=== stream_unpacker ===
<file path="src/rtl/stream_unpacker_pkg.sv">
// Shared types and constants for the 32-bit to 24-bit pixel stream unpacker.
// Four 24-bit pixels travel in three 32-bit words, least significant byte first.
package stream_unpacker_pkg;

  localparam logic [1:0] S_W0    = 2'd0;
  localparam logic [1:0] S_W1    = 2'd1;
  localparam logic [1:0] S_W2    = 2'd2;
  localparam logic [1:0] S_EXTRA = 2'd3;

  localparam int PIX_PER_GRP   = 4;
  localparam int WORDS_PER_GRP = 3;

  typedef struct packed {
    logic [7:0] r;
    logic [7:0] g;
    logic [7:0] b;
  } pixel_t;

endpackage

</file>
<file path="src/rtl/stream_unpacker_out.sv">
// One-deep valid/ready holding register for unpacked pixels.
// Holds pixel, sof and eol steady while the consumer stalls.
module pixel_out_reg
  import stream_unpacker_pkg::*;
(
  input  logic   aclk,
  input  logic   areset,
  input  logic   load_valid,
  input  pixel_t load_pix,
  input  logic   load_sof,
  input  logic   load_eol,
  output logic   can_load,
  output logic   valid,
  output pixel_t pix,
  output logic   sof,
  output logic   eol,
  input  logic   ready
);

  assign can_load = !valid || ready;

  always_ff @(posedge aclk or posedge areset) begin
    if (areset) begin
      valid <= 1'b0;
      pix   <= '0;
      sof   <= 1'b0;
      eol   <= 1'b0;
    end else if (can_load) begin
      valid <= load_valid;
      if (load_valid) begin
        pix <= load_pix;
        sof <= load_sof;
        eol <= load_eol;
      end
    end
  end

endmodule

</file>
<file path="src/rtl/stream_unpacker.sv">
// Unpacks 3-word groups into 4 pixels with sof/eol and a sticky framing error.
// Define LINE_LEN_CHECK_EN to also flag lines whose length is not IMG_WIDTH.
module stream_unpacker
  import stream_unpacker_pkg::*;
#(
  parameter int IMG_WIDTH = 640,
  parameter int CNT_W     = 10
) (
  input  logic        aclk,
  input  logic        areset,
  input  logic [31:0] in_stream_tdata,
  input  logic [3:0]  in_stream_tkeep,
  input  logic        in_stream_tlast,
  input  logic        in_stream_tuser,
  input  logic        in_stream_tvalid,
  output logic        in_stream_tready,
  output logic [7:0]  r,
  output logic [7:0]  g,
  output logic [7:0]  b,
  output logic        sof,
  output logic        eol,
  output logic        valid,
  input  logic        ready,
  input  logic        err_clr,
  output logic        err
);

  if ((IMG_WIDTH / PIX_PER_GRP) * WORDS_PER_GRP * 4
      != IMG_WIDTH * 3) begin : g_bad_width
    $error("IMG_WIDTH must be a multiple of 4");
  end
  if ((2 ** CNT_W) <= IMG_WIDTH) begin : g_bad_cnt
    $error("CNT_W too narrow for IMG_WIDTH");
  end

  logic [1:0]  state;
  logic [1:0]  state_nxt;
  logic [15:0] res;
  logic [15:0] res_nxt;
  logic [23:0] p3;
  logic        p3_eol;
  logic        can_load;
  logic        accept;
  logic        w0_eff;
  logic        ld_valid;
  pixel_t      ld_pix;
  logic        ld_sof;
  logic        ld_eol;
  logic        frm_err;
  logic        len_err;
  pixel_t      out_pix;
  logic        unused_keep;

  assign unused_keep = ^in_stream_tkeep;

  assign in_stream_tready = can_load && (state != S_EXTRA) && !areset;
  assign accept = in_stream_tvalid && in_stream_tready;
  // tuser resynchronises: the word is always decoded as the group's first
  assign w0_eff = (state == S_W0) || in_stream_tuser;

  always_comb begin
    state_nxt = state;
    res_nxt   = res;
    ld_valid  = 1'b0;
    ld_pix    = '0;
    ld_sof    = 1'b0;
    ld_eol    = 1'b0;
    frm_err   = 1'b0;
    if (state == S_EXTRA) begin
      if (can_load) begin
        ld_valid  = 1'b1;
        ld_pix    = p3;
        ld_eol    = p3_eol;
        state_nxt = S_W0;
      end
    end else if (accept) begin
      ld_valid = 1'b1;
      ld_eol   = in_stream_tlast;
      unique case (1'b1)
        w0_eff: begin
          ld_pix    = in_stream_tdata[23:0];
          ld_sof    = in_stream_tuser;
          res_nxt   = {8'h00, in_stream_tdata[31:24]};
          state_nxt = S_W1;
          frm_err   = in_stream_tuser && (state != S_W0);
        end
        (!in_stream_tuser && state == S_W1): begin
          ld_pix    = {in_stream_tdata[15:0], res[7:0]};
          res_nxt   = in_stream_tdata[31:16];
          state_nxt = S_W2;
        end
        default: begin
          ld_pix    = {in_stream_tdata[7:0], res};
          ld_eol    = 1'b0;
          res_nxt   = '0;
          state_nxt = S_EXTRA;
        end
      endcase
      if (in_stream_tlast && state_nxt != S_EXTRA) begin
        frm_err   = 1'b1;
        res_nxt   = '0;
        state_nxt = S_W0;
      end
    end
  end

  always_ff @(posedge aclk or posedge areset) begin
    if (areset) begin
      state  <= S_W0;
      res    <= '0;
      p3     <= '0;
      p3_eol <= 1'b0;
    end else begin
      state <= state_nxt;
      res   <= res_nxt;
      if (accept && state_nxt == S_EXTRA) begin
        p3     <= in_stream_tdata[31:8];
        p3_eol <= in_stream_tlast;
      end
    end
  end

`ifdef LINE_LEN_CHECK_EN
  localparam logic [CNT_W-1:0] LAST = CNT_W'(IMG_WIDTH - 1);
  logic [CNT_W-1:0] cnt;
  logic [CNT_W-1:0] idx;
  logic             hs;

  assign hs  = valid && ready;
  assign idx = sof ? '0 : cnt;
  assign len_err = hs && ((eol && idx != LAST) || (!eol && idx == LAST));

  always_ff @(posedge aclk or posedge areset) begin
    if (areset) begin
      cnt <= '0;
    end else if (hs) begin
      cnt <= (eol || idx == LAST) ? '0 : idx + 1'b1;
    end
  end
`else
  assign len_err = 1'b0;
`endif

  // a new error wins over a simultaneous clear
  always_ff @(posedge aclk or posedge areset) begin
    if (areset) begin
      err <= 1'b0;
    end else begin
      err <= (err && !err_clr) || frm_err || len_err;
    end
  end

  pixel_out_reg u_out (
    .aclk       (aclk),
    .areset     (areset),
    .load_valid (ld_valid),
    .load_pix   (ld_pix),
    .load_sof   (ld_sof),
    .load_eol   (ld_eol),
    .can_load   (can_load),
    .valid      (valid),
    .pix        (out_pix),
    .sof        (sof),
    .eol        (eol),
    .ready      (ready)
  );

  assign r = out_pix.r;
  assign g = out_pix.g;
  assign b = out_pix.b;

endmodule
</file>
<file path="config.mk">
export PLATFORM = sky130hd
export DESIGN_NAME = stream_unpacker
export DESIGN_NICKNAME = d
export VERILOG_FILES = /design/src/rtl/stream_unpacker_pkg.sv /design/src/rtl/stream_unpacker_out.sv /design/src/rtl/stream_unpacker.sv
export SDC_FILE = /design/constraint.sdc
export NUM_CORES = 1
export LEC_CHECK = 0
export ABC_CLOCK_PERIOD_IN_PS = 4400
export CAP_MARGIN = 20
export CORE_MARGIN = 2
export CORE_UTILIZATION = 30
export CTS_BUF_LIST = sky130_fd_sc_hd__clkbuf_4 sky130_fd_sc_hd__clkbuf_8
export CTS_CLUSTER_DIAMETER = 30
export DETAILED_ROUTE_END_ITERATION = 16
export GPL_TIMING_DRIVEN = 0
export HOLD_SLACK_MARGIN = 0.1
export MAX_ROUTING_LAYER = met4
export PLACE_DENSITY = 0.49
export SLEW_MARGIN = 20
export SYNTH_ARGS = -nofsm -noshare
export SYNTH_HDL_FRONTEND = slang
export SYNTH_SLANG_ARGS = --single-unit
</file>
<file path="constraint.sdc">
create_clock -name aclk -period 4.4 [get_ports aclk]
set_clock_uncertainty 0.1 [all_clocks]
set_input_delay 0.44 -clock aclk [delete_from_list [all_inputs] [get_ports aclk]]
set_output_delay 0.44 -clock aclk [all_outputs]
set_load 0.1 [all_outputs]
</file>
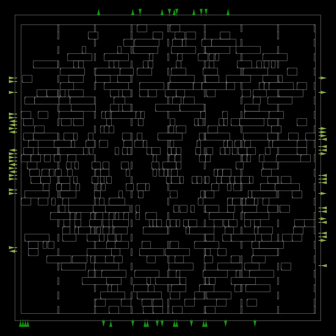
Fig. 1. Placed standard cells (stream_unpacker).
Seq cells: 71
n_taps: 168
core footprint: 12060 um2
Layout Cells excl Fill: 599
row count: 40

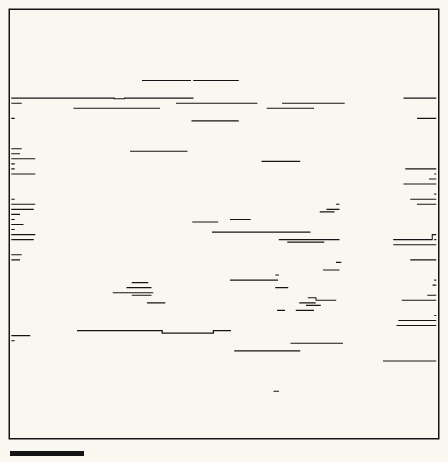
Fig. 2. The metal 3 layer (stream_unpacker).
Bar = 20 um.
main direction: horizontal
wire length on this layer: 590 um
share of all routed wire: 4.8%
nets with wire on the layer: 66

==> flow_metrics.py <==
# Synthesis and PnR figures
metrics = {
    "critical_path": {
        "reg2reg_slack_ps": 1780,
        "cp.depth": 4,
    },
    "finish": {
        "n_antenna_cell": 0,
        "n_all_inverters": 23,
        "nets": 472,
        "lay_top_count": "dfrtp_1",
        "biggestRegsByFlops": "p3 (24), u_out.pix (24), res (16)",
    },
    "pwr": {
        "switching_share_pct": 51.31,
        "p_leak_nw": 2.072,
    },
    "global_route": {
        "antenna_found_initial": 0,
        "use_met3_pct": 5.061,
    },
    "synth": {
        "async_flop_share_pct": 100.0,
        "synth.distinct_cells": 43,
        "yosysSeqAreaShare_pct": 47.91,
    },
    "cts": {
        "cts_root_buf": "clkbuf_8",
        "cts.sinks": 71,
        "path_clk_slew_ps": 70,
    },
    "routing": {
        "routed_wl_mm": 12.40,
        "wl_met3_um": 590,
        "dr.first_iter.drc_count": 196,
    },
    "placed_design": {
        "dpl_worst_slack_ps": 1311,
    },
    "final_timing": {
        "rsz0062_at_grt": "no",
    },
    "outcome": {
        "outcome": "complete, no violations",
    },
    "die": {
        "die_y_um": 115.2,
    },
    "flow_run": {
        "cap_violations": 0,
    },
}

=== dmem_arbiter ===
Fig. 3: dmem_arbiter, the metal 3 layer
Bar = 20 um.
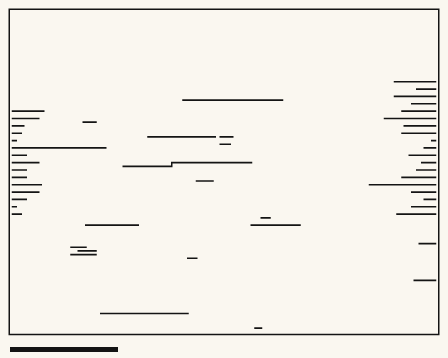
$ cat config.mk
export PLATFORM = sky130hd
export DESIGN_NAME = dmem_arbiter
export DESIGN_NICKNAME = d
export VERILOG_FILES = /design/src/rtl/dmem_arbiter.sv
export SDC_FILE = /design/constraint.sdc
export NUM_CORES = 1
export LEC_CHECK = 0
export CORE_ASPECT_RATIO = 0.75
export CORE_UTILIZATION = 34
export DETAILED_ROUTE_END_ITERATION = 6
export MAX_ROUTING_LAYER = met4
export PLACE_DENSITY = 0.74
export SYNTH_ARGS = -nofsm -noshare
export SYNTH_HDL_FRONTEND = slang
export SYNTH_SLANG_ARGS = --single-unit
$ cat constraint.sdc
create_clock -name clk -period 1.15 [get_ports clk]
set_input_delay 0.23 -clock clk [delete_from_list [all_inputs] [get_ports clk]]
set_output_delay 0.23 -clock clk [all_outputs]
set_load 0.03 [all_outputs]
$ cat src/rtl/dmem_arbiter.sv
// dmem_arbiter -- two-requester round-robin arbiter in front of a single-port
// data memory.
//
// Each access takes two cycles: ACCESS (memory port enabled, gnt pulse) then
// DONE (done pulse). DONE arbitrates like IDLE, so a pending request is granted
// back-to-back. The peak rate is one access every 2 cycles.
//
// Ports
//   clk, rst_n                    clock, async active-low reset
//   req0/1, we0/1, addr0/1,       requester side; inputs held stable until gnt
//   wdata0/1
//   gnt0/1, done0/1               one-cycle pulses: access on the port / completion
//   rdata                         last read result, held until the next read completes
//   busy                          high in ACCESS and DONE
//   mem_enable, mem_write,        memory side, every signal straight from a flop
//   mem_read_addr, mem_write_addr,
//   mem_write_data
//   mem_read_data                 combinational read data from the memory

// Per-requester handshake flops. gnt and done are registered here so neither
// pulse can glitch.
module dmem_arbiter_port (
  input  logic clk,
  input  logic rst_n,
  input  logic gnt_set,
  input  logic done_set,
  output logic gnt,
  output logic done
);
  always_ff @(posedge clk or negedge rst_n) begin
    if (!rst_n) begin
      gnt  <= 1'b0;
      done <= 1'b0;
    end else begin
      gnt  <= gnt_set;
      done <= done_set;
    end
  end
endmodule

module dmem_arbiter (
  input  logic       clk,
  input  logic       rst_n,
  input  logic       req0,
  input  logic       req1,
  input  logic       we0,
  input  logic       we1,
  input  logic [7:0] addr0,
  input  logic [7:0] addr1,
  input  logic [7:0] wdata0,
  input  logic [7:0] wdata1,
  output logic       gnt0,
  output logic       gnt1,
  output logic       done0,
  output logic       done1,
  output logic [7:0] rdata,
  output logic       busy,
  output logic       mem_enable,
  output logic       mem_write,
  output logic [7:0] mem_read_addr,
  output logic [7:0] mem_write_addr,
  output logic [7:0] mem_write_data,
  input  logic [7:0] mem_read_data
);
  localparam int NUM_REQ = 2;

  localparam logic [1:0] ST_IDLE   = 2'd0;
  localparam logic [1:0] ST_ACCESS = 2'd1;
  localparam logic [1:0] ST_DONE   = 2'd2;

  typedef struct packed {
    logic       we;
    logic [7:0] addr;
    logic [7:0] wdata;
  } dmem_req_t;

  logic [1:0]                state;
  logic                      ptr;     // requester that wins the next tie
  logic                      owner;   // requester of the access in flight
  logic                      we_q;

  logic [NUM_REQ-1:0]        req_vec;
  dmem_req_t [NUM_REQ-1:0]   req_in;
  dmem_req_t                 win_req;
  logic                      arb;
  logic                      win;
  logic [NUM_REQ-1:0]        gnt_set, done_set, gnt_vec, done_vec;

  assign req_vec   = {req1, req0};
  assign req_in[0] = {we0, addr0, wdata0};
  assign req_in[1] = {we1, addr1, wdata1};

  // Arbitration is live in IDLE and DONE. With a single request it wins.
  // With both, the pointer decides.
  always_comb begin
    arb     = (state != ST_ACCESS) && (|req_vec);
    win     = (&req_vec) ? ptr : req_vec[1];
    win_req = req_in[win];
  end

  for (genvar i = 0; i < NUM_REQ; i++) begin : g_port
    assign gnt_set[i]  = arb && (win == 1'(i));
    assign done_set[i] = (state == ST_ACCESS) && (owner == 1'(i));

    dmem_arbiter_port u_port (
      .clk      (clk),
      .rst_n    (rst_n),
      .gnt_set  (gnt_set[i]),
      .done_set (done_set[i]),
      .gnt      (gnt_vec[i]),
      .done     (done_vec[i])
    );
  end

  assign gnt0  = gnt_vec[0];
  assign gnt1  = gnt_vec[1];
  assign done0 = done_vec[0];
  assign done1 = done_vec[1];

  // The memory writes combinationally while enabled. Every memory-side output
  // is therefore a flop that is set up on the edge entering ACCESS. Reset
  // clears these flops asynchronously, so it cuts an access off mid-cycle.
  always_ff @(posedge clk or negedge rst_n) begin
    if (!rst_n) begin
      state          <= ST_IDLE;
      ptr            <= 1'b0;
      owner          <= 1'b0;
      we_q           <= 1'b0;
      busy           <= 1'b0;
      mem_enable     <= 1'b0;
      mem_write      <= 1'b0;
      mem_read_addr  <= 8'h00;
      mem_write_addr <= 8'h00;
      mem_write_data <= 8'h00;
      rdata          <= 8'h00;
    end else begin
      case (state)
        ST_ACCESS: begin
          state      <= ST_DONE;
          busy       <= 1'b1;
          mem_enable <= 1'b0;
          mem_write  <= 1'b0;
          if (!we_q) rdata <= mem_read_data;
        end
        default: begin
          // IDLE and DONE share the same arbitration. The unused encoding
          // falls through here as well and recovers like IDLE.
          if (arb) begin
            state          <= ST_ACCESS;
            owner          <= win;
            ptr            <= ~win;
            we_q           <= win_req.we;
            busy           <= 1'b1;
            mem_enable     <= 1'b1;
            mem_write      <= win_req.we;
            mem_read_addr  <= win_req.addr;
            mem_write_addr <= win_req.addr;
            mem_write_data <= win_req.wdata;
          end else begin
            state      <= ST_IDLE;
            busy       <= 1'b0;
            mem_enable <= 1'b0;
            mem_write  <= 1'b0;
          end
        end
      endcase
    end
  end
endmodule

==> flow_metrics.py <==
# Synthesis and PnR figures
metrics = {
    "outcome": {
        "violations": "negative setup slack",
        "outcome": "finished with violations",
    },
    "synth": {
        "ys.flops": 35,
        "ys_cells": 127,
        "synth_warnings": 0,
    },
    "critical_path": {
        "worst_ep_required_time_ps": 1330,
        "cp-endpoint": "mem_write_data[6]$_DFFE_PN0P_",
    },
    "die": {
        "fp.dieW_um": 79.12,
        "fp-row-count": 20,
    },
    "final_timing": {
        "finalClockSkew_ps": 5.969,
        "finalClockPeriodUsage_pct": 109.6,
        "setup_violations": 28,
        "setup_ws_ps": -110.4,
    },
    "pwr": {
        "peakVddDrop_v": 0.001365,
        "p_leak_nw": 1.199,
    },
    "finish": {
        "num-fill-cells": 361,
        "n_antenna_cell": 0,
        "nets": 266,
        "final_core_util_pct": 61.60,
        "n_all_inverters": 3,
    },
    "cts": {
        "ctsHoldBuffers": 1,
    },
    "global_route": {
        "use_met1_pct": 24.54,
    },
}
Notes on Fig. 3 above:
nets with wire on the layer: 46
share of all routed wire: 6.7%
met3 Use GR: 5.038%
Vias: 1361


=== seq_hit_logger_flat ===
[config.mk]
export PLATFORM = sky130hd
export DESIGN_NAME = seq_hit_logger_flat
export DESIGN_NICKNAME = d
export VERILOG_FILES = /design/src/rtl/seq_log_pkg.sv /design/src/rtl/seq_hit_logger_if.sv /design/src/rtl/seq_log_fifo.sv /design/src/rtl/seq_hit_logger.sv /design/src/flat_wrapper.sv
export SDC_FILE = /design/constraint.sdc
export NUM_CORES = 1
export LEC_CHECK = 0
export ABC_AREA = 1
export ABC_CLOCK_PERIOD_IN_PS = 4500
export CAP_MARGIN = 5
export CELL_PAD_IN_SITES_DETAIL_PLACEMENT = 0
export CELL_PAD_IN_SITES_GLOBAL_PLACEMENT = 1
export CORE_MARGIN = 2
export CORE_UTILIZATION = 46
export DETAILED_ROUTE_END_ITERATION = 8
export PLACE_DENSITY = 0.8
export SLEW_MARGIN = 5
export SYNTH_ARGS = -nofsm -noshare
export SYNTH_HDL_FRONTEND = slang
export SYNTH_HIERARCHICAL = 1
export SYNTH_SLANG_ARGS = --single-unit
[constraint.sdc]
create_clock -name clk -period 4.5 [get_ports clk]
set_input_delay 0.45 -clock clk [delete_from_list [all_inputs] [get_ports clk]]
set_output_delay 0.45 -clock clk [all_outputs]
set_load 0.1 [all_outputs]
[src/rtl/seq_log_pkg.sv]
// seq_log_pkg: shared defaults, timestamp type and saturating-increment helper for seq_hit_logger.
package seq_log_pkg;
  localparam int DEF_TS_W = 16;
  localparam int DEF_DEPTH = 8;
  localparam int DEF_CNT_W = 16;
  localparam int DEF_DROP_W = 8;
  localparam int DEF_IRQ_LVL = 4;
  typedef logic [DEF_TS_W-1:0] ts_t;
  function automatic logic [31:0] sat_inc(input logic [31:0] v, input int w);
    logic [31:0] m;
    m = (w >= 32) ? '1 : (32'd1 << w) - 32'd1;
    return (v >= m) ? v : v + 32'd1;
  endfunction
endpackage

[src/rtl/seq_hit_logger_if.sv]
// seq_hit_logger_if: valid/ready event stream carrying hit timestamps to the reader.
interface seq_hit_logger_if #(parameter int TS_W = 16) ();
  logic evt_vld;
  logic evt_rdy;
  logic [TS_W-1:0] evt_ts;
  modport master (output evt_vld, output evt_ts, input evt_rdy);
  modport slave (input evt_vld, input evt_ts, output evt_rdy);
endinterface

[src/rtl/seq_log_fifo.sv]
// seq_log_fifo: first-word fall-through sync FIFO with wrap-bit pointers and sync flush.
module seq_log_fifo #(
  parameter int W = 16,
  parameter int DEPTH = 8
) (
  input  logic clk,
  input  logic rst,
  input  logic flush,
  input  logic push,
  input  logic pop,
  input  logic [W-1:0] din,
  output logic [W-1:0] dout,
  output logic full,
  output logic empty,
  output logic [$clog2(DEPTH):0] level
);
  localparam int AW = $clog2(DEPTH);
  logic [W-1:0] mem [DEPTH];
  logic [AW:0] wp, rp;
  logic do_push, do_pop;
  assign level = wp - rp;
  assign empty = wp == rp;
  assign full = (wp[AW] != rp[AW]) && (wp[AW-1:0] == rp[AW-1:0]);
  assign do_pop = pop & ~empty;
  assign do_push = push & (~full | do_pop);
  // Masked while empty so the head reads zero after reset/flush.
  assign dout = empty ? '0 : mem[rp[AW-1:0]];
  always_ff @(posedge clk or negedge rst)
    if (!rst) begin
      wp <= '0;
      rp <= '0;
    end else if (flush) begin
      wp <= '0;
      rp <= '0;
    end else begin
      if (do_push) wp <= wp + (AW+1)'(1);
      if (do_pop) rp <= rp + (AW+1)'(1);
    end
  always_ff @(posedge clk)
    if (do_push && !flush) mem[wp[AW-1:0]] <= din;
endmodule

[src/rtl/seq_hit_logger.sv]
// seq_hit_logger: timestamps detector hits into an event FIFO with saturating hit/drop counts; SEQ_LOG_IRQ_EN adds a level irq.
module seq_hit_logger import seq_log_pkg::*; #(
  parameter int TS_W = DEF_TS_W,
  parameter int DEPTH = DEF_DEPTH,
  parameter int CNT_W = DEF_CNT_W,
  parameter int DROP_W = DEF_DROP_W,
  parameter int IRQ_LVL = DEF_IRQ_LVL
) (
  input  logic clk,
  input  logic rst,
  input  logic clr,
  input  logic hit,
  seq_hit_logger_if.master evt,
  output logic [$clog2(DEPTH):0] level,
  output logic [CNT_W-1:0] hit_cnt,
  output logic [DROP_W-1:0] drop_cnt
`ifdef SEQ_LOG_IRQ_EN
  ,output logic irq
`endif
);
  localparam int LW = $clog2(DEPTH) + 1;
  logic [TS_W-1:0] ts_cnt, head;
  logic full, empty, pop, push, drop;
  logic [31:0] hit_inc, drop_inc;
  assign pop = ~empty & evt.evt_rdy;
  // A full FIFO still takes the hit when the reader frees a slot this cycle.
  assign push = hit & ~clr & (~full | pop);
  assign drop = hit & ~clr & ~push;
  assign hit_inc = sat_inc(32'(hit_cnt), CNT_W);
  assign drop_inc = sat_inc(32'(drop_cnt), DROP_W);
  assign evt.evt_vld = ~empty;
  assign evt.evt_ts = head;
  always_ff @(posedge clk or negedge rst)
    if (!rst) begin
      ts_cnt <= '0;
      hit_cnt <= '0;
      drop_cnt <= '0;
    end else if (clr) begin
      ts_cnt <= '0;
      hit_cnt <= '0;
      drop_cnt <= '0;
    end else begin
      ts_cnt <= ts_cnt + TS_W'(1);
      if (hit) hit_cnt <= hit_inc[CNT_W-1:0];
      if (drop) drop_cnt <= drop_inc[DROP_W-1:0];
    end
  seq_log_fifo #(.W(TS_W), .DEPTH(DEPTH)) u_fifo (
    .clk(clk),
    .rst(rst),
    .flush(clr),
    .push(push),
    .pop(pop),
    .din(ts_cnt),
    .dout(head),
    .full(full),
    .empty(empty),
    .level(level)
  );
`ifdef SEQ_LOG_IRQ_EN
  localparam logic [LW-1:0] IRQ_THR = LW'(IRQ_LVL);
  always_ff @(posedge clk or negedge rst)
    if (!rst) irq <= 1'b0;
    else irq <= ~clr & (level >= IRQ_THR);
`endif
endmodule

[src/flat_wrapper.sv]
// flat-port wrapper written by rule: the top's interface ports become plain ports
module seq_hit_logger_flat import seq_log_pkg::*;
#(
  parameter int TS_W = DEF_TS_W,
  parameter int DEPTH = DEF_DEPTH,
  parameter int CNT_W = DEF_CNT_W,
  parameter int DROP_W = DEF_DROP_W,
  parameter int IRQ_LVL = DEF_IRQ_LVL
)
  (clk, rst, clr, hit, level, hit_cnt, drop_cnt, evt_evt_vld, evt_evt_ts, evt_evt_rdy);
  seq_hit_logger_if #(.TS_W(TS_W)) evt_i ();
  input  logic clk;
  input  logic rst;
  input  logic clr;
  input  logic hit;
  output logic [$clog2(DEPTH):0] level;
  output logic [CNT_W-1:0] hit_cnt;
  output logic [DROP_W-1:0] drop_cnt;
  output wire logic [$bits(evt_i.evt_vld)-1:0] evt_evt_vld;
  output wire logic [$bits(evt_i.evt_ts)-1:0] evt_evt_ts;
  input wire logic [$bits(evt_i.evt_rdy)-1:0] evt_evt_rdy;
  assign evt_evt_vld = evt_i.evt_vld;
  assign evt_evt_ts = evt_i.evt_ts;
  assign evt_i.evt_rdy = evt_evt_rdy;
  seq_hit_logger #(.TS_W(TS_W), .DEPTH(DEPTH), .CNT_W(CNT_W), .DROP_W(DROP_W), .IRQ_LVL(IRQ_LVL)) u_core (.clk(clk), .rst(rst), .clr(clr), .hit(hit), .evt(evt_i), .level(level), .hit_cnt(hit_cnt), .drop_cnt(drop_cnt));
endmodule
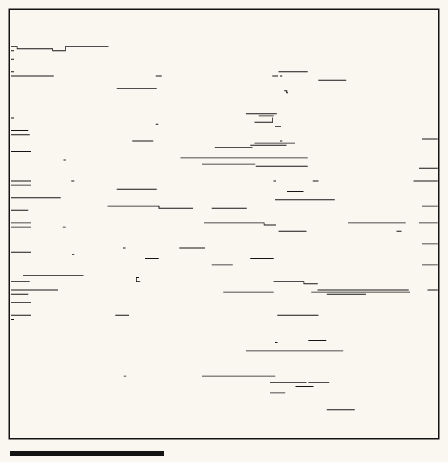
Fig. 4. The metal 3 layer (seq_hit_logger_flat).
Bar = 50 um.
wire length on this layer: 776 um
share of all routed wire: 4.6%
nets with wire on the layer: 64
WL final: 16.95 mm
Vias: 5991

==> flow_metrics.py <==
# Synthesis and PnR figures
metrics = {
    "routing": {
        "met2_length_mm": 8.029,
        "highest_layer": "met4",
        "antenna_left": 0,
    },
    "cts": {
        "cts_resized": 0,
        "path_clk_slew_ps": 60,
        "cts_tree": "yes",
    },
    "placed_design": {
        "dp_hpwl_mm": 11.03,
    },
    "finish": {
        "design.seq.count": 176,
        "lay_top_count": "nand2_1",
    },
    "die": {
        "fp-row-count": 49,
    },
    "min_path": {
        "hp-class": "in -> async",
    },
    "pwr": {
        "top_power_group": "sequential cells",
        "pwr-share-comb_pct": 8.0,
    },
    "final_timing": {
        "max_freq_mhz": 291.3,
        "finalHoldViolCount": 0,
    },
    "synth": {
        "syn-cell-area_um2": 8344,
    },
    "global_route": {
        "use_met1_pct": 24.90,
    },
    "outcome": {
        "outcome": "complete, no violations",
    },
}
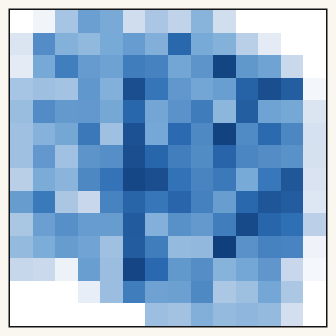
Fig. 5. Placement density heat map (seq_hit_logger_flat).
14 x 14 tiles, from white (low) to dark blue (high), 0 to 100% covered.
nearly empty tiles: 9.7%
tiles over 75% full: 15%
emptiest ninth of the die: south-west
fullest tile: 94%


=== hazard_fwd_ctrl ===
Fig. 6: hazard_fwd_ctrl, placement density heat map
5 x 9 tiles, from white (low) to dark blue (high), 0 to 100% covered.
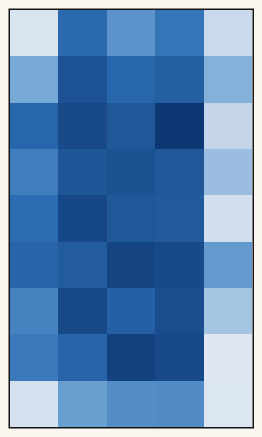
Fig. 7: hazard_fwd_ctrl, the metal 3 layer
Bar = 10 um.
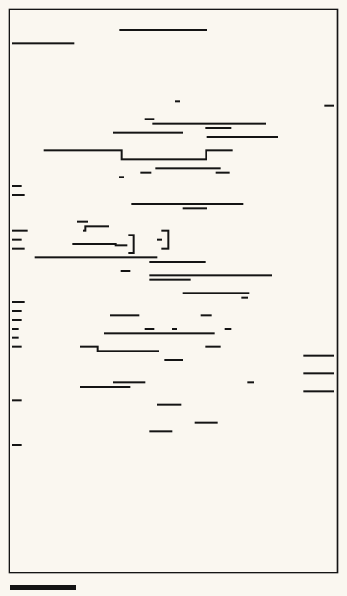
Fig. 8: hazard_fwd_ctrl, cell classes on the final placement
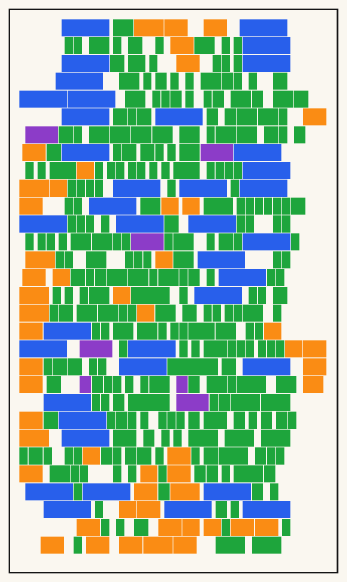
===== src/rtl/hazard_pkg.sv =====
// Shared encodings, stage record types and the E-stage selector helper
// for the hazard/forwarding controller.
package hazard_pkg;

    localparam int RF_AW  = 5;
    localparam int TNEW_W = 2;

    // Result source of an in-flight instruction
    localparam logic [1:0] SRC_ALU = 2'd0;
    localparam logic [1:0] SRC_MEM = 2'd1;
    localparam logic [1:0] SRC_PC8 = 2'd2;

    // Tuse value meaning "operand not read"
    localparam logic [TNEW_W-1:0] TUSE_NONE = 2'd3;

    // D-stage operand mux selects
    localparam logic [2:0] FWD_D_RF    = 3'd0;
    localparam logic [2:0] FWD_D_PC8_E = 3'd1;
    localparam logic [2:0] FWD_D_AO_M  = 3'd2;
    localparam logic [2:0] FWD_D_PC8_M = 3'd3;
    localparam logic [2:0] FWD_D_WD_W  = 3'd4;

    // E-stage operand mux selects
    localparam logic [1:0] FWD_E_RF    = 2'd0;
    localparam logic [1:0] FWD_E_AO_M  = 2'd1;
    localparam logic [1:0] FWD_E_PC8_M = 2'd2;
    localparam logic [1:0] FWD_E_WD_W  = 2'd3;

    // Shadow records; an all-zero record is a bubble
    typedef struct packed {
        logic [RF_AW-1:0]  rs;
        logic [RF_AW-1:0]  rt;
        logic [RF_AW-1:0]  a3;
        logic [TNEW_W-1:0] tnew;
        logic [1:0]        src;
    } e_rec_t;

    typedef struct packed {
        logic [RF_AW-1:0]  rt;
        logic [RF_AW-1:0]  a3;
        logic [TNEW_W-1:0] tnew;
        logic [1:0]        src;
    } m_rec_t;

    typedef struct packed {
        logic [RF_AW-1:0] a3;
        logic [1:0]       src;
    } w_rec_t;

    // E-stage operand select: M is younger than W, so it is checked first.
    // A MEM result in M is not yet available, so the register value is kept.
    function automatic logic [1:0] fwd_e_sel(input logic [RF_AW-1:0] r,
                                             input m_rec_t m,
                                             input w_rec_t w);
        logic [1:0] sel;
        sel = FWD_E_RF;
        if (r != '0 && m.a3 == r) begin
            if (m.src == SRC_PC8)
                sel = FWD_E_PC8_M;
            else if (m.src == SRC_ALU)
                sel = FWD_E_AO_M;
            else
                sel = FWD_E_RF;
        end else if (r != '0 && w.a3 == r) begin
            sel = FWD_E_WD_W;
        end
        return sel;
    endfunction

endpackage


===== src/rtl/hazard_fwd_sel.sv =====
// Per-operand D-stage selector: decides the D forwarding code and whether
// this operand forces a stall, from the E/M/W shadow records.
module hazard_fwd_sel
    import hazard_pkg::*;
(
    input  logic [RF_AW-1:0]  reg_idx,
    input  logic [TNEW_W-1:0] tuse,
    input  logic [RF_AW-1:0]  e_a3,
    input  logic [TNEW_W-1:0] e_tnew,
    input  logic [1:0]        e_src,
    input  logic [RF_AW-1:0]  m_a3,
    input  logic [TNEW_W-1:0] m_tnew,
    input  logic [1:0]        m_src,
    input  logic [RF_AW-1:0]  w_a3,
    output logic [2:0]        d_op,
    output logic              stall
);

    logic e_hit;
    logic m_hit;
    logic w_hit;

    // Register 0 is hard-wired, so it never matches a producer
    assign e_hit = (reg_idx != '0) && (e_a3 == reg_idx);
    assign m_hit = (reg_idx != '0) && (m_a3 == reg_idx);
    assign w_hit = (reg_idx != '0) && (w_a3 == reg_idx);

    // Stall when a producer's result arrives later than this operand is needed;
    // forward from the youngest matching stage only
    always_comb begin
        stall = 1'b0;
        d_op  = FWD_D_RF;
        if (tuse != TUSE_NONE) begin
            stall = (e_hit && (e_tnew > tuse)) || (m_hit && (m_tnew > tuse));
        end
        if (e_hit) begin
            d_op = (e_src == SRC_PC8) ? FWD_D_PC8_E : FWD_D_RF;
        end else if (m_hit) begin
            if (m_src == SRC_PC8)
                d_op = FWD_D_PC8_M;
            else if (m_src == SRC_ALU)
                d_op = FWD_D_AO_M;
            else
                d_op = FWD_D_RF;
        end else if (w_hit) begin
            d_op = FWD_D_WD_W;
        end
    end

endmodule


===== src/rtl/hazard_fwd_ctrl.sv =====
// Hazard and forwarding controller for the 5-stage pipeline. Tracks E/M/W
// shadow records and produces the D-stage stall plus D/E/M mux selects.
// Optional macro HAZARD_STATS_EN adds stall_cnt/fwd_cnt statistics outputs.
module hazard_fwd_ctrl
    import hazard_pkg::*;
(
    input  logic              clk,
    input  logic              reset,
    input  logic [RF_AW-1:0]  d_rs,
    input  logic [RF_AW-1:0]  d_rt,
    input  logic [TNEW_W-1:0] d_tuse_rs,
    input  logic [TNEW_W-1:0] d_tuse_rt,
    input  logic [RF_AW-1:0]  d_a3,
    input  logic [TNEW_W-1:0] d_tnew,
    input  logic [1:0]        d_src,
    output logic              stall,
    output logic [2:0]        rsd_op,
    output logic [2:0]        rtd_op,
    output logic [1:0]        rse_op,
    output logic [1:0]        rte_op,
    output logic              rtm_op
`ifdef HAZARD_STATS_EN
    ,
    output logic [31:0]       stall_cnt,
    output logic [31:0]       fwd_cnt
`endif
);

    e_rec_t e_rec_reg, e_rec_next;
    m_rec_t m_rec_reg, m_rec_next;
    w_rec_t w_rec_reg, w_rec_next;

    logic [RF_AW-1:0]  op_idx  [2];
    logic [TNEW_W-1:0] op_tuse [2];
    logic [2:0]        op_d_sel[2];
    logic              op_stall[2];

    assign op_idx[0]  = d_rs;
    assign op_idx[1]  = d_rt;
    assign op_tuse[0] = d_tuse_rs;
    assign op_tuse[1] = d_tuse_rt;

    // One selector per D-stage source operand (0 = rs, 1 = rt)
    generate
        for (genvar gi = 0; gi < 2; gi++) begin : g_op
            hazard_fwd_sel u_sel (
                .reg_idx (op_idx[gi]),
                .tuse    (op_tuse[gi]),
                .e_a3    (e_rec_reg.a3),
                .e_tnew  (e_rec_reg.tnew),
                .e_src   (e_rec_reg.src),
                .m_a3    (m_rec_reg.a3),
                .m_tnew  (m_rec_reg.tnew),
                .m_src   (m_rec_reg.src),
                .w_a3    (w_rec_reg.a3),
                .d_op    (op_d_sel[gi]),
                .stall   (op_stall[gi])
            );
        end
    endgenerate

    assign stall  = op_stall[0] | op_stall[1];
    assign rsd_op = op_d_sel[0];
    assign rtd_op = op_d_sel[1];
    assign rse_op = fwd_e_sel(e_rec_reg.rs, m_rec_reg, w_rec_reg);
    assign rte_op = fwd_e_sel(e_rec_reg.rt, m_rec_reg, w_rec_reg);
    assign rtm_op = (m_rec_reg.rt != '0) && (w_rec_reg.a3 == m_rec_reg.rt);

    // Next records: bubble into E on stall; M and W always advance
    always_comb begin
        e_rec_next = '0;
        if (!stall) begin
            e_rec_next = '{rs: d_rs, rt: d_rt, a3: d_a3, tnew: d_tnew, src: d_src};
        end
        m_rec_next.rt   = e_rec_reg.rt;
        m_rec_next.a3   = e_rec_reg.a3;
        m_rec_next.src  = e_rec_reg.src;
        m_rec_next.tnew = (e_rec_reg.tnew == '0) ? '0 : e_rec_reg.tnew - 2'd1;
        w_rec_next.a3   = m_rec_reg.a3;
        w_rec_next.src  = m_rec_reg.src;
    end

    // Shadow pipeline registers, cleared to bubbles on reset
    always_ff @(posedge clk) begin
        if (reset) begin
            e_rec_reg <= '0;
            m_rec_reg <= '0;
            w_rec_reg <= '0;
        end else begin
            e_rec_reg <= e_rec_next;
            m_rec_reg <= m_rec_next;
            w_rec_reg <= w_rec_next;
        end
    end

`ifdef HAZARD_STATS_EN
    logic [31:0] stall_cnt_reg;
    logic [31:0] fwd_cnt_reg;
    logic        any_fwd;

    assign any_fwd = (rsd_op != '0) || (rtd_op != '0) || (rse_op != '0) ||
                     (rte_op != '0) || rtm_op;

    // Free-running wrap-around event counters
    always_ff @(posedge clk) begin
        if (reset) begin
            stall_cnt_reg <= '0;
            fwd_cnt_reg   <= '0;
        end else begin
            if (stall)
                stall_cnt_reg <= stall_cnt_reg + 32'd1;
            if (any_fwd)
                fwd_cnt_reg <= fwd_cnt_reg + 32'd1;
        end
    end

    assign stall_cnt = stall_cnt_reg;
    assign fwd_cnt   = fwd_cnt_reg;
`endif

endmodule


===== config.mk =====
export PLATFORM = sky130hd
export DESIGN_NAME = hazard_fwd_ctrl
export DESIGN_NICKNAME = d
export VERILOG_FILES = /design/src/rtl/hazard_pkg.sv /design/src/rtl/hazard_fwd_sel.sv /design/src/rtl/hazard_fwd_ctrl.sv
export SDC_FILE = /design/constraint.sdc
export NUM_CORES = 1
export LEC_CHECK = 0
export ABC_AREA = 1
export ABC_CLOCK_PERIOD_IN_PS = 2800
export CAP_MARGIN = 20
export CORE_ASPECT_RATIO = 1.75
export CORE_UTILIZATION = 58
export DETAILED_ROUTE_END_ITERATION = 8
export HOLD_SLACK_MARGIN = 0.1
export PLACE_DENSITY = 0.85
export SYNTH_ARGS = -nofsm -noshare
export SYNTH_HDL_FRONTEND = slang
export SYNTH_SLANG_ARGS = --single-unit
export TNS_END_PERCENT = 10

===== constraint.sdc =====
create_clock -name clk -period 2.8 [get_ports clk]
set_input_delay 0.42 -clock clk [delete_from_list [all_inputs] [get_ports clk]]
set_output_delay 0.42 -clock clk [all_outputs]
set_load 0.01 [all_outputs]

==> flow_metrics.py <==
# Synthesis and PnR figures
metrics = {
    "finish": {
        "biggestCellCategory": "logic gates",
        "drive_gt1_share_pct": 13.98,
        "buf_share_pct": 16.89,
        "nets": 406,
        "logic_gates": 219,
        "num-fill-cells": 288,
    },
    "global_route": {
        "grt_pass1_wl_mm": 9.211,
        "track_usage_pct": 28.87,
    },
    "outcome": {
        "outcome": "complete, no violations",
    },
    "cts": {
        "cts_setup_buffers": 0,
    },
    "critical_path": {
        "arrival_ps": 2300,
        "start_kind": "input port",
    },
    "routing": {
        "met2_length_mm": 3.215,
        "via_per_inst": 5.295,
    },
    "min_path": {
        "min_path_cells": 1,
    },
}
## Picture notes: Fig. 6
mean over tiles: 67%
tiles over 75% full: 56%
densest ninth of the die: center
FP Util: 60.00%
Final Core Density: 75.31%

## Picture notes: Fig. 7
wire length on this layer: 310 um
nets with wire on the layer: 45
share of all routed wire: 5.2%
longest straight run: 18.4 um
main direction: horizontal
met3 Use GR: 5.319%
Vias: 2224
WL final: 5.971 mm

## Picture notes: Fig. 8
[blue] flops | cells: 38 | share of their area: 27%
[green] combinational and other logic | cells: 276 | share of their area: 53%
[orange] other buffers and delay cells | cells: 51 | share of their area: 17%
[purple] clock drivers and dummy loads | cells: 7 | share of their area: 2.8%


=== code_lock_fsm_flat ===
===== config.mk =====
export PLATFORM = sky130hd
export DESIGN_NAME = code_lock_fsm_flat
export DESIGN_NICKNAME = d
export VERILOG_FILES = /design/src/rtl/code_lock_if.sv /design/src/rtl/code_lock_fsm.sv /design/src/flat_wrapper.sv
export SDC_FILE = /design/constraint.sdc
export NUM_CORES = 1
export LEC_CHECK = 0
export CORE_UTILIZATION = 35
export CTS_CLUSTER_SIZE = 25
export DETAILED_ROUTE_END_ITERATION = 10
export PLACE_DENSITY = 0.64
export SLEW_MARGIN = 20
export SYNTH_ARGS = -nofsm -noshare
export SYNTH_HDL_FRONTEND = slang
export SYNTH_SLANG_ARGS = --single-unit

===== constraint.sdc =====
create_clock -name clk -period 1.9 [get_ports clk]
set_input_delay 0.19 -clock clk [delete_from_list [all_inputs] [get_ports clk]]
set_output_delay 0.19 -clock clk [all_outputs]
set_load 0.05 [all_outputs]

===== src/rtl/code_lock_if.sv =====
// code_lock_if
//   Groups the keypad/lock signals of code_lock_fsm into one bundle.
//   master : drives din, din_valid, key, lock_cmd; observes status.
//   slave  : the lock itself; consumes inputs, drives status.
//   Signals:
//     din       - entered 2-bit digit {A1,A0}
//     din_valid - din is sampled this cycle
//     key       - stored code, digit n = key[2n+1:2n]
//     lock_cmd  - relock request (honoured only while open)
//     unlocked  - lock is in OPEN
//     alarm     - lock is in ALARM
//     fails     - failed-entry count
//     idx       - index of the next expected digit
interface code_lock_if;
  logic [1:0] din;
  logic       din_valid;
  logic [7:0] key;
  logic       lock_cmd;
  logic       unlocked;
  logic       alarm;
  logic [1:0] fails;
  logic [1:0] idx;

  modport master (
    output din, din_valid, key, lock_cmd,
    input  unlocked, alarm, fails, idx
  );

  modport slave (
    input  din, din_valid, key, lock_cmd,
    output unlocked, alarm, fails, idx
  );
endinterface


===== src/rtl/code_lock_fsm.sv =====
// code_lock_fsm
//   Four-digit combination lock. Digits arrive on bus.din qualified by
//   bus.din_valid and are compared against bus.key one at a time. A full
//   correct entry opens the lock; MAX_FAILS wrong entries latch the alarm,
//   which only rst clears. A partial entry left idle for TIMEOUT cycles is
//   discarded without counting as a failure. All outputs are registered.
//   Ports:
//     clk - single clock, rising edge
//     rst - synchronous, active-high reset
//     bus - code_lock_if slave (din, din_valid, key, lock_cmd in;
//           unlocked, alarm, fails, idx out)
module code_lock_fsm #(
  parameter int TIMEOUT   = 15,
  parameter int MAX_FAILS = 3
) (
  input logic        clk,
  input logic        rst,
  code_lock_if.slave bus
);

  typedef enum logic [1:0] {
    ST_ENTRY = 2'd0,
    ST_OPEN  = 2'd1,
    ST_ALARM = 2'd2
  } state_t;

  // Expiry fires on the idle edge that would bring the count to TIMEOUT.
  localparam logic [3:0] TIMER_LAST = 4'(TIMEOUT - 1);
  localparam logic [2:0] FAIL_LIMIT = 3'(MAX_FAILS);

  state_t     state_q, state_d;
  logic [1:0] idx_q, idx_d;
  logic [1:0] fails_q, fails_d;
  logic       mismatch_q, mismatch_d;
  logic [3:0] timer_q, timer_d;
  logic       unlocked_q, unlocked_d;
  logic       alarm_q, alarm_d;

  logic [1:0] key_digit;
  logic       digit_eq;

  always_comb begin
    key_digit = 2'b00;
    case (idx_q)
      2'd0: key_digit = bus.key[1:0];
      2'd1: key_digit = bus.key[3:2];
      2'd2: key_digit = bus.key[5:4];
      2'd3: key_digit = bus.key[7:6];
      default: key_digit = 2'b00;
    endcase
    digit_eq = (bus.din[1] ~^ key_digit[1]) & (bus.din[0] ~^ key_digit[0]);
  end

  always_comb begin
    state_d    = state_q;
    idx_d      = idx_q;
    fails_d    = fails_q;
    mismatch_d = mismatch_q;
    timer_d    = timer_q;

    case (state_q)
      ST_ENTRY: begin
        if (bus.din_valid) begin
          // A digit always wins over a coincident timer expiry.
          timer_d = 4'd0;
          if (idx_q != 2'd3) begin
            idx_d      = idx_q + 2'd1;
            mismatch_d = mismatch_q | ~digit_eq;
          end else begin
            idx_d      = 2'd0;
            mismatch_d = 1'b0;
            if (!mismatch_q && digit_eq) begin
              state_d = ST_OPEN;
              fails_d = 2'd0;
            end else if (({1'b0, fails_q} + 3'd1) == FAIL_LIMIT) begin
              state_d = ST_ALARM;
              fails_d = FAIL_LIMIT[1:0];
            end else begin
              fails_d = fails_q + 2'd1;
            end
          end
        end else if (idx_q != 2'd0) begin
          if (timer_q == TIMER_LAST) begin
            idx_d      = 2'd0;
            mismatch_d = 1'b0;
            timer_d    = 4'd0;
          end else begin
            timer_d = timer_q + 4'd1;
          end
        end
      end
      ST_OPEN: begin
        if (bus.lock_cmd) begin
          state_d    = ST_ENTRY;
          idx_d      = 2'd0;
          mismatch_d = 1'b0;
          timer_d    = 4'd0;
        end
      end
      ST_ALARM: begin
        state_d = ST_ALARM;
      end
      default: begin
        state_d    = ST_ENTRY;
        idx_d      = 2'd0;
        mismatch_d = 1'b0;
        timer_d    = 4'd0;
      end
    endcase

    unlocked_d = (state_d == ST_OPEN);
    alarm_d    = (state_d == ST_ALARM);
  end

  always_ff @(posedge clk) begin
    if (rst) begin
      state_q    <= ST_ENTRY;
      idx_q      <= 2'd0;
      fails_q    <= 2'd0;
      mismatch_q <= 1'b0;
      timer_q    <= 4'd0;
      unlocked_q <= 1'b0;
      alarm_q    <= 1'b0;
    end else begin
      state_q    <= state_d;
      idx_q      <= idx_d;
      fails_q    <= fails_d;
      mismatch_q <= mismatch_d;
      timer_q    <= timer_d;
      unlocked_q <= unlocked_d;
      alarm_q    <= alarm_d;
    end
  end

  assign bus.unlocked = unlocked_q;
  assign bus.alarm    = alarm_q;
  assign bus.fails    = fails_q;
  assign bus.idx      = idx_q;

endmodule


===== src/flat_wrapper.sv =====
// flat-port wrapper written by rule: the top's interface ports become plain ports
module code_lock_fsm_flat 
#(
  parameter int TIMEOUT   = 15,
  parameter int MAX_FAILS = 3
)
  (clk, rst, bus_din, bus_din_valid, bus_key, bus_lock_cmd, bus_unlocked, bus_alarm, bus_fails, bus_idx);
  code_lock_if bus_i ();
  input logic clk;
  input logic rst;
  input wire logic [$bits(bus_i.din)-1:0] bus_din;
  input wire logic [$bits(bus_i.din_valid)-1:0] bus_din_valid;
  input wire logic [$bits(bus_i.key)-1:0] bus_key;
  input wire logic [$bits(bus_i.lock_cmd)-1:0] bus_lock_cmd;
  output wire logic [$bits(bus_i.unlocked)-1:0] bus_unlocked;
  output wire logic [$bits(bus_i.alarm)-1:0] bus_alarm;
  output wire logic [$bits(bus_i.fails)-1:0] bus_fails;
  output wire logic [$bits(bus_i.idx)-1:0] bus_idx;
  assign bus_i.din = bus_din;
  assign bus_i.din_valid = bus_din_valid;
  assign bus_i.key = bus_key;
  assign bus_i.lock_cmd = bus_lock_cmd;
  assign bus_unlocked = bus_i.unlocked;
  assign bus_alarm = bus_i.alarm;
  assign bus_fails = bus_i.fails;
  assign bus_idx = bus_i.idx;
  code_lock_fsm #(.TIMEOUT(TIMEOUT), .MAX_FAILS(MAX_FAILS)) u_core (.clk(clk), .rst(rst), .bus(bus_i));
endmodule

==> flow_metrics.py <==
# Synthesis and PnR figures
metrics = {
    "outcome": {
        "outcome": "complete, no violations",
    },
    "routing": {
        "routed_wl_mm": 1.849,
        "via_per_inst": 5.349,
    },
    "finish": {
        "top_register": "u_core.timer_q",
        "stdcell_count": 146,
        "n_all_inverters": 7,
    },
    "die": {
        "die_y_um": 50.91,
        "fp.coreArea_um2": 2233,
        "fp.dieW_um": 50.91,
    },
    "synth": {
        "synthAoiAreaFrac_pct": 30.34,
        "logic_family": "AND-OR/OR-AND gates",
        "synthFlopType": "dfxtp_1",
        "ys_sh_xor_pct": 1.046,
    },
    "final_timing": {
        "setup_violations": 0,
        "rsz0062_at_grt": "yes",
        "finalClockSkew_ps": 9.534,
        "setup_ws_ps": 46.87,
        "worst_pin_slew_ps": 509.8,
    },
    "critical_path": {
        "critPathLaunch": "u_core.bus.idx[0]$_SDFFE_PP0P_",
        "arrival_ps": 2040,
        "cp_slowest_cell": "mux2_4",
    },
    "flow_run": {
        "cap_violations": 0,
    },
    "min_path": {
        "hp-class": "reg -> reg",
    },
    "placed_design": {
        "placement.io_buffers": 19,
    },
    "cts": {
        "cts_setup_buffers": 0,
    },
    "global_route": {
        "grt_use_met2_pct": 23.03,
    },
    "pwr": {
        "p_leak_nw": 0.4204,
    },
}
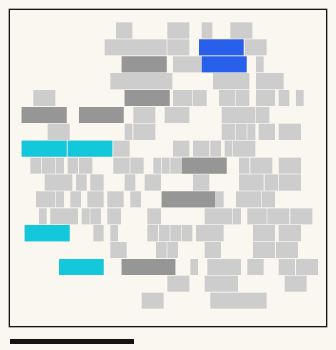
Fig. 9. Sequential cells grouped by signal name (code_lock_fsm_flat).
Bar = 20 um. Other sequential cells in the stronger gray, the rest of the logic in the fainter gray.
[cyan] u_core.timer_q | placed flops: 4
[blue] u_core.bus.fails | placed flops: 2
Final Core Density: 52.04%
Sequential cell area: 267.8 um2
flip-flop and latch power: 297 uW

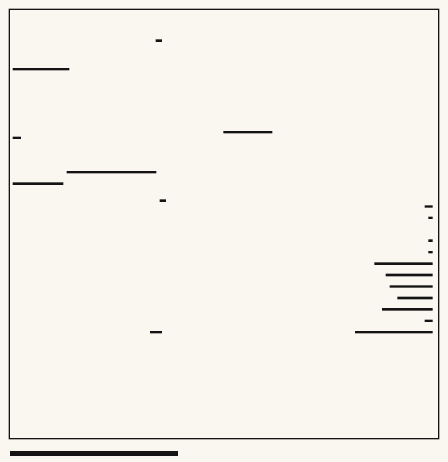
Fig. 10. The metal 3 layer (code_lock_fsm_flat).
Bar = 20 um.
share of all routed wire: 3.7%
longest straight run: 10.3 um
main direction: horizontal
nets with wire on the layer: 16
Vias: 781
met3 Use GR: 2.083%


=== imem_loader_flat ===
Fig. 11: imem_loader_flat, cell classes on the final placement
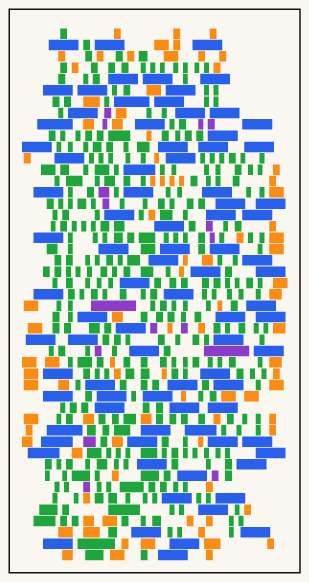
Fig. 12: imem_loader_flat, the metal 3 layer
Bar = 20 um.
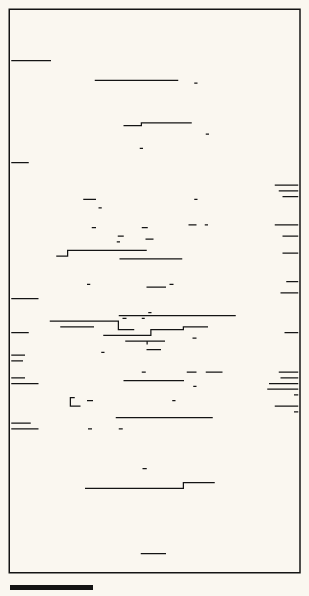
Fig. 13: imem_loader_flat, sequential cells grouped by signal name
Bar = 20 um. Other sequential cells in the stronger gray, the rest of the logic in the fainter gray.
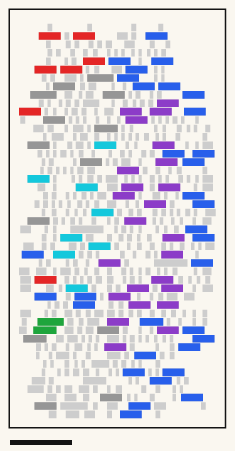
[src/rtl/imem_loader_if.sv]
// rtl/imem_loader_if.sv - byte stream and instruction memory write port bundle
interface imem_loader_if #(
  parameter int N  = 32,
  parameter int AW = 7
);
  logic          in_valid;
  logic [7:0]    in_data;
  logic          in_ready;
  logic          we;
  logic [AW-1:0] waddr;
  logic [N-1:0]  wdata;

  modport master (output in_valid, in_data, input in_ready, we, waddr, wdata);
  modport slave  (input in_valid, in_data, output in_ready, we, waddr, wdata);
endinterface

[src/rtl/imem_loader.sv]
// rtl/imem_loader.sv - boot-time instruction memory loader; IMEM_LOADER_CLEAR_EN zero-fills unloaded words
module imem_loader #(
  parameter int N  = 32,
  parameter int AW = 7
) (
  input  logic         clk,
  input  logic         reset,
  input  logic         start,
  imem_loader_if.slave bus,
  output logic         busy,
  output logic         cpu_reset,
  output logic         done
);
  localparam int B     = N / 8;
  localparam int BW    = (B > 1) ? $clog2(B) : 1;
  localparam int DEPTH = 1 << AW;
  localparam int CW    = AW + 1;

  typedef enum logic [2:0] {
    S_IDLE,
    S_LEN,
    S_DATA,
`ifdef IMEM_LOADER_CLEAR_EN
    S_CLEAR,
`endif
    S_DONE
  } state_t;

  state_t        state, next;
  logic          ready;
  logic          accept;
  logic          word_end;
  logic          load_end;
  int            hdr_len;
  logic [CW-1:0] len_clamped;
  logic [CW-1:0] word_cnt;
  logic [CW-1:0] word_idx;
  logic [BW-1:0] byte_idx;
  logic [N-1:0]  shbuf;
  logic [N-1:0]  assembled;
  logic          we_r;
  logic [AW-1:0] waddr_r;
  logic [N-1:0]  wdata_r;

  // Bytes enter at the top and drift down, so the first byte ends in bits 7:0.
  assign assembled = (shbuf >> 8) | (N'(bus.in_data) << (N - 8));
  assign accept    = ready && bus.in_valid;
  assign word_end  = accept && (byte_idx == BW'(B - 1));
  assign load_end  = word_end && ((word_idx + CW'(1)) == word_cnt);

  always_comb begin
    hdr_len = (bus.in_data == 8'd0) ? 256 : int'(bus.in_data);
    if (hdr_len > DEPTH) hdr_len = DEPTH;
    len_clamped = CW'(hdr_len);
  end

  always_ff @(posedge clk) begin
    if (reset) state <= S_IDLE;
    else       state <= next;
  end

  always_comb begin
    next  = state;
    ready = 1'b0;
    case (state)
      S_IDLE: if (start) next = S_LEN;
      S_LEN: begin
        ready = 1'b1;
        if (bus.in_valid) next = S_DATA;
      end
      S_DATA: begin
        ready = 1'b1;
        if (load_end) begin
`ifdef IMEM_LOADER_CLEAR_EN
          next = (word_cnt != CW'(DEPTH)) ? S_CLEAR : S_DONE;
`else
          next = S_DONE;
`endif
        end
      end
`ifdef IMEM_LOADER_CLEAR_EN
      S_CLEAR: if (word_idx == CW'(DEPTH - 1)) next = S_DONE;
`endif
      S_DONE:  next = S_IDLE;
      default: next = S_IDLE;
    endcase
  end

  always_ff @(posedge clk) begin
    if (reset) begin
      busy     <= 1'b0;
      done     <= 1'b0;
      we_r     <= 1'b0;
      waddr_r  <= '0;
      wdata_r  <= '0;
      word_cnt <= '0;
      word_idx <= '0;
      byte_idx <= '0;
      shbuf    <= '0;
    end else begin
      we_r <= 1'b0;
      case (state)
        S_IDLE: if (start) begin
          busy <= 1'b1;
          done <= 1'b0;
        end
        S_LEN: if (accept) begin
          word_cnt <= len_clamped;
          word_idx <= '0;
          byte_idx <= '0;
        end
        S_DATA: if (accept) begin
          shbuf <= assembled;
          if (word_end) begin
            byte_idx <= '0;
            we_r     <= 1'b1;
            waddr_r  <= word_idx[AW-1:0];
            wdata_r  <= assembled;
            word_idx <= word_idx + CW'(1);
          end else begin
            byte_idx <= byte_idx + BW'(1);
          end
        end
`ifdef IMEM_LOADER_CLEAR_EN
        S_CLEAR: begin
          we_r     <= 1'b1;
          waddr_r  <= word_idx[AW-1:0];
          wdata_r  <= '0;
          word_idx <= word_idx + CW'(1);
        end
`endif
        S_DONE: begin
          busy <= 1'b0;
          done <= 1'b1;
        end
        default: ;
      endcase
    end
  end

  assign bus.in_ready = ready;
  assign bus.we       = we_r;
  assign bus.waddr    = waddr_r;
  assign bus.wdata    = wdata_r;
  assign cpu_reset    = busy;
endmodule

[src/flat_wrapper.sv]
// flat-port wrapper written by rule: the top's interface ports become plain ports
module imem_loader_flat 
#(
  parameter int N  = 32,
  parameter int AW = 7
)
  (clk, reset, start, busy, cpu_reset, done, bus_in_valid, bus_in_data, bus_in_ready, bus_we, bus_waddr, bus_wdata);
  imem_loader_if #(.N(N), .AW(AW)) bus_i ();
  input  logic clk;
  input  logic reset;
  input  logic start;
  output logic busy;
  output logic cpu_reset;
  output logic done;
  input wire logic [$bits(bus_i.in_valid)-1:0] bus_in_valid;
  input wire logic [$bits(bus_i.in_data)-1:0] bus_in_data;
  output wire logic [$bits(bus_i.in_ready)-1:0] bus_in_ready;
  output wire logic [$bits(bus_i.we)-1:0] bus_we;
  output wire logic [$bits(bus_i.waddr)-1:0] bus_waddr;
  output wire logic [$bits(bus_i.wdata)-1:0] bus_wdata;
  assign bus_i.in_valid = bus_in_valid;
  assign bus_i.in_data = bus_in_data;
  assign bus_in_ready = bus_i.in_ready;
  assign bus_we = bus_i.we;
  assign bus_waddr = bus_i.waddr;
  assign bus_wdata = bus_i.wdata;
  imem_loader #(.N(N), .AW(AW)) u_core (.clk(clk), .reset(reset), .start(start), .bus(bus_i), .busy(busy), .cpu_reset(cpu_reset), .done(done));
endmodule
[config.mk]
export PLATFORM = sky130hd
export DESIGN_NAME = imem_loader_flat
export DESIGN_NICKNAME = d
export VERILOG_FILES = /design/src/rtl/imem_loader_if.sv /design/src/rtl/imem_loader.sv /design/src/flat_wrapper.sv
export SDC_FILE = /design/constraint.sdc
export NUM_CORES = 1
export LEC_CHECK = 0
export ABC_AREA = 1
export CAP_MARGIN = 20
export CELL_PAD_IN_SITES_DETAIL_PLACEMENT = 1
export CELL_PAD_IN_SITES_GLOBAL_PLACEMENT = 1
export CORE_ASPECT_RATIO = 2
export CORE_MARGIN = 2
export CORE_UTILIZATION = 40
export CTS_BUF_LIST = sky130_fd_sc_hd__clkbuf_2
export DETAILED_ROUTE_END_ITERATION = 10
export GPL_TIMING_DRIVEN = 0
export PLACE_DENSITY = 0.88
export SYNTH_ARGS = -nofsm -noshare
export SYNTH_HDL_FRONTEND = slang
export SYNTH_SLANG_ARGS = --single-unit
[constraint.sdc]
create_clock -name clk -period 1.9 [get_ports clk]
set_input_delay 0.57 -clock clk [delete_from_list [all_inputs] [get_ports clk]]
set_output_delay 0.57 -clock clk [all_outputs]
set_load 0.02 [all_outputs]
==> flow_metrics.py <==
# Synthesis and PnR figures
metrics = {
    "outcome": {
        "outcome": "finished with violations",
        "violations": "negative setup slack",
    },
    "final_timing": {
        "setup_ws_ps": -85.20,
        "finalClockSkew_ps": 23.38,
        "setup_violations": 1,
    },
    "cts": {
        "clock_path_buffers": 2,
        "ctsHoldBuffers": 0,
        "clock_latency_ps": 580,
    },
    "routing": {
        "via_per_inst": 5.357,
        "highest_layer": "met4",
    },
    "global_route": {
        "use_met3_pct": 4.627,
    },
    "finish": {
        "layout.area.seq_um2": 1738,
        "clkCellAreaFrac_pct": 3.099,
        "n_antenna_cell": 1,
        "design_area_um2": 4280,
        "n_all_inverters": 33,
    },
    "die": {
        "fp.coreArea_um2": 8292,
    },
    "flow_run": {
        "cap_violations": 0,
    },
    "synth": {
        "synthMuxAreaShare_pct": 0,
        "most_common_cell": "nor2_1",
    },
}
Notes on Fig. 11 above:
[green] combinational and other logic | cells: 346 | share of their area: 41%
[purple] clock drivers and dummy loads | cells: 16 | share of their area: 3.2%
[blue] flops | cells: 86 | share of their area: 42%
[orange] other buffers and delay cells | cells: 88 | share of their area: 14%

Notes on Fig. 12 above:
longest straight run: 27.8 um
main direction: horizontal
share of all routed wire: 3.6%
wire length on this layer: 392 um

Notes on Fig. 13 above:
[green] u_core.state | placed flops: 2
[blue] u_core.bus.wdata | placed flops: 32
[red] u_core.bus.waddr | placed flops: 7 | where: north-west
[cyan] u_core.word_cnt | placed flops: 8
[purple] u_core.shbuf | placed flops: 24
sequential cell area share: 40.60%
flip-flop and latch power: 2.14 mW
Final Core Density: 51.62%


=== mux_scan_ctrl ===
Fig. 14: mux_scan_ctrl, the metal 3 layer
Bar = 20 um.
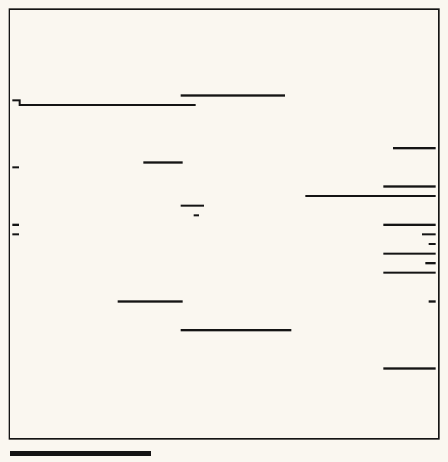
Fig. 15: mux_scan_ctrl, placement density heat map
6 x 6 tiles, from white (low) to dark blue (high), 0 to 100% covered.
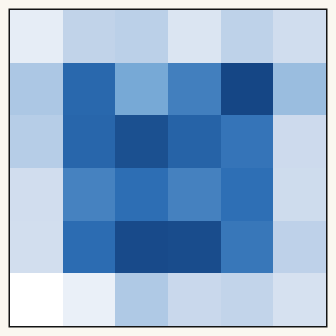
## src/rtl/mux_scan_pkg.sv

```systemverilog
// Shared types and constants for the mux4to1 scan sequencer.
package mux_scan_pkg;

  typedef enum logic [1:0] {
    IDLE = 2'd0,
    SCAN = 2'd1,
    HOLD = 2'd2
  } state_t;

  localparam int NCH       = 4;
  localparam int SEL_W     = 2;
  localparam int DWELL_DEF = 2;

endpackage

```

## src/rtl/dwell_timer.sv

```systemverilog
// Per-channel dwell timer: counts 0..DWELL-1 while enabled, last flags the final cycle.
module dwell_timer #(
  parameter int DWELL = 2
) (
  input  logic clk,
  input  logic rst_n,
  input  logic clr,
  input  logic en,
  output logic last
);

  localparam int W = 8;

  logic [W-1:0] dwell;

  assign last = (dwell == W'(DWELL - 1));

  // Wraps to zero on its own after the last cycle so the next channel starts cleanly.
  always_ff @(posedge clk or negedge rst_n) begin
    if (!rst_n) begin
      dwell <= '0;
    end else if (clr || (en && last)) begin
      dwell <= '0;
    end else if (en) begin
      dwell <= dwell + 1'b1;
    end
  end

endmodule

```

## src/rtl/mux_scan_ctrl.sv

```systemverilog
// Scans mux4to1 channels 0..3, samples y on each channel's last dwell cycle and
// hands the 4-bit frame downstream over valid/ready.
//
// state | meaning
// IDLE  | selects channel 0, waits for start
// SCAN  | drives current channel, samples y on last dwell cycle
// HOLD  | frame_valid high, waits for frame_ready
module mux_scan_ctrl
  import mux_scan_pkg::*;
#(
  parameter int DWELL = DWELL_DEF,
  parameter int CNT_W = 8
) (
  input  logic             clk,
  input  logic             rst_n,
  input  logic             start,
  input  logic             cont,
  input  logic             y,
  output logic             s1,
  output logic             s0,
  output logic             busy,
  output logic [3:0]       frame,
  output logic             frame_valid,
  input  logic             frame_ready,
  output logic [CNT_W-1:0] frame_cnt
);

  state_t           state;
  logic [SEL_W-1:0] sel;
  logic [NCH-2:0]   shadow;
  logic             last;
  logic             timer_en;
  logic             timer_clr;

  assign timer_en  = (state == SCAN);
  assign timer_clr = (state != SCAN);

  dwell_timer #(.DWELL(DWELL)) u_dwell (
    .clk   (clk),
    .rst_n (rst_n),
    .clr   (timer_clr),
    .en    (timer_en),
    .last  (last)
  );

  // sel doubles as the channel index and the registered select output.
  assign s1 = sel[1];
  assign s0 = sel[0];

  always_ff @(posedge clk or negedge rst_n) begin
    if (!rst_n) begin
      state       <= IDLE;
      sel         <= '0;
      shadow      <= '0;
      busy        <= 1'b0;
      frame       <= '0;
      frame_valid <= 1'b0;
      frame_cnt   <= '0;
    end else begin
      case (state)
        IDLE: begin
          sel <= '0;
          if (start) begin
            state <= SCAN;
            busy  <= 1'b1;
          end
        end
        SCAN: begin
          if (last) begin
            if (sel != SEL_W'(NCH - 1)) begin
              shadow[sel] <= y;
              sel         <= sel + 1'b1;
            end else begin
              frame       <= {y, shadow};
              frame_valid <= 1'b1;
              sel         <= '0;
              state       <= HOLD;
            end
          end
        end
        HOLD: begin
          sel <= '0;
          if (frame_valid && frame_ready) begin
            frame_valid <= 1'b0;
            frame_cnt   <= frame_cnt + 1'b1;
            if (cont) begin
              state <= SCAN;
            end else begin
              state <= IDLE;
              busy  <= 1'b0;
            end
          end
        end
        default: begin
          state       <= IDLE;
          sel         <= '0;
          busy        <= 1'b0;
          frame_valid <= 1'b0;
        end
      endcase
    end
  end

endmodule

```

## config.mk

```make
export PLATFORM = sky130hd
export DESIGN_NAME = mux_scan_ctrl
export DESIGN_NICKNAME = d
export VERILOG_FILES = /design/src/rtl/mux_scan_pkg.sv /design/src/rtl/dwell_timer.sv /design/src/rtl/mux_scan_ctrl.sv
export SDC_FILE = /design/constraint.sdc
export NUM_CORES = 1
export LEC_CHECK = 0
export ABC_AREA = 1
export CAP_MARGIN = 20
export CORE_MARGIN = 4
export CORE_UTILIZATION = 53
export DETAILED_ROUTE_END_ITERATION = 10
export PLACE_DENSITY = 0.76
export REMOVE_ABC_BUFFERS = 1
export SLEW_MARGIN = 40
export SYNTH_ARGS = -nofsm -noshare
export SYNTH_HDL_FRONTEND = slang
export SYNTH_SLANG_ARGS = --single-unit
export TNS_END_PERCENT = 20
```

## constraint.sdc

```tcl
create_clock -name clk -period 1.8 [get_ports clk]
set_input_delay 0.18 -clock clk [delete_from_list [all_inputs] [get_ports clk]]
set_output_delay 0.18 -clock clk [all_outputs]
set_load 0.005 [all_outputs]
```

==> flow_metrics.py <==
# Synthesis and PnR figures
metrics = {
    "critical_path": {
        "crit_path_cell_trace": "inv_1 > ha_1 > nand2_1 > nor2_1 > nand2_1 > inv_2 > nand3_1 > nand2_1 > nand2_1",
        "crit_buf_inv": 2,
        "cp_slowest_cell": "dfrtp_1",
        "r2r-end": "frame[1]$_DFFE_PN0P_",
    },
    "finish": {
        "layout.area.seq_um2": 725.7,
        "design.seq.count": 29,
        "stdcell_count": 222,
        "final_cell_mix": "nand2_1, dfrtp_1, clkdlybuf4s50_1, nor2_1, inv_1",
    },
    "pwr": {
        "seq_power_share_pct": 44.4,
        "p_leak_nw": 0.8443,
    },
    "final_timing": {
        "relSlewSlack_pct": 75.65,
        "finalClockSkew_ps": 4.847,
    },
    "routing": {
        "wl_per_cell_um": 12.50,
        "dr.pass1.iters": 4,
        "dr.first_iter.drc_count": 39,
    },
    "cts": {
        "cts_buffers": 5,
        "cts.sinks": 29,
        "cts_resized": 0,
        "path_clk_slew_ps": 90,
        "cts_tree": "yes",
    },
    "synth": {
        "simple_gate_share_pct": 31.38,
        "ys.flops": 29,
        "synthAoiAreaFrac_pct": 3.647,
        "async_flop_share_pct": 100.0,
        "edf_count": 0,
    },
    "flow_run": {
        "cap_violations": 0,
    },
    "placed_design": {
        "placed_cells": 214,
    },
    "global_route": {
        "grt_most_used_layer": "met2",
    },
    "outcome": {
        "outcome": "complete, no violations",
    },
    "die": {
        "io_pins": 22,
    },
}
Notes on Fig. 14 above:
main direction: horizontal
share of all routed wire: 5.0%
wire length on this layer: 140 um
nets with wire on the layer: 16
met3 Use GR: 5.957%
Vias: 1153
WL final: 2.776 mm

Notes on Fig. 15 above:
nearly empty tiles: 2.8%
densest ninth of the die: center
emptiest ninth of the die: south-west
mean over tiles: 47%
core footprint: 2567 um2
FP Util: 57.46%


=== bat_reg_bank ===
`src/rtl/bat_pkg.sv`:
```
// Shared constants for the BatAmateur datapath: bus width, register indices
// and a clog2 helper for select and pointer widths.
package bat_pkg;

    localparam int BAT_WIDTH = 16;

    localparam int REG_A     = 0;
    localparam int REG_B     = 1;
    localparam int REG_THREE = 2;
    localparam int REG_FOUR  = 3;
    localparam int REG_FIVE  = 4;
    localparam int REG_SIX   = 5;
    localparam int REG_SEVEN = 6;

    // Never returns less than 1, so a depth-1 structure still gets a 1-bit pointer.
    function automatic int clog2(input int n);
        int r;
        r = 1;
        for (int i = 1; i < 31; i++) begin
            if ((1 << i) < n) begin
                r = i + 1;
            end
        end
        return r;
    endfunction

endpackage

```
`src/rtl/bat_out_fifo.sv`:
```
// Output FIFO for the register bank: circular buffer with first-word fall-through head,
// valid/ready pop, occupancy level and a sticky overflow flag.
module bat_out_fifo
    import bat_pkg::*;
#(
    parameter int WIDTH = BAT_WIDTH,
    parameter int DEPTH = 4,
    parameter int LVL_W = 3
) (
    input  logic             clk,
    input  logic             srst,
    input  logic             push_i,
    input  logic [WIDTH-1:0] data_i,
    output logic [WIDTH-1:0] data_o,
    output logic             valid_o,
    input  logic             ready_i,
    output logic [LVL_W-1:0] level_o,
    output logic             ovf_o
);

    localparam int PTR_W = clog2(DEPTH);

    logic [WIDTH-1:0] mem_q [DEPTH];
    logic [PTR_W-1:0] wr_ptr_q;
    logic [PTR_W-1:0] rd_ptr_q;
    logic [LVL_W-1:0] count_q;
    logic [LVL_W-1:0] count_d;
    logic [WIDTH-1:0] last_q;
    logic             ovf_q;
    logic             pop;
    logic             push;

    assign pop  = (count_q != '0) && ready_i;
    // A full FIFO still accepts a push when the head leaves in the same cycle.
    assign push = push_i && ((count_q < LVL_W'(DEPTH)) || pop);

    always_comb begin
        count_d = count_q;
        if (push && !pop) begin
            count_d = count_q + LVL_W'(1);
        end else if (pop && !push) begin
            count_d = count_q - LVL_W'(1);
        end
    end

    always_ff @(posedge clk) begin
        if (push) begin
            mem_q[wr_ptr_q] <= data_i;
        end
    end

    always_ff @(posedge clk) begin
        if (srst) begin
            wr_ptr_q <= '0;
            rd_ptr_q <= '0;
            count_q  <= '0;
            last_q   <= '0;
            ovf_q    <= 1'b0;
        end else begin
            count_q <= count_d;
            if (push) begin
                wr_ptr_q <= wr_ptr_q + PTR_W'(1);
            end
            if (pop) begin
                rd_ptr_q <= rd_ptr_q + PTR_W'(1);
                last_q   <= mem_q[rd_ptr_q];
            end
            if (push_i && !push) begin
                ovf_q <= 1'b1;
            end
        end
    end

    // While empty the head shows the most recently consumed word.
    assign data_o  = (count_q != '0) ? mem_q[rd_ptr_q] : last_q;
    assign valid_o = (count_q != '0);
    assign level_o = count_q;
    assign ovf_o   = ovf_q;

endmodule

```
`src/rtl/bat_reg_bank.sv`:
```
// Indexed general-purpose register bank with combinational bus read, write/count
// arbitration and a buffered valid/ready output port.
module bat_reg_bank
    import bat_pkg::*;
#(
    parameter int WIDTH     = BAT_WIDTH,
    parameter int NUM_REGS  = 8,
    parameter int SEL_W     = 3,
    parameter int OUT_DEPTH = 4
) (
    input  logic             CLK,
    input  logic             RST,
    input  logic [WIDTH-1:0] BUS_IN,
    output logic [WIDTH-1:0] BUS_OUT,
    output logic             BUS_OE,
    input  logic             WR_EN,
    input  logic [SEL_W-1:0] WR_SEL,
    input  logic             RD_EN,
    input  logic [SEL_W-1:0] RD_SEL,
    input  logic             CNT_EN,
    input  logic [SEL_W-1:0] CNT_SEL,
    input  logic             CNT_DOWN,
    output logic [WIDTH-1:0] ALU_A,
    output logic [WIDTH-1:0] ALU_B,
    input  logic             OUT_PUSH,
    output logic [WIDTH-1:0] OUT_DATA,
    output logic             OUT_VALID,
    input  logic             OUT_READY,
    output logic [SEL_W:0]   OUT_LEVEL,
    output logic             OUT_OVF
);

    logic [WIDTH-1:0] regs_q [NUM_REGS];
    logic [WIDTH-1:0] bus_out_d;

    // Selects beyond NUM_REGS match no register, so such writes and counts fall away.
    generate
        for (genvar gi = 0; gi < NUM_REGS; gi++) begin : g_reg
            always_ff @(posedge CLK) begin
                if (RST) begin
                    regs_q[gi] <= '0;
                end else if (WR_EN && (WR_SEL == SEL_W'(gi))) begin
                    regs_q[gi] <= BUS_IN;
                end else if (CNT_EN && (CNT_SEL == SEL_W'(gi))) begin
                    regs_q[gi] <= CNT_DOWN ? (regs_q[gi] - WIDTH'(1))
                                           : (regs_q[gi] + WIDTH'(1));
                end
            end
        end
    endgenerate

    always_comb begin
        bus_out_d = '0;
        if (RD_EN) begin
            for (int i = 0; i < NUM_REGS; i++) begin
                if (RD_SEL == SEL_W'(i)) begin
                    bus_out_d = regs_q[i];
                end
            end
        end
    end

    assign BUS_OUT = bus_out_d;
    assign BUS_OE  = RD_EN;
    assign ALU_A   = regs_q[REG_A];
    assign ALU_B   = regs_q[REG_B];

    bat_out_fifo #(
        .WIDTH (WIDTH),
        .DEPTH (OUT_DEPTH),
        .LVL_W (SEL_W + 1)
    ) u_out_fifo (
        .clk     (CLK),
        .srst    (RST),
        .push_i  (OUT_PUSH),
        .data_i  (BUS_IN),
        .data_o  (OUT_DATA),
        .valid_o (OUT_VALID),
        .ready_i (OUT_READY),
        .level_o (OUT_LEVEL),
        .ovf_o   (OUT_OVF)
    );

endmodule
```
`config.mk`:
```
export PLATFORM = sky130hd
export DESIGN_NAME = bat_reg_bank
export DESIGN_NICKNAME = d
export VERILOG_FILES = /design/src/rtl/bat_pkg.sv /design/src/rtl/bat_out_fifo.sv /design/src/rtl/bat_reg_bank.sv
export SDC_FILE = /design/constraint.sdc
export NUM_CORES = 1
export LEC_CHECK = 0
export CAP_MARGIN = 20
export CORE_MARGIN = 3
export CORE_UTILIZATION = 36
export DETAILED_ROUTE_END_ITERATION = 10
export HOLD_SLACK_MARGIN = 0.15
export PLACE_DENSITY_LB_ADDON = 0.05
export SETUP_SLACK_MARGIN = 0.4
export SYNTH_ARGS = -nofsm -noshare
export SYNTH_HDL_FRONTEND = slang
export SYNTH_SLANG_ARGS = --single-unit
```
`constraint.sdc`:
```
create_clock -name CLK -period 5.1 [get_ports CLK]
set_clock_uncertainty 0.15 [all_clocks]
set_input_delay 1.02 -clock CLK [delete_from_list [all_inputs] [get_ports CLK]]
set_output_delay 1.02 -clock CLK [all_outputs]
set_load 0.005 [all_outputs]
```
==> flow_metrics.py <==
# Synthesis and PnR figures
metrics = {
    "outcome": {
        "outcome": "complete, no violations",
    },
    "critical_path": {
        "setup.worst_path.class": "in -> out",
        "path_delay_family": "buffers and inverters",
        "start_kind": "input port",
    },
    "flow_run": {
        "cap_violations": 0,
    },
    "final_timing": {
        "finalClockPeriodUsage_pct": 90.41,
        "max_freq_mhz": 216.9,
    },
    "finish": {
        "top_register": "regs_q",
    },
    "pwr": {
        "p_sw_mw": 2.185,
    },
    "cts": {
        "cts_buffers": 29,
        "ctsHoldBuffers": 0,
        "h-tree-depth": 1,
    },
    "global_route": {
        "use_met1_pct": 31.26,
        "grt_max_degree": 47,
        "grt_most_used_layer": "met2",
    },
    "routing": {
        "via_count": 13077,
    },
    "die": {
        "io_pins": 104,
        "die_y_um": 216.9,
    },
    "min_path": {
        "hp-class": "reg -> reg",
    },
}
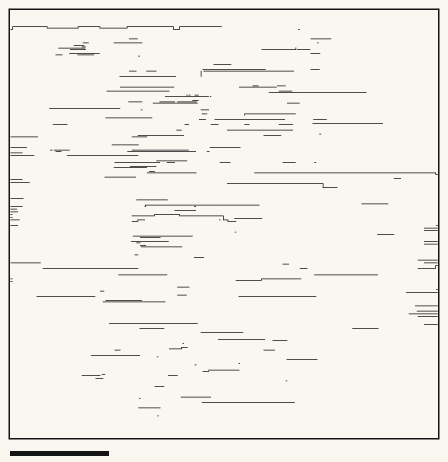
Fig. 16. The metal 3 layer (bat_reg_bank).
Bar = 50 um.
longest straight run: 91.8 um
nets with wire on the layer: 127
wire length on this layer: 2340 um
main direction: horizontal


=== hi_lo_muldiv_sequencer ===
Fig. 17: hi_lo_muldiv_sequencer, the metal 3 layer
Bar = 100 um.
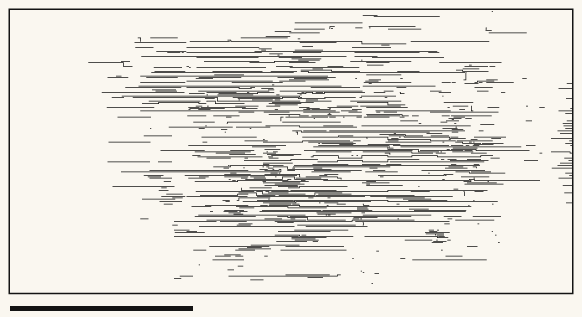
Fig. 18: hi_lo_muldiv_sequencer, placement density heat map
31 x 15 tiles, from white (low) to dark blue (high), 0 to 100% covered.
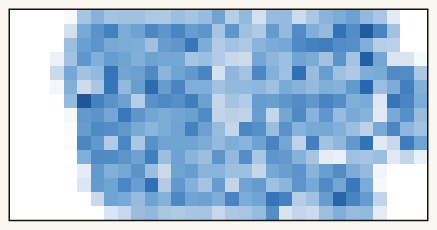
$ cat src/rtl/hi_lo_muldiv_sequencer.sv
// Iterative HI/LO multiply/divide sequencer (shift-add multiply, restoring divide).
// Optional MULDIV_FAST_MUL_EN: single-cycle multiplier replaces the shift-add loop.
module hi_lo_muldiv_sequencer #(
   parameter int XLEN = 32
) (
   input  logic            clk,
   input  logic            reset,
   input  logic            start,
   input  logic [2:0]      op,
   input  logic [XLEN-1:0] operand_a,
   input  logic [XLEN-1:0] operand_b,
   input  logic            read_req,
   output logic            busy,
   output logic            stall,
   output logic            done,
   output logic [XLEN-1:0] hi,
   output logic [XLEN-1:0] lo
);

   localparam int CW = $clog2(XLEN);

   typedef enum logic [1:0] {
      S_IDLE,
      S_MUL,
      S_DIV,
      S_FIXUP
   } state_t;

   state_t            state_q, state_d;
   logic [CW-1:0]     cnt_q, cnt_d;
   logic [2*XLEN-1:0] acc_q, acc_d;
   logic [XLEN-1:0]   opb_q, opb_d;
   logic [XLEN-1:0]   mpl_q, mpl_d;
   logic              qneg_q, qneg_d;
   logic              rneg_q, rneg_d;
   logic              isdiv_q, isdiv_d;
   logic [XLEN-1:0]   hi_q, hi_d;
   logic [XLEN-1:0]   lo_q, lo_d;
   logic              done_q, done_d;

   logic              sgn;
   logic              is_mul_op;
   logic              is_div_op;
   logic [XLEN-1:0]   mag_a;
   logic [XLEN-1:0]   mag_b;
   logic [XLEN:0]     add_s;
   logic [XLEN:0]     shl_s;
   logic [XLEN:0]     diff_s;
   logic [2*XLEN-1:0] prod_f;
   logic [XLEN-1:0]   rem_f;
   logic [XLEN-1:0]   quo_f;

   assign sgn       = ~op[0];
   assign is_mul_op = (op[2:1] == 2'b00);
   assign is_div_op = (op[2:1] == 2'b01);
   assign mag_a     = (sgn && operand_a[XLEN-1]) ? -operand_a : operand_a;
   assign mag_b     = (sgn && operand_b[XLEN-1]) ? -operand_b : operand_b;

   // acc holds {product_hi, product_lo} for MUL and {remainder, quotient} for DIV
   assign add_s  = {1'b0, acc_q[2*XLEN-1:XLEN]}
                 + (mpl_q[0] ? {1'b0, opb_q} : '0);
   assign shl_s  = {acc_q[2*XLEN-1:XLEN], acc_q[XLEN-1]};
   assign diff_s = shl_s - {1'b0, opb_q};

   assign prod_f = qneg_q ? -acc_q : acc_q;
   assign rem_f  = rneg_q ? -acc_q[2*XLEN-1:XLEN] : acc_q[2*XLEN-1:XLEN];
   assign quo_f  = qneg_q ? -acc_q[XLEN-1:0] : acc_q[XLEN-1:0];

   always_comb begin
      state_d = state_q;
      cnt_d   = cnt_q;
      acc_d   = acc_q;
      opb_d   = opb_q;
      mpl_d   = mpl_q;
      qneg_d  = qneg_q;
      rneg_d  = rneg_q;
      isdiv_d = isdiv_q;
      hi_d    = hi_q;
      lo_d    = lo_q;
      done_d  = 1'b0;

      unique case (state_q)
         S_IDLE: begin
            if (start) begin
               unique case (1'b1)
                  is_mul_op: begin
                     isdiv_d = 1'b0;
                     qneg_d  = sgn & (operand_a[XLEN-1] ^ operand_b[XLEN-1]);
                     rneg_d  = 1'b0;
`ifdef MULDIV_FAST_MUL_EN
                     acc_d   = {{XLEN{1'b0}}, mag_a} * {{XLEN{1'b0}}, mag_b};
                     state_d = S_FIXUP;
`else
                     acc_d   = '0;
                     opb_d   = mag_a;
                     mpl_d   = mag_b;
                     cnt_d   = '1;
                     state_d = S_MUL;
`endif
                  end
                  is_div_op: begin
                     isdiv_d = 1'b1;
                     if (operand_b == '0) begin
                        acc_d   = {operand_a, {XLEN{1'b1}}};
                        qneg_d  = 1'b0;
                        rneg_d  = 1'b0;
                        state_d = S_FIXUP;
                     end else begin
                        acc_d   = {{XLEN{1'b0}}, mag_a};
                        opb_d   = mag_b;
                        qneg_d  = sgn & (operand_a[XLEN-1] ^ operand_b[XLEN-1]);
                        rneg_d  = sgn & operand_a[XLEN-1];
                        cnt_d   = '1;
                        state_d = S_DIV;
                     end
                  end
                  (op == 3'b100): hi_d = operand_a;
                  (op == 3'b101): lo_d = operand_a;
                  default: ;
               endcase
            end
         end
         S_MUL: begin
            acc_d = {add_s, acc_q[XLEN-1:1]};
            mpl_d = mpl_q >> 1;
            if (cnt_q == '0) state_d = S_FIXUP;
            else             cnt_d   = cnt_q - 1'b1;
         end
         S_DIV: begin
            if (!diff_s[XLEN])
               acc_d = {diff_s[XLEN-1:0], acc_q[XLEN-2:0], 1'b1};
            else
               acc_d = {shl_s[XLEN-1:0], acc_q[XLEN-2:0], 1'b0};
            if (cnt_q == '0) state_d = S_FIXUP;
            else             cnt_d   = cnt_q - 1'b1;
         end
         S_FIXUP: begin
            if (isdiv_q) begin
               hi_d = rem_f;
               lo_d = quo_f;
            end else begin
               hi_d = prod_f[2*XLEN-1:XLEN];
               lo_d = prod_f[XLEN-1:0];
            end
            done_d  = 1'b1;
            state_d = S_IDLE;
         end
         default: state_d = S_IDLE;
      endcase
   end

   always_ff @(posedge clk) begin
      if (reset) begin
         state_q <= S_IDLE;
         cnt_q   <= '0;
         acc_q   <= '0;
         opb_q   <= '0;
         mpl_q   <= '0;
         qneg_q  <= 1'b0;
         rneg_q  <= 1'b0;
         isdiv_q <= 1'b0;
         hi_q    <= '0;
         lo_q    <= '0;
         done_q  <= 1'b0;
      end else begin
         state_q <= state_d;
         cnt_q   <= cnt_d;
         acc_q   <= acc_d;
         opb_q   <= opb_d;
         mpl_q   <= mpl_d;
         qneg_q  <= qneg_d;
         rneg_q  <= rneg_d;
         isdiv_q <= isdiv_d;
         hi_q    <= hi_d;
         lo_q    <= lo_d;
         done_q  <= done_d;
      end
   end

   assign busy  = (state_q != S_IDLE);
   assign stall = busy & (start | read_req);
   assign done  = done_q;
   assign hi    = hi_q;
   assign lo    = lo_q;

endmodule

$ cat config.mk
export PLATFORM = sky130hd
export DESIGN_NAME = hi_lo_muldiv_sequencer
export DESIGN_NICKNAME = d
export VERILOG_FILES = /design/src/rtl/hi_lo_muldiv_sequencer.sv
export SDC_FILE = /design/constraint.sdc
export NUM_CORES = 1
export LEC_CHECK = 0
export CORE_ASPECT_RATIO = 0.5
export CORE_UTILIZATION = 35
export CTS_BUF_LIST = sky130_fd_sc_hd__clkbuf_2
export CTS_CLUSTER_DIAMETER = 40
export DETAILED_ROUTE_END_ITERATION = 8
export GPL_TIMING_DRIVEN = 0
export SLEW_MARGIN = 20
export SYNTH_ARGS = -nofsm -noshare
export SYNTH_HDL_FRONTEND = slang
export SYNTH_SLANG_ARGS = --single-unit
$ cat constraint.sdc
create_clock -name clk -period 4.47 [get_ports clk]
set_clock_uncertainty 0.15 [all_clocks]
set_input_delay 0.894 -clock clk [delete_from_list [all_inputs] [get_ports clk]]
set_output_delay 0.894 -clock clk [all_outputs]
set_load 0.01 [all_outputs]
==> flow_metrics.py <==
# Synthesis and PnR figures
metrics = {
    "outcome": {
        "outcome": "complete, no violations",
    },
    "routing": {
        "wl_met1_mm": 33.88,
        "dr.pass1.iters": 8,
    },
    "finish": {
        "biggestCellCategory": "logic gates",
        "layout.area.seq_um2": 4066,
        "top_register": "acc_q",
    },
    "synth": {
        "logic_family": "AND-OR/OR-AND gates",
        "synth_warnings": 0,
        "synthMuxAreaShare_pct": 1.926,
        "yosysSeqAreaShare_pct": 24.82,
        "synthFlopType": "dfxtp_1",
        "netlist.area_leader.share_pct": 24.82,
        "synthTopCellsByCount": "nor2_1, a21oi_1, nand2_1",
        "most_common_cell": "nor2_1",
    },
    "cts": {
        "cts_buffers": 54,
        "cts.sinks": 203,
    },
    "critical_path": {
        "setup.worst_path.class": "reg -> reg",
        "crit_buf_inv": 2,
        "crit_top_cell": "a221oi_1",
        "critPathLaunch": "acc_q[31]$_SDFFE_PP0P_",
        "cp_slowest_cell": "fa_1",
    },
    "global_route": {
        "grt_use_met2_pct": 45.33,
    },
    "placed_design": {
        "gp_congestion": 1.048,
    },
    "final_timing": {
        "layout_min_cycle_time_ps": 4256,
        "finalClockPeriodUsage_pct": 95.21,
    },
    "pwr": {
        "seq_power_share_pct": 23.1,
    },
}
Notes on Fig. 17 above:
share of all routed wire: 13%
nets with wire on the layer: 379
wire length on this layer: 10500 um
main direction: horizontal

Notes on Fig. 18 above:
emptiest ninth of the die: south-west
tiles over 75% full: 1.3%
mean over tiles: 38%
fullest tile: 85%
FP Util: 35.84%
core footprint: 45690 um2
Final Core Density: 41.53%


=== cmd_input_ctrl ===
$ cat config.mk
export PLATFORM = sky130hd
export DESIGN_NAME = cmd_input_ctrl
export DESIGN_NICKNAME = d
export VERILOG_FILES = /design/src/rtl/cmd_input_ctrl_pkg.sv /design/src/rtl/cmd_input_ctrl_btn_debounce.sv /design/src/rtl/cmd_input_ctrl.sv
export SDC_FILE = /design/constraint.sdc
export NUM_CORES = 1
export LEC_CHECK = 0
export CORE_AREA = 2 2 228 230
export CTS_BUF_LIST = sky130_fd_sc_hd__clkbuf_8
export CTS_CLUSTER_DIAMETER = 100
export DETAILED_ROUTE_END_ITERATION = 12
export DIE_AREA = 0 0 230 232
export PLACE_DENSITY = 0.5
export SYNTH_ARGS = -nofsm -noshare
export SYNTH_HDL_FRONTEND = slang
export SYNTH_HIERARCHICAL = 1
export SYNTH_SLANG_ARGS = --single-unit
$ cat constraint.sdc
create_clock -name clk -period 3.8 [get_ports clk]
set_input_delay 0.57 -clock clk [delete_from_list [all_inputs] [get_ports clk]]
set_output_delay 0.57 -clock clk [all_outputs]
set_load 0.005 [all_outputs]
$ cat src/rtl/cmd_input_ctrl_pkg.sv
// Shared constants for the command front end and envolve_ctrl: command bit
// indices, direction indices, mode encodings and the wrap-around cursor step.
package cmd_input_ctrl_pkg;

  localparam int CMD_TOGGLE  = 0;
  localparam int CMD_RUN     = 1;
  localparam int CMD_STEP    = 2;
  localparam int CMD_RANDOM  = 3;
  localparam int CMD_CLEAR   = 4;
  localparam int CMD_PATTERN = 5;
  localparam int CMD_SPD_UP  = 6;
  localparam int CMD_SPD_DN  = 7;

  localparam int DIR_UP    = 0;
  localparam int DIR_DOWN  = 1;
  localparam int DIR_LEFT  = 2;
  localparam int DIR_RIGHT = 3;

  localparam logic MODE_EDIT = 1'b0;
  localparam logic MODE_RUN  = 1'b1;

  localparam int NUM_DIR = 4;
  localparam int NUM_CMD = 8;
  localparam int NUM_BTN = NUM_DIR + NUM_CMD;

  // Opposing moves in the same cycle cancel; otherwise step with wrap at both ends.
  function automatic logic [7:0] cursor_step(input logic [7:0] pos,
                                             input logic       inc,
                                             input logic       dec,
                                             input logic [7:0] max_pos);
    logic [7:0] nxt;
    nxt = pos;
    if (inc && !dec) begin
      nxt = (pos == max_pos) ? 8'd0 : pos + 8'd1;
    end else if (dec && !inc) begin
      nxt = (pos == 8'd0) ? max_pos : pos - 8'd1;
    end
    return nxt;
  endfunction

endpackage

$ cat src/rtl/cmd_input_ctrl_btn_debounce.sv
// One button lane: 2-FF synchroniser, stability counter, registered rising-edge pulse.
// The stable value only changes after DEB_CYCLES consecutive differing samples.
module btn_debounce #(
  parameter int DEB_CYCLES = 500000
) (
  input  logic clk,
  input  logic rst,
  input  logic raw,
  output logic stable,
  output logic rise
);

  localparam int CW = (DEB_CYCLES > 2) ? $clog2(DEB_CYCLES) : 1;
  localparam logic [CW-1:0] CNT_LAST = CW'(DEB_CYCLES - 1);

  logic          r_sync1;
  logic          r_sync2;
  logic          r_stable;
  logic          r_stable_prev;
  logic          r_rise;
  logic [CW-1:0] r_cnt;

  always_ff @(posedge clk or negedge rst) begin
    if (!rst) begin
      r_sync1       <= 1'b0;
      r_sync2       <= 1'b0;
      r_stable      <= 1'b0;
      r_stable_prev <= 1'b0;
      r_rise        <= 1'b0;
      r_cnt         <= '0;
    end else begin
      r_sync1       <= raw;
      r_sync2       <= r_sync1;
      r_stable_prev <= r_stable;
      r_rise        <= r_stable & ~r_stable_prev;
      // Any matching sample restarts the count, so short glitches are discarded.
      if (r_sync2 == r_stable) begin
        r_cnt <= '0;
      end else if (r_cnt == CNT_LAST) begin
        r_cnt    <= '0;
        r_stable <= r_sync2;
      end else begin
        r_cnt <= r_cnt + 1'b1;
      end
    end
  end

  assign stable = r_stable;
  assign rise   = r_rise;

endmodule

$ cat src/rtl/cmd_input_ctrl.sv
// Button front end for envolve_ctrl: debounced command pulses, run/edit mode, edit cursor.
// Optional direction auto-repeat is built when CMD_AUTOREPEAT_EN is defined.
module cmd_input_ctrl
  import cmd_input_ctrl_pkg::*;
#(
  parameter int GRID_W     = 32,
  parameter int GRID_H     = 32,
`ifdef CMD_AUTOREPEAT_EN
  parameter int REP_DELAY  = 25000000,
  parameter int REP_PERIOD = 5000000,
`endif
  parameter int DEB_CYCLES = 500000
) (
  input  logic       clk,
  input  logic       rst,
  input  logic [3:0] btn_dir,
  input  logic [7:0] btn_cmd,
  output logic [7:0] envo_ctrl_cmd,
  output logic       mode,
  output logic [7:0] cur_x,
  output logic [7:0] cur_y
);

  localparam logic [7:0] X_MAX = 8'(GRID_W - 1);
  localparam logic [7:0] Y_MAX = 8'(GRID_H - 1);

  logic [NUM_BTN-1:0] w_raw;
  logic [NUM_BTN-1:0] w_stable;
  logic [NUM_BTN-1:0] w_rise;
  logic [3:0]         w_dir_pulse;
  logic [7:0]         w_cmd_pulse;
  logic [7:0]         w_cmd_out;
  logic               w_force_edit;
  logic               w_mode_nxt;
  logic [7:0]         w_cur_x_nxt;
  logic [7:0]         w_cur_y_nxt;

  logic [7:0]         r_cmd;
  logic               r_mode;
  logic [7:0]         r_cur_x;
  logic [7:0]         r_cur_y;

  assign w_raw = {btn_cmd, btn_dir};

  for (genvar g = 0; g < NUM_BTN; g++) begin : g_lane
    btn_debounce #(
      .DEB_CYCLES(DEB_CYCLES)
    ) u_deb (
      .clk   (clk),
      .rst   (rst),
      .raw   (w_raw[g]),
      .stable(w_stable[g]),
      .rise  (w_rise[g])
    );
  end

`ifdef CMD_AUTOREPEAT_EN
  localparam int REP_MAX = (REP_DELAY > REP_PERIOD) ? REP_DELAY : REP_PERIOD;
  localparam int RW      = $clog2(REP_MAX + 1);

  logic [RW-1:0] r_rep_cnt [NUM_DIR];
  logic [3:0]    r_rep_first;
  logic [3:0]    w_rep_fire;

  // Count cycles since the last emitted pulse; the first gap is REP_DELAY, later ones REP_PERIOD.
  always_comb begin
    w_rep_fire = '0;
    for (int d = 0; d < NUM_DIR; d++) begin
      if (w_stable[d] && !w_rise[d]) begin
        w_rep_fire[d] = r_rep_first[d] ? (r_rep_cnt[d] == RW'(REP_DELAY))
                                       : (r_rep_cnt[d] == RW'(REP_PERIOD));
      end
    end
  end

  always_ff @(posedge clk or negedge rst) begin
    if (!rst) begin
      for (int d = 0; d < NUM_DIR; d++) begin
        r_rep_cnt[d] <= '0;
      end
      r_rep_first <= '0;
    end else begin
      for (int d = 0; d < NUM_DIR; d++) begin
        if (!w_stable[d]) begin
          r_rep_cnt[d]   <= '0;
          r_rep_first[d] <= 1'b0;
        end else if (w_rise[d]) begin
          r_rep_cnt[d]   <= RW'(1);
          r_rep_first[d] <= 1'b1;
        end else if (w_rep_fire[d]) begin
          r_rep_cnt[d]   <= RW'(1);
          r_rep_first[d] <= 1'b0;
        end else begin
          r_rep_cnt[d] <= r_rep_cnt[d] + 1'b1;
        end
      end
    end
  end

  assign w_dir_pulse = w_rise[3:0] | w_rep_fire;
`else
  assign w_dir_pulse = w_rise[3:0];
`endif

  assign w_cmd_pulse  = w_rise[NUM_BTN-1:NUM_DIR];
  assign w_force_edit = w_cmd_pulse[CMD_CLEAR] | w_cmd_pulse[CMD_RANDOM] |
                        w_cmd_pulse[CMD_PATTERN];

  // Editing commands are gated on the mode held before this update.
  always_comb begin
    w_cmd_out = w_cmd_pulse;
    if (r_mode == MODE_RUN) begin
      w_cmd_out[CMD_TOGGLE] = 1'b0;
      w_cmd_out[CMD_STEP]   = 1'b0;
    end
  end

  always_comb begin
    w_mode_nxt = r_mode;
    if (w_force_edit) begin
      w_mode_nxt = MODE_EDIT;
    end else if (w_cmd_pulse[CMD_RUN]) begin
      w_mode_nxt = ~r_mode;
    end
  end

  assign w_cur_x_nxt = cursor_step(r_cur_x, w_dir_pulse[DIR_RIGHT], w_dir_pulse[DIR_LEFT], X_MAX);
  assign w_cur_y_nxt = cursor_step(r_cur_y, w_dir_pulse[DIR_DOWN], w_dir_pulse[DIR_UP], Y_MAX);

  always_ff @(posedge clk or negedge rst) begin
    if (!rst) begin
      r_cmd   <= '0;
      r_mode  <= MODE_EDIT;
      r_cur_x <= '0;
      r_cur_y <= '0;
    end else begin
      r_cmd   <= w_cmd_out;
      r_mode  <= w_mode_nxt;
      r_cur_x <= w_cur_x_nxt;
      r_cur_y <= w_cur_y_nxt;
    end
  end

  assign envo_ctrl_cmd = r_cmd;
  assign mode          = r_mode;
  assign cur_x         = r_cur_x;
  assign cur_y         = r_cur_y;

endmodule

==> flow_metrics.py <==
# Synthesis and PnR figures
metrics = {
    "outcome": {
        "outcome": "complete, no violations",
    },
    "global_route": {
        "grt_most_used_layer": "met2",
        "overflow": 0,
    },
    "routing": {
        "wl_met3_mm": 1.248,
    },
    "synth": {
        "ys_cells": 1465,
        "netlist_instances": 1465,
        "ys.flops": 313,
    },
    "final_timing": {
        "finalClockPeriodUsage_pct": 64.51,
        "max_freq_mhz": 407.9,
    },
    "cts": {
        "cts_setup_buffers": 0,
        "ctsHoldBuffers": 1,
        "clock_latency_ps": 630,
        "cts_root_buf": "clkbuf_8",
    },
    "finish": {
        "num-fill-cells": 5173,
        "drive_gt1_share_pct": 9.700,
        "top_register": "g_lane.u_deb/r_cnt",
        "buf_share_pct": 2.626,
    },
    "pwr": {
        "p_total_mw": 6.710,
        "clkPwrFrac_pct": 45.8,
        "powerComb_uw": 208,
        "peakVddDrop_v": 0.0002151,
    },
    "critical_path": {
        "worst_ep_required_time_ps": 3230,
        "setup.worst_path.class": "reg -> out",
        "crit_fanout": 11,
        "cp.depth": 1,
    },
    "placed_design": {
        "place_area_um2": 16240,
    },
    "die": {
        "fp-row-count": 83,
    },
}
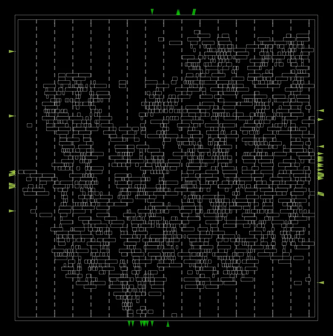
Fig. 19. Placed standard cells (cmd_input_ctrl).
Layout Cells excl Fill: 2247
sequential cell area share: 45.17%
Seq cells: 313


=== ifetch_queue_flat ===
## config.mk

```make
export PLATFORM = sky130hd
export DESIGN_NAME = ifetch_queue_flat
export DESIGN_NICKNAME = d
export VERILOG_FILES = /design/src/rtl/ifetch_queue_if.sv /design/src/rtl/ifetch_queue.sv /design/src/flat_wrapper.sv
export SDC_FILE = /design/constraint.sdc
export NUM_CORES = 1
export LEC_CHECK = 0
export ABC_AREA = 1
export CORE_MARGIN = 10
export CORE_UTILIZATION = 60
export DETAILED_ROUTE_END_ITERATION = 6
export HOLD_SLACK_MARGIN = 0.02
export PLACE_DENSITY_LB_ADDON = 0.25
export SYNTH_ARGS = -nofsm -noshare
export SYNTH_HDL_FRONTEND = slang
export SYNTH_SLANG_ARGS = --single-unit
export TNS_END_PERCENT = 30
```

## constraint.sdc

```tcl
create_clock -name CLK -period 15.89 [get_ports CLK]
set_input_delay 3.9725 -clock CLK [delete_from_list [all_inputs] [get_ports CLK]]
set_output_delay 3.9725 -clock CLK [all_outputs]
set_load 0.02 [all_outputs]
```

## src/rtl/ifetch_queue_if.sv

```systemverilog
// Fetch-stage bus bundle: instruction-memory req/ack, execute redirect and the decode valid/ready stream.
// The fetch unit uses the master modport; memory and decode sit on the slave side.
interface ifetch_queue_if;
    logic        imem_req;
    logic [31:0] imem_addr;
    logic        imem_ack;
    logic [31:0] imem_rdata;
    logic        redirect;
    logic [31:0] redirect_pc;
    logic        out_valid;
    logic        out_ready;
    logic [31:0] out_instr;
    logic [31:0] out_pc;
    logic [31:0] out_pcplus4;

    modport master (
        output imem_req, imem_addr,
        input  imem_ack, imem_rdata,
        input  redirect, redirect_pc,
        output out_valid,
        input  out_ready,
        output out_instr, out_pc, out_pcplus4
    );

    modport slave (
        input  imem_req, imem_addr,
        output imem_ack, imem_rdata,
        output redirect, redirect_pc,
        input  out_valid,
        output out_ready,
        input  out_instr, out_pc, out_pcplus4
    );
endinterface

```

## src/rtl/ifetch_queue.sv

```systemverilog
// Instruction fetch unit: owns the fetch PC, keeps one memory read in flight and buffers DEPTH {pc, instr} pairs.
// Optional macro IFQ_BYPASS_EN forwards an ack straight to out_* while the queue is empty.
module ifetch_queue #(
    parameter int          DEPTH    = 4,
    parameter logic [31:0] RESET_PC = 32'h0
) (
    input logic            CLK,
    input logic            RST,
    ifetch_queue_if.master bus
);
    localparam int          AW       = $clog2(DEPTH);
    localparam logic [AW:0] DEPTH_C  = (AW+1)'(DEPTH);
    localparam logic [31:0] START_PC = {RESET_PC[31:2], 2'b00};

    logic [31:0]   fpc;
    logic [31:0]   fpc_nxt;
    logic [31:0]   pend_addr;
    logic [31:0]   pend_nxt;
    logic          req_q;
    logic          req_nxt;
    logic          drop_q;
    logic          drop_nxt;
    logic [AW-1:0] head;
    logic [AW-1:0] tail;
    logic [AW:0]   count;
    logic [AW:0]   count_nxt;
    logic [31:0]   q_pc    [DEPTH];
    logic [31:0]   q_instr [DEPTH];

    logic          ack_v;
    logic          outstanding_nxt;
    logic          push_word;
    logic          do_push;
    logic          pop;
    logic          issue;
    logic          queue_valid;
    logic          byp_valid;
    logic          byp_take;
    logic [31:0]   out_pc_w;
    logic          unused_rpc_bits;

    assign unused_rpc_bits = ^bus.redirect_pc[1:0];

    // An ack only counts while our own request is pending; stale acks after reset fall out here.
    assign ack_v           = req_q & bus.imem_ack;
    assign outstanding_nxt = req_q & ~bus.imem_ack;
    assign push_word       = ack_v & ~drop_q & ~bus.redirect;
    assign queue_valid     = (count != '0);

`ifdef IFQ_BYPASS_EN
    assign byp_valid = push_word & ~queue_valid;
`else
    assign byp_valid = 1'b0;
`endif

    assign byp_take = byp_valid & bus.out_ready;
    assign pop      = queue_valid & bus.out_ready;
    assign do_push  = push_word & ~byp_take;

    // While a request is pending the address comes from pend_addr, so a redirect cannot disturb it.
    assign bus.imem_req  = outstanding_nxt;
    assign bus.imem_addr = req_q ? pend_addr : fpc;

    assign out_pc_w        = byp_valid ? fpc : q_pc[head];
    assign bus.out_valid   = queue_valid | byp_valid;
    assign bus.out_pc      = out_pc_w;
    assign bus.out_instr   = byp_valid ? bus.imem_rdata : q_instr[head];
    assign bus.out_pcplus4 = out_pc_w + 32'd4;

    // Next occupancy, fetch PC and drop flag; a new request is only issued when the post-update
    // occupancy leaves a free slot, which reserves room for the word that request will return.
    always_comb begin
        count_nxt = count;
        fpc_nxt   = fpc;
        drop_nxt  = drop_q;
        if (bus.redirect) begin
            count_nxt = '0;
            fpc_nxt   = {bus.redirect_pc[31:2], 2'b00};
            drop_nxt  = outstanding_nxt;
        end else begin
            count_nxt = count + (AW+1)'(do_push) - (AW+1)'(pop);
            if (push_word) begin
                fpc_nxt = fpc + 32'd4;
            end
            if (ack_v) begin
                drop_nxt = 1'b0;
            end
        end
        issue    = ~outstanding_nxt & (count_nxt < DEPTH_C) & ~bus.redirect;
        req_nxt  = outstanding_nxt | issue;
        pend_nxt = issue ? fpc_nxt : pend_addr;
    end

    always_ff @(posedge CLK) begin
        if (RST) begin
            fpc       <= START_PC;
            pend_addr <= START_PC;
            req_q     <= 1'b0;
            drop_q    <= 1'b0;
            head      <= '0;
            tail      <= '0;
            count     <= '0;
            for (int i = 0; i < DEPTH; i++) begin
                q_pc[i]    <= '0;
                q_instr[i] <= '0;
            end
        end else begin
            fpc       <= fpc_nxt;
            pend_addr <= pend_nxt;
            req_q     <= req_nxt;
            drop_q    <= drop_nxt;
            count     <= count_nxt;
            if (bus.redirect) begin
                head <= '0;
                tail <= '0;
            end else begin
                if (do_push) begin
                    q_pc[tail]    <= fpc;
                    q_instr[tail] <= bus.imem_rdata;
                    tail          <= tail + AW'(1);
                end
                if (pop) begin
                    head <= head + AW'(1);
                end
            end
        end
    end
endmodule
```

## src/flat_wrapper.sv

```systemverilog
// flat-port wrapper written by rule: the top's interface ports become plain ports
module ifetch_queue_flat 
#(
    parameter int          DEPTH    = 4,
    parameter logic [31:0] RESET_PC = 32'h0
)
  (CLK, RST, bus_imem_req, bus_imem_addr, bus_imem_ack, bus_imem_rdata, bus_redirect, bus_redirect_pc, bus_out_valid, bus_out_ready, bus_out_instr, bus_out_pc, bus_out_pcplus4);
  ifetch_queue_if bus_i ();
  input logic CLK;
  input logic RST;
  output wire logic [$bits(bus_i.imem_req)-1:0] bus_imem_req;
  output wire logic [$bits(bus_i.imem_addr)-1:0] bus_imem_addr;
  input wire logic [$bits(bus_i.imem_ack)-1:0] bus_imem_ack;
  input wire logic [$bits(bus_i.imem_rdata)-1:0] bus_imem_rdata;
  input wire logic [$bits(bus_i.redirect)-1:0] bus_redirect;
  input wire logic [$bits(bus_i.redirect_pc)-1:0] bus_redirect_pc;
  output wire logic [$bits(bus_i.out_valid)-1:0] bus_out_valid;
  input wire logic [$bits(bus_i.out_ready)-1:0] bus_out_ready;
  output wire logic [$bits(bus_i.out_instr)-1:0] bus_out_instr;
  output wire logic [$bits(bus_i.out_pc)-1:0] bus_out_pc;
  output wire logic [$bits(bus_i.out_pcplus4)-1:0] bus_out_pcplus4;
  assign bus_imem_req = bus_i.imem_req;
  assign bus_imem_addr = bus_i.imem_addr;
  assign bus_i.imem_ack = bus_imem_ack;
  assign bus_i.imem_rdata = bus_imem_rdata;
  assign bus_i.redirect = bus_redirect;
  assign bus_i.redirect_pc = bus_redirect_pc;
  assign bus_out_valid = bus_i.out_valid;
  assign bus_i.out_ready = bus_out_ready;
  assign bus_out_instr = bus_i.out_instr;
  assign bus_out_pc = bus_i.out_pc;
  assign bus_out_pcplus4 = bus_i.out_pcplus4;
  ifetch_queue #(.DEPTH(DEPTH), .RESET_PC(RESET_PC)) u_core (.CLK(CLK), .RST(RST), .bus(bus_i));
endmodule
```

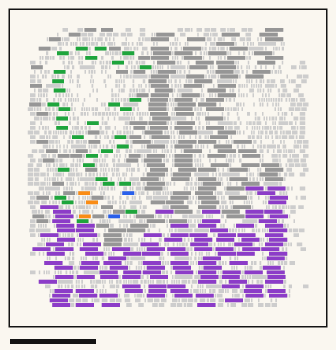
Fig. 20. Sequential cells grouped by signal name (ifetch_queue_flat).
Bar = 50 um. Other sequential cells in the stronger gray, the rest of the logic in the fainter gray.
[green] u_core.fpc | placed flops: 32
[blue] u_core.tail | placed flops: 2
[purple] u_core.q_instr | placed flops: 128
[orange] u_core.count | placed flops: 3
not colored: 166
Final Core Density: 72.11%
flip-flop and latch power: 987 uW

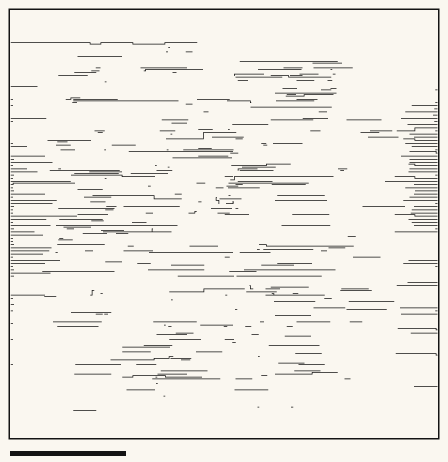
Fig. 21. The metal 3 layer (ifetch_queue_flat).
Bar = 50 um.
wire length on this layer: 3890 um
longest straight run: 52.0 um
nets with wire on the layer: 215
main direction: horizontal

==> flow_metrics.py <==
# Synthesis and PnR figures
metrics = {
    "placed_design": {
        "place_area_um2": 18240,
        "placement.io_buffers": 196,
        "dp_hpwl_mm": 26.60,
    },
    "global_route": {
        "grt_pass1_vias": 13338,
        "grt_most_used_layer": "met2",
    },
    "critical_path": {
        "setup.worst_path.class": "in -> out",
        "critical_path.max_stage_delay_ps": 660,
        "r2r-end": "u_core.q_pc[0][21]$_SDFFCE_PN0P_",
        "cp.depth": 3,
        "worst_ep_required_time_ps": 11920,
    },
    "synth": {
        "edf_count": 256,
        "ys_cells": 1885,
        "yosysSeqAreaShare_pct": 56.70,
        "simple_gate_share_pct": 25.07,
        "logic_family": "simple AND/OR/NAND/NOR gates",
        "syn_nets": 1959,
    },
    "routing": {
        "via_per_inst": 5.551,
        "dr.first_iter.drc_count": 1166,
    },
    "cts": {
        "cts_buffers": 34,
        "h-tree-depth": 2,
    },
    "finish": {
        "combGateArea_um2": 5693,
        "final_cell_mix": "nor2_1, nand2_1, edfxtp_1, inv_1, clkdlybuf4s50_1",
    },
    "final_timing": {
        "finalClockPeriodUsage_pct": 58.02,
        "setup_violations": 0,
        "finalHoldViolCount": 0,
        "relSlewSlack_pct": 24.74,
    },
    "flow_run": {
        "warnings": 30,
    },
    "pwr": {
        "p_total_mw": 1.976,
    },
    "outcome": {
        "outcome": "complete, no violations",
    },
    "die": {
        "fp.dieW_um": 184.3,
    },
}

=== mode_scheduler ===
Fig. 22: mode_scheduler, cell classes on the final placement
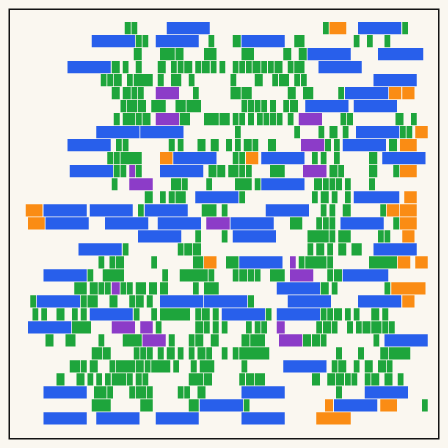
### config.mk
export PLATFORM = sky130hd
export DESIGN_NAME = mode_scheduler
export DESIGN_NICKNAME = d
export VERILOG_FILES = /design/src/rtl/mode_sched_pkg.sv /design/src/rtl/mode_scheduler_btn_debounce.sv /design/src/rtl/mode_scheduler.sv
export SDC_FILE = /design/constraint.sdc
export NUM_CORES = 1
export LEC_CHECK = 0
export ABC_AREA = 1
export CAP_MARGIN = 15
export CORE_MARGIN = 2
export CORE_UTILIZATION = 46
export CTS_CLUSTER_SIZE = 20
export DETAILED_ROUTE_END_ITERATION = 10
export SETUP_SLACK_MARGIN = 0.05
export SLEW_MARGIN = 20
export SYNTH_ARGS = -nofsm -noshare
export SYNTH_HDL_FRONTEND = slang
export SYNTH_SLANG_ARGS = --single-unit
export TNS_END_PERCENT = 50
### constraint.sdc
create_clock -name clk -period 2.08 [get_ports clk]
set_clock_uncertainty 0.15 [all_clocks]
set_input_delay 0.208 -clock clk [delete_from_list [all_inputs] [get_ports clk]]
set_output_delay 0.208 -clock clk [all_outputs]
set_load 0.1 [all_outputs]
### src/rtl/mode_sched_pkg.sv
// Shared types and constants for the display mode scheduler.
package mode_sched_pkg;

  localparam int IDX_W     = 3;
  localparam int MAX_MODES = 8;

  localparam logic [7:0] MODE_TABLE [0:MAX_MODES-1] = '{
    8'h00, 8'h01, 8'h02, 8'h03, 8'h10, 8'h11, 8'h20, 8'h21
  };

  typedef enum logic {
    S_RUN  = 1'b0,
    S_HOLD = 1'b1
  } state_e;

  // Next table index, wrapping after the last used entry.
  function automatic logic [IDX_W-1:0] next_idx(input logic [IDX_W-1:0] idx,
                                                input int num_modes);
    if (int'(idx) >= num_modes - 1) return '0;
    return idx + 1'b1;
  endfunction

endpackage

### src/rtl/mode_scheduler_btn_debounce.sv
// Button conditioning: 2-FF synchronizer, counting debouncer and a
// one-cycle press event on each debounced rising edge. Release is silent.
module btn_debounce #(
  parameter int DEBOUNCE_CYCLES = 65536
) (
  input  logic clk,
  input  logic rst_n,
  input  logic btn_i,
  output logic press_o
);

  localparam int CNT_W = $clog2(DEBOUNCE_CYCLES + 1);
  localparam logic [CNT_W-1:0] CNT_LAST = CNT_W'(DEBOUNCE_CYCLES - 1);
  localparam logic [CNT_W-1:0] CNT_MAX  = '1;

  logic [1:0]       sync_q;
  logic             level_q, level_d;
  logic [CNT_W-1:0] cnt_q, cnt_d;
  logic             press_q;

  // Count consecutive samples that disagree with the debounced level;
  // flip the level on the last one of the run.
  always_comb begin
    level_d = level_q;
    cnt_d   = cnt_q;
    if (sync_q[1] == level_q) begin
      cnt_d = '0;
    end else if (cnt_q == CNT_LAST) begin
      level_d = ~level_q;
      cnt_d   = '0;
    end else if (cnt_q != CNT_MAX) begin
      cnt_d = cnt_q + 1'b1;
    end
  end

  // Synchronizer, debounce state and registered press pulse.
  always_ff @(posedge clk or negedge rst_n) begin
    if (!rst_n) begin
      sync_q  <= '0;
      level_q <= 1'b0;
      cnt_q   <= '0;
      press_q <= 1'b0;
    end else begin
      sync_q  <= {sync_q[0], btn_i};
      level_q <= level_d;
      cnt_q   <= cnt_d;
      press_q <= level_d & ~level_q;
    end
  end

  assign press_o = press_q;

endmodule

### src/rtl/mode_scheduler.sv
// Display mode sequencer for the VGA controller. Auto-advances through
// the mode table every FRAMES_PER_MODE frames, accepts next/hold buttons
// and jump requests, and only ever changes the mode at vblank start.
module mode_scheduler
  import mode_sched_pkg::*;
#(
  parameter int FRAMES_PER_MODE = 120,
  parameter int NUM_MODES       = 8,
  parameter int DEBOUNCE_CYCLES = 65536
) (
  input  logic             clk,
  input  logic             rst_n,
  input  logic             vblank,
  input  logic             btn_next,
  input  logic             btn_hold,
  input  logic             jump_valid,
  input  logic [IDX_W-1:0] jump_idx,
  output logic [7:0]       mode_out,
  output logic [IDX_W-1:0] mode_idx,
  output logic             frame_tick,
  output logic             holding,
  output logic             pending
);

  localparam int FC_W = $clog2(FRAMES_PER_MODE + 1);
  localparam logic [FC_W-1:0] FC_LAST = FC_W'(FRAMES_PER_MODE - 1);

  logic             next_press, hold_press;
  logic             vblank_q, frame_tick_q;
  state_e           state_q, state_d;
  logic [IDX_W-1:0] idx_q, idx_d;
  logic [FC_W-1:0]  frame_cnt_q, frame_cnt_d;
  logic             pend_step_q, pend_step_d;
  logic             pend_jump_q, pend_jump_d;
  logic [IDX_W-1:0] jump_tgt_q, jump_tgt_d;
  logic [7:0]       mode_out_q;

  btn_debounce #(.DEBOUNCE_CYCLES(DEBOUNCE_CYCLES)) u_db_next (
    .clk     (clk),
    .rst_n   (rst_n),
    .btn_i   (btn_next),
    .press_o (next_press)
  );

  btn_debounce #(.DEBOUNCE_CYCLES(DEBOUNCE_CYCLES)) u_db_hold (
    .clk     (clk),
    .rst_n   (rst_n),
    .btn_i   (btn_hold),
    .press_o (hold_press)
  );

  // Vblank rising-edge detector producing the registered frame tick.
  always_ff @(posedge clk or negedge rst_n) begin
    if (!rst_n) begin
      vblank_q     <= 1'b0;
      frame_tick_q <= 1'b0;
    end else begin
      vblank_q     <= vblank;
      frame_tick_q <= vblank & ~vblank_q;
    end
  end

  // Next-state: RUN/HOLD toggle, per-frame decision, request queuing.
  // The frame decision uses only requests already queued, so events
  // arriving in the tick cycle are held over to the following frame.
  always_comb begin
    state_d     = state_q;
    idx_d       = idx_q;
    frame_cnt_d = frame_cnt_q;
    pend_step_d = pend_step_q;
    pend_jump_d = pend_jump_q;
    jump_tgt_d  = jump_tgt_q;

    if (hold_press) begin
      state_d = (state_q == S_RUN) ? S_HOLD : S_RUN;
    end

    if (frame_tick_q) begin
      if (pend_jump_q) begin
        idx_d       = (int'(jump_tgt_q) >= NUM_MODES) ? '0 : jump_tgt_q;
        frame_cnt_d = '0;
        pend_jump_d = 1'b0;
        pend_step_d = 1'b0;
      end else if (pend_step_q) begin
        idx_d       = next_idx(idx_q, NUM_MODES);
        frame_cnt_d = '0;
        pend_step_d = 1'b0;
      end else if (state_q == S_RUN) begin
        if (frame_cnt_q == FC_LAST) begin
          idx_d       = next_idx(idx_q, NUM_MODES);
          frame_cnt_d = '0;
        end else begin
          frame_cnt_d = frame_cnt_q + 1'b1;
        end
      end
    end

    if (next_press) begin
      pend_step_d = 1'b1;
    end
    if (jump_valid) begin
      pend_jump_d = 1'b1;
      jump_tgt_d  = jump_idx;
    end
  end

  // Scheduler state registers; mode byte follows the new index directly.
  always_ff @(posedge clk or negedge rst_n) begin
    if (!rst_n) begin
      state_q     <= S_RUN;
      idx_q       <= '0;
      frame_cnt_q <= '0;
      pend_step_q <= 1'b0;
      pend_jump_q <= 1'b0;
      jump_tgt_q  <= '0;
      mode_out_q  <= MODE_TABLE[0];
    end else begin
      state_q     <= state_d;
      idx_q       <= idx_d;
      frame_cnt_q <= frame_cnt_d;
      pend_step_q <= pend_step_d;
      pend_jump_q <= pend_jump_d;
      jump_tgt_q  <= jump_tgt_d;
      mode_out_q  <= MODE_TABLE[idx_d];
    end
  end

  assign mode_out   = mode_out_q;
  assign mode_idx   = idx_q;
  assign frame_tick = frame_tick_q;
  assign holding    = (state_q == S_HOLD);
  assign pending    = pend_step_q | pend_jump_q;

endmodule

==> flow_metrics.py <==
# Synthesis and PnR figures
metrics = {
    "outcome": {
        "outcome": "complete, no violations",
    },
    "synth": {
        "adder_share_pct": 1.862,
        "synthMuxAreaShare_pct": 0,
        "logic_family": "simple AND/OR/NAND/NOR gates",
        "netlist.area_leader.share_pct": 46.93,
    },
    "placed_design": {
        "dpl_worst_slack_ps": 165.5,
    },
    "critical_path": {
        "path_delay_family": "simple AND/OR/NAND/NOR gates",
        "r2r_start": "u_db_hold.cnt_q[0]$_DFFE_PN0P_",
        "worst_ep_required_time_ps": 2150,
    },
    "pwr": {
        "pg_seq_mw": 1.31,
        "seq_power_share_pct": 48.5,
    },
    "cts": {
        "path_clk_slew_ps": 70,
        "ctsHoldBuffers": 1,
        "clock_latency_ps": 340,
    },
    "finish": {
        "clkCellAreaFrac_pct": 4.603,
        "layout.area.seq_um2": 1580,
    },
    "die": {
        "io_pins": 23,
        "die_y_um": 89.46,
    },
    "routing": {
        "dr.pass1.iters": 4,
        "wl_met3_um": 261,
    },
}
Notes on Fig. 22 above:
[purple] clock drivers and dummy loads | cells: 16 | share of their area: 4.8%
[orange] other buffers and delay cells | cells: 23 | share of their area: 5.8%
[blue] flops | cells: 63 | share of their area: 43%
[green] combinational and other logic | cells: 355 | share of their area: 47%
row count: 31
core footprint: 7176 um2
Final Core Density: 53.41%
sequential cell area share: 41.23%


=== serial_word_rx ===
### config.mk
export PLATFORM = sky130hd
export DESIGN_NAME = serial_word_rx
export DESIGN_NICKNAME = d
export VERILOG_FILES = /design/src/rtl/serial_word_rx.sv
export SDC_FILE = /design/constraint.sdc
export NUM_CORES = 1
export LEC_CHECK = 0
export ABC_AREA = 1
export CORE_ASPECT_RATIO = 0.7
export CORE_MARGIN = 2
export CORE_UTILIZATION = 46
export CTS_CLUSTER_DIAMETER = 200
export DETAILED_ROUTE_END_ITERATION = 12
export PLACE_DENSITY = 0.77
export SLEW_MARGIN = 10
export SYNTH_ARGS = -nofsm -noshare
export SYNTH_HDL_FRONTEND = slang
export SYNTH_SLANG_ARGS = --single-unit
### constraint.sdc
create_clock -name clk -period 1.3 [get_ports clk]
set_input_delay 0.195 -clock clk [delete_from_list [all_inputs] [get_ports clk]]
set_output_delay 0.195 -clock clk [all_outputs]
set_load 0.03 [all_outputs]
### src/rtl/serial_word_rx.sv
// LSB-first serial-to-parallel receiver with a valid/ready word output.
// Optional sticky overrun flag enabled by defining SERIAL_RX_OVERRUN_EN.
module serial_word_rx #(
  parameter int unsigned WIDTH = 8
) (
  input  logic             clk,
  input  logic             reset,
  input  logic             bit_in,
  input  logic             bit_valid,
  input  logic             sof,
  output logic [WIDTH-1:0] word_out,
  output logic             word_valid,
  input  logic             word_ready,
  output logic             frame_err,
  output logic             overrun
);

  localparam int unsigned CntW = $clog2(WIDTH);

  typedef enum logic [1:0] {StIdle, StShift, StHold} state_e;

  state_e            state;
  logic [WIDTH-1:0]  sreg;
  logic [CntW-1:0]   cnt;

  always_ff @(posedge clk or posedge reset) begin
    if (reset) begin
      state      <= StIdle;
      sreg       <= '0;
      cnt        <= '0;
      word_out   <= '0;
      word_valid <= 1'b0;
      frame_err  <= 1'b0;
      overrun    <= 1'b0;
    end else begin
      frame_err <= 1'b0;
      unique case (state)
        StIdle: begin
          if (bit_valid && sof) begin
            sreg[WIDTH-1] <= bit_in;
            cnt           <= CntW'(1);
            state         <= StShift;
          end
        end
        StShift: begin
          if (bit_valid) begin
            if (sof) begin
              // Abort the partial word; this bit becomes bit 0 of a new one.
              sreg[WIDTH-1] <= bit_in;
              cnt           <= CntW'(1);
              frame_err     <= 1'b1;
            end else if (cnt == CntW'(WIDTH - 1)) begin
              sreg       <= {bit_in, sreg[WIDTH-1:1]};
              word_out   <= {bit_in, sreg[WIDTH-1:1]};
              word_valid <= 1'b1;
              cnt        <= '0;
              state      <= StHold;
            end else begin
              sreg <= {bit_in, sreg[WIDTH-1:1]};
              cnt  <= cnt + 1'b1;
            end
          end
        end
        StHold: begin
          if (word_ready) begin
            word_valid <= 1'b0;
            if (bit_valid && sof) begin
              sreg[WIDTH-1] <= bit_in;
              cnt           <= CntW'(1);
              state         <= StShift;
            end else begin
              state <= StIdle;
            end
          end
`ifdef SERIAL_RX_OVERRUN_EN
          // Any bit not taken as a new frame start is lost while holding.
          if (bit_valid && !(word_ready && sof)) begin
            overrun <= 1'b1;
          end
`endif
        end
        default: state <= StIdle;
      endcase
    end
  end

endmodule
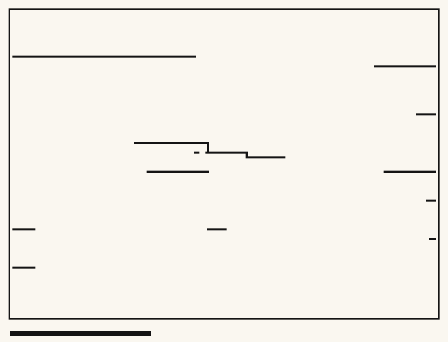
Fig. 23. The metal 3 layer (serial_word_rx).
Bar = 20 um.
wire length on this layer: 86.5 um
main direction: horizontal
share of all routed wire: 4.1%
nets with wire on the layer: 10
met3 Use GR: 5.373%
Vias: 845
WL final: 2.097 mm

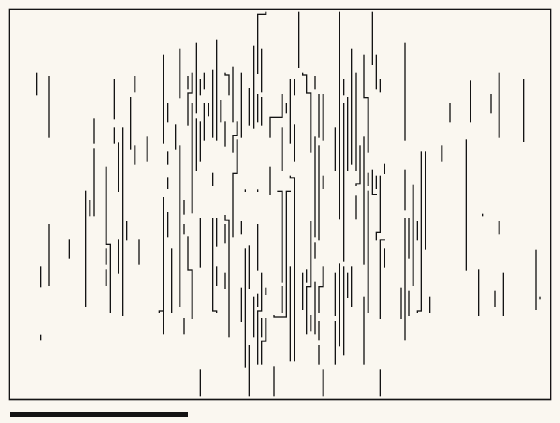
Fig. 24. M2 wires (serial_word_rx).
Bar = 20 um.
nets with wire on the layer: 119
main direction: vertical
share of all routed wire: 46%
longest straight run: 23.2 um

==> flow_metrics.py <==
# Synthesis and PnR figures
metrics = {
    "routing": {
        "dr.first_iter.drc_count": 9,
        "wl_per_cell_um": 11.65,
        "wl_met1_mm": 1.018,
        "highest_layer": "met4",
    },
    "pwr": {
        "power_density_nw_per_um2": 1682,
        "pwr-share-comb_pct": 39.2,
        "pg_seq_mw": 1.07,
        "p_total_mw": 2.369,
        "switching_share_pct": 38.84,
    },
    "finish": {
        "top_register": "word_out",
        "lay_top_count": "nand2_1",
        "biggestCellCategory": "sequential cells",
        "clkbuf_count": 4,
        "largest_register_ffs": 8,
        "stdcell_count": 180,
    },
    "outcome": {
        "outcome": "complete, no violations",
    },
    "flow_run": {
        "cap_violations": 0,
    },
    "synth": {
        "yosysSeqAreaShare_pct": 53.20,
        "ys_cells": 115,
        "syn-cell-area_um2": 1035,
        "netlist.area_leader.share_pct": 53.20,
        "top_area_cell": "dfrtp_1",
        "async_flop_share_pct": 100.0,
    },
    "critical_path": {
        "crit_fanout": 10,
        "setup.worst_path.class": "reg -> reg",
    },
    "global_route": {
        "overflow": 0,
    },
    "final_timing": {
        "finalHoldViolCount": 0,
        "drv_slew": 0,
    },
    "min_path": {
        "hp-class": "in -> async",
    },
}

=== multi_clock_monitor ===
Fig. 25: multi_clock_monitor, sequential cells grouped by signal name
Bar = 20 um. Other sequential cells in the stronger gray, the rest of the logic in the fainter gray.
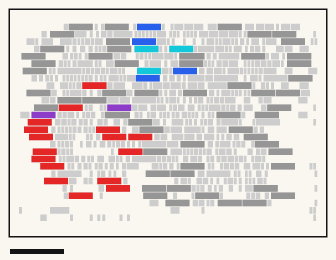
Fig. 26: multi_clock_monitor, placement density heat map
12 x 8 tiles, from white (low) to dark blue (high), 0 to 100% covered.
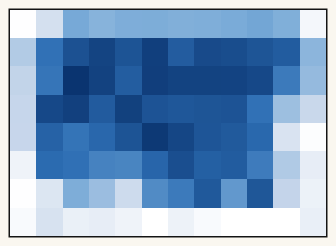
Fig. 27: multi_clock_monitor, cell classes on the final placement
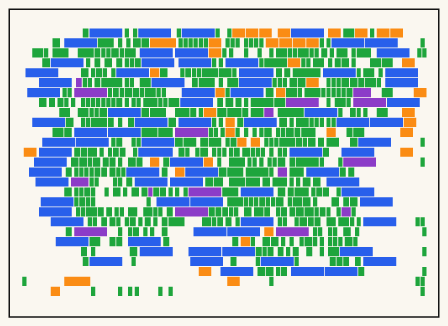
`config.mk`:
```
export PLATFORM = sky130hd
export DESIGN_NAME = multi_clock_monitor
export DESIGN_NICKNAME = d
export VERILOG_FILES = /design/src/rtl/multi_clock_monitor.sv
export SDC_FILE = /design/constraint.sdc
export NUM_CORES = 1
export LEC_CHECK = 0
export ABC_AREA = 1
export CORE_ASPECT_RATIO = 0.7
export CORE_MARGIN = 3
export CORE_UTILIZATION = 56
export DETAILED_ROUTE_END_ITERATION = 12
export GPL_ROUTABILITY_DRIVEN = 0
export PLACE_DENSITY = 0.91
export SETUP_SLACK_MARGIN = 0.05
export SLEW_MARGIN = 20
export SYNTH_ARGS = -nofsm -noshare
export SYNTH_HDL_FRONTEND = slang
export SYNTH_SLANG_ARGS = --single-unit
```
`constraint.sdc`:
```
create_clock -name clock -period 3.1 [get_ports clock]
set_clock_uncertainty 0.1 [all_clocks]
set_input_delay 0.775 -clock clock [delete_from_list [all_inputs] [get_ports clock]]
set_output_delay 0.775 -clock clock [all_outputs]
set_load 0.02 [all_outputs]
```
`src/rtl/multi_clock_monitor.sv`:
```
`default_nettype none
// +--------------------------------------------------------------------------+
// | multi_clock_monitor: sampled checker for the instr/mem two-phase pair.   |
// | Optional stats build macro: MULTI_CLOCK_MON_STATS_EN.       Rev 1.0      |
// +--------------------------------------------------------------------------+
module multi_clock_monitor #(
  parameter int CNT_W       = 16,
  parameter int TIMEOUT     = 1000,
  parameter int MIN_WIDTH   = 2,
  parameter int LOCK_CYCLES = 4
) (
  input  logic             clock,
  input  logic             reset_bar,
  input  logic             instr_clk_in,
  input  logic             mem_clk_in,
  input  logic             err_clear,
  output logic [1:0]       phase,
  output logic [CNT_W-1:0] cycle_count,
  output logic             locked,
  output logic             overlap_err,
  output logic             order_err,
  output logic             timeout_err,
  output logic             width_err,
  output logic [CNT_W-1:0] min_hi_w,
  output logic [CNT_W-1:0] max_hi_w
);
  localparam int LK_W = $clog2(LOCK_CYCLES + 1);

  typedef enum logic [1:0] {
    INSTR_HI   = 2'd0,
    WAIT_MEM   = 2'd1,
    MEM_HI     = 2'd2,
    WAIT_INSTR = 2'd3
  } phase_e;

  phase_e           state_q, state_d;
  logic [1:0]       instr_sync_q, mem_sync_q;
  logic             instr_dly_q, mem_dly_q;
  logic             first_q;
  logic [CNT_W-1:0] cycle_q, cycle_d, state_cnt_q, state_cnt_d;
  logic [CNT_W-1:0] ihi_q, ihi_d, mhi_q, mhi_d;
  logic [3:0]       err_q, err_d, det;  // {width, timeout, order, overlap}
  logic [LK_W-1:0]  lock_q, lock_d;
  logic             clean_q, clean_d;

  logic       i_s, m_s, i_rise, i_fall, m_rise, m_fall;
  logic [3:0] edges, used;
  logic [1:0] cur, st1, st2;
  logic       legal1, legal2, cycle_evt;

  assign i_s    = instr_sync_q[1];
  assign m_s    = mem_sync_q[1];
  assign i_rise = i_s & ~instr_dly_q;
  assign i_fall = ~i_s & instr_dly_q;
  assign m_rise = m_s & ~mem_dly_q;
  assign m_fall = ~m_s & mem_dly_q;

  // Bit n is the edge that legally leaves phase n. The instr line is held high
  // through reset, so its first synced rise while still in INSTR_HI is benign.
  assign edges = {i_rise & ~(first_q & (state_q == INSTR_HI)), m_fall, m_rise, i_fall};

  always_ff @(posedge clock or negedge reset_bar) begin
    if (!reset_bar) state_q <= INSTR_HI;
    else            state_q <= state_d;
  end

  always_comb begin
    cur    = state_q;
    used   = '0;
    legal1 = edges[cur];
    st1    = legal1 ? cur + 2'd1 : cur;
    if (legal1) used[cur] = 1'b1;
    // A hand-off (e.g. instr fall with mem rise) can land in one sample clock.
    legal2 = legal1 & edges[st1];
    st2    = legal2 ? st1 + 2'd1 : st1;
    if (legal2) used[st1] = 1'b1;

    det[0] = i_s & m_s;
    det[1] = |(edges & ~used);

    state_d   = state_q;
    cycle_evt = 1'b0;
    if (det[0]) begin
      state_d = state_q;
    end else if (det[1]) begin
      if (i_s)         state_d = INSTR_HI;
      else if (m_s)    state_d = MEM_HI;
      else if (i_fall) state_d = WAIT_MEM;
      else if (m_fall) state_d = WAIT_INSTR;
    end else begin
      state_d   = phase_e'(st2);
      cycle_evt = (legal1 && state_q == WAIT_INSTR) ||
                  (legal2 && phase_e'(st1) == WAIT_INSTR);
    end

    state_cnt_d = (state_d != state_q) ? '0 :
                  (&state_cnt_q) ? state_cnt_q : state_cnt_q + CNT_W'(1);
    det[2] = (state_d == state_q) && (state_cnt_q == CNT_W'(TIMEOUT - 1));

    ihi_d  = i_s ? ((&ihi_q) ? ihi_q : ihi_q + CNT_W'(1)) : '0;
    mhi_d  = m_s ? ((&mhi_q) ? mhi_q : mhi_q + CNT_W'(1)) : '0;
    det[3] = (i_fall && ihi_q < CNT_W'(MIN_WIDTH)) ||
             (m_fall && mhi_q < CNT_W'(MIN_WIDTH));

    err_d   = (err_q & {4{~err_clear}}) | det;
    cycle_d = cycle_evt ? cycle_q + CNT_W'(1) : cycle_q;

    lock_d  = lock_q;
    clean_d = clean_q;
    if (|det) begin
      lock_d  = '0;
      clean_d = 1'b0;
    end else if (err_clear) begin
      lock_d  = '0;
      clean_d = 1'b1;
    end else if (cycle_evt) begin
      if (clean_q && lock_q != LK_W'(LOCK_CYCLES)) lock_d = lock_q + LK_W'(1);
      clean_d = 1'b1;
    end
  end

  always_ff @(posedge clock or negedge reset_bar) begin
    if (!reset_bar) begin
      instr_sync_q <= '0;
      mem_sync_q   <= '0;
      instr_dly_q  <= 1'b0;
      mem_dly_q    <= 1'b0;
      first_q      <= 1'b1;
      cycle_q      <= '0;
      state_cnt_q  <= '0;
      ihi_q        <= '0;
      mhi_q        <= '0;
      err_q        <= '0;
      lock_q       <= '0;
      clean_q      <= 1'b1;
    end else begin
      instr_sync_q <= {instr_sync_q[0], instr_clk_in};
      mem_sync_q   <= {mem_sync_q[0], mem_clk_in};
      instr_dly_q  <= i_s;
      mem_dly_q    <= m_s;
      first_q      <= first_q & ~i_fall;
      cycle_q      <= cycle_d;
      state_cnt_q  <= state_cnt_d;
      ihi_q        <= ihi_d;
      mhi_q        <= mhi_d;
      err_q        <= err_d;
      lock_q       <= lock_d;
      clean_q      <= clean_d;
    end
  end

  assign phase       = state_q;
  assign cycle_count = cycle_q;
  assign locked      = (lock_q == LK_W'(LOCK_CYCLES));
  assign overlap_err = err_q[0];
  assign order_err   = err_q[1];
  assign timeout_err = err_q[2];
  assign width_err   = err_q[3];

`ifdef MULTI_CLOCK_MON_STATS_EN
  logic [CNT_W-1:0] min_q, max_q;

  always_ff @(posedge clock or negedge reset_bar) begin
    if (!reset_bar) begin
      min_q <= '1;
      max_q <= '0;
    end else if (err_clear) begin
      min_q <= '1;
      max_q <= '0;
    end else if (i_fall && !first_q) begin
      if (ihi_q < min_q) min_q <= ihi_q;
      if (ihi_q > max_q) max_q <= ihi_q;
    end
  end

  assign min_hi_w = min_q;
  assign max_hi_w = max_q;
`else
  assign min_hi_w = '0;
  assign max_hi_w = '0;
`endif

endmodule
`default_nettype wire

```
==> flow_metrics.py <==
# Synthesis and PnR figures
metrics = {
    "critical_path": {
        "cp-endpoint": "state_cnt_q[4]$_DFFE_PN0P_",
        "path_delay_family": "simple AND/OR/NAND/NOR gates",
        "critical_path.max_stage_delay_ps": 380,
    },
    "min_path": {
        "min_path_cells": 0,
    },
    "finish": {
        "stdcell_count": 763,
        "nets": 657,
    },
    "outcome": {
        "outcome": "complete, no violations",
    },
    "synth": {
        "synthAoiAreaFrac_pct": 7.158,
    },
    "pwr": {
        "internal_power_mw": 2.271,
    },
    "cts": {
        "h-tree-depth": 3,
        "cts_resized": 0,
        "clock_path_buffers": 2,
        "ctsHoldBuffers": 0,
    },
    "routing": {
        "via_per_inst": 5.368,
    },
    "final_timing": {
        "setup_ws_ps": 186.1,
    },
    "global_route": {
        "use_met3_pct": 6.449,
    },
}
## Picture notes: Fig. 25
[cyan] lock_q | placed flops: 3
[red] ihi_q | placed flops: 16
[blue] err_q | placed flops: 4 | where: north
[purple] instr_sync_q | placed flops: 2
not colored: 56
sequential cell area share: 36.35%
Sequential cell area: 2029 um2
Final Core Density: 68.57%
flip-flop and latch power: 1.20 mW

## Picture notes: Fig. 26
fullest tile: 98%
tiles over 75% full: 42%
densest ninth of the die: center
nearly empty tiles: 7.3%
mean over tiles: 55%

## Picture notes: Fig. 27
[orange] other buffers and delay cells | cells: 42 | share of their area: 7.5%
[blue] flops | cells: 81 | share of their area: 37%
[purple] clock drivers and dummy loads | cells: 16 | share of their area: 5.2%
[green] combinational and other logic | cells: 508 | share of their area: 50%


=== uart8_rx_flat ===
$ cat config.mk
export PLATFORM = sky130hd
export DESIGN_NAME = uart8_rx_flat
export DESIGN_NICKNAME = d
export VERILOG_FILES = /design/src/rtl/uart_pkg.sv /design/src/rtl/uart8_rx_if.sv /design/src/rtl/uart_baud_tick.sv /design/src/rtl/uart8_rx.sv /design/src/flat_wrapper.sv
export SDC_FILE = /design/constraint.sdc
export NUM_CORES = 1
export LEC_CHECK = 0
export ABC_CLOCK_PERIOD_IN_PS = 2250
export CAP_MARGIN = 20
export CORE_UTILIZATION = 55
export DETAILED_ROUTE_END_ITERATION = 7
export GPL_TIMING_DRIVEN = 0
export PLACE_DENSITY = 0.76
export SLEW_MARGIN = 20
export SYNTH_ARGS = -nofsm -noshare
export SYNTH_HDL_FRONTEND = slang
export SYNTH_SLANG_ARGS = --single-unit
$ cat constraint.sdc
create_clock -name clk -period 2.25 [get_ports clk]
set_input_delay 0.45 -clock clk [delete_from_list [all_inputs] [get_ports clk]]
set_output_delay 0.45 -clock clk [all_outputs]
set_load 0.05 [all_outputs]
$ cat src/rtl/uart_pkg.sv
// Shared definitions for the Uart8 link: receiver state encoding, data framing
// constants and the baud-tick divider computation.
package uart_pkg;

    localparam int   DATA_BITS  = 8;
    localparam logic IDLE_LEVEL = 1'b1;

    typedef enum logic [2:0] {
        ST_IDLE  = 3'd0,
        ST_START = 3'd1,
        ST_DATA  = 3'd2,
        ST_STOP  = 3'd3,
        ST_BREAK = 3'd4
    } uart_state_e;

    // Clocks per oversample tick, floor division.
    function automatic int calc_div(input int clock_rate, input int baud_rate,
                                    input int oversample);
        return clock_rate / (baud_rate * oversample);
    endfunction

endpackage

$ cat src/rtl/uart8_rx_if.sv
// Receive-side port bundle of the Uart8 link: serial line and enable in,
// busy level plus done/error strobes and the received byte out.
interface uart8_rx_if;
    // rxDone and rxErr are single-cycle strobes with no back-pressure: the
    // consumer must take rxOut in the cycle rxDone is high. rxOut stays valid
    // until the next good frame. Both strobes are never high together.
    logic       rxEn;
    logic       rxIn;
    logic       rxBusy;
    logic       rxDone;
    logic       rxErr;
    logic [7:0] rxOut;
    logic [2:0] rxState;

    modport slave (
        input  rxEn, rxIn,
        output rxBusy, rxDone, rxErr, rxOut, rxState
    );

    modport master (
        output rxEn, rxIn,
        input  rxBusy, rxDone, rxErr, rxOut, rxState
    );
endinterface

$ cat src/rtl/uart_baud_tick.sv
// Oversample tick divider: counts 0..DIV-1 and flags the last count. A
// synchronous clear re-aligns the tick phase to an external event.
module uart_baud_tick #(
    parameter int DIV = 78
) (
    input  logic clk,
    input  logic rstn,
    input  logic clr,
    output logic tick
);
    localparam int CW = (DIV > 1) ? $clog2(DIV) : 1;

    logic [CW-1:0] cnt_q, cnt_d;

    assign tick = (cnt_q == CW'(DIV - 1));

    always_comb begin
        cnt_d = cnt_q + CW'(1);
        if (clr || tick) begin
            cnt_d = '0;
        end
    end

    always_ff @(posedge clk or negedge rstn) begin
        if (!rstn) begin
            cnt_q <= '0;
        end else begin
            cnt_q <= cnt_d;
        end
    end
endmodule

$ cat src/rtl/uart8_rx.sv
// 8N1 UART receiver: synchronises the line, detects the start edge, samples
// each bit at its midpoint and strobes done or framing error per frame.
module uart8_rx
    import uart_pkg::*;
#(
    parameter int CLOCK_RATE = 12000000,
    parameter int BAUD_RATE  = 9600,
    parameter int OVERSAMPLE = 16
) (
    input  logic       clk,
    input  logic       rstn,
    uart8_rx_if.slave  rx
);
    localparam int DIV = calc_div(CLOCK_RATE, BAUD_RATE, OVERSAMPLE);
    localparam int SW  = $clog2(OVERSAMPLE);
    localparam int BW  = $clog2(DATA_BITS);

    localparam logic [SW-1:0] SAMP_MID  = SW'(OVERSAMPLE / 2 - 1);
    localparam logic [SW-1:0] SAMP_LAST = SW'(OVERSAMPLE - 1);
    localparam logic [BW-1:0] BIT_LAST  = BW'(DATA_BITS - 1);

    localparam logic [2:0] S_IDLE  = ST_IDLE;
    localparam logic [2:0] S_START = ST_START;
    localparam logic [2:0] S_DATA  = ST_DATA;
    localparam logic [2:0] S_STOP  = ST_STOP;
    localparam logic [2:0] S_BREAK = ST_BREAK;

    logic                 sync1_q, sync2_q, prev_q;
    logic [2:0]           state_q, state_d;
    logic [SW-1:0]        samp_q, samp_d;
    logic [BW-1:0]        bit_q, bit_d;
    logic [DATA_BITS-1:0] shift_q, shift_d;
    logic [DATA_BITS-1:0] out_q, out_d;
    logic                 done_q, done_d;
    logic                 err_q, err_d;
    logic                 tick, div_clr, rx_s, fall;

    assign rx_s = sync2_q;
    assign fall = prev_q && !rx_s;

    uart_baud_tick #(.DIV(DIV)) u_tick (
        .clk  (clk),
        .rstn (rstn),
        .clr  (div_clr),
        .tick (tick)
    );

    always_comb begin
        state_d = state_q;
        samp_d  = tick ? samp_q + SW'(1) : samp_q;
        bit_d   = bit_q;
        shift_d = shift_q;
        out_d   = out_q;
        done_d  = 1'b0;
        err_d   = 1'b0;
        div_clr = 1'b0;
        case (state_q)
            S_IDLE: begin
                if (rx.rxEn && fall) begin
                    div_clr = 1'b1;
                    samp_d  = '0;
                    state_d = S_START;
                end
            end
            S_START: begin
                if (tick && samp_q == SAMP_MID) begin
                    state_d = rx_s ? S_IDLE : S_DATA;
                    bit_d   = '0;
                    samp_d  = '0;
                end
            end
            S_DATA: begin
                if (tick && samp_q == SAMP_LAST) begin
                    shift_d = {rx_s, shift_q[DATA_BITS-1:1]};
                    bit_d   = bit_q + BW'(1);
                    if (bit_q == BIT_LAST) begin
                        state_d = S_STOP;
                    end
                end
            end
            S_STOP: begin
                if (tick && samp_q == SAMP_LAST) begin
                    if (rx_s) begin
                        out_d   = shift_q;
                        done_d  = 1'b1;
                        state_d = S_IDLE;
                    end else begin
                        err_d   = 1'b1;
                        state_d = S_BREAK;
                    end
                end
            end
            S_BREAK: begin
                // Hold off until the line recovers so a stuck-low line cannot start a frame.
                if (rx_s) begin
                    state_d = S_IDLE;
                end
            end
            default: state_d = S_IDLE;
        endcase
        if (!rx.rxEn && state_q != S_IDLE) begin
            state_d = S_IDLE;
            out_d   = out_q;
            done_d  = 1'b0;
            err_d   = 1'b0;
        end
    end

    always_ff @(posedge clk or negedge rstn) begin
        if (!rstn) begin
            sync1_q <= IDLE_LEVEL;
            sync2_q <= IDLE_LEVEL;
            prev_q  <= IDLE_LEVEL;
            state_q <= S_IDLE;
            samp_q  <= '0;
            bit_q   <= '0;
            shift_q <= '0;
            out_q   <= '0;
            done_q  <= 1'b0;
            err_q   <= 1'b0;
        end else begin
            sync1_q <= rx.rxIn;
            sync2_q <= sync1_q;
            prev_q  <= sync2_q;
            state_q <= state_d;
            samp_q  <= samp_d;
            bit_q   <= bit_d;
            shift_q <= shift_d;
            out_q   <= out_d;
            done_q  <= done_d;
            err_q   <= err_d;
        end
    end

    assign rx.rxBusy  = (state_q == S_START) || (state_q == S_DATA) || (state_q == S_STOP);
    assign rx.rxDone  = done_q;
    assign rx.rxErr   = err_q;
    assign rx.rxOut   = out_q;
    assign rx.rxState = state_q;
endmodule

$ cat src/flat_wrapper.sv
// flat-port wrapper written by rule: the top's interface ports become plain ports
module uart8_rx_flat import uart_pkg::*;
#(
    parameter int CLOCK_RATE = 12000000,
    parameter int BAUD_RATE  = 9600,
    parameter int OVERSAMPLE = 16
)
  (clk, rstn, rx_rxEn, rx_rxIn, rx_rxBusy, rx_rxDone, rx_rxErr, rx_rxOut, rx_rxState);
  uart8_rx_if rx_i ();
  input  logic clk;
  input  logic rstn;
  input wire logic [$bits(rx_i.rxEn)-1:0] rx_rxEn;
  input wire logic [$bits(rx_i.rxIn)-1:0] rx_rxIn;
  output wire logic [$bits(rx_i.rxBusy)-1:0] rx_rxBusy;
  output wire logic [$bits(rx_i.rxDone)-1:0] rx_rxDone;
  output wire logic [$bits(rx_i.rxErr)-1:0] rx_rxErr;
  output wire logic [$bits(rx_i.rxOut)-1:0] rx_rxOut;
  output wire logic [$bits(rx_i.rxState)-1:0] rx_rxState;
  assign rx_i.rxEn = rx_rxEn;
  assign rx_i.rxIn = rx_rxIn;
  assign rx_rxBusy = rx_i.rxBusy;
  assign rx_rxDone = rx_i.rxDone;
  assign rx_rxErr = rx_i.rxErr;
  assign rx_rxOut = rx_i.rxOut;
  assign rx_rxState = rx_i.rxState;
  uart8_rx #(.CLOCK_RATE(CLOCK_RATE), .BAUD_RATE(BAUD_RATE), .OVERSAMPLE(OVERSAMPLE)) u_core (.clk(clk), .rstn(rstn), .rx(rx_i));
endmodule
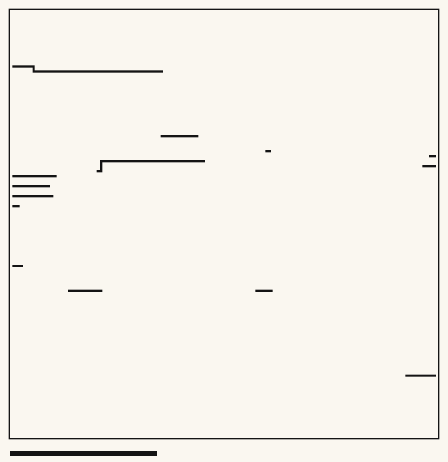
Fig. 28. The metal 3 layer (uart8_rx_flat).
Bar = 20 um.
main direction: horizontal
nets with wire on the layer: 10

==> flow_metrics.py <==
# Synthesis and PnR figures
metrics = {
    "outcome": {
        "outcome": "complete, no violations",
    },
    "synth": {
        "most_common_cell": "dfrtp_1",
        "adder_share_pct": 4.298,
    },
    "global_route": {
        "use_met1_pct": 26.51,
    },
    "min_path": {
        "min_from": "u_core.sync1_q$_DFF_PN1_",
        "hp-class": "reg -> reg",
    },
    "placed_design": {
        "dpl_worst_slack_ps": -112.6,
        "gp_congestion": 0.7487,
    },
    "pwr": {
        "seq_power_share_pct": 51.6,
        "pwr-share-comb_pct": 9.9,
    },
    "finish": {
        "lay_top_count": "dfrtp_1",
        "n_antenna_cell": 0,
    },
    "die": {
        "tap_cells": 44,
        "fp-row-count": 20,
    },
    "cts": {
        "cts_root_buf": "clkbuf_4",
    },
    "critical_path": {
        "crit_path_end_kind": "flop",
        "crit_buf_inv": 0,
        "critical_path.max_stage_delay_ps": 500,
        "cp_slowest_cell": "nor4_4",
        "worst_ep_required_time_ps": 2470,
        "cp-endpoint": "u_core.shift_q[6]$_DFFE_PN0P_",
    },
    "routing": {
        "drc": 0,
    },
    "final_timing": {
        "rsz0062_at_grt": "no",
        "relSlewSlack_pct": 62.73,
    },
}
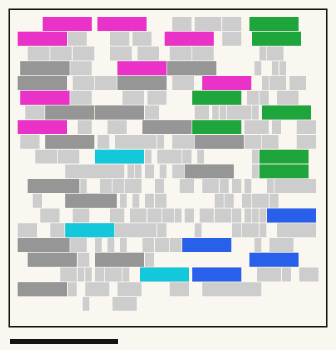
Fig. 29. Sequential cells grouped by signal name (uart8_rx_flat).
Bar = 20 um. Other sequential cells in the stronger gray, the rest of the logic in the fainter gray.
[blue] u_core.samp_q | placed flops: 4 | where: south-east
[green] u_core.u_tick.cnt_q | placed flops: 7
[magenta] u_core.rx.rxOut | placed flops: 8
[cyan] u_core.rx.rxState | placed flops: 3


=== led_bank_arbiter ===
Fig. 30: led_bank_arbiter, cell classes on the final placement
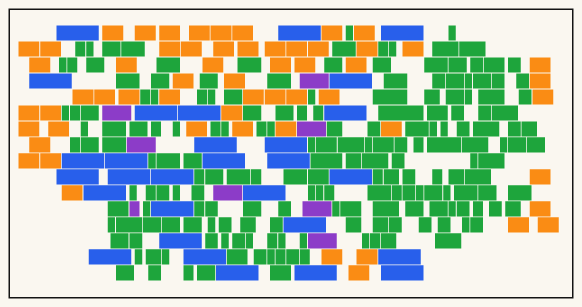
==> src/rtl/led_bank_arbiter.sv <==
// led_bank_arbiter
// Shares the fabric LED bank between several pattern sources (bit 0 = blinky).
// The bank stays dark until device init and the fabric PLL are both good. One
// owner at a time is granted in round-robin order. Each grant is held for at
// least MIN_HOLD cycles. With contention, a grant is preempted after MAX_SLICE
// cycles. The owner's pattern word is registered onto the LED pins.
//
// Optional feature: define LED_BANK_ARB_PWM_EN to add an 8-bit `duty` input.
// The LED drive is then gated by a free-running PWM counter. Without the
// macro, the captured word drives the pins directly.

module led_bank_arbiter #(
   parameter int NREQ      = 3,
   parameter int LED_W     = 12,
   parameter int MIN_HOLD  = 16,
   parameter int MAX_SLICE = 4096
) (
   input  logic                    clkin,
   input  logic                    rst_n,
   input  logic                    init_done,
   input  logic                    pll_lock,
   input  logic [NREQ-1:0]         req,
   input  logic [NREQ*LED_W-1:0]   led_data,
`ifdef LED_BANK_ARB_PWM_EN
   input  logic [7:0]              duty,
`endif
   output logic [NREQ-1:0]         gnt,
   output logic [LED_W-1:0]        leds,
   output logic                    busy
);

   // Owner index width and hold counter width.
   localparam int OW = (NREQ > 1) ? $clog2(NREQ) : 1;
   localparam int HW = $clog2(MAX_SLICE);

   // Last hold_cnt value before a voluntary release is allowed.
   localparam logic [HW-1:0] HOLD_MIN_LAST = HW'(MIN_HOLD - 1);
   // Saturation value; reaching it with a pending requester forces a handover.
   localparam logic [HW-1:0] HOLD_SAT      = HW'(MAX_SLICE - 1);

   typedef enum logic [1:0] {
      ST_WAIT_INIT = 2'd0,
      ST_IDLE      = 2'd1,
      ST_GRANT     = 2'd2
   } state_t;

   // ------------------------------------------------------------------
   // State
   // ------------------------------------------------------------------
   state_t            state_reg,      state_next;
   logic [OW-1:0]     owner_reg,      owner_next;
   logic [OW-1:0]     last_owner_reg, last_owner_next;
   logic [HW-1:0]     hold_cnt_reg,   hold_cnt_next;
   logic [LED_W-1:0]  led_q_reg,      led_q_next;
   logic [LED_W-1:0]  leds_reg,       leds_next;

   // ------------------------------------------------------------------
   // Combinational helpers
   // ------------------------------------------------------------------
   logic              sys_ready;
   logic [NREQ-1:0]   owner_oh;
   logic [LED_W-1:0]  data_word [NREQ];
   logic              owner_req;
   logic [NREQ-1:0]   others_req;
   logic [OW:0]       idle_pick;
   logic [OW:0]       hand_pick;
   logic              do_release;
   logic              do_preempt;

   assign sys_ready = init_done & pll_lock;

   // Split the pattern bus into words and decode the owner index to one-hot.
   for (genvar gi = 0; gi < NREQ; gi++) begin : g_req
      assign data_word[gi] = led_data[gi*LED_W +: LED_W];
      assign owner_oh[gi]  = (owner_reg == OW'(gi));
   end

   assign owner_req  = req[owner_reg];
   assign others_req = req & ~owner_oh;

   // Round-robin search: the first set bit of mask at base+1, base+2, ...
   // (mod NREQ). base itself is checked last, so a requester that just owned
   // the bank has the lowest priority. Returns {found, index}.
   function automatic logic [OW:0] rr_pick(input logic [NREQ-1:0] mask,
                                           input logic [OW-1:0]   base);
      logic [OW:0]   result;
      logic [OW-1:0] sel;
      int            idx;
      result = '0;
      // Walk from the farthest candidate to the nearest so the nearest wins.
      for (int k = NREQ; k >= 1; k--) begin
         idx = int'(base) + k;
         if (idx >= NREQ) begin
            idx = idx - NREQ;
         end
         sel = OW'(idx);
         if (mask[sel]) begin
            result = {1'b1, sel};
         end
      end
      return result;
   endfunction

   assign idle_pick = rr_pick(req, last_owner_reg);
   assign hand_pick = rr_pick(others_req, owner_reg);

   // Voluntary release needs the minimum hold to be served. Preemption only
   // happens when someone else is actually waiting.
   assign do_release = !owner_req && (hold_cnt_reg >= HOLD_MIN_LAST);
   assign do_preempt = (hold_cnt_reg == HOLD_SAT) && hand_pick[OW];

   // ------------------------------------------------------------------
   // FSM state register and arbitration bookkeeping
   // ------------------------------------------------------------------
   // Register the arbiter state, the current owner, the round-robin pointer and the hold counter.
   always_ff @(posedge clkin) begin
      if (!rst_n) begin
         state_reg      <= ST_WAIT_INIT;
         owner_reg      <= '0;
         last_owner_reg <= OW'(NREQ - 1);
         hold_cnt_reg   <= '0;
      end else begin
         state_reg      <= state_next;
         owner_reg      <= owner_next;
         last_owner_reg <= last_owner_next;
         hold_cnt_reg   <= hold_cnt_next;
      end
   end

   // Compute the next state: gate on readiness, grant from IDLE, and handle release, handover or preemption in GRANT.
   always_comb begin
      state_next      = state_reg;
      owner_next      = owner_reg;
      last_owner_next = last_owner_reg;
      hold_cnt_next   = hold_cnt_reg;

      if (!sys_ready) begin
         // Losing init or PLL lock drops everything, whatever the state.
         state_next    = ST_WAIT_INIT;
         hold_cnt_next = '0;
      end else begin
         unique case (state_reg)
            ST_WAIT_INIT: begin
               state_next    = ST_IDLE;
               hold_cnt_next = '0;
            end

            ST_IDLE: begin
               hold_cnt_next = '0;
               if (idle_pick[OW]) begin
                  state_next      = ST_GRANT;
                  owner_next      = idle_pick[OW-1:0];
                  last_owner_next = idle_pick[OW-1:0];
               end
            end

            ST_GRANT: begin
               // Count the time the owner has held the bank, saturating at the slice limit.
               if (hold_cnt_reg != HOLD_SAT) begin
                  hold_cnt_next = hold_cnt_reg + 1'b1;
               end

               if (do_release || do_preempt) begin
                  if (hand_pick[OW]) begin
                     // Direct handover: the grant moves on this edge with no idle gap.
                     owner_next      = hand_pick[OW-1:0];
                     last_owner_next = hand_pick[OW-1:0];
                     hold_cnt_next   = '0;
                  end else begin
                     state_next    = ST_IDLE;
                     hold_cnt_next = '0;
                  end
               end
            end

            default: begin
               state_next    = ST_WAIT_INIT;
               hold_cnt_next = '0;
            end
         endcase
      end
   end

   // ------------------------------------------------------------------
   // LED datapath
   // ------------------------------------------------------------------
   // Capture the owner's word only while its request is high. After an early
   // drop (or a release), the bank keeps showing the last word captured.
   // Non-owners never reach this path.
   always_comb begin
      led_q_next = led_q_reg;
      if (!sys_ready) begin
         led_q_next = '0;
      end else if ((state_reg == ST_GRANT) && owner_req) begin
         led_q_next = data_word[owner_reg];
      end
   end

`ifdef LED_BANK_ARB_PWM_EN
   logic [7:0] pwm_cnt_reg;
   logic       pwm_on;

   assign pwm_on = (pwm_cnt_reg < duty);

   // Advance the free-running PWM phase counter. duty=0 never lights the bank; duty=255 lights it 255 of 256 cycles.
   always_ff @(posedge clkin) begin
      if (!rst_n) begin
         pwm_cnt_reg <= '0;
      end else begin
         pwm_cnt_reg <= pwm_cnt_reg + 8'd1;
      end
   end

   // Gate the word being captured, so the pins still lag led_data by one cycle.
   always_comb begin
      leds_next = led_q_next & {LED_W{pwm_on}};
      if (!sys_ready) begin
         leds_next = '0;
      end
   end
`else
   // Without PWM, the pins carry the captured word directly.
   always_comb begin
      leds_next = led_q_next;
   end
`endif

   // Register the captured word and the pin drive.
   always_ff @(posedge clkin) begin
      if (!rst_n) begin
         led_q_reg <= '0;
         leds_reg  <= '0;
      end else begin
         led_q_reg <= led_q_next;
         leds_reg  <= leds_next;
      end
   end

   // ------------------------------------------------------------------
   // Outputs
   // ------------------------------------------------------------------
   assign busy = (state_reg == ST_GRANT);
   assign gnt  = busy ? owner_oh : '0;
   assign leds = leds_reg;

endmodule
==> config.mk <==
export PLATFORM = sky130hd
export DESIGN_NAME = led_bank_arbiter
export DESIGN_NICKNAME = d
export VERILOG_FILES = /design/src/rtl/led_bank_arbiter.sv
export SDC_FILE = /design/constraint.sdc
export NUM_CORES = 1
export LEC_CHECK = 0
export CORE_ASPECT_RATIO = 0.5
export CORE_UTILIZATION = 46
export DETAILED_ROUTE_END_ITERATION = 12
export HOLD_SLACK_MARGIN = 0.03
export PLACE_DENSITY_LB_ADDON = 0.3
export REMOVE_ABC_BUFFERS = 1
export SYNTH_ARGS = -nofsm -noshare
export SYNTH_HDL_FRONTEND = slang
export SYNTH_SLANG_ARGS = --single-unit
==> constraint.sdc <==
create_clock -name clkin -period 6 [get_ports clkin]
set_input_delay 1.2 -clock clkin [delete_from_list [all_inputs] [get_ports clkin]]
set_output_delay 1.2 -clock clkin [all_outputs]
set_load 0.01 [all_outputs]
==> flow_metrics.py <==
# Synthesis and PnR figures
metrics = {
    "outcome": {
        "outcome": "complete, no violations",
    },
    "pwr": {
        "clkPwrFrac_pct": 41.1,
        "pwr-share-comb_pct": 14.2,
        "p_sw_uw": 100.1,
        "switching_share_pct": 23.00,
    },
    "routing": {
        "highest_layer": "met4",
        "met2_length_mm": 2.544,
    },
    "final_timing": {
        "holdWs_ps": 495.5,
        "setup_violations": 0,
        "setup_ws_ps": 2138,
    },
    "finish": {
        "final_core_util_pct": 66.86,
        "areaGrowthSynthToFinish_pct": 34.22,
        "num-fill-cells": 314,
        "buf_share_pct": 21.47,
    },
    "critical_path": {
        "cp.depth": 4,
        "arrival_ps": 2660,
        "critical_path.max_stage_delay_ps": 1060,
    },
    "synth": {
        "synthMuxAreaShare_pct": 9.317,
        "synth_warnings": 0,
        "synthFlopType": "dfxtp_1",
        "synth.distinct_cells": 57,
    },
    "min_path": {
        "min_from": "leds[4]$_SDFFE_PN0P_",
    },
    "die": {
        "fp_util_pct": 49.81,
        "fp-row-count": 16,
    },
    "global_route": {
        "grt_pass1_wl_mm": 8.666,
    },
    "placed_design": {
        "placement.io_buffers": 58,
    },
}
Notes on Fig. 30 above:
[purple] clock drivers and dummy loads | cells: 8 | share of their area: 3.8%
[blue] flops | cells: 29 | share of their area: 22%
[green] combinational and other logic | cells: 188 | share of their area: 52%
[orange] other buffers and delay cells | cells: 58 | share of their area: 22%


=== dsel_arbiter ===
<file path="src/rtl/dsel_arbiter.sv">
// dsel_arbiter: two-channel whole-packet arbiter with optional inversion and a registered output.
// Define DSEL_ARB_STAT_EN to add per-channel completed-packet counters (cnt_clr, pkt_cnt0/1).

module dsel_arbiter #(
    parameter int DWIDTH    = 32,
    parameter int MAX_BURST = 16,
    parameter int CNT_WIDTH = 16
) (
    input  logic              pclk,
    input  logic              rst,
    input  logic              arb_mode,
    input  logic              channel_sel,
    input  logic              data_inv,
    input  logic              ch0_valid,
    input  logic [DWIDTH-1:0] ch0_data,
    input  logic              ch0_last,
    output logic              ch0_ready,
    input  logic              ch1_valid,
    input  logic [DWIDTH-1:0] ch1_data,
    input  logic              ch1_last,
    output logic              ch1_ready,
    output logic              out_valid,
    output logic [DWIDTH-1:0] out_data,
    output logic              out_last,
    input  logic              out_ready,
    output logic              grant_id,
    output logic              busy,
`ifdef DSEL_ARB_STAT_EN
    input  logic                 cnt_clr,
    output logic [CNT_WIDTH-1:0] pkt_cnt0,
    output logic [CNT_WIDTH-1:0] pkt_cnt1,
`endif
    output logic              trunc_err
);

    localparam int BW = (MAX_BURST > 2) ? $clog2(MAX_BURST) : 1;

    if (MAX_BURST < 2 || CNT_WIDTH < 1) begin : g_bad_param
        $error("dsel_arbiter: MAX_BURST must be >= 2 and CNT_WIDTH >= 1");
    end

    typedef enum logic [1:0] {
        S_IDLE = 2'd0,
        S_GNT0 = 2'd1,
        S_GNT1 = 2'd2
    } state_e;

    state_e            state_q, state_d;
    logic              out_valid_q, out_valid_d;
    logic [DWIDTH-1:0] out_data_q, out_data_d;
    logic              out_last_q, out_last_d;
    logic              grant_q, grant_d;
    logic              last_grant_q, last_grant_d;
    logic              inv_q, inv_d;
    logic              trunc_q, trunc_d;
    logic [BW-1:0]     beat_cnt_q, beat_cnt_d;

    logic              req0, req1, pick1, start;
    logic              can_take, sel_ch1, acc;
    logic [DWIDTH-1:0] acc_data;
    logic              acc_last, at_max, pkt_end, forced;

    // Live config decides the request; it is latched only when a grant starts.
    always_comb begin
        req0 = 1'b0;
        req1 = 1'b0;
        if (arb_mode) begin
            req0 = ch0_valid;
            req1 = ch1_valid;
        end else begin
            req0 = ch0_valid & ~channel_sel;
            req1 = ch1_valid & channel_sel;
        end
    end

    assign pick1 = req1 & (~req0 | ~last_grant_q);
    assign start = (state_q == S_IDLE) & (req0 | req1);

    assign can_take = ~out_valid_q | out_ready;
    assign sel_ch1  = (state_q == S_GNT1);
    assign acc      = (ch0_valid & ch0_ready) | (ch1_valid & ch1_ready);
    assign acc_data = sel_ch1 ? ch1_data : ch0_data;
    assign acc_last = sel_ch1 ? ch1_last : ch0_last;
    assign at_max   = (beat_cnt_q == BW'(MAX_BURST - 1));
    assign pkt_end  = acc & (acc_last | at_max);
    assign forced   = acc & at_max & ~acc_last;

    always_ff @(posedge pclk or posedge rst) begin
        if (rst) begin
            state_q <= S_IDLE;
        end else begin
            state_q <= state_d;
        end
    end

    always_comb begin
        state_d = state_q;
        unique case (state_q)
            S_IDLE: begin
                if (start) begin
                    state_d = pick1 ? S_GNT1 : S_GNT0;
                end
            end
            S_GNT0, S_GNT1: begin
                if (pkt_end) begin
                    state_d = S_IDLE;
                end
            end
            default: state_d = S_IDLE;
        endcase
    end

    always_comb begin
        ch0_ready = 1'b0;
        ch1_ready = 1'b0;
        unique case (state_q)
            S_GNT0:  ch0_ready = can_take;
            S_GNT1:  ch1_ready = can_take;
            default: ;
        endcase
    end

    assign busy = (state_q != S_IDLE);

    always_comb begin
        out_valid_d  = out_valid_q;
        out_data_d   = out_data_q;
        out_last_d   = out_last_q;
        beat_cnt_d   = beat_cnt_q;
        grant_d      = grant_q;
        last_grant_d = last_grant_q;
        inv_d        = inv_q;
        trunc_d      = trunc_q | forced;

        if (acc) begin
            out_valid_d = 1'b1;
            out_data_d  = acc_data ^ {DWIDTH{inv_q}};
            out_last_d  = pkt_end;
        end else if (out_ready) begin
            out_valid_d = 1'b0;
            out_last_d  = 1'b0;
        end

        if (pkt_end) begin
            beat_cnt_d = '0;
        end else if (acc) begin
            beat_cnt_d = beat_cnt_q + BW'(1);
        end

        if (start) begin
            grant_d      = pick1;
            last_grant_d = pick1;
            inv_d        = data_inv;
        end
    end

    always_ff @(posedge pclk or posedge rst) begin
        if (rst) begin
            out_valid_q  <= 1'b0;
            out_data_q   <= '0;
            out_last_q   <= 1'b0;
            beat_cnt_q   <= '0;
            grant_q      <= 1'b0;
            last_grant_q <= 1'b1;
            inv_q        <= 1'b0;
            trunc_q      <= 1'b0;
        end else begin
            out_valid_q  <= out_valid_d;
            out_data_q   <= out_data_d;
            out_last_q   <= out_last_d;
            beat_cnt_q   <= beat_cnt_d;
            grant_q      <= grant_d;
            last_grant_q <= last_grant_d;
            inv_q        <= inv_d;
            trunc_q      <= trunc_d;
        end
    end

    assign out_valid = out_valid_q;
    assign out_data  = out_data_q;
    assign out_last  = out_last_q;
    assign grant_id  = grant_q;
    assign trunc_err = trunc_q;

`ifdef DSEL_ARB_STAT_EN
    logic [CNT_WIDTH-1:0] cnt0_q, cnt0_d;
    logic [CNT_WIDTH-1:0] cnt1_q, cnt1_d;

    // Clear takes priority over a packet completing in the same cycle.
    always_comb begin
        cnt0_d = cnt0_q;
        cnt1_d = cnt1_q;
        if (cnt_clr) begin
            cnt0_d = '0;
            cnt1_d = '0;
        end else if (pkt_end) begin
            if (sel_ch1) begin
                cnt1_d = cnt1_q + CNT_WIDTH'(1);
            end else begin
                cnt0_d = cnt0_q + CNT_WIDTH'(1);
            end
        end
    end

    always_ff @(posedge pclk or posedge rst) begin
        if (rst) begin
            cnt0_q <= '0;
            cnt1_q <= '0;
        end else begin
            cnt0_q <= cnt0_d;
            cnt1_q <= cnt1_d;
        end
    end

    assign pkt_cnt0 = cnt0_q;
    assign pkt_cnt1 = cnt1_q;
`endif

`ifndef SYNTHESIS
    a_excl_ready : assert property (
        @(posedge pclk) disable iff (rst) !(ch0_ready && ch1_ready));
    a_hold_stall : assert property (
        @(posedge pclk) disable iff (rst)
        (out_valid && !out_ready) |=> (out_valid && $stable(out_data)));
`endif

endmodule

</file>
<file path="config.mk">
export PLATFORM = sky130hd
export DESIGN_NAME = dsel_arbiter
export DESIGN_NICKNAME = d
export VERILOG_FILES = /design/src/rtl/dsel_arbiter.sv
export SDC_FILE = /design/constraint.sdc
export NUM_CORES = 1
export LEC_CHECK = 0
export ABC_CLOCK_PERIOD_IN_PS = 2800
export CORE_AREA = 2 2 76 78
export CTS_BUF_LIST = sky130_fd_sc_hd__clkbuf_8
export CTS_CLUSTER_SIZE = 10
export DETAILED_ROUTE_END_ITERATION = 12
export DIE_AREA = 0 0 78 80
export PLACE_DENSITY = 0.87
export SYNTH_ARGS = -nofsm -noshare
export SYNTH_HDL_FRONTEND = slang
export SYNTH_SLANG_ARGS = --single-unit
</file>
<file path="constraint.sdc">
create_clock -name pclk -period 2.8 [get_ports pclk]
set_input_delay 0.7 -clock pclk [delete_from_list [all_inputs] [get_ports pclk]]
set_output_delay 0.7 -clock pclk [all_outputs]
set_load 0.01 [all_outputs]
</file>
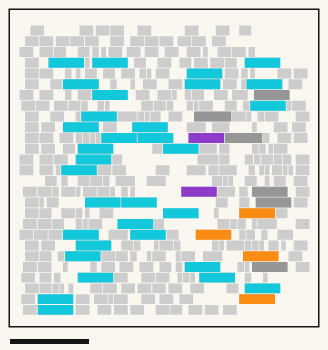
Fig. 31. Sequential cells grouped by signal name (dsel_arbiter).
Bar = 20 um. Other sequential cells in the stronger gray, the rest of the logic in the fainter gray.
[cyan] out_data | placed flops: 32
[orange] beat_cnt_q | placed flops: 4 | where: south-east
[purple] state_q | placed flops: 2
not colored: 6

==> flow_metrics.py <==
# Synthesis and PnR figures
metrics = {
    "outcome": {
        "outcome": "complete, no violations",
    },
    "critical_path": {
        "reg2reg_slack_ps": 810,
        "path_delay_family": "buffers and inverters",
        "worst_ep_required_time_ps": 2100,
    },
    "final_timing": {
        "holdWs_ps": 476.9,
        "setup_ws_ps": 136.8,
        "max_freq_mhz": 375.5,
        "setup_violations": 0,
        "relSlewSlack_pct": 39.86,
    },
    "global_route": {
        "grt_use_met2_pct": 36.12,
        "grt_pass1_vias": 2188,
    },
    "flow_run": {
        "cap_violations": 0,
    },
    "min_path": {
        "hp-class": "reg -> reg",
        "min_from": "trunc_err$_DFF_PP0_",
    },
    "finish": {
        "final_cell_mix": "clkdlybuf4s50_1, dfrtp_1, nand2_1, o21ai_0",
        "biggestCellCategory": "logic gates",
        "clkbuf_count": 7,
        "n_antenna_cell": 0,
        "n_all_inverters": 10,
    },
    "synth": {
        "synth_warnings": 0,
        "synth_chip_area_um2": 2450,
        "edf_count": 0,
    },
    "cts": {
        "cts_tree": "yes",
        "cts_resized": 0,
    },
    "die": {
        "fp-row-count": 27,
        "fp.dieW_um": 78,
    },
    "routing": {
        "dr.first_iter.drc_count": 93,
        "routed_wl_mm": 5.757,
        "wl_met1_mm": 2.268,
    },
    "pwr": {
        "p_total_mw": 3.388,
    },
}

=== pipeline_hazard_ctrl ===
[src/rtl/pipe_ctrl_pkg.sv]
// Shared types and constants for the pipeline stall/flush controller.
package pipe_ctrl_pkg;

  localparam int unsigned REG_W = 5;
  localparam int unsigned XLEN  = 64;

  // Sequencer state: normal flow or frozen on a data-memory access.
  typedef enum logic {
    RUN  = 1'b0,
    WAIT = 1'b1
  } state_t;

  // Control bits carried by the ID/EX, EX/MEM and MEM/WB registers.
  typedef struct packed {
    logic reg_write;
    logic mem_to_reg;
    logic mem_read;
    logic mem_write;
    logic branch;
  } stage_ctrl_t;

  // Canonical NOP (addi x0, x0, 0) loaded into IF/ID on a flush.
  localparam logic [31:0] NOP_INSN = 32'h0000_0013;

  // Bubble: every side-effecting control bit cleared.
  localparam stage_ctrl_t BUBBLE_CTRL = '0;

  // True when a load's destination feeds a source of the next instruction; x0 never does.
  function automatic logic hazard_match(input logic [REG_W-1:0] rd,
                                        input logic [REG_W-1:0] rs1,
                                        input logic [REG_W-1:0] rs2);
    return (rd != '0) && ((rd == rs1) || (rd == rs2));
  endfunction

endpackage

[src/rtl/sat_counter.sv]
// Saturating up-counter with synchronous clear.
module sat_counter #(
  parameter int unsigned W = 32
) (
  input  logic         clk,
  input  logic         reset,
  input  logic         inc,
  input  logic         clear,
  output logic [W-1:0] value
);

  // Count up on inc, hold at all-ones.
  always_ff @(posedge clk or posedge reset) begin
    if (reset) begin
      value <= '0;
    end else if (clear) begin
      value <= '0;
    end else if (inc && (value != '1)) begin
      value <= value + W'(1);
    end
  end

endmodule

[src/rtl/pipeline_hazard_ctrl.sv]
// Stall/flush sequencer for the 5-stage pipe: memory freeze, branch flush, load-use bubble.
module pipeline_hazard_ctrl
  import pipe_ctrl_pkg::*;
#(
  parameter int unsigned MAX_WAIT = 16,
  parameter int unsigned CNT_W    = 32
) (
  input  logic             clk,
  input  logic             reset,
  input  logic [REG_W-1:0] id_rs1,
  input  logic [REG_W-1:0] id_rs2,
  input  logic [REG_W-1:0] ex_rd,
  input  logic             ex_memread,
  input  logic             mem_memread,
  input  logic             mem_memwrite,
  input  logic             mem_branch_taken,
  input  logic             dmem_ready,
  output logic             dmem_req,
  output logic             pc_en,
  output logic             pc_src,
  output logic             if_id_en,
  output logic             if_id_flush,
  output logic             id_ex_en,
  output logic             id_ex_flush,
  output logic             ex_mem_en,
  output logic             ex_mem_flush,
  output logic             mem_wb_bubble,
  output logic             dmem_err,
  output logic [CNT_W-1:0] stall_cnt,
  output logic [CNT_W-1:0] flush_cnt
);

  localparam int unsigned        WAIT_W    = $clog2(MAX_WAIT);
  localparam logic [WAIT_W-1:0]  WAIT_LAST = WAIT_W'(MAX_WAIT - 1);

  state_t            state;
  state_t            state_nxt;
  logic [WAIT_W-1:0] wait_cnt;
  logic [WAIT_W-1:0] wait_cnt_nxt;
  logic              err_nxt;
  logic              acc;
  logic              frozen;
  logic              timeout;

  // State, wait counter and sticky timeout flag.
  always_ff @(posedge clk or posedge reset) begin
    if (reset) begin
      state    <= RUN;
      wait_cnt <= '0;
      dmem_err <= 1'b0;
    end else begin
      state    <= state_nxt;
      wait_cnt <= wait_cnt_nxt;
      dmem_err <= err_nxt;
    end
  end

  // Next state and pipeline controls; priority is freeze > branch > load-use.
  always_comb begin
    state_nxt     = state;
    wait_cnt_nxt  = wait_cnt;
    err_nxt       = dmem_err;
    acc           = mem_memread | mem_memwrite;
    frozen        = 1'b0;
    timeout       = 1'b0;
    dmem_req      = 1'b0;
    pc_en         = 1'b1;
    pc_src        = 1'b0;
    if_id_en      = 1'b1;
    if_id_flush   = 1'b0;
    id_ex_en      = 1'b1;
    id_ex_flush   = 1'b0;
    ex_mem_en     = 1'b1;
    ex_mem_flush  = 1'b0;
    mem_wb_bubble = 1'b0;

    if (!reset) begin
      case (state)
        RUN: begin
          if (acc) begin
            dmem_req = 1'b1;
            if (!dmem_ready) begin
              frozen       = 1'b1;
              state_nxt    = WAIT;
              wait_cnt_nxt = WAIT_W'(1);
            end
          end
        end
        WAIT: begin
          dmem_req = 1'b1;
          if (dmem_ready) begin
            state_nxt    = RUN;
            wait_cnt_nxt = '0;
          end else if (wait_cnt == WAIT_LAST) begin
            timeout      = 1'b1;
            err_nxt      = 1'b1;
            state_nxt    = RUN;
            wait_cnt_nxt = '0;
          end else begin
            frozen       = 1'b1;
            wait_cnt_nxt = wait_cnt + WAIT_W'(1);
          end
        end
        default: begin
          state_nxt    = RUN;
          wait_cnt_nxt = '0;
        end
      endcase

      if (frozen) begin
        pc_en         = 1'b0;
        if_id_en      = 1'b0;
        id_ex_en      = 1'b0;
        ex_mem_en     = 1'b0;
        mem_wb_bubble = 1'b1;
      end else begin
        // A timed-out access releases the pipe but its data is discarded.
        if (timeout) mem_wb_bubble = 1'b1;
        if (mem_branch_taken) begin
          pc_src       = 1'b1;
          if_id_flush  = 1'b1;
          id_ex_flush  = 1'b1;
          ex_mem_flush = 1'b1;
        end else if (ex_memread && hazard_match(ex_rd, id_rs1, id_rs2)) begin
          pc_en       = 1'b0;
          if_id_en    = 1'b0;
          id_ex_flush = 1'b1;
        end
      end
    end
  end

  // Cycles with the PC held.
  sat_counter #(.W(CNT_W)) u_stall_cnt (
    .clk   (clk),
    .reset (reset),
    .inc   (~pc_en),
    .clear (1'b0),
    .value (stall_cnt)
  );

  // Branch-taken flush events.
  sat_counter #(.W(CNT_W)) u_flush_cnt (
    .clk   (clk),
    .reset (reset),
    .inc   (pc_src),
    .clear (1'b0),
    .value (flush_cnt)
  );

endmodule

[config.mk]
export PLATFORM = sky130hd
export DESIGN_NAME = pipeline_hazard_ctrl
export DESIGN_NICKNAME = d
export VERILOG_FILES = /design/src/rtl/pipe_ctrl_pkg.sv /design/src/rtl/sat_counter.sv /design/src/rtl/pipeline_hazard_ctrl.sv
export SDC_FILE = /design/constraint.sdc
export NUM_CORES = 1
export LEC_CHECK = 0
export CORE_MARGIN = 8
export CORE_UTILIZATION = 48
export DETAILED_ROUTE_END_ITERATION = 10
export GPL_ROUTABILITY_DRIVEN = 1
export PLACE_DENSITY = 0.8
export SLEW_MARGIN = 25
export SYNTH_ARGS = -nofsm -noshare
export SYNTH_HDL_FRONTEND = slang
export SYNTH_SLANG_ARGS = --single-unit
[constraint.sdc]
create_clock -name clk -period 4.9 [get_ports clk]
set_input_delay 0.98 -clock clk [delete_from_list [all_inputs] [get_ports clk]]
set_output_delay 0.98 -clock clk [all_outputs]
set_load 0.01 [all_outputs]
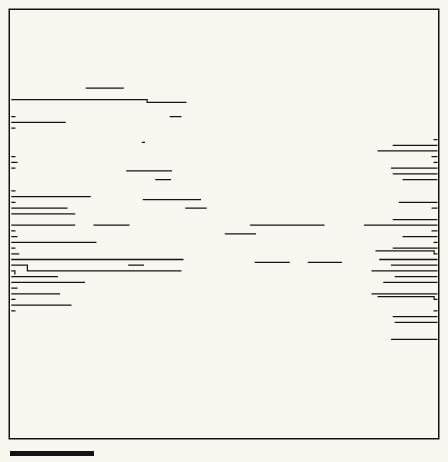
Fig. 32. The metal 3 layer (pipeline_hazard_ctrl).
Bar = 20 um.
wire length on this layer: 635 um
nets with wire on the layer: 61
main direction: horizontal
share of all routed wire: 7.6%
longest straight run: 40.7 um

==> flow_metrics.py <==
# Synthesis and PnR figures
metrics = {
    "global_route": {
        "grt_use_met2_pct": 27.11,
    },
    "pwr": {
        "peakVddDrop_v": 0.0002137,
        "powerComb_uw": 251,
        "power_density_nw_per_um2": 294.9,
        "p_total_mw": 1.417,
    },
    "critical_path": {
        "start_kind": "input port",
        "crit_buf_inv": 2,
        "arrival_ps": 3370,
    },
    "routing": {
        "drc": 0,
        "wl_met3_um": 634,
        "dr.first_iter.drc_count": 98,
    },
    "cts": {
        "h-tree-depth": 3,
    },
    "finish": {
        "comb_share_pct": 35.26,
        "final_cell_mix": "clkdlybuf4s50_1, dfrtp_1, xnor2_1, nand4_1, nand2_1",
        "n_all_inverters": 9,
        "drive_gt1_share_pct": 6.696,
        "final_core_util_pct": 66.60,
    },
    "synth": {
        "netlist.area_leader.share_pct": 49.45,
        "top_area_cell": "dfrtp_1",
        "adder_share_pct": 1.060,
        "synthFlopType": "dfrtp_1",
        "syn-cell-area_um2": 3542,
        "synth_warnings": 0,
    },
    "placed_design": {
        "gp_congestion": 0.7903,
        "dpl_worst_slack_ps": 560.3,
    },
    "final_timing": {
        "setup_ws_ps": 551.0,
    },
    "outcome": {
        "outcome": "complete, no violations",
    },
    "die": {
        "fp.dieW_um": 101.9,
    },
}
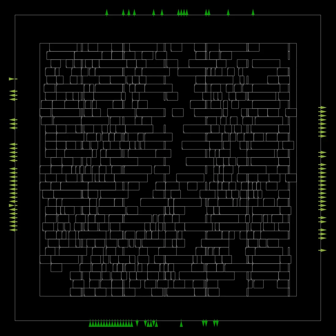
Fig. 33. Placed standard cells (pipeline_hazard_ctrl).
n_taps: 99
Seq cells: 70
sequential cell area share: 36.46%
Fill cells: 577


=== mips_cpu_muldiv ===
Fig. 34: mips_cpu_muldiv, placed standard cells
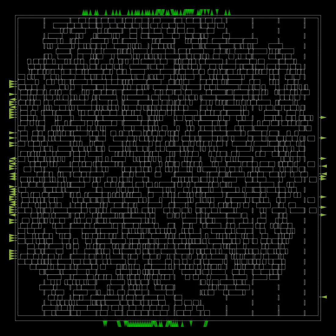
`src/rtl/mips_cpu_muldiv.sv`:
```
// Iterative MULT/MULTU/DIV/DIVU unit with architectural HI/LO and MTHI/MTLO.
// Division hardware is built only when MIPS_CPU_MULDIV_DIV_EN is defined.
module mips_cpu_muldiv (
  input  logic        clk,
  input  logic        reset,
  input  logic        start,
  input  logic [5:0]  funct,
  input  logic [31:0] rs_content,
  input  logic [31:0] rt_content,
  output logic        busy,
  output logic        done,
  output logic [31:0] hi,
  output logic [31:0] lo
);

  localparam logic [5:0] F_MTHI  = 6'h11;
  localparam logic [5:0] F_MTLO  = 6'h13;
  localparam logic [5:0] F_MULT  = 6'h18;
  localparam logic [5:0] F_MULTU = 6'h19;
  localparam logic [5:0] F_DIV   = 6'h1A;
  localparam logic [5:0] F_DIVU  = 6'h1B;

  typedef enum logic [1:0] {
    S_IDLE = 2'd0,
    S_RUN  = 2'd1,
    S_FIX  = 2'd2
  } state_t;

  state_t      state_q, state_d;
  logic [5:0]  cnt_q, cnt_d;
  logic [63:0] acc_q, acc_d;
  logic [31:0] mcand_q, mcand_d;
  logic [31:0] hi_q, hi_d;
  logic [31:0] lo_q, lo_d;
  logic        op_div_q, op_div_d;
  logic        neg_p_q, neg_p_d;
  logic        neg_r_q, neg_r_d;
  logic        busy_q, busy_d;
  logic        done_q, done_d;

  logic        is_mul_s, is_div_s, is_signed_s;
  logic        rs_neg_s, rt_neg_s;
  logic [31:0] rs_mag_s, rt_mag_s;
  logic [32:0] mul_sum_s;
  logic [63:0] mul_step_s;
  logic [63:0] prod_s;

  function automatic logic [31:0] neg32(input logic [31:0] x);
    neg32 = ~x + 32'd1;
  endfunction

  function automatic logic [63:0] neg64(input logic [63:0] x);
    neg64 = ~x + 64'd1;
  endfunction

  assign is_mul_s    = (funct == F_MULT) || (funct == F_MULTU);
  assign is_signed_s = (funct == F_MULT) || (funct == F_DIV);
  assign rs_neg_s    = is_signed_s & rs_content[31];
  assign rt_neg_s    = is_signed_s & rt_content[31];
  assign rs_mag_s    = rs_neg_s ? neg32(rs_content) : rs_content;
  assign rt_mag_s    = rt_neg_s ? neg32(rt_content) : rt_content;

  // Shift-add: upper half accumulates, lower half holds the shrinking multiplier.
  assign mul_sum_s  = {1'b0, acc_q[63:32]} + {1'b0, mcand_q};
  assign mul_step_s = acc_q[0] ? {mul_sum_s, acc_q[31:1]} : {1'b0, acc_q[63:1]};
  assign prod_s     = neg_p_q ? neg64(acc_q) : acc_q;

`ifdef MIPS_CPU_MULDIV_DIV_EN
  logic [32:0] rem_sh_s;
  logic        rem_ge_s;
  logic [31:0] rem_sub_s;
  logic [63:0] div_step_s;

  // Restoring step: acc = {remainder, dividend bits shifting out / quotient bits in}.
  assign rem_sh_s   = {acc_q[63:32], acc_q[31]};
  assign rem_ge_s   = rem_sh_s >= {1'b0, mcand_q};
  assign rem_sub_s  = rem_sh_s[31:0] - mcand_q;
  assign div_step_s = rem_ge_s ? {rem_sub_s, acc_q[30:0], 1'b1}
                               : {rem_sh_s[31:0], acc_q[30:0], 1'b0};
  assign is_div_s   = (funct == F_DIV) || (funct == F_DIVU);
`else
  assign is_div_s   = 1'b0;
`endif

  // Next-state and datapath computation for every flop.
  always_comb begin
    state_d  = state_q;
    cnt_d    = cnt_q;
    acc_d    = acc_q;
    mcand_d  = mcand_q;
    hi_d     = hi_q;
    lo_d     = lo_q;
    op_div_d = op_div_q;
    neg_p_d  = neg_p_q;
    neg_r_d  = neg_r_q;
    done_d   = 1'b0;
    case (state_q)
      S_IDLE: begin
        if (start) begin
          if (is_mul_s) begin
            acc_d    = {32'd0, rt_mag_s};
            mcand_d  = rs_mag_s;
            neg_p_d  = rs_neg_s ^ rt_neg_s;
            neg_r_d  = 1'b0;
            op_div_d = 1'b0;
            cnt_d    = 6'd0;
            state_d  = S_RUN;
          end else if (is_div_s) begin
            // Zero divisor: raw dividend over zero yields all-ones quotient and rs as remainder.
            if (rt_content == 32'd0) begin
              acc_d   = {32'd0, rs_content};
              neg_p_d = 1'b0;
              neg_r_d = 1'b0;
            end else begin
              acc_d   = {32'd0, rs_mag_s};
              neg_p_d = rs_neg_s ^ rt_neg_s;
              neg_r_d = rs_neg_s;
            end
            mcand_d  = rt_mag_s;
            op_div_d = 1'b1;
            cnt_d    = 6'd0;
            state_d  = S_RUN;
          end else if (funct == F_MTHI) begin
            hi_d = rs_content;
          end else if (funct == F_MTLO) begin
            lo_d = rs_content;
          end else begin
            state_d = S_IDLE;
          end
        end else begin
          state_d = S_IDLE;
        end
      end
      S_RUN: begin
`ifdef MIPS_CPU_MULDIV_DIV_EN
        if (op_div_q) begin
          acc_d = div_step_s;
        end else begin
          acc_d = mul_step_s;
        end
`else
        acc_d = mul_step_s;
`endif
        if (cnt_q == 6'd31) begin
          state_d = S_FIX;
        end else begin
          cnt_d = cnt_q + 6'd1;
        end
      end
      S_FIX: begin
        if (op_div_q) begin
          lo_d = neg_p_q ? neg32(acc_q[31:0])  : acc_q[31:0];
          hi_d = neg_r_q ? neg32(acc_q[63:32]) : acc_q[63:32];
        end else begin
          hi_d = prod_s[63:32];
          lo_d = prod_s[31:0];
        end
        done_d  = 1'b1;
        state_d = S_IDLE;
      end
      default: begin
        state_d = S_IDLE;
      end
    endcase
    busy_d = (state_d != S_IDLE);
  end

  // State register with synchronous reset.
  always_ff @(posedge clk) begin
    if (reset) begin
      state_q  <= S_IDLE;
      cnt_q    <= 6'd0;
      acc_q    <= 64'd0;
      mcand_q  <= 32'd0;
      hi_q     <= 32'd0;
      lo_q     <= 32'd0;
      op_div_q <= 1'b0;
      neg_p_q  <= 1'b0;
      neg_r_q  <= 1'b0;
      busy_q   <= 1'b0;
      done_q   <= 1'b0;
    end else begin
      state_q  <= state_d;
      cnt_q    <= cnt_d;
      acc_q    <= acc_d;
      mcand_q  <= mcand_d;
      hi_q     <= hi_d;
      lo_q     <= lo_d;
      op_div_q <= op_div_d;
      neg_p_q  <= neg_p_d;
      neg_r_q  <= neg_r_d;
      busy_q   <= busy_d;
      done_q   <= done_d;
    end
  end

  assign busy = busy_q;
  assign done = done_q;
  assign hi   = hi_q;
  assign lo   = lo_q;

endmodule
```
`config.mk`:
```
export PLATFORM = sky130hd
export DESIGN_NAME = mips_cpu_muldiv
export DESIGN_NICKNAME = d
export VERILOG_FILES = /design/src/rtl/mips_cpu_muldiv.sv
export SDC_FILE = /design/constraint.sdc
export NUM_CORES = 1
export LEC_CHECK = 0
export CAP_MARGIN = 20
export CORE_MARGIN = 1
export CORE_UTILIZATION = 45
export DETAILED_ROUTE_END_ITERATION = 7
export PLACE_DENSITY = 0.67
export SETUP_SLACK_MARGIN = 0.1
export SYNTH_ARGS = -nofsm -noshare
export SYNTH_HDL_FRONTEND = slang
export SYNTH_SLANG_ARGS = --single-unit
```
`constraint.sdc`:
```
create_clock -name clk -period 5.1 [get_ports clk]
set_input_delay 1.275 -clock clk [delete_from_list [all_inputs] [get_ports clk]]
set_output_delay 1.275 -clock clk [all_outputs]
set_load 0.02 [all_outputs]
```
==> flow_metrics.py <==
# Synthesis and PnR figures
metrics = {
    "finish": {
        "top_register": "acc_q",
        "comb_share_pct": 55.51,
    },
    "critical_path": {
        "reg2reg_slack_ps": 1490,
        "worst_ep_required_time_ps": 5450,
        "path_delay_family": "simple AND/OR/NAND/NOR gates",
        "r2r-end": "acc_q[63]$_SDFFE_PP0P_",
    },
    "routing": {
        "wl_met1_mm": 16.66,
        "dr.first_iter.drc_count": 1159,
        "antenna_left": 0,
    },
    "pwr": {
        "p_total_mw": 3.158,
        "clkPwrFrac_pct": 44.9,
        "internal_power_mw": 2.285,
    },
    "synth": {
        "async_flop_share_pct": 0,
        "synthTopCellsByCount": "nor2_1, dfxtp_1, a21oi_1",
        "syn-cell-area_um2": 11510,
        "synth.distinct_cells": 80,
        "netlist.area_leader.share_pct": 29.75,
        "most_common_cell": "nor2_1",
    },
    "die": {
        "io_pins": 139,
        "die_area_um2": 26210,
        "tap_cells": 330,
        "fp.dieW_um": 161.9,
    },
    "cts": {
        "cts_buffers": 17,
        "cts_tree": "yes",
        "clock_latency_ps": 440,
    },
    "global_route": {
        "overflow": 0,
    },
    "outcome": {
        "outcome": "complete, no violations",
    },
    "placed_design": {
        "placement.io_buffers": 138,
        "place_area_um2": 13070,
    },
}
About Fig. 34:
Layout Cells excl Fill: 1923
Fill cells: 2467
row count: 58


=== bit_serial_adder_flat ===
==> config.mk <==
export PLATFORM = sky130hd
export DESIGN_NAME = bit_serial_adder_flat
export DESIGN_NICKNAME = d
export VERILOG_FILES = /design/src/rtl/bit_serial_adder_if.sv /design/src/rtl/bit_serial_adder.sv /design/src/flat_wrapper.sv
export SDC_FILE = /design/constraint.sdc
export NUM_CORES = 1
export LEC_CHECK = 0
export CAP_MARGIN = 20
export CORE_MARGIN = 5
export CORE_UTILIZATION = 35
export CTS_CLUSTER_SIZE = 16
export DETAILED_ROUTE_END_ITERATION = 10
export SLEW_MARGIN = 40
export SYNTH_ARGS = -nofsm -noshare
export SYNTH_HDL_FRONTEND = slang
export SYNTH_SLANG_ARGS = --single-unit
==> constraint.sdc <==
create_clock -name clk -period 1.8 [get_ports clk]
set_input_delay 0.36 -clock clk [delete_from_list [all_inputs] [get_ports clk]]
set_output_delay 0.36 -clock clk [all_outputs]
set_load 0.02 [all_outputs]
==> src/rtl/bit_serial_adder_if.sv <==
// Handshake and operand/result bundle for bit_serial_adder.
// The overflow signal exists only when BSA_SIGNED_OVF_EN is defined.
interface bit_serial_adder_if #(
  parameter int unsigned WIDTH = 8
);

  logic             start;
  logic [WIDTH-1:0] input_a;
  logic [WIDTH-1:0] input_b;
  logic             carry_in;
  logic             busy;
  logic             done;
  logic [WIDTH-1:0] sum;
  logic             carry_out;
`ifdef BSA_SIGNED_OVF_EN
  logic             overflow;
`endif

  // Controlling logic: issues requests, observes results.
  modport master (
    output start,
    output input_a,
    output input_b,
    output carry_in,
    input  busy,
    input  done,
    input  sum,
`ifdef BSA_SIGNED_OVF_EN
    input  overflow,
`endif
    input  carry_out
  );

  // Adder side: consumes requests, produces results.
  modport slave (
    input  start,
    input  input_a,
    input  input_b,
    input  carry_in,
    output busy,
    output done,
    output sum,
`ifdef BSA_SIGNED_OVF_EN
    output overflow,
`endif
    output carry_out
  );

endinterface

==> src/rtl/bit_serial_adder.sv <==
// Bit-serial WIDTH-bit adder: one full_adder cell reused over WIDTH cycles,
// LSB first, with a carry flip-flop between cycles.
// Optional feature macro: BSA_SIGNED_OVF_EN adds a registered signed-overflow
// flag (bus.overflow); without it the flag and its logic are absent.

// Single-bit combinational full adder cell.
module full_adder (
  input  logic a,
  input  logic b,
  input  logic carry_in,
  output logic sum,
  output logic carry_out
);

  // Sum and carry of three one-bit inputs.
  always_comb begin
    sum       = a ^ b ^ carry_in;
    carry_out = (a & b) | (carry_in & (a ^ b));
  end

endmodule

module bit_serial_adder #(
  parameter int unsigned WIDTH = 8
) (
  input  logic                clk,
  input  logic                rst_n,
  bit_serial_adder_if.slave   bus
);

  localparam int unsigned CNT_W = (WIDTH > 1) ? $clog2(WIDTH) : 1;

  typedef enum logic [1:0] {
    ST_IDLE = 2'd0,
    ST_ADD  = 2'd1,
    ST_DONE = 2'd2
  } state_t;

  state_t           state;
  state_t           state_n;

  logic [WIDTH-1:0] sa;
  logic [WIDTH-1:0] sb;
  logic [WIDTH-1:0] sw;
  logic [WIDTH-1:0] sw_n;
  logic             c;
  logic [CNT_W-1:0] cnt;

  logic             fa_sum;
  logic             fa_cout;

  logic             load_c;
  logic             step_c;
  logic             last_c;

  // The one shared adder cell, fed from the LSBs of the operand shifters.
  full_adder u_fa (
    .a         (sa[0]),
    .b         (sb[0]),
    .carry_in  (c),
    .sum       (fa_sum),
    .carry_out (fa_cout)
  );

  // Working register after this step: new sum bit enters at the MSB.
  always_comb begin
    sw_n = {fa_sum, sw[WIDTH-1:1]};
  end

  // State register.
  always_ff @(posedge clk or negedge rst_n) begin
    if (!rst_n) begin
      state <= ST_IDLE;
    end else begin
      state <= state_n;
    end
  end

  // Next-state and datapath control strobes.
  always_comb begin
    state_n = state;
    load_c  = 1'b0;
    step_c  = 1'b0;
    last_c  = (cnt == CNT_W'(WIDTH - 1));
    case (state)
      ST_IDLE: begin
        if (bus.start) begin
          load_c  = 1'b1;
          state_n = ST_ADD;
        end
      end
      ST_ADD: begin
        step_c = 1'b1;
        if (last_c) begin
          state_n = ST_DONE;
        end
      end
      ST_DONE: begin
        if (bus.start) begin
          load_c  = 1'b1;
          state_n = ST_ADD;
        end else begin
          state_n = ST_IDLE;
        end
      end
      default: begin
        state_n = ST_IDLE;
      end
    endcase
  end

  // Operand shifters, carry FF, bit counter and working register.
  always_ff @(posedge clk or negedge rst_n) begin
    if (!rst_n) begin
      sa  <= '0;
      sb  <= '0;
      sw  <= '0;
      c   <= 1'b0;
      cnt <= '0;
    end else if (load_c) begin
      sa  <= bus.input_a;
      sb  <= bus.input_b;
      sw  <= '0;
      c   <= bus.carry_in;
      cnt <= '0;
    end else if (step_c) begin
      sa <= {1'b0, sa[WIDTH-1:1]};
      sb <= {1'b0, sb[WIDTH-1:1]};
      sw <= sw_n;
      c  <= fa_cout;
      // Hold at WIDTH-1 on the final step so the counter never wraps.
      if (!last_c) begin
        cnt <= cnt + CNT_W'(1);
      end
    end
  end

  // Result registers: updated only on the edge that enters DONE.
  always_ff @(posedge clk or negedge rst_n) begin
    if (!rst_n) begin
      bus.sum       <= '0;
      bus.carry_out <= 1'b0;
`ifdef BSA_SIGNED_OVF_EN
      bus.overflow  <= 1'b0;
`endif
    end else if (step_c && last_c) begin
      bus.sum       <= sw_n;
      bus.carry_out <= fa_cout;
`ifdef BSA_SIGNED_OVF_EN
      // Carry into the MSB is c; carry out of the MSB is fa_cout.
      bus.overflow  <= c ^ fa_cout;
`endif
    end
  end

  // Registered status flags, aligned with the state they describe.
  always_ff @(posedge clk or negedge rst_n) begin
    if (!rst_n) begin
      bus.busy <= 1'b0;
      bus.done <= 1'b0;
    end else begin
      bus.busy <= (state_n == ST_ADD);
      bus.done <= (state_n == ST_DONE);
    end
  end

endmodule

==> src/flat_wrapper.sv <==
// flat-port wrapper written by rule: the top's interface ports become plain ports
module bit_serial_adder_flat 
#(
  parameter int unsigned WIDTH = 8
)
  (clk, rst_n, bus_start, bus_input_a, bus_input_b, bus_carry_in, bus_busy, bus_done, bus_sum, bus_carry_out);
  bit_serial_adder_if #(.WIDTH(WIDTH)) bus_i ();
  input  logic clk;
  input  logic rst_n;
  input wire logic [$bits(bus_i.start)-1:0] bus_start;
  input wire logic [$bits(bus_i.input_a)-1:0] bus_input_a;
  input wire logic [$bits(bus_i.input_b)-1:0] bus_input_b;
  input wire logic [$bits(bus_i.carry_in)-1:0] bus_carry_in;
  output wire logic [$bits(bus_i.busy)-1:0] bus_busy;
  output wire logic [$bits(bus_i.done)-1:0] bus_done;
  output wire logic [$bits(bus_i.sum)-1:0] bus_sum;
  output wire logic [$bits(bus_i.carry_out)-1:0] bus_carry_out;
  assign bus_i.start = bus_start;
  assign bus_i.input_a = bus_input_a;
  assign bus_i.input_b = bus_input_b;
  assign bus_i.carry_in = bus_carry_in;
  assign bus_busy = bus_i.busy;
  assign bus_done = bus_i.done;
  assign bus_sum = bus_i.sum;
  assign bus_carry_out = bus_i.carry_out;
  bit_serial_adder #(.WIDTH(WIDTH)) u_core (.clk(clk), .rst_n(rst_n), .bus(bus_i));
endmodule
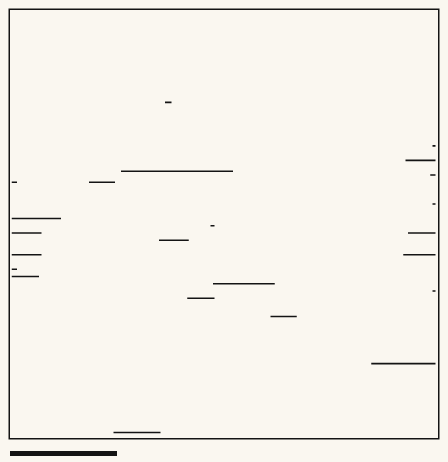
Fig. 35. The metal 3 layer (bit_serial_adder_flat).
Bar = 20 um.
main direction: horizontal
share of all routed wire: 3.3%
wire length on this layer: 116 um
nets with wire on the layer: 19
longest straight run: 20.7 um

==> flow_metrics.py <==
# Synthesis and PnR figures
metrics = {
    "synth": {
        "post_synth_main_area_contributors": "dfrtp_1, mux2_2, a21oi_1, mux2i_1, a22o_1",
        "synthFlopType": "dfrtp_1",
        "top_area_cell": "dfrtp_1",
        "synthMuxAreaShare_pct": 9.862,
    },
    "cts": {
        "cts_setup_buffers": 0,
        "cts_resized": 0,
        "clock_latency_ps": 280,
    },
    "routing": {
        "dr.first_iter.drc_count": 64,
        "wl_per_cell_um": 13.70,
        "drc": 0,
    },
    "pwr": {
        "pwr-share-comb_pct": 38.9,
    },
    "finish": {
        "design.seq.count": 40,
        "n_all_inverters": 15,
    },
    "critical_path": {
        "critPathLaunch": "u_core.cnt[0]$_DFFE_PN0P_",
        "crit_fanout": 9,
        "crit_path_cell_trace": "ha_1 > ha_1 > nand3b_1 > mux2_2",
    },
    "final_timing": {
        "relSlewSlack_pct": 63.75,
    },
    "placed_design": {
        "gp_congestion": 0.7317,
    },
    "outcome": {
        "outcome": "complete, no violations",
    },
    "die": {
        "fp_util_pct": 36.29,
    },
}
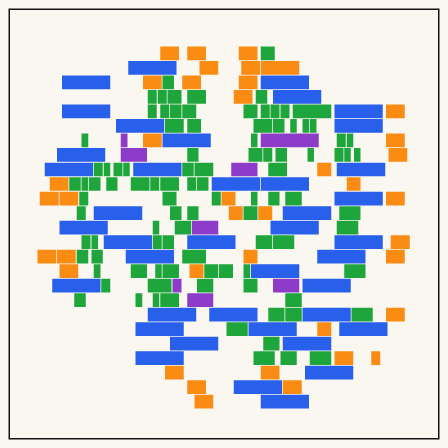
Fig. 36. Cell classes on the final placement (bit_serial_adder_flat).
[orange] other buffers and delay cells | cells: 39 | share of their area: 17%
[purple] clock drivers and dummy loads | cells: 8 | share of their area: 5.0%
[blue] flops | cells: 40 | share of their area: 46%
[green] combinational and other logic | cells: 99 | share of their area: 31%


=== alu_flag_sequencer ===
`src/rtl/alu_flag_sequencer.sv`:
```
// alu_flag_sequencer: carry/compare flag registers, program counter, branch
// resolution, load stall and halt control for the 8-bit core.
//
// Optional build macro: ALU_FLAG_SEQ_PERF_EN
//   defined   -> cycle_count is a saturating 16-bit count of active
//                (RUN or LOAD_WAIT) cycles, cleared by reset and start.
//   undefined -> cycle_count is tied to zero and no counter exists.
//
// stall, done and load_we are decoded from the state register; load_we also
// qualifies on mem_ready so the register file writes in the cycle data arrives.

module alu_flag_sequencer #(
    parameter int unsigned PC_W       = 10,
    parameter int unsigned START_ADDR = 0
) (
    input  logic            clk,
    input  logic            reset,
    input  logic            start,
    input  logic [3:0]      alu_op,
    input  logic            alu_carry,
    input  logic [1:0]      alu_cmp,
    input  logic            br_en,
    input  logic [1:0]      br_cond,
    input  logic [PC_W-1:0] br_target,
    input  logic            mem_ready,
    output logic [PC_W-1:0] pc,
    output logic            carry_flag,
    output logic [1:0]      cmp_flag,
    output logic            stall,
    output logic            load_we,
    output logic            done,
    output logic [15:0]     cycle_count
);

    localparam int unsigned CNT_W = 16;

    // FSM encoding
    localparam logic [1:0] S_RUN       = 2'd0;
    localparam logic [1:0] S_LOAD_WAIT = 2'd1;
    localparam logic [1:0] S_HALTED    = 2'd2;

    // ALU opcodes of interest
    localparam logic [3:0] OP_ADD   = 4'd2;
    localparam logic [3:0] OP_SUB   = 4'd3;
    localparam logic [3:0] OP_ADDC  = 4'd4;
    localparam logic [3:0] OP_CMP   = 4'd7;
    localparam logic [3:0] OP_SHIFT = 4'd8;
    localparam logic [3:0] OP_LOAD  = 4'd14;
    localparam logic [3:0] OP_HALT  = 4'd15;

    // ALU compareFlag encoding
    localparam logic [1:0] CMP_NONE = 2'b11;
    localparam logic [1:0] CMP_EQ   = 2'b10;
    localparam logic [1:0] CMP_GT   = 2'b01;
    localparam logic [1:0] CMP_LT   = 2'b00;

    // Branch condition encoding
    localparam logic [1:0] COND_EQ    = 2'b00;
    localparam logic [1:0] COND_GT    = 2'b01;
    localparam logic [1:0] COND_LT    = 2'b10;
    localparam logic [1:0] COND_CARRY = 2'b11;

    localparam logic [PC_W-1:0] START_PC = PC_W'(START_ADDR);

    logic [1:0]      state_q, state_d;
    logic [PC_W-1:0] pc_q, pc_d;
    logic            carry_q, carry_d;
    logic [1:0]      cmp_q, cmp_d;
    logic            load_we_c;
    logic            carry_upd_c;
    logic            br_taken_c;
    logic [PC_W-1:0] pc_inc_c;

    // Sequential pc increment; wraps modulo 2^PC_W by width truncation.
    assign pc_inc_c = pc_q + PC_W'(1);

    // Opcodes whose ALU carry_out is architecturally visible.
    always_comb begin
        carry_upd_c = 1'b0;
        case (alu_op)
            OP_ADD, OP_SUB, OP_ADDC, OP_SHIFT: carry_upd_c = 1'b1;
            default:                          carry_upd_c = 1'b0;
        endcase
    end

    // Branch condition against the flags as registered before this cycle.
    always_comb begin
        br_taken_c = 1'b0;
        case (br_cond)
            COND_EQ:    br_taken_c = (cmp_q == CMP_EQ);
            COND_GT:    br_taken_c = (cmp_q == CMP_GT);
            COND_LT:    br_taken_c = (cmp_q == CMP_LT);
            COND_CARRY: br_taken_c = carry_q;
            default:    br_taken_c = 1'b0;
        endcase
    end

    // State register and architectural state.
    always_ff @(posedge clk or posedge reset) begin
        if (reset) begin
            state_q <= S_RUN;
            pc_q    <= START_PC;
            carry_q <= 1'b0;
            cmp_q   <= CMP_NONE;
        end else begin
            state_q <= state_d;
            pc_q    <= pc_d;
            carry_q <= carry_d;
            cmp_q   <= cmp_d;
        end
    end

    // Next-state, flag, pc and load strobe decode.
    always_comb begin
        state_d   = state_q;
        pc_d      = pc_q;
        carry_d   = carry_q;
        cmp_d     = cmp_q;
        load_we_c = 1'b0;
        case (state_q)
            S_RUN: begin
                if (alu_op == OP_HALT) begin
                    // Halt wins over any branch; pc parks on the halt.
                    state_d = S_HALTED;
                end else if (alu_op == OP_LOAD) begin
                    state_d = S_LOAD_WAIT;
                end else begin
                    if (carry_upd_c) begin
                        carry_d = alu_carry;
                    end
                    if (alu_op == OP_CMP) begin
                        cmp_d = alu_cmp;
                    end
                    pc_d = (br_en && br_taken_c) ? br_target : pc_inc_c;
                end
            end
            S_LOAD_WAIT: begin
                if (mem_ready) begin
                    load_we_c = 1'b1;
                    pc_d      = pc_inc_c;
                    state_d   = S_RUN;
                end
            end
            S_HALTED: begin
                if (start) begin
                    pc_d    = START_PC;
                    carry_d = 1'b0;
                    cmp_d   = CMP_NONE;
                    state_d = S_RUN;
                end
            end
            default: begin
                // Unreachable encoding: recover into a clean run state.
                state_d = S_RUN;
            end
        endcase
    end

`ifdef ALU_FLAG_SEQ_PERF_EN
    logic [CNT_W-1:0] cnt_q, cnt_d;

    // Active-cycle counter: saturates, freezes while halted, clears on start.
    always_comb begin
        cnt_d = cnt_q;
        if (state_q == S_HALTED) begin
            if (start) begin
                cnt_d = '0;
            end
        end else if (cnt_q != {CNT_W{1'b1}}) begin
            cnt_d = cnt_q + CNT_W'(1);
        end
    end

    // Counter register.
    always_ff @(posedge clk or posedge reset) begin
        if (reset) begin
            cnt_q <= '0;
        end else begin
            cnt_q <= cnt_d;
        end
    end

    assign cycle_count = cnt_q;
`else
    assign cycle_count = CNT_W'(0);
`endif

    // Output mapping.
    assign pc         = pc_q;
    assign carry_flag = carry_q;
    assign cmp_flag   = cmp_q;
    assign stall      = (state_q == S_LOAD_WAIT);
    assign done       = (state_q == S_HALTED);
    assign load_we    = load_we_c;

endmodule

```
`config.mk`:
```
export PLATFORM = sky130hd
export DESIGN_NAME = alu_flag_sequencer
export DESIGN_NICKNAME = d
export VERILOG_FILES = /design/src/rtl/alu_flag_sequencer.sv
export SDC_FILE = /design/constraint.sdc
export NUM_CORES = 1
export LEC_CHECK = 0
export CAP_MARGIN = 20
export CELL_PAD_IN_SITES_DETAIL_PLACEMENT = 1
export CELL_PAD_IN_SITES_GLOBAL_PLACEMENT = 1
export CORE_MARGIN = 5
export CORE_UTILIZATION = 33
export CTS_BUF_LIST = sky130_fd_sc_hd__clkbuf_4 sky130_fd_sc_hd__clkbuf_8
export CTS_CLUSTER_SIZE = 20
export DETAILED_ROUTE_END_ITERATION = 10
export PLACE_DENSITY = 0.85
export SLEW_MARGIN = 20
export SYNTH_ARGS = -nofsm -noshare
export SYNTH_HDL_FRONTEND = slang
export SYNTH_SLANG_ARGS = --single-unit
```
`constraint.sdc`:
```
create_clock -name clk -period 3.2 [get_ports clk]
set_input_delay 0.48 -clock clk [delete_from_list [all_inputs] [get_ports clk]]
set_output_delay 0.48 -clock clk [all_outputs]
set_load 0.05 [all_outputs]
```
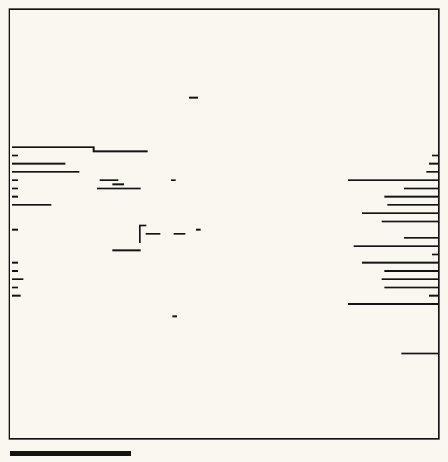
Fig. 37. The metal 3 layer (alu_flag_sequencer).
Bar = 20 um.
wire length on this layer: 221 um
share of all routed wire: 6.1%

==> flow_metrics.py <==
# Synthesis and PnR figures
metrics = {
    "global_route": {
        "track_usage_pct": 14.53,
    },
    "synth": {
        "syn_area_per_cell_um2": 8.767,
        "netlist_instances": 138,
        "logic_family": "simple AND/OR/NAND/NOR gates",
        "ys_cells": 138,
        "synthMuxAreaShare_pct": 0,
        "syn-cell-area_um2": 1210,
    },
    "finish": {
        "buf_share_pct": 24.96,
        "combGateArea_um2": 709.4,
    },
    "outcome": {
        "outcome": "complete, no violations",
    },
    "pwr": {
        "pwr-share-comb_pct": 67.6,
        "clkPwrFrac_pct": 9.7,
        "switching_share_pct": 52.85,
    },
    "critical_path": {
        "crit_path_end_kind": "output port",
        "setup.worst_path.class": "reg -> out",
    },
    "routing": {
        "via_per_inst": 5.409,
        "wl_per_cell_um": 16.24,
    },
}

=== mac_4b_sequencer ===
Fig. 38: mac_4b_sequencer, sequential cells grouped by signal name
Bar = 20 um. Other sequential cells in the stronger gray, the rest of the logic in the fainter gray.
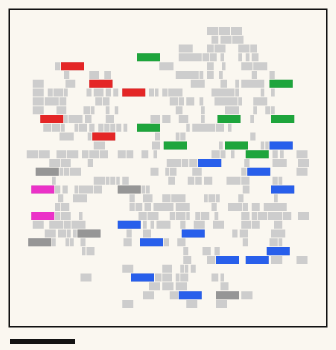
[src/rtl/mac_pkg.sv]
// Shared types and constants for the 4-bit multiply-accumulate sequencer.
package mac_pkg;

    localparam int OP_W    = 4;
    localparam int PROD_W  = 8;
    localparam int MAX_LEN = 16;
    localparam int CNT_W   = $clog2(MAX_LEN + 1);

    typedef enum logic [1:0] {
        S_IDLE  = 2'd0,
        S_RUN   = 2'd1,
        S_DRAIN = 2'd2,
        S_DONE  = 2'd3
    } mac_state_e;

endpackage

[src/rtl/mac_mult_4x4.sv]
// Combinational 4x4 unsigned multiplier: carry-save (Wallace) reduction of the
// four partial-product rows, then a single carry-propagate add.
module mac_mult_4x4
    import mac_pkg::*;
(
    input  logic [OP_W-1:0]   i_a,
    input  logic [OP_W-1:0]   i_b,
    output logic [PROD_W-1:0] o_p
);

    logic [PROD_W-1:0] w_pp [OP_W];
    logic [PROD_W-1:0] w_s1, w_c1, w_s2, w_c2;

    for (genvar i = 0; i < OP_W; i++) begin : g_pp
        assign w_pp[i] = {{(PROD_W-OP_W){1'b0}}, i_a & {OP_W{i_b[i]}}} << i;
    end

    // Two 3:2 compressor layers; carries dropped off the top cannot occur since p < 256.
    assign w_s1 = w_pp[0] ^ w_pp[1] ^ w_pp[2];
    assign w_c1 = ((w_pp[0] & w_pp[1]) | (w_pp[0] & w_pp[2]) | (w_pp[1] & w_pp[2])) << 1;
    assign w_s2 = w_s1 ^ w_c1 ^ w_pp[3];
    assign w_c2 = ((w_s1 & w_c1) | (w_s1 & w_pp[3]) | (w_c1 & w_pp[3])) << 1;

    assign o_p = w_s2 + w_c2;

endmodule

[src/rtl/mac_4b_sequencer.sv]
// Job sequencer: accepts len_m1+1 operand pairs, accumulates their products
// through a one-stage product register and presents the sum with a handshake.
//
//  state   | meaning
//  S_IDLE  | waiting for start
//  S_RUN   | accepting operand pairs while remaining count > 0
//  S_DRAIN | last product accumulating
//  S_DONE  | result valid, waiting for res_ready
module mac_4b_sequencer
    import mac_pkg::*;
#(
    parameter int ACC_W = 12
) (
    input  logic             clk,
    input  logic             rst,
    input  logic             start,
    input  logic [3:0]       len_m1,
    input  logic             abort,
    input  logic             op_valid,
    output logic             op_ready,
    input  logic [OP_W-1:0]  op_a,
    input  logic [OP_W-1:0]  op_b,
    output logic             res_valid,
    input  logic             res_ready,
    output logic [ACC_W-1:0] res_data,
    output logic             res_ovf,
    output logic             busy
);

    mac_state_e        r_state;
    logic [CNT_W-1:0]  r_remain;
    logic [PROD_W-1:0] r_prod;
    logic              r_pvld;
    logic [ACC_W-1:0]  r_acc;
    logic              r_ovf;
    logic              r_op_ready;
    logic              r_res_valid;
    logic              r_busy;

    logic [PROD_W-1:0] w_prod;
    logic              w_xfer;
    logic [ACC_W:0]    w_sum;

    mac_mult_4x4 u_mult (
        .i_a (op_a),
        .i_b (op_b),
        .o_p (w_prod)
    );

    assign w_xfer = r_op_ready & op_valid;
    assign w_sum  = {1'b0, r_acc} + {{(ACC_W+1-PROD_W){1'b0}}, r_prod};

    always_ff @(posedge clk) begin
        if (rst) begin
            r_state     <= S_IDLE;
            r_remain    <= '0;
            r_prod      <= '0;
            r_pvld      <= 1'b0;
            r_acc       <= '0;
            r_ovf       <= 1'b0;
            r_op_ready  <= 1'b0;
            r_res_valid <= 1'b0;
            r_busy      <= 1'b0;
        end else if (abort && r_state != S_IDLE) begin
            // Pending product is dropped; accumulator keeps its last value.
            r_state     <= S_IDLE;
            r_pvld      <= 1'b0;
            r_op_ready  <= 1'b0;
            r_res_valid <= 1'b0;
            r_busy      <= 1'b0;
        end else begin
            if (r_pvld) begin
                r_acc <= w_sum[ACC_W-1:0];
                if (w_sum[ACC_W]) r_ovf <= 1'b1;
            end
            case (r_state)
                S_IDLE: begin
                    if (start) begin
                        r_state    <= S_RUN;
                        r_remain   <= CNT_W'(len_m1) + CNT_W'(1);
                        r_acc      <= '0;
                        r_pvld     <= 1'b0;
                        r_ovf      <= 1'b0;
                        r_op_ready <= 1'b1;
                        r_busy     <= 1'b1;
                    end
                end
                S_RUN: begin
                    r_pvld <= w_xfer;
                    if (w_xfer) begin
                        r_prod   <= w_prod;
                        r_remain <= r_remain - CNT_W'(1);
                        if (r_remain == CNT_W'(1)) begin
                            r_op_ready <= 1'b0;
                            r_state    <= S_DRAIN;
                        end
                    end
                end
                S_DRAIN: begin
                    r_pvld      <= 1'b0;
                    r_res_valid <= 1'b1;
                    r_state     <= S_DONE;
                end
                S_DONE: begin
                    if (res_ready) begin
                        r_res_valid <= 1'b0;
                        r_busy      <= 1'b0;
                        r_state     <= S_IDLE;
                    end
                end
                default: r_state <= S_IDLE;
            endcase
        end
    end

    assign op_ready  = r_op_ready;
    assign res_valid = r_res_valid;
    assign res_data  = r_acc;
    assign res_ovf   = r_ovf;
    assign busy      = r_busy;

endmodule

[config.mk]
export PLATFORM = sky130hd
export DESIGN_NAME = mac_4b_sequencer
export DESIGN_NICKNAME = d
export VERILOG_FILES = /design/src/rtl/mac_pkg.sv /design/src/rtl/mac_mult_4x4.sv /design/src/rtl/mac_4b_sequencer.sv
export SDC_FILE = /design/constraint.sdc
export NUM_CORES = 1
export LEC_CHECK = 0
export CELL_PAD_IN_SITES_DETAIL_PLACEMENT = 0
export CELL_PAD_IN_SITES_GLOBAL_PLACEMENT = 1
export CORE_MARGIN = 5
export CORE_UTILIZATION = 30
export CTS_BUF_LIST = sky130_fd_sc_hd__clkbuf_4
export DETAILED_ROUTE_END_ITERATION = 10
export PLACE_DENSITY_LB_ADDON = 0.25
export SYNTH_ARGS = -nofsm -noshare
export SYNTH_HDL_FRONTEND = slang
export SYNTH_SLANG_ARGS = --single-unit
[constraint.sdc]
create_clock -name clk -period 6 [get_ports clk]
set_clock_uncertainty 0.15 [all_clocks]
set_input_delay 0.6 -clock clk [delete_from_list [all_inputs] [get_ports clk]]
set_output_delay 0.6 -clock clk [all_outputs]
set_load 0.05 [all_outputs]
==> flow_metrics.py <==
# Synthesis and PnR figures
metrics = {
    "outcome": {
        "outcome": "complete, no violations",
    },
    "cts": {
        "path_clk_slew_ps": 100,
        "cts_tree": "yes",
    },
    "synth": {
        "netlist_instances": 276,
        "ys_sh_xor_pct": 1.903,
        "logic_family": "AND-OR/OR-AND gates",
        "synthAoiAreaFrac_pct": 23.44,
        "netlist.area_leader.share_pct": 27.84,
        "synth_chip_area_um2": 2301,
    },
    "finish": {
        "n_antenna_cell": 0,
        "design.seq.count": 32,
        "combGateArea_um2": 1540,
    },
    "final_timing": {
        "holdWs_ps": 323.6,
        "finalHoldViolCount": 0,
    },
    "critical_path": {
        "crit_buf_inv": 3,
        "reg2reg_slack_ps": 3660,
    },
    "flow_run": {
        "warnings": 30,
        "cap_violations": 0,
    },
    "pwr": {
        "p_clk_uw": 117,
    },
    "global_route": {
        "grt_use_met2_pct": 19.56,
    },
}
## Picture notes: Fig. 38
[green] r_prod | placed flops: 8
[red] r_remain | placed flops: 5
[magenta] r_state | placed flops: 2
[blue] res_data | placed flops: 12


=== ras_ctrl_flat ===
Fig. 39: ras_ctrl_flat, M2 wires
Bar = 10 um.
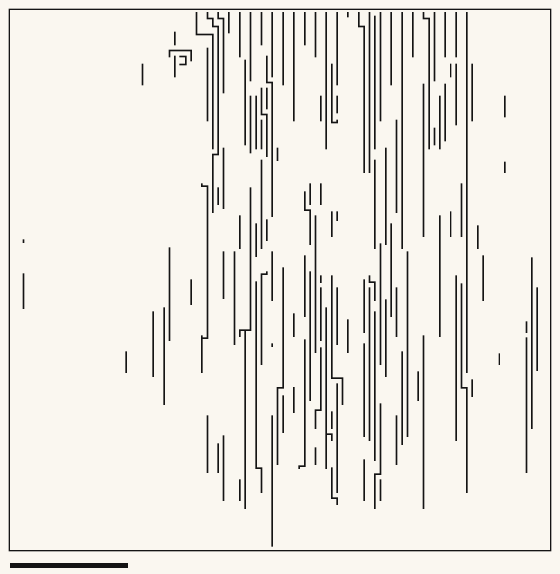
Fig. 40: ras_ctrl_flat, the metal 3 layer
Bar = 10 um.
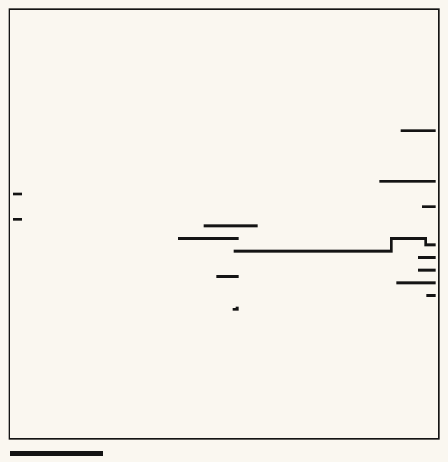
Fig. 41: ras_ctrl_flat, placed standard cells
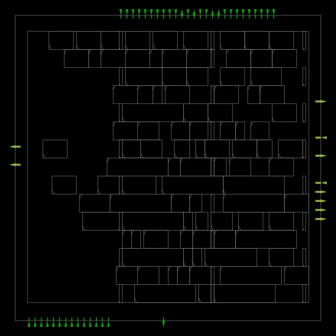
### config.mk
export PLATFORM = sky130hd
export DESIGN_NAME = ras_ctrl_flat
export DESIGN_NICKNAME = d
export VERILOG_FILES = /design/src/rtl/ras_ctrl_if.sv /design/src/rtl/ras_ctrl.sv /design/src/flat_wrapper.sv
export SDC_FILE = /design/constraint.sdc
export NUM_CORES = 1
export LEC_CHECK = 0
export CAP_MARGIN = 20
export CORE_MARGIN = 1.5
export CORE_UTILIZATION = 34
export DETAILED_ROUTE_END_ITERATION = 16
export MAX_ROUTING_LAYER = met4
export PLACE_DENSITY = 0.83
export SKIP_LAST_GASP = 1
export SYNTH_ARGS = -nofsm -noshare
export SYNTH_HDL_FRONTEND = slang
export SYNTH_SLANG_ARGS = --single-unit
### constraint.sdc
create_clock -name clk -period 3.2 [get_ports clk]
set_clock_uncertainty 0.15 [all_clocks]
set_input_delay 0.48 -clock clk [delete_from_list [all_inputs] [get_ports clk]]
set_output_delay 0.48 -clock clk [all_outputs]
set_load 0.005 [all_outputs]
### src/rtl/ras_ctrl_if.sv
// rtl/ras_ctrl_if.sv - pipeline-side and RAS-side signals of the call/return speculation tracker
interface ras_ctrl_if #(
  parameter int CNT_WIDTH = 8
);
  logic [31:0]          if_instr;
  logic                 if_valid;
  logic                 stall;
  logic                 flush_id;
  logic                 flush_ex;
  logic                 push;
  logic                 pop;
  logic                 rollback_pop_id;
  logic                 rollback_push_id;
  logic                 rollback_push_ex;
  logic [CNT_WIDTH-1:0] desync_cnt;

  modport master (
    output if_instr, if_valid, stall, flush_id, flush_ex,
    input  push, pop, rollback_pop_id, rollback_push_id, rollback_push_ex, desync_cnt
  );

  modport slave (
    input  if_instr, if_valid, stall, flush_id, flush_ex,
    output push, pop, rollback_pop_id, rollback_push_id, rollback_push_ex, desync_cnt
  );
endinterface

### src/rtl/ras_ctrl.sv
// rtl/ras_ctrl.sv - classifies calls/returns in IF, issues RAS push/pop, tracks them to EX for rollback
module ras_ctrl #(
  parameter int CNT_WIDTH = 8,
  parameter bit LINK_X5   = 1'b1
) (
  input  logic       clk,
  input  logic       rst,
  ras_ctrl_if.slave  bus
);

  localparam logic [6:0] OPC_JAL  = 7'b1101111;
  localparam logic [6:0] OPC_JALR = 7'b1100111;

  logic [6:0] opcode;
  logic [4:0] rd;
  logic [4:0] rs1;
  logic [2:0] funct3;
  logic       rd_link;
  logic       rs1_link;
  logic       cls_push;
  logic       cls_pop;
  logic       any_flush;
  logic       adv;

  logic                 id_push_q, id_push_d;
  logic                 id_pop_q,  id_pop_d;
  logic                 ex_push_q, ex_push_d;
  logic                 ex_pop_q,  ex_pop_d;
  logic [CNT_WIDTH-1:0] desync_cnt_q, desync_cnt_d;

  assign opcode = bus.if_instr[6:0];
  assign rd     = bus.if_instr[11:7];
  assign funct3 = bus.if_instr[14:12];
  assign rs1    = bus.if_instr[19:15];

  assign rd_link  = (rd == 5'd1)  || (LINK_X5 && (rd == 5'd5));
  assign rs1_link = (rs1 == 5'd1) || (LINK_X5 && (rs1 == 5'd5));

  // A JALR with both rd and rs1 linked would be a coroutine swap; it is treated as a plain call.
  always_comb begin
    cls_push = 1'b0;
    cls_pop  = 1'b0;
    if (opcode == OPC_JAL) begin
      cls_push = rd_link;
    end else if ((opcode == OPC_JALR) && (funct3 == 3'b000)) begin
      cls_push = rd_link;
      cls_pop  = !rd_link && rs1_link;
    end
  end

  assign any_flush = bus.flush_id | bus.flush_ex;
  assign adv       = bus.if_valid & !bus.stall & !any_flush & !rst;

  assign bus.push = adv & cls_push;
  assign bus.pop  = adv & cls_pop;

  // Flushes block adv, so a rollback never coincides with a forward push/pop.
  assign bus.rollback_pop_id  = !rst & any_flush   & id_pop_q;
  assign bus.rollback_push_id = !rst & any_flush   & id_push_q;
  assign bus.rollback_push_ex = !rst & bus.flush_ex & ex_push_q;
  assign bus.desync_cnt       = desync_cnt_q;

  always_comb begin
    id_push_d    = id_push_q;
    id_pop_d     = id_pop_q;
    ex_push_d    = 1'b0;
    ex_pop_d     = 1'b0;
    desync_cnt_d = desync_cnt_q;
    if (any_flush) begin
      id_push_d = 1'b0;
      id_pop_d  = 1'b0;
    end else if (!bus.stall) begin
      id_push_d = bus.push;
      id_pop_d  = bus.pop;
      ex_push_d = id_push_q;
      ex_pop_d  = id_pop_q;
    end
    // A killed pop that already left ID cannot be repaired by the RAS; only count it.
    if (bus.flush_ex && ex_pop_q && (desync_cnt_q != {CNT_WIDTH{1'b1}})) begin
      desync_cnt_d = desync_cnt_q + 1'b1;
    end
  end

  always_ff @(posedge clk or posedge rst) begin
    if (rst) begin
      id_push_q    <= 1'b0;
      id_pop_q     <= 1'b0;
      ex_push_q    <= 1'b0;
      ex_pop_q     <= 1'b0;
      desync_cnt_q <= '0;
    end else begin
      id_push_q    <= id_push_d;
      id_pop_q     <= id_pop_d;
      ex_push_q    <= ex_push_d;
      ex_pop_q     <= ex_pop_d;
      desync_cnt_q <= desync_cnt_d;
    end
  end

endmodule

### src/flat_wrapper.sv
// flat-port wrapper written by rule: the top's interface ports become plain ports
module ras_ctrl_flat 
#(
  parameter int CNT_WIDTH = 8,
  parameter bit LINK_X5   = 1'b1
)
  (clk, rst, bus_if_instr, bus_if_valid, bus_stall, bus_flush_id, bus_flush_ex, bus_push, bus_pop, bus_rollback_pop_id, bus_rollback_push_id, bus_rollback_push_ex, bus_desync_cnt);
  ras_ctrl_if #(.CNT_WIDTH(CNT_WIDTH)) bus_i ();
  input  logic clk;
  input  logic rst;
  input wire logic [$bits(bus_i.if_instr)-1:0] bus_if_instr;
  input wire logic [$bits(bus_i.if_valid)-1:0] bus_if_valid;
  input wire logic [$bits(bus_i.stall)-1:0] bus_stall;
  input wire logic [$bits(bus_i.flush_id)-1:0] bus_flush_id;
  input wire logic [$bits(bus_i.flush_ex)-1:0] bus_flush_ex;
  output wire logic [$bits(bus_i.push)-1:0] bus_push;
  output wire logic [$bits(bus_i.pop)-1:0] bus_pop;
  output wire logic [$bits(bus_i.rollback_pop_id)-1:0] bus_rollback_pop_id;
  output wire logic [$bits(bus_i.rollback_push_id)-1:0] bus_rollback_push_id;
  output wire logic [$bits(bus_i.rollback_push_ex)-1:0] bus_rollback_push_ex;
  output wire logic [$bits(bus_i.desync_cnt)-1:0] bus_desync_cnt;
  assign bus_i.if_instr = bus_if_instr;
  assign bus_i.if_valid = bus_if_valid;
  assign bus_i.stall = bus_stall;
  assign bus_i.flush_id = bus_flush_id;
  assign bus_i.flush_ex = bus_flush_ex;
  assign bus_push = bus_i.push;
  assign bus_pop = bus_i.pop;
  assign bus_rollback_pop_id = bus_i.rollback_pop_id;
  assign bus_rollback_push_id = bus_i.rollback_push_id;
  assign bus_rollback_push_ex = bus_i.rollback_push_ex;
  assign bus_desync_cnt = bus_i.desync_cnt;
  ras_ctrl #(.CNT_WIDTH(CNT_WIDTH), .LINK_X5(LINK_X5)) u_core (.clk(clk), .rst(rst), .bus(bus_i));
endmodule
==> flow_metrics.py <==
# Synthesis and PnR figures
metrics = {
    "outcome": {
        "outcome": "complete, no violations",
    },
    "finish": {
        "drive_gt1_share_pct": 12.37,
        "signal_buffers": 37,
        "comb_share_pct": 30.04,
        "layout.area.seq_um2": 300.3,
        "n_antenna_cell": 0,
    },
    "critical_path": {
        "cp-endpoint": "bus_pop",
        "reg2reg_depth": 4,
        "r2r_start": "u_core.bus.desync_cnt[0]$_DFFE_PP0P_",
    },
    "final_timing": {
        "finalHoldViolCount": 0,
        "holdWs_ps": 358.0,
        "max_freq_mhz": 345.7,
    },
    "cts": {
        "cts_buffers": 3,
    },
    "placed_design": {
        "placement.io_buffers": 36,
        "gp_congestion": 0.7155,
    },
    "routing": {
        "via_per_inst": 4.730,
    },
    "synth": {
        "edf_count": 0,
    },
    "global_route": {
        "grt_most_used_layer": "met2",
    },
    "pwr": {
        "powerComb_uw": 38.1,
    },
}
Notes on Fig. 39 above:
main direction: vertical
longest straight run: 30.6 um
nets with wire on the layer: 110
share of all routed wire: 55%

Notes on Fig. 40 above:
share of all routed wire: 3.6%
nets with wire on the layer: 12
Vias: 577
met3 Use GR: 3.571%

Notes on Fig. 41 above:
row count: 15
sequential cell area share: 28.27%
Seq cells: 12


=== change_dispenser ===
Fig. 42: change_dispenser, placement density heat map
9 x 9 tiles, from white (low) to dark blue (high), 0 to 100% covered.
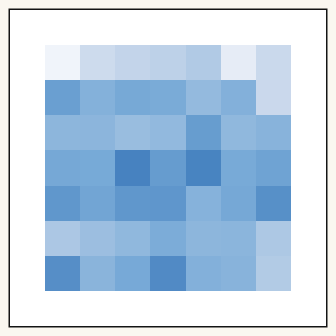
Fig. 43: change_dispenser, placed standard cells
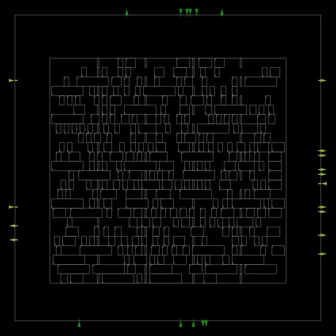
[config.mk]
export PLATFORM = sky130hd
export DESIGN_NAME = change_dispenser
export DESIGN_NICKNAME = d
export VERILOG_FILES = /design/src/rtl/change_dispenser.sv
export SDC_FILE = /design/constraint.sdc
export NUM_CORES = 1
export LEC_CHECK = 0
export ABC_AREA = 1
export CELL_PAD_IN_SITES_DETAIL_PLACEMENT = 1
export CELL_PAD_IN_SITES_GLOBAL_PLACEMENT = 1
export CORE_MARGIN = 10
export CORE_UTILIZATION = 39
export DETAILED_ROUTE_END_ITERATION = 8
export GPL_TIMING_DRIVEN = 0
export HOLD_SLACK_MARGIN = 0.1
export PLACE_DENSITY = 0.79
export SLEW_MARGIN = 20
export SYNTH_ARGS = -nofsm -noshare
export SYNTH_HDL_FRONTEND = slang
export SYNTH_SLANG_ARGS = --single-unit
[constraint.sdc]
create_clock -name clk -period 1.86 [get_ports clk]
set_input_delay 0.279 -clock clk [delete_from_list [all_inputs] [get_ports clk]]
set_output_delay 0.279 -clock clk [all_outputs]
set_load 0.02 [all_outputs]
[src/rtl/change_dispenser.sv]
// Change/refund payout: greedy 10 / 1 / 0.5 yuan coins over an eject/ack hopper handshake.
// Define CHANGE_INV_EN to track per-denomination coin stock and fault on change shortfall.
module change_dispenser #(
    parameter int SUM_MAX = 40,
    parameter int ACK_TMO = 1000,
    parameter int INV_10  = 4,
    parameter int INV_1   = 20,
    parameter int INV_H   = 20
) (
    input  logic       clk,
    input  logic       rst_n,
    input  logic       charge_ind,
    input  logic [5:0] coin_sum,
    input  logic       hopper_ack,
    output logic       eject,
    output logic [1:0] eject_type,
    output logic       busy,
    output logic       done,
    output logic [5:0] remaining,
    output logic       fault,
    output logic [2:0] inv_empty
);
    localparam int         TW       = $clog2(ACK_TMO + 1);
    localparam logic [1:0] C_NONE   = 2'b00;
    localparam logic [1:0] C_1      = 2'b01;
    localparam logic [1:0] C_10     = 2'b10;
    localparam logic [1:0] C_H      = 2'b11;
    localparam logic [6:0] SUM_MAX7 = 7'(SUM_MAX);

    typedef enum logic [2:0] {IDLE, SELECT, EJECT, DONE, FAULT} state_t;

    state_t        state;
    logic          charge_q;
    logic          req;
    logic [TW-1:0] tmo_cnt;
    logic [5:0]    sum_clamped;
    logic [1:0]    pick;
    logic [5:0]    coin_val;
    logic          ok10, ok1, okh;

    assign req         = charge_ind & ~charge_q;
    assign sum_clamped = ({1'b0, coin_sum} > SUM_MAX7) ? SUM_MAX7[5:0] : coin_sum;

`ifdef CHANGE_INV_EN
    logic [7:0] stk10, stk1, stkh;

    always_ff @(posedge clk or negedge rst_n) begin
        if (!rst_n) begin
            stk10 <= 8'(INV_10);
            stk1  <= 8'(INV_1);
            stkh  <= 8'(INV_H);
        end else if (state == EJECT && hopper_ack) begin
            case (eject_type)
                C_10:    stk10 <= stk10 - 8'd1;
                C_1:     stk1  <= stk1 - 8'd1;
                C_H:     stkh  <= stkh - 8'd1;
                default: ;
            endcase
        end
    end

    assign ok10      = (stk10 != 8'd0);
    assign ok1       = (stk1 != 8'd0);
    assign okh       = (stkh != 8'd0);
    assign inv_empty = {~okh, ~ok1, ~ok10};
`else
    logic unused_inv_cfg;

    assign ok10           = 1'b1;
    assign ok1            = 1'b1;
    assign okh            = 1'b1;
    assign inv_empty      = 3'b000;
    assign unused_inv_cfg = ^{INV_10, INV_1, INV_H};
`endif

    // Largest coin that fits the remainder and is in stock; C_NONE means shortfall.
    always_comb begin
        pick = C_NONE;
        if (remaining >= 6'd20 && ok10)
            pick = C_10;
        else if (remaining >= 6'd2 && ok1)
            pick = C_1;
        else if (remaining != 6'd0 && okh)
            pick = C_H;
    end

    always_comb begin
        coin_val = 6'd0;
        case (eject_type)
            C_10:    coin_val = 6'd20;
            C_1:     coin_val = 6'd2;
            C_H:     coin_val = 6'd1;
            default: coin_val = 6'd0;
        endcase
    end

    always_ff @(posedge clk or negedge rst_n) begin
        if (!rst_n) begin
            state      <= IDLE;
            charge_q   <= 1'b0;
            eject      <= 1'b0;
            eject_type <= C_NONE;
            busy       <= 1'b0;
            done       <= 1'b0;
            remaining  <= 6'd0;
            fault      <= 1'b0;
            tmo_cnt    <= '0;
        end else begin
            charge_q <= charge_ind;
            done     <= 1'b0;
            case (state)
                IDLE: begin
                    if (req) begin
                        remaining <= sum_clamped;
                        busy      <= 1'b1;
                        state     <= SELECT;
                    end
                end
                SELECT: begin
                    if (remaining == 6'd0) begin
                        done  <= 1'b1;
                        state <= DONE;
                    end else if (pick == C_NONE) begin
                        busy  <= 1'b0;
                        fault <= 1'b1;
                        state <= FAULT;
                    end else begin
                        eject      <= 1'b1;
                        eject_type <= pick;
                        tmo_cnt    <= '0;
                        state      <= EJECT;
                    end
                end
                EJECT: begin
                    if (hopper_ack) begin
                        remaining  <= remaining - coin_val;
                        eject      <= 1'b0;
                        eject_type <= C_NONE;
                        state      <= SELECT;
                    end else if (tmo_cnt == TW'(ACK_TMO - 1)) begin
                        eject      <= 1'b0;
                        eject_type <= C_NONE;
                        busy       <= 1'b0;
                        fault      <= 1'b1;
                        state      <= FAULT;
                    end else begin
                        tmo_cnt <= tmo_cnt + 1'b1;
                    end
                end
                DONE: begin
                    busy  <= 1'b0;
                    state <= IDLE;
                end
                FAULT: begin
                    eject <= 1'b0;
                    busy  <= 1'b0;
                    fault <= 1'b1;
                end
                default: state <= IDLE;
            endcase
        end
    end
endmodule

==> flow_metrics.py <==
# Synthesis and PnR figures
metrics = {
    "finish": {
        "final_core_util_pct": 48.77,
        "design_area_um2": 2182,
        "signal_buffers": 28,
        "clkCellAreaFrac_pct": 1.892,
    },
    "final_timing": {
        "relSlewSlack_pct": 59.34,
        "drv_slew": 0,
    },
    "routing": {
        "highest_layer": "met4",
        "met2_length_mm": 2.186,
        "wl_met1_mm": 2.180,
    },
    "flow_run": {
        "warnings": 26,
    },
    "die": {
        "io_pins": 25,
        "die_y_um": 88.70,
    },
    "outcome": {
        "outcome": "complete, no violations",
    },
    "min_path": {
        "min_path_cells": 2,
    },
    "global_route": {
        "grt_pass1_vias": 1756,
    },
    "pwr": {
        "p_total_mw": 3.082,
    },
    "cts": {
        "cts_setup_buffers": 0,
    },
    "synth": {
        "synthTopCellsByCount": "nand2_1, nor2_1, inv_1",
    },
}
Notes on Fig. 42 above:
fullest tile: 67%
densest ninth of the die: center
nearly empty tiles: 40%
mean over tiles: 27%
emptiest ninth of the die: north-east

Notes on Fig. 43 above:
row count: 24
sequential cell area share: 29.82%
Seq cells: 26
Fill cells: 579
core footprint: 4474 um2


=== ternary_to_binary_seq ===
Fig. 44: ternary_to_binary_seq, cell classes on the final placement
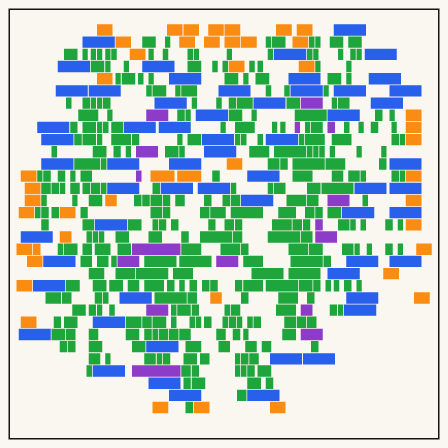
Fig. 45: ternary_to_binary_seq, the metal 3 layer
Bar = 20 um.
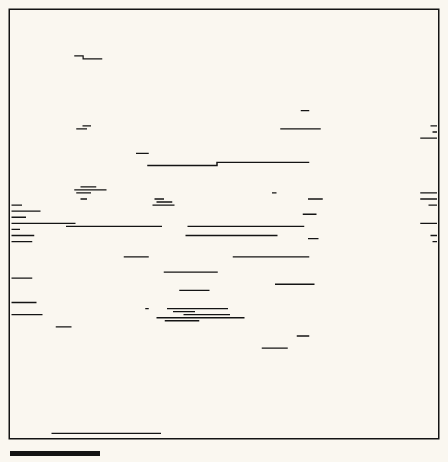
===== src/rtl/ternary_to_binary_seq.sv =====
// Balanced-ternary to two's-complement decoder, one trit per clock.
//
// Converts a WIDTH-trit word plus one extension trit (weight 3^WIDTH, typically the
// ternary adder's carry out) into a signed BIN_W-bit value using Horner's rule,
// starting with the extension trit and finishing with din[0].
//
// Ports:
//   clk       clock, all state updates on the rising edge
//   rst       synchronous, active-high reset
//   in_valid  din/din_ext valid
//   in_ready  block can accept a word (IDLE and not in reset)
//   din       value trits, index 0 = LSB (weight 3^0)
//   din_ext   extension trit, weight 3^WIDTH
//   out_valid dout/err valid
//   out_ready consumer accepts the result
//   dout      signed result
//   err       at least one trit of the word carried an undefined code

package ternary_pkg;

  typedef logic [1:0] trit_t;

  localparam trit_t T_ZERO    = 2'b00;
  localparam trit_t T_POS_ONE = 2'b01;
  localparam trit_t T_NEG_ONE = 2'b10;

endpackage

module ternary_to_binary_seq
  import ternary_pkg::*;
#(
  parameter int unsigned WIDTH = 8,
  parameter int unsigned BIN_W = 16
) (
  input  logic                    clk,
  input  logic                    rst,
  input  logic                    in_valid,
  output logic                    in_ready,
  input  trit_t [WIDTH-1:0]       din,
  input  trit_t                   din_ext,
  output logic                    out_valid,
  input  logic                    out_ready,
  output logic [BIN_W-1:0]        dout,
  output logic                    err
);

  // Bits needed for the largest magnitude (3^(WIDTH+1)-1)/2, plus a sign bit.
  function automatic int min_bin_w(input int unsigned w);
    longint unsigned p;
    p = 64'd1;
    for (int unsigned i = 0; i <= w; i++) begin
      p = p * 64'd3;
    end
    return 1 + $clog2((p - 64'd1) / 64'd2 + 64'd1);
  endfunction

  if (int'(BIN_W) < min_bin_w(WIDTH)) begin : g_bin_w_check
    $error("BIN_W too small for WIDTH value trits plus extension trit");
  end

  localparam int unsigned CntW = (WIDTH < 1) ? 1 : $clog2(WIDTH + 1);

  typedef enum logic [1:0] {
    StIdle,
    StConv,
    StDone
  } state_e;

  state_e                    state_q, state_d;
  trit_t [WIDTH:0]           sr_q, sr_d;
  logic signed [BIN_W-1:0]   acc_q, acc_d;
  logic                      err_acc_q, err_acc_d;
  logic [CntW-1:0]           cnt_q, cnt_d;
  logic [BIN_W-1:0]          dout_q, dout_d;
  logic                      err_q, err_d;
  logic                      out_valid_q, out_valid_d;

  logic signed [BIN_W-1:0]   trit_val;
  logic                      trit_bad;
  logic signed [BIN_W-1:0]   acc_step;

  // Decode the trit currently at the top of the shift register.
  always_comb begin
    trit_val = '0;
    trit_bad = 1'b0;
    unique case (sr_q[WIDTH])
      T_ZERO:    trit_val = '0;
      T_POS_ONE: trit_val = BIN_W'(1);
      T_NEG_ONE: trit_val = {BIN_W{1'b1}};
      default:   trit_bad = 1'b1;
    endcase
  end

  // acc*3 + trit, with the multiply done as a shift and add.
  assign acc_step = (acc_q <<< 1) + acc_q + trit_val;

  assign in_ready = (state_q == StIdle) && !rst;

  always_comb begin
    state_d     = state_q;
    sr_d        = sr_q;
    acc_d       = acc_q;
    err_acc_d   = err_acc_q;
    cnt_d       = cnt_q;
    dout_d      = dout_q;
    err_d       = err_q;
    out_valid_d = out_valid_q;

    unique case (state_q)
      StIdle: begin
        if (in_valid && in_ready) begin
          sr_d      = {din_ext, din};
          acc_d     = '0;
          err_acc_d = 1'b0;
          cnt_d     = CntW'(WIDTH);
          state_d   = StConv;
        end
      end
      StConv: begin
        acc_d     = acc_step;
        sr_d      = {sr_q[WIDTH-1:0], T_ZERO};
        err_acc_d = err_acc_q | trit_bad;
        cnt_d     = cnt_q - 1'b1;
        // Counter reaches zero on the step that consumes din[0].
        if (cnt_q == '0) begin
          cnt_d       = '0;
          dout_d      = acc_step;
          err_d       = err_acc_q | trit_bad;
          out_valid_d = 1'b1;
          state_d     = StDone;
        end
      end
      StDone: begin
        if (out_ready) begin
          out_valid_d = 1'b0;
          state_d     = StIdle;
        end
      end
      default: begin
        state_d = StIdle;
      end
    endcase
  end

  always_ff @(posedge clk) begin
    if (rst) begin
      state_q     <= StIdle;
      sr_q        <= '0;
      acc_q       <= '0;
      err_acc_q   <= 1'b0;
      cnt_q       <= '0;
      dout_q      <= '0;
      err_q       <= 1'b0;
      out_valid_q <= 1'b0;
    end else begin
      state_q     <= state_d;
      sr_q        <= sr_d;
      acc_q       <= acc_d;
      err_acc_q   <= err_acc_d;
      cnt_q       <= cnt_d;
      dout_q      <= dout_d;
      err_q       <= err_d;
      out_valid_q <= out_valid_d;
    end
  end

  assign dout      = dout_q;
  assign err       = err_q;
  assign out_valid = out_valid_q;

endmodule


===== config.mk =====
export PLATFORM = sky130hd
export DESIGN_NAME = ternary_to_binary_seq
export DESIGN_NICKNAME = d
export VERILOG_FILES = /design/src/rtl/ternary_to_binary_seq.sv
export SDC_FILE = /design/constraint.sdc
export NUM_CORES = 1
export LEC_CHECK = 0
export CAP_MARGIN = 20
export CORE_UTILIZATION = 40
export DETAILED_ROUTE_END_ITERATION = 6
export GPL_ROUTABILITY_DRIVEN = 0
export PLACE_DENSITY = 0.65
export SLEW_MARGIN = 10
export SYNTH_ARGS = -nofsm -noshare
export SYNTH_HDL_FRONTEND = slang
export SYNTH_SLANG_ARGS = --single-unit

===== constraint.sdc =====
create_clock -name clk -period 5.38 [get_ports clk]
set_input_delay 0.807 -clock clk [delete_from_list [all_inputs] [get_ports clk]]
set_output_delay 0.807 -clock clk [all_outputs]
set_load 0.005 [all_outputs]

==> flow_metrics.py <==
# Synthesis and PnR figures
metrics = {
    "outcome": {
        "outcome": "complete, no violations",
    },
    "critical_path": {
        "critical_path.max_stage_delay_ps": 680,
        "arrival_ps": 3950,
        "r2r_start": "sr_q[16]$_SDFFE_PP0P_",
        "start_kind": "flop",
        "path_delay_family": "adder cells",
        "r2r-end": "dout[13]$_SDFFE_PP0P_",
        "setup.worst_path.class": "reg -> reg",
        "reg2reg_depth": 12,
        "crit_path_end_kind": "flop",
    },
    "die": {
        "fp_util_pct": 42.00,
    },
    "pwr": {
        "peakVddDrop_v": 0.0001858,
        "top_power_group": "combinational logic",
        "pwr-share-comb_pct": 36.2,
    },
    "finish": {
        "largest_register_ffs": 18,
        "combGateArea_um2": 2161,
        "nets": 504,
        "design.seq.count": 59,
        "final_cell_mix": "nand2_1, dfxtp_1, nor2_1, clkdlybuf4s50_1, a21oi_1",
    },
    "placed_design": {
        "place_area_um2": 3940,
        "dp_hpwl_mm": 5.950,
    },
    "synth": {
        "ys_sh_xor_pct": 2.500,
        "syn_nets": 476,
        "adder_share_pct": 15.36,
    },
    "cts": {
        "path_clk_slew_ps": 70,
        "ctsHoldBuffers": 0,
    },
    "min_path": {
        "min_to": "dout[1]$_SDFFE_PP0P_",
    },
    "global_route": {
        "antenna_found_initial": 0,
        "grt_use_met2_pct": 31.67,
    },
    "final_timing": {
        "finalClockSkew_ps": 10.21,
    },
}
Notes on Fig. 44 above:
[green] combinational and other logic | cells: 333 | share of their area: 55%
[purple] clock drivers and dummy loads | cells: 16 | share of their area: 5.2%
[orange] other buffers and delay cells | cells: 45 | share of their area: 11%
[blue] flops | cells: 59 | share of their area: 29%
Final Instance Area: 4179 um2
Final Core Density: 50.11%

Notes on Fig. 45 above:
wire length on this layer: 370 um
nets with wire on the layer: 38
longest straight run: 25.8 um
share of all routed wire: 4.3%
main direction: horizontal


=== ppu_oam_dma ===
Fig. 46: ppu_oam_dma, sequential cells grouped by signal name
Bar = 20 um. Other sequential cells in the stronger gray, the rest of the logic in the fainter gray.
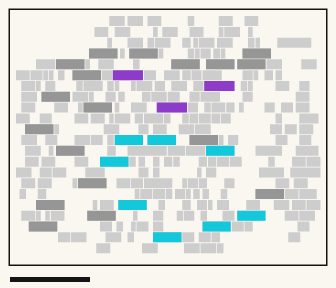
Fig. 47: ppu_oam_dma, the metal 3 layer
Bar = 20 um.
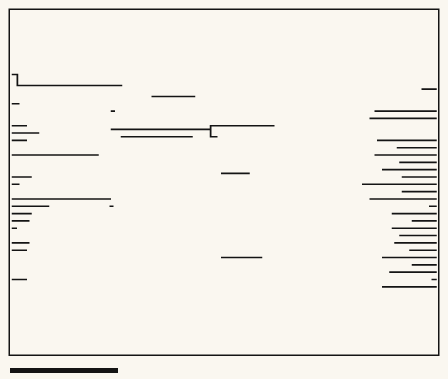
[src/rtl/ppu_oam_dma.sv]
// OAM DMA engine for the PPU.
//
// This block snoops CPU writes to DMA_REG. A write received while idle halts
// the CPU and copies one 256-byte CPU page into the PPU OAMDATA register. Each
// byte uses one READ cycle from {page, cnt} and then one WRITE cycle to
// OAM_DATA_REG. READ cycles always start on an even cycle, where r_odd == 0.
// When the HALT cycle lands on an even cycle, one ALIGN cycle is inserted.
//
// Ports
//   i_cpu_clk     single clock for all logic
//   i_cpu_rst     synchronous active-high reset
//   i_bus_addr    CPU-side bus address, snooped before the bus mux
//   i_bus_wn      CPU-side write strobe, 0 = write
//   i_bus_wdata   CPU-side write data, which carries the page on a trigger
//   i_bus_rdata   shared-bus read data, valid in the same cycle as the address
//   o_cpu_halt    stalls the CPU while a transfer is pending or running
//   o_dma_active  bus-mux select, 1 = DMA owns addr/wn/wdata
//   o_dma_addr    DMA bus address
//   o_dma_wn      DMA write strobe, 0 = write
//   o_dma_wdata   DMA write data
//   o_dma_done    one-cycle pulse in the first idle cycle after a full transfer
module ppu_oam_dma #(
  parameter logic [15:0] DMA_REG      = 16'h4014,
  parameter logic [15:0] OAM_DATA_REG = 16'h2004
) (
  input  logic        i_cpu_clk,
  input  logic        i_cpu_rst,
  input  logic [15:0] i_bus_addr,
  input  logic        i_bus_wn,
  input  logic [7:0]  i_bus_wdata,
  input  logic [7:0]  i_bus_rdata,
  output logic        o_cpu_halt,
  output logic        o_dma_active,
  output logic [15:0] o_dma_addr,
  output logic        o_dma_wn,
  output logic [7:0]  o_dma_wdata,
  output logic        o_dma_done
);

  typedef enum logic [2:0] {
    StIdle  = 3'd0,
    StHalt  = 3'd1,
    StAlign = 3'd2,
    StRead  = 3'd3,
    StWrite = 3'd4
  } state_e;

  state_e     state_q, state_d;
  logic [7:0] page_q, page_d;
  logic [7:0] cnt_q, cnt_d;
  logic [7:0] data_q, data_d;
  logic       done_q, done_d;
  logic       r_odd_q;

  always_ff @(posedge i_cpu_clk) begin
    if (i_cpu_rst) begin
      state_q <= StIdle;
      page_q  <= 8'h00;
      cnt_q   <= 8'h00;
      data_q  <= 8'h00;
      done_q  <= 1'b0;
      r_odd_q <= 1'b0;
    end else begin
      state_q <= state_d;
      page_q  <= page_d;
      cnt_q   <= cnt_d;
      data_q  <= data_d;
      done_q  <= done_d;
      r_odd_q <= ~r_odd_q;
    end
  end

  always_comb begin
    state_d = state_q;
    page_d  = page_q;
    cnt_d   = cnt_q;
    data_d  = data_q;
    done_d  = 1'b0;
    case (state_q)
      StIdle: begin
        if ((i_bus_addr == DMA_REG) && !i_bus_wn) begin
          page_d  = i_bus_wdata;
          cnt_d   = 8'h00;
          state_d = StHalt;
        end
      end
      // r_odd_q == 1 here means the next cycle is even and can be a READ.
      StHalt:  state_d = r_odd_q ? StRead : StAlign;
      StAlign: state_d = StRead;
      StRead: begin
        data_d  = i_bus_rdata;
        state_d = StWrite;
      end
      StWrite: begin
        if (cnt_q == 8'hFF) begin
          state_d = StIdle;
          done_d  = 1'b1;
        end else begin
          cnt_d   = cnt_q + 8'd1;
          state_d = StRead;
        end
      end
      default: state_d = StIdle;
    endcase
  end

  // Every output is a decode of registered state.
  always_comb begin
    o_cpu_halt   = (state_q != StIdle);
    o_dma_active = 1'b0;
    o_dma_addr   = 16'h0000;
    o_dma_wn     = 1'b1;
    o_dma_wdata  = 8'h00;
    o_dma_done   = done_q;
    case (state_q)
      StRead: begin
        o_dma_active = 1'b1;
        o_dma_addr   = {page_q, cnt_q};
      end
      StWrite: begin
        o_dma_active = 1'b1;
        o_dma_addr   = OAM_DATA_REG;
        o_dma_wn     = 1'b0;
        o_dma_wdata  = data_q;
      end
      default: ;
    endcase
  end

endmodule

[config.mk]
export PLATFORM = sky130hd
export DESIGN_NAME = ppu_oam_dma
export DESIGN_NICKNAME = d
export VERILOG_FILES = /design/src/rtl/ppu_oam_dma.sv
export SDC_FILE = /design/constraint.sdc
export NUM_CORES = 1
export LEC_CHECK = 0
export CAP_MARGIN = 20
export CORE_ASPECT_RATIO = 0.8
export CORE_UTILIZATION = 30
export DETAILED_ROUTE_END_ITERATION = 12
export SYNTH_ARGS = -nofsm -noshare
export SYNTH_HDL_FRONTEND = slang
export SYNTH_SLANG_ARGS = --single-unit
[constraint.sdc]
create_clock -name i_cpu_clk -period 1.8 [get_ports i_cpu_clk]
set_clock_uncertainty 0.15 [all_clocks]
set_input_delay 0.36 -clock i_cpu_clk [delete_from_list [all_inputs] [get_ports i_cpu_clk]]
set_output_delay 0.36 -clock i_cpu_clk [all_outputs]
set_load 0.01 [all_outputs]
==> flow_metrics.py <==
# Synthesis and PnR figures
metrics = {
    "final_timing": {
        "setup_ws_ps": -76.96,
        "max_freq_mhz": 532.8,
        "finalClockPeriodUsage_pct": 104.3,
        "setup_violations": 14,
    },
    "pwr": {
        "p_total_mw": 1.562,
        "p_leak_nw": 1.117,
        "power_density_nw_per_um2": 612.4,
        "seq_power_share_pct": 42.8,
        "switching_share_pct": 25.07,
    },
    "die": {
        "die_y_um": 64.00,
        "die_area_um2": 5087,
    },
    "synth": {
        "simple_gate_share_pct": 36.72,
        "syn_area_per_cell_um2": 8.380,
        "netlist_instances": 172,
        "synthFlopType": "dfxtp_1",
    },
    "outcome": {
        "violations": "negative setup slack",
        "outcome": "finished with violations",
    },
    "flow_run": {
        "cap_violations": 0,
    },
    "critical_path": {
        "worst_ep_required_time_ps": 1860,
        "r2r-end": "page_q[6]$_SDFFE_PP0P_",
    },
    "routing": {
        "dr.first_iter.drc_count": 60,
    },
    "global_route": {
        "grt_pass1_wl_mm": 6.555,
    },
    "cts": {
        "path_clk_slew_ps": 60,
    },
}
## Picture notes: Fig. 46
[cyan] cnt_q | placed flops: 8
[purple] state_q | placed flops: 3
not colored: 18
Final Core Density: 55.50%
flip-flop and latch power: 669 uW
sequential cell area share: 22.90%

## Picture notes: Fig. 47
wire length on this layer: 344 um
nets with wire on the layer: 43
main direction: horizontal
share of all routed wire: 8.0%


=== pc_sequencer ===
Fig. 48: pc_sequencer, cell classes on the final placement
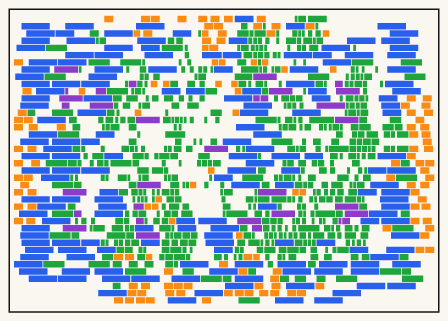
File: src/rtl/pc_sequencer.sv
// pc_sequencer: program-counter next-state logic with a circular return-address
// stack. PC advances sequentially, follows PC-relative branches/calls,
// register-indirect jumps and returns, with a one-clock input-to-PC latency.
module pc_sequencer #(
    parameter int              XLEN         = 32,
    parameter int              RAS_DEPTH    = 4,
    parameter logic [XLEN-1:0] RESET_PC     = '0,
    parameter int              OFFSET_SHIFT = 2
) (
    input  logic            clock,
    input  logic            reset_n,
    input  logic            stall,
    input  logic [XLEN-1:0] sign_extend,
    input  logic            branch,
    input  logic            branch_nz,
    input  logic            zero,
    input  logic            uncondbranch,
    input  logic            call,
    input  logic            ret,
    input  logic            br_reg,
    input  logic [XLEN-1:0] reg_target,
    output logic [XLEN-1:0] PC,
    output logic            ras_empty,
    output logic            ras_full,
    output logic            ras_err
);

    // Pointer addresses a stack slot; count needs one extra code for "full".
    localparam int PW = (RAS_DEPTH > 1) ? $clog2(RAS_DEPTH) : 1;
    localparam int CW = $clog2(RAS_DEPTH + 1);

    localparam logic [PW-1:0] LAST_SLOT = PW'(RAS_DEPTH - 1);
    localparam logic [CW-1:0] FULL_CNT  = CW'(RAS_DEPTH);

    // Stack storage; contents are never reset, only count/pointer are.
    logic [XLEN-1:0] stack [RAS_DEPTH];
    logic [PW-1:0]   top_ptr;
    logic [CW-1:0]   count;

    logic [XLEN-1:0] seq;
    logic [XLEN-1:0] rel;
    logic [XLEN-1:0] top;
    logic            taken;
    logic [PW-1:0]   ptr_inc;
    logic [PW-1:0]   ptr_dec;

    // Next-state values produced by the combinational block.
    logic [XLEN-1:0] pc_next;
    logic [PW-1:0]   ptr_next;
    logic [CW-1:0]   count_next;
    logic            err_next;
    logic            wr_en;
    logic [PW-1:0]   wr_idx;

    assign seq   = PC + (XLEN'(1) << OFFSET_SHIFT);
    assign rel   = PC + (sign_extend << OFFSET_SHIFT);
    assign taken = uncondbranch | call | (branch & (zero ^ branch_nz));
    assign top   = stack[top_ptr];

    // Circular pointer arithmetic; depth need not be a power of two.
    assign ptr_inc = (top_ptr == LAST_SLOT) ? '0 : top_ptr + PW'(1);
    assign ptr_dec = (top_ptr == '0) ? LAST_SLOT : top_ptr - PW'(1);

    assign ras_empty = (count == '0);
    assign ras_full  = (count == FULL_CNT);

    // Next PC by priority plus stack push/pop/replace decisions.
    always_comb begin
        pc_next    = PC;
        ptr_next   = top_ptr;
        count_next = count;
        err_next   = ras_err;
        wr_en      = 1'b0;
        wr_idx     = ptr_inc;

        if (!stall) begin
            // Program counter selection.
            if (ret && !ras_empty) begin
                pc_next = top;
            end else if (ret) begin
                pc_next = seq;
            end else if (br_reg) begin
                pc_next = reg_target;
            end else if (taken) begin
                pc_next = rel;
            end else begin
                pc_next = seq;
            end

            // Return-address stack update.
            if (call && ret) begin
                if (ras_empty) begin
                    // Nothing to pop: behaves as a push and flags the underflow.
                    wr_en      = 1'b1;
                    wr_idx     = ptr_inc;
                    ptr_next   = ptr_inc;
                    count_next = CW'(1);
                    err_next   = 1'b1;
                end else begin
                    // Pop then push collapses into overwriting the top slot.
                    wr_en  = 1'b1;
                    wr_idx = top_ptr;
                end
            end else if (call) begin
                // When full, ptr_inc lands on the oldest entry, which is dropped.
                wr_en    = 1'b1;
                wr_idx   = ptr_inc;
                ptr_next = ptr_inc;
                if (ras_full) begin
                    err_next = 1'b1;
                end else begin
                    count_next = count + CW'(1);
                end
            end else if (ret) begin
                if (ras_empty) begin
                    err_next = 1'b1;
                end else begin
                    ptr_next   = ptr_dec;
                    count_next = count - CW'(1);
                end
            end
        end
    end

    // PC, stack pointer, count and sticky error register.
    always_ff @(posedge clock) begin
        if (!reset_n) begin
            PC      <= RESET_PC;
            top_ptr <= '0;
            count   <= '0;
            ras_err <= 1'b0;
        end else begin
            PC      <= pc_next;
            top_ptr <= ptr_next;
            count   <= count_next;
            ras_err <= err_next;
        end
    end

    // Stack entry write; suppressed during reset so reset fully overrides a call.
    always_ff @(posedge clock) begin
        if (reset_n && wr_en) begin
            stack[wr_idx] <= seq;
        end
    end

endmodule

File: config.mk
export PLATFORM = sky130hd
export DESIGN_NAME = pc_sequencer
export DESIGN_NICKNAME = d
export VERILOG_FILES = /design/src/rtl/pc_sequencer.sv
export SDC_FILE = /design/constraint.sdc
export NUM_CORES = 1
export LEC_CHECK = 0
export CAP_MARGIN = 20
export CORE_ASPECT_RATIO = 0.7
export CORE_UTILIZATION = 51
export DETAILED_ROUTE_END_ITERATION = 8
export PLACE_DENSITY = 0.73
export SYNTH_ARGS = -nofsm -noshare
export SYNTH_HDL_FRONTEND = slang
export SYNTH_SLANG_ARGS = --single-unit
File: constraint.sdc
create_clock -name clock -period 4.5 [get_ports clock]
set_input_delay 0.9 -clock clock [delete_from_list [all_inputs] [get_ports clock]]
set_output_delay 0.9 -clock clock [all_outputs]
set_load 0.05 [all_outputs]
==> flow_metrics.py <==
# Synthesis and PnR figures
metrics = {
    "outcome": {
        "outcome": "complete, no violations",
    },
    "pwr": {
        "switching_share_pct": 30.69,
        "p_total_mw": 4.282,
        "pwr-share-comb_pct": 22.4,
    },
    "cts": {
        "cts_resized": 0,
        "cts_setup_buffers": 0,
        "clock_latency_ps": 430,
        "cts_root_buf": "clkbuf_16",
    },
    "synth": {
        "syn-cell-area_um2": 9070,
        "ys_cells": 763,
        "synthMuxAreaShare_pct": 8.622,
        "synthFlopType": "edfxtp_1",
    },
    "final_timing": {
        "rsz0062_at_grt": "no",
    },
    "global_route": {
        "grt_pass1_wl_mm": 41.34,
        "grt_max_degree": 33,
        "overflow": 0,
    },
    "flow_run": {
        "warnings": 30,
    },
    "routing": {
        "via_per_inst": 6.439,
        "wl_met3_mm": 2.303,
    },
    "critical_path": {
        "reg2reg_depth": 11,
        "cp-endpoint": "PC[12]$_SDFFE_PN0N_",
        "crit_path_end_kind": "flop",
        "arrival_ps": 4110,
    },
    "finish": {
        "final_cell_mix": "edfxtp_1, clkdlybuf4s50_1, nand2_1, nor2_1, o21ai_0",
        "lay_top_count": "edfxtp_1",
        "nets": 990,
    },
    "placed_design": {
        "gp_congestion": 0.9054,
    },
    "min_path": {
        "min_from": "ras_err$_SDFFE_PN0P_",
    },
    "die": {
        "tap_cells": 231,
    },
}
## Picture notes: Fig. 48
[purple] clock drivers and dummy loads | cells: 32 | share of their area: 5.5%
[orange] other buffers and delay cells | cells: 135 | share of their area: 12%
[blue] flops | cells: 168 | share of their area: 43%
[green] combinational and other logic | cells: 560 | share of their area: 40%
core footprint: 17270 um2
Final Instance Area: 11080 um2
Final Core Density: 64.17%
sequential cell area share: 41.93%
row count: 40


=== peak_detector_adaptive ===
===== src/rtl/peak_detector_adaptive.sv =====
// Adaptive peak detector: moving-average baseline, scaled threshold trigger,
// local-maximum search window and hold-off after each report.
module peak_detector_adaptive #(
    parameter int unsigned IN_DW       = 32,
    parameter int unsigned WINDOW_LEN  = 8,
    parameter int unsigned SEARCH_LEN  = 4,
    parameter int unsigned HOLDOFF_LEN = 16,
    parameter int unsigned FACTOR_DW   = 8,
    parameter int unsigned POS_DW      = 16
) (
    input  logic                 clk_i,
    input  logic                 reset_i,
    input  logic [IN_DW-1:0]     s_axis_in_tdata,
    input  logic                 s_axis_in_tvalid,
    input  logic [FACTOR_DW-1:0] factor_i,
    output logic                 peak_valid_o,
    output logic [IN_DW-1:0]     peak_score_o,
    output logic [POS_DW-1:0]    peak_pos_o,
    output logic                 busy_o
);

    localparam int unsigned LOG2W   = $clog2(WINDOW_LEN);
    localparam int unsigned SUM_DW  = IN_DW + LOG2W;
    localparam int unsigned PROD_DW = IN_DW + FACTOR_DW;
    localparam int unsigned MAX_SH  = (SEARCH_LEN > HOLDOFF_LEN) ? SEARCH_LEN : HOLDOFF_LEN;
    localparam int unsigned CNT_MAX = (WINDOW_LEN > MAX_SH) ? WINDOW_LEN : MAX_SH;
    localparam int unsigned CNT_DW  = $clog2(CNT_MAX + 1);

    typedef enum logic [1:0] {
        FILL,
        IDLE,
        SEARCH,
        HOLDOFF
    } state_t;

    state_t             state_q, state_d;
    logic [IN_DW-1:0]   dline_q [WINDOW_LEN];
    logic [SUM_DW-1:0]  sum_q;
    logic [POS_DW-1:0]  pos_q;
    logic [CNT_DW-1:0]  cnt_q, cnt_d;
    logic [IN_DW-1:0]   best_q, best_d;
    logic [IN_DW-1:0]   best_avg_q, best_avg_d;
    logic [POS_DW-1:0]  best_pos_q, best_pos_d;
    logic               report;
    logic [IN_DW-1:0]   avg;
    logic [PROD_DW-1:0] prod;
    logic [PROD_DW-1:0] thr;
    logic               above_thr;
    logic [IN_DW-1:0]   score;

    // sum_q covers the WINDOW_LEN samples before the current one, so x is excluded
    assign avg       = IN_DW'(sum_q >> LOG2W);
    assign prod      = PROD_DW'(avg) * PROD_DW'(factor_i);
    assign thr       = prod >> 4;
    assign above_thr = PROD_DW'(s_axis_in_tdata) > thr;
    assign busy_o    = (state_q == SEARCH) || (state_q == HOLDOFF);

    always_comb begin
        state_d    = state_q;
        cnt_d      = cnt_q;
        best_d     = best_q;
        best_avg_d = best_avg_q;
        best_pos_d = best_pos_q;
        report     = 1'b0;

        case (state_q)
            FILL: begin
                if (cnt_q == CNT_DW'(WINDOW_LEN - 1)) begin
                    cnt_d   = '0;
                    state_d = IDLE;
                end else begin
                    cnt_d = cnt_q + 1'b1;
                end
            end
            IDLE: begin
                if (above_thr) begin
                    best_d     = s_axis_in_tdata;
                    best_pos_d = pos_q;
                    best_avg_d = avg;
                    if (SEARCH_LEN == 1) begin
                        report = 1'b1;
                    end else begin
                        cnt_d   = CNT_DW'(1);
                        state_d = SEARCH;
                    end
                end
            end
            SEARCH: begin
                if (s_axis_in_tdata > best_q) begin
                    best_d     = s_axis_in_tdata;
                    best_pos_d = pos_q;
                    best_avg_d = avg;
                end
                if (cnt_q == CNT_DW'(SEARCH_LEN - 1)) begin
                    report = 1'b1;
                end else begin
                    cnt_d = cnt_q + 1'b1;
                end
            end
            HOLDOFF: begin
                if (cnt_q == CNT_DW'(HOLDOFF_LEN - 1)) begin
                    cnt_d   = '0;
                    state_d = IDLE;
                end else begin
                    cnt_d = cnt_q + 1'b1;
                end
            end
            default: begin
                cnt_d   = '0;
                state_d = FILL;
            end
        endcase

        if (report) begin
            cnt_d   = '0;
            state_d = (HOLDOFF_LEN == 0) ? IDLE : HOLDOFF;
        end
    end

    // Score uses the post-update best so a maximum on the completing sample counts
    assign score = (best_d > best_avg_d) ? (best_d - best_avg_d) : '0;

    always_ff @(posedge clk_i or posedge reset_i) begin
        if (reset_i) begin
            state_q      <= FILL;
            cnt_q        <= '0;
            sum_q        <= '0;
            pos_q        <= '0;
            best_q       <= '0;
            best_avg_q   <= '0;
            best_pos_q   <= '0;
            peak_valid_o <= 1'b0;
            peak_score_o <= '0;
            peak_pos_o   <= '0;
            for (int unsigned i = 0; i < WINDOW_LEN; i++) begin
                dline_q[i] <= '0;
            end
        end else begin
            peak_valid_o <= s_axis_in_tvalid & report;
            if (s_axis_in_tvalid) begin
                state_q    <= state_d;
                cnt_q      <= cnt_d;
                best_q     <= best_d;
                best_avg_q <= best_avg_d;
                best_pos_q <= best_pos_d;
                pos_q      <= pos_q + 1'b1;
                sum_q      <= sum_q + SUM_DW'(s_axis_in_tdata) - SUM_DW'(dline_q[WINDOW_LEN-1]);
                dline_q[0] <= s_axis_in_tdata;
                for (int unsigned i = 1; i < WINDOW_LEN; i++) begin
                    dline_q[i] <= dline_q[i-1];
                end
                if (report) begin
                    peak_score_o <= score;
                    peak_pos_o   <= best_pos_d;
                end
            end
        end
    end

endmodule

===== config.mk =====
export PLATFORM = sky130hd
export DESIGN_NAME = peak_detector_adaptive
export DESIGN_NICKNAME = d
export VERILOG_FILES = /design/src/rtl/peak_detector_adaptive.sv
export SDC_FILE = /design/constraint.sdc
export NUM_CORES = 2
export LEC_CHECK = 0
export ABC_AREA = 1
export CORE_MARGIN = 2
export CORE_UTILIZATION = 55
export DETAILED_ROUTE_END_ITERATION = 7
export PLACE_DENSITY = 0.76
export SLEW_MARGIN = 40
export SYNTH_ARGS = -nofsm -noshare
export SYNTH_HDL_FRONTEND = slang
export SYNTH_SLANG_ARGS = --single-unit

===== constraint.sdc =====
create_clock -name clk_i -period 16.8 [get_ports clk_i]
set_input_delay 2.52 -clock clk_i [delete_from_list [all_inputs] [get_ports clk_i]]
set_output_delay 2.52 -clock clk_i [all_outputs]
set_load 0.05 [all_outputs]

==> flow_metrics.py <==
# Synthesis and PnR figures
metrics = {
    "die": {
        "die_y_um": 256.6,
    },
    "critical_path": {
        "worst_ep_required_time_ps": 17250,
        "cp_slowest_cell": "fa_1",
        "r2r-end": "peak_score_o[13]$_DFFE_PP0P_",
    },
    "outcome": {
        "outcome": "complete, no violations",
    },
    "finish": {
        "biggestCellCategory": "logic gates",
        "n_all_inverters": 915,
        "logic_gates": 3197,
        "buf_share_pct": 3.166,
        "final_core_util_pct": 60.53,
    },
    "final_timing": {
        "finalHoldViolCount": 0,
        "setup_ws_ps": 4737,
        "relSlewSlack_pct": 41.65,
    },
    "global_route": {
        "grt_use_met2_pct": 44.46,
        "use_met3_pct": 3.934,
    },
    "synth": {
        "post_synth_main_area_contributors": "dfrtp_1, nand2_1, fa_1, inv_1, o21ai_0",
    },
    "min_path": {
        "min_path_cells": 2,
    },
    "routing": {
        "wl_met1_mm": 41.12,
        "via_per_inst": 5.417,
        "dr.first_iter.drc_count": 2577,
    },
    "placed_design": {
        "gp_congestion": 0.9637,
    },
}
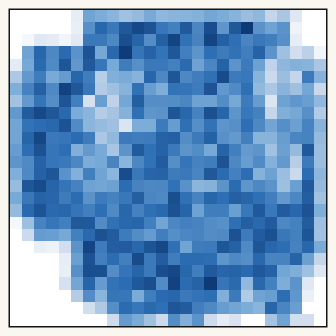
Fig. 49. Placement density heat map (peak_detector_adaptive).
26 x 26 tiles, from white (low) to dark blue (high), 0 to 100% covered.
nearly empty tiles: 8.7%
fullest tile: 97%
mean over tiles: 56%



==> notes/layouts.md <==
Pictures saved along the way, in no particular order.

The metal 3 layer.
picture 1
Bar = 50 um.
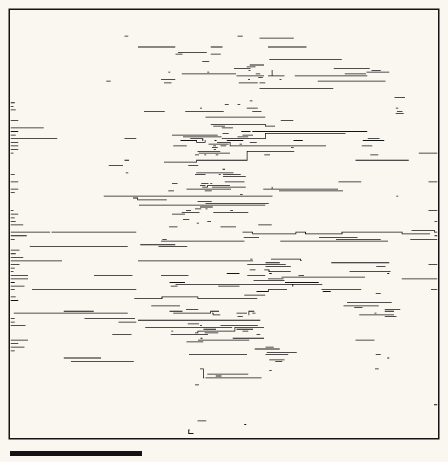
picture 2
Bar = 50 um.
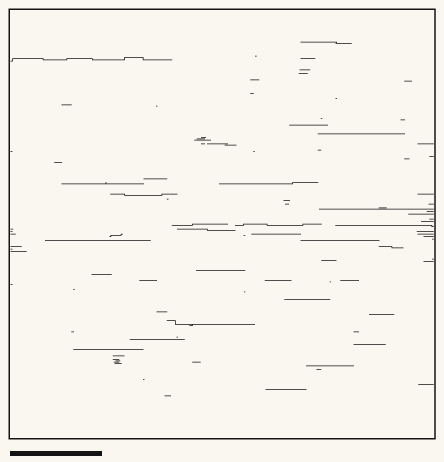
picture 3
Bar = 20 um.
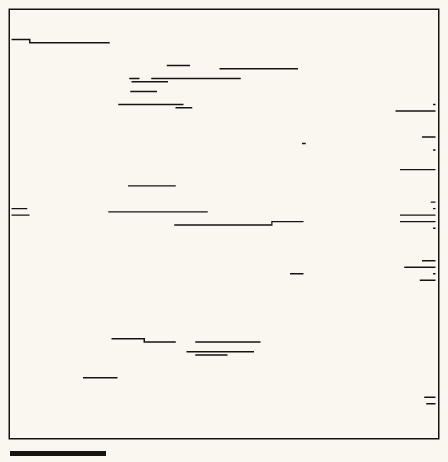
picture 4
Bar = 20 um.
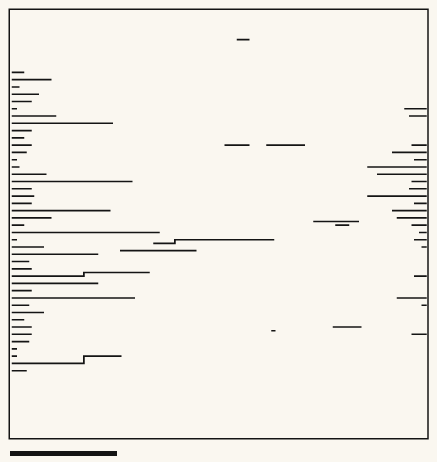
picture 5
Bar = 20 um.
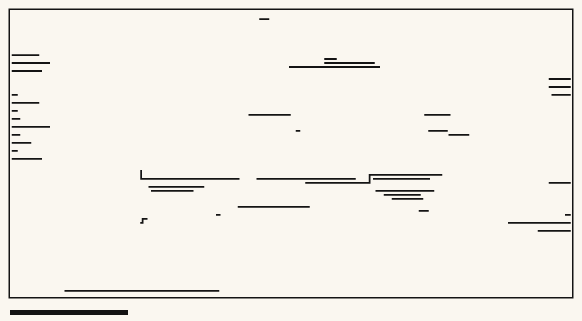
picture 6
Bar = 100 um.
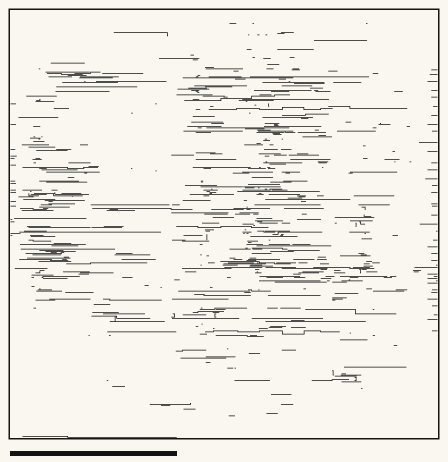
For dsel_arbiter, see picture 4.
For peak_detector_adaptive, see picture 6.
For mode_scheduler, see picture 3.
For led_bank_arbiter, see picture 5.
For mips_cpu_muldiv, see picture 1.
For cmd_input_ctrl, see picture 2.
The one with the largest die is picture 6.
The one with the smallest die is picture 5.

Key to picture 1:
wire length on this layer: 2560 um
share of all routed wire: 6.6%
main direction: horizontal


==> notes/layouts.md <==
Pictures saved along the way, in no particular order.

The metal 3 layer.
Plate I
Bar = 20 um.
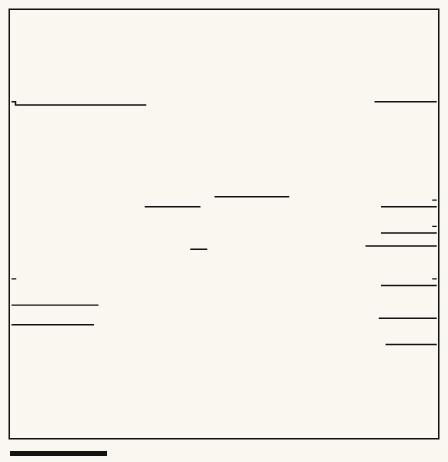
Plate II
Bar = 50 um.
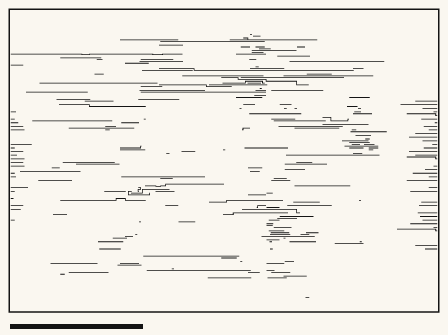
Plate III
Bar = 20 um.
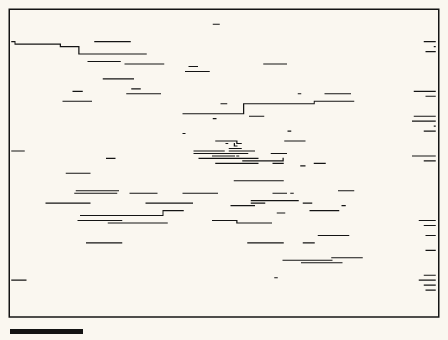
- multi_clock_monitor = Plate III
- pc_sequencer = Plate II
- change_dispenser = Plate I

Power figures rest on the tool's default switching activity, not on a simulated workload.
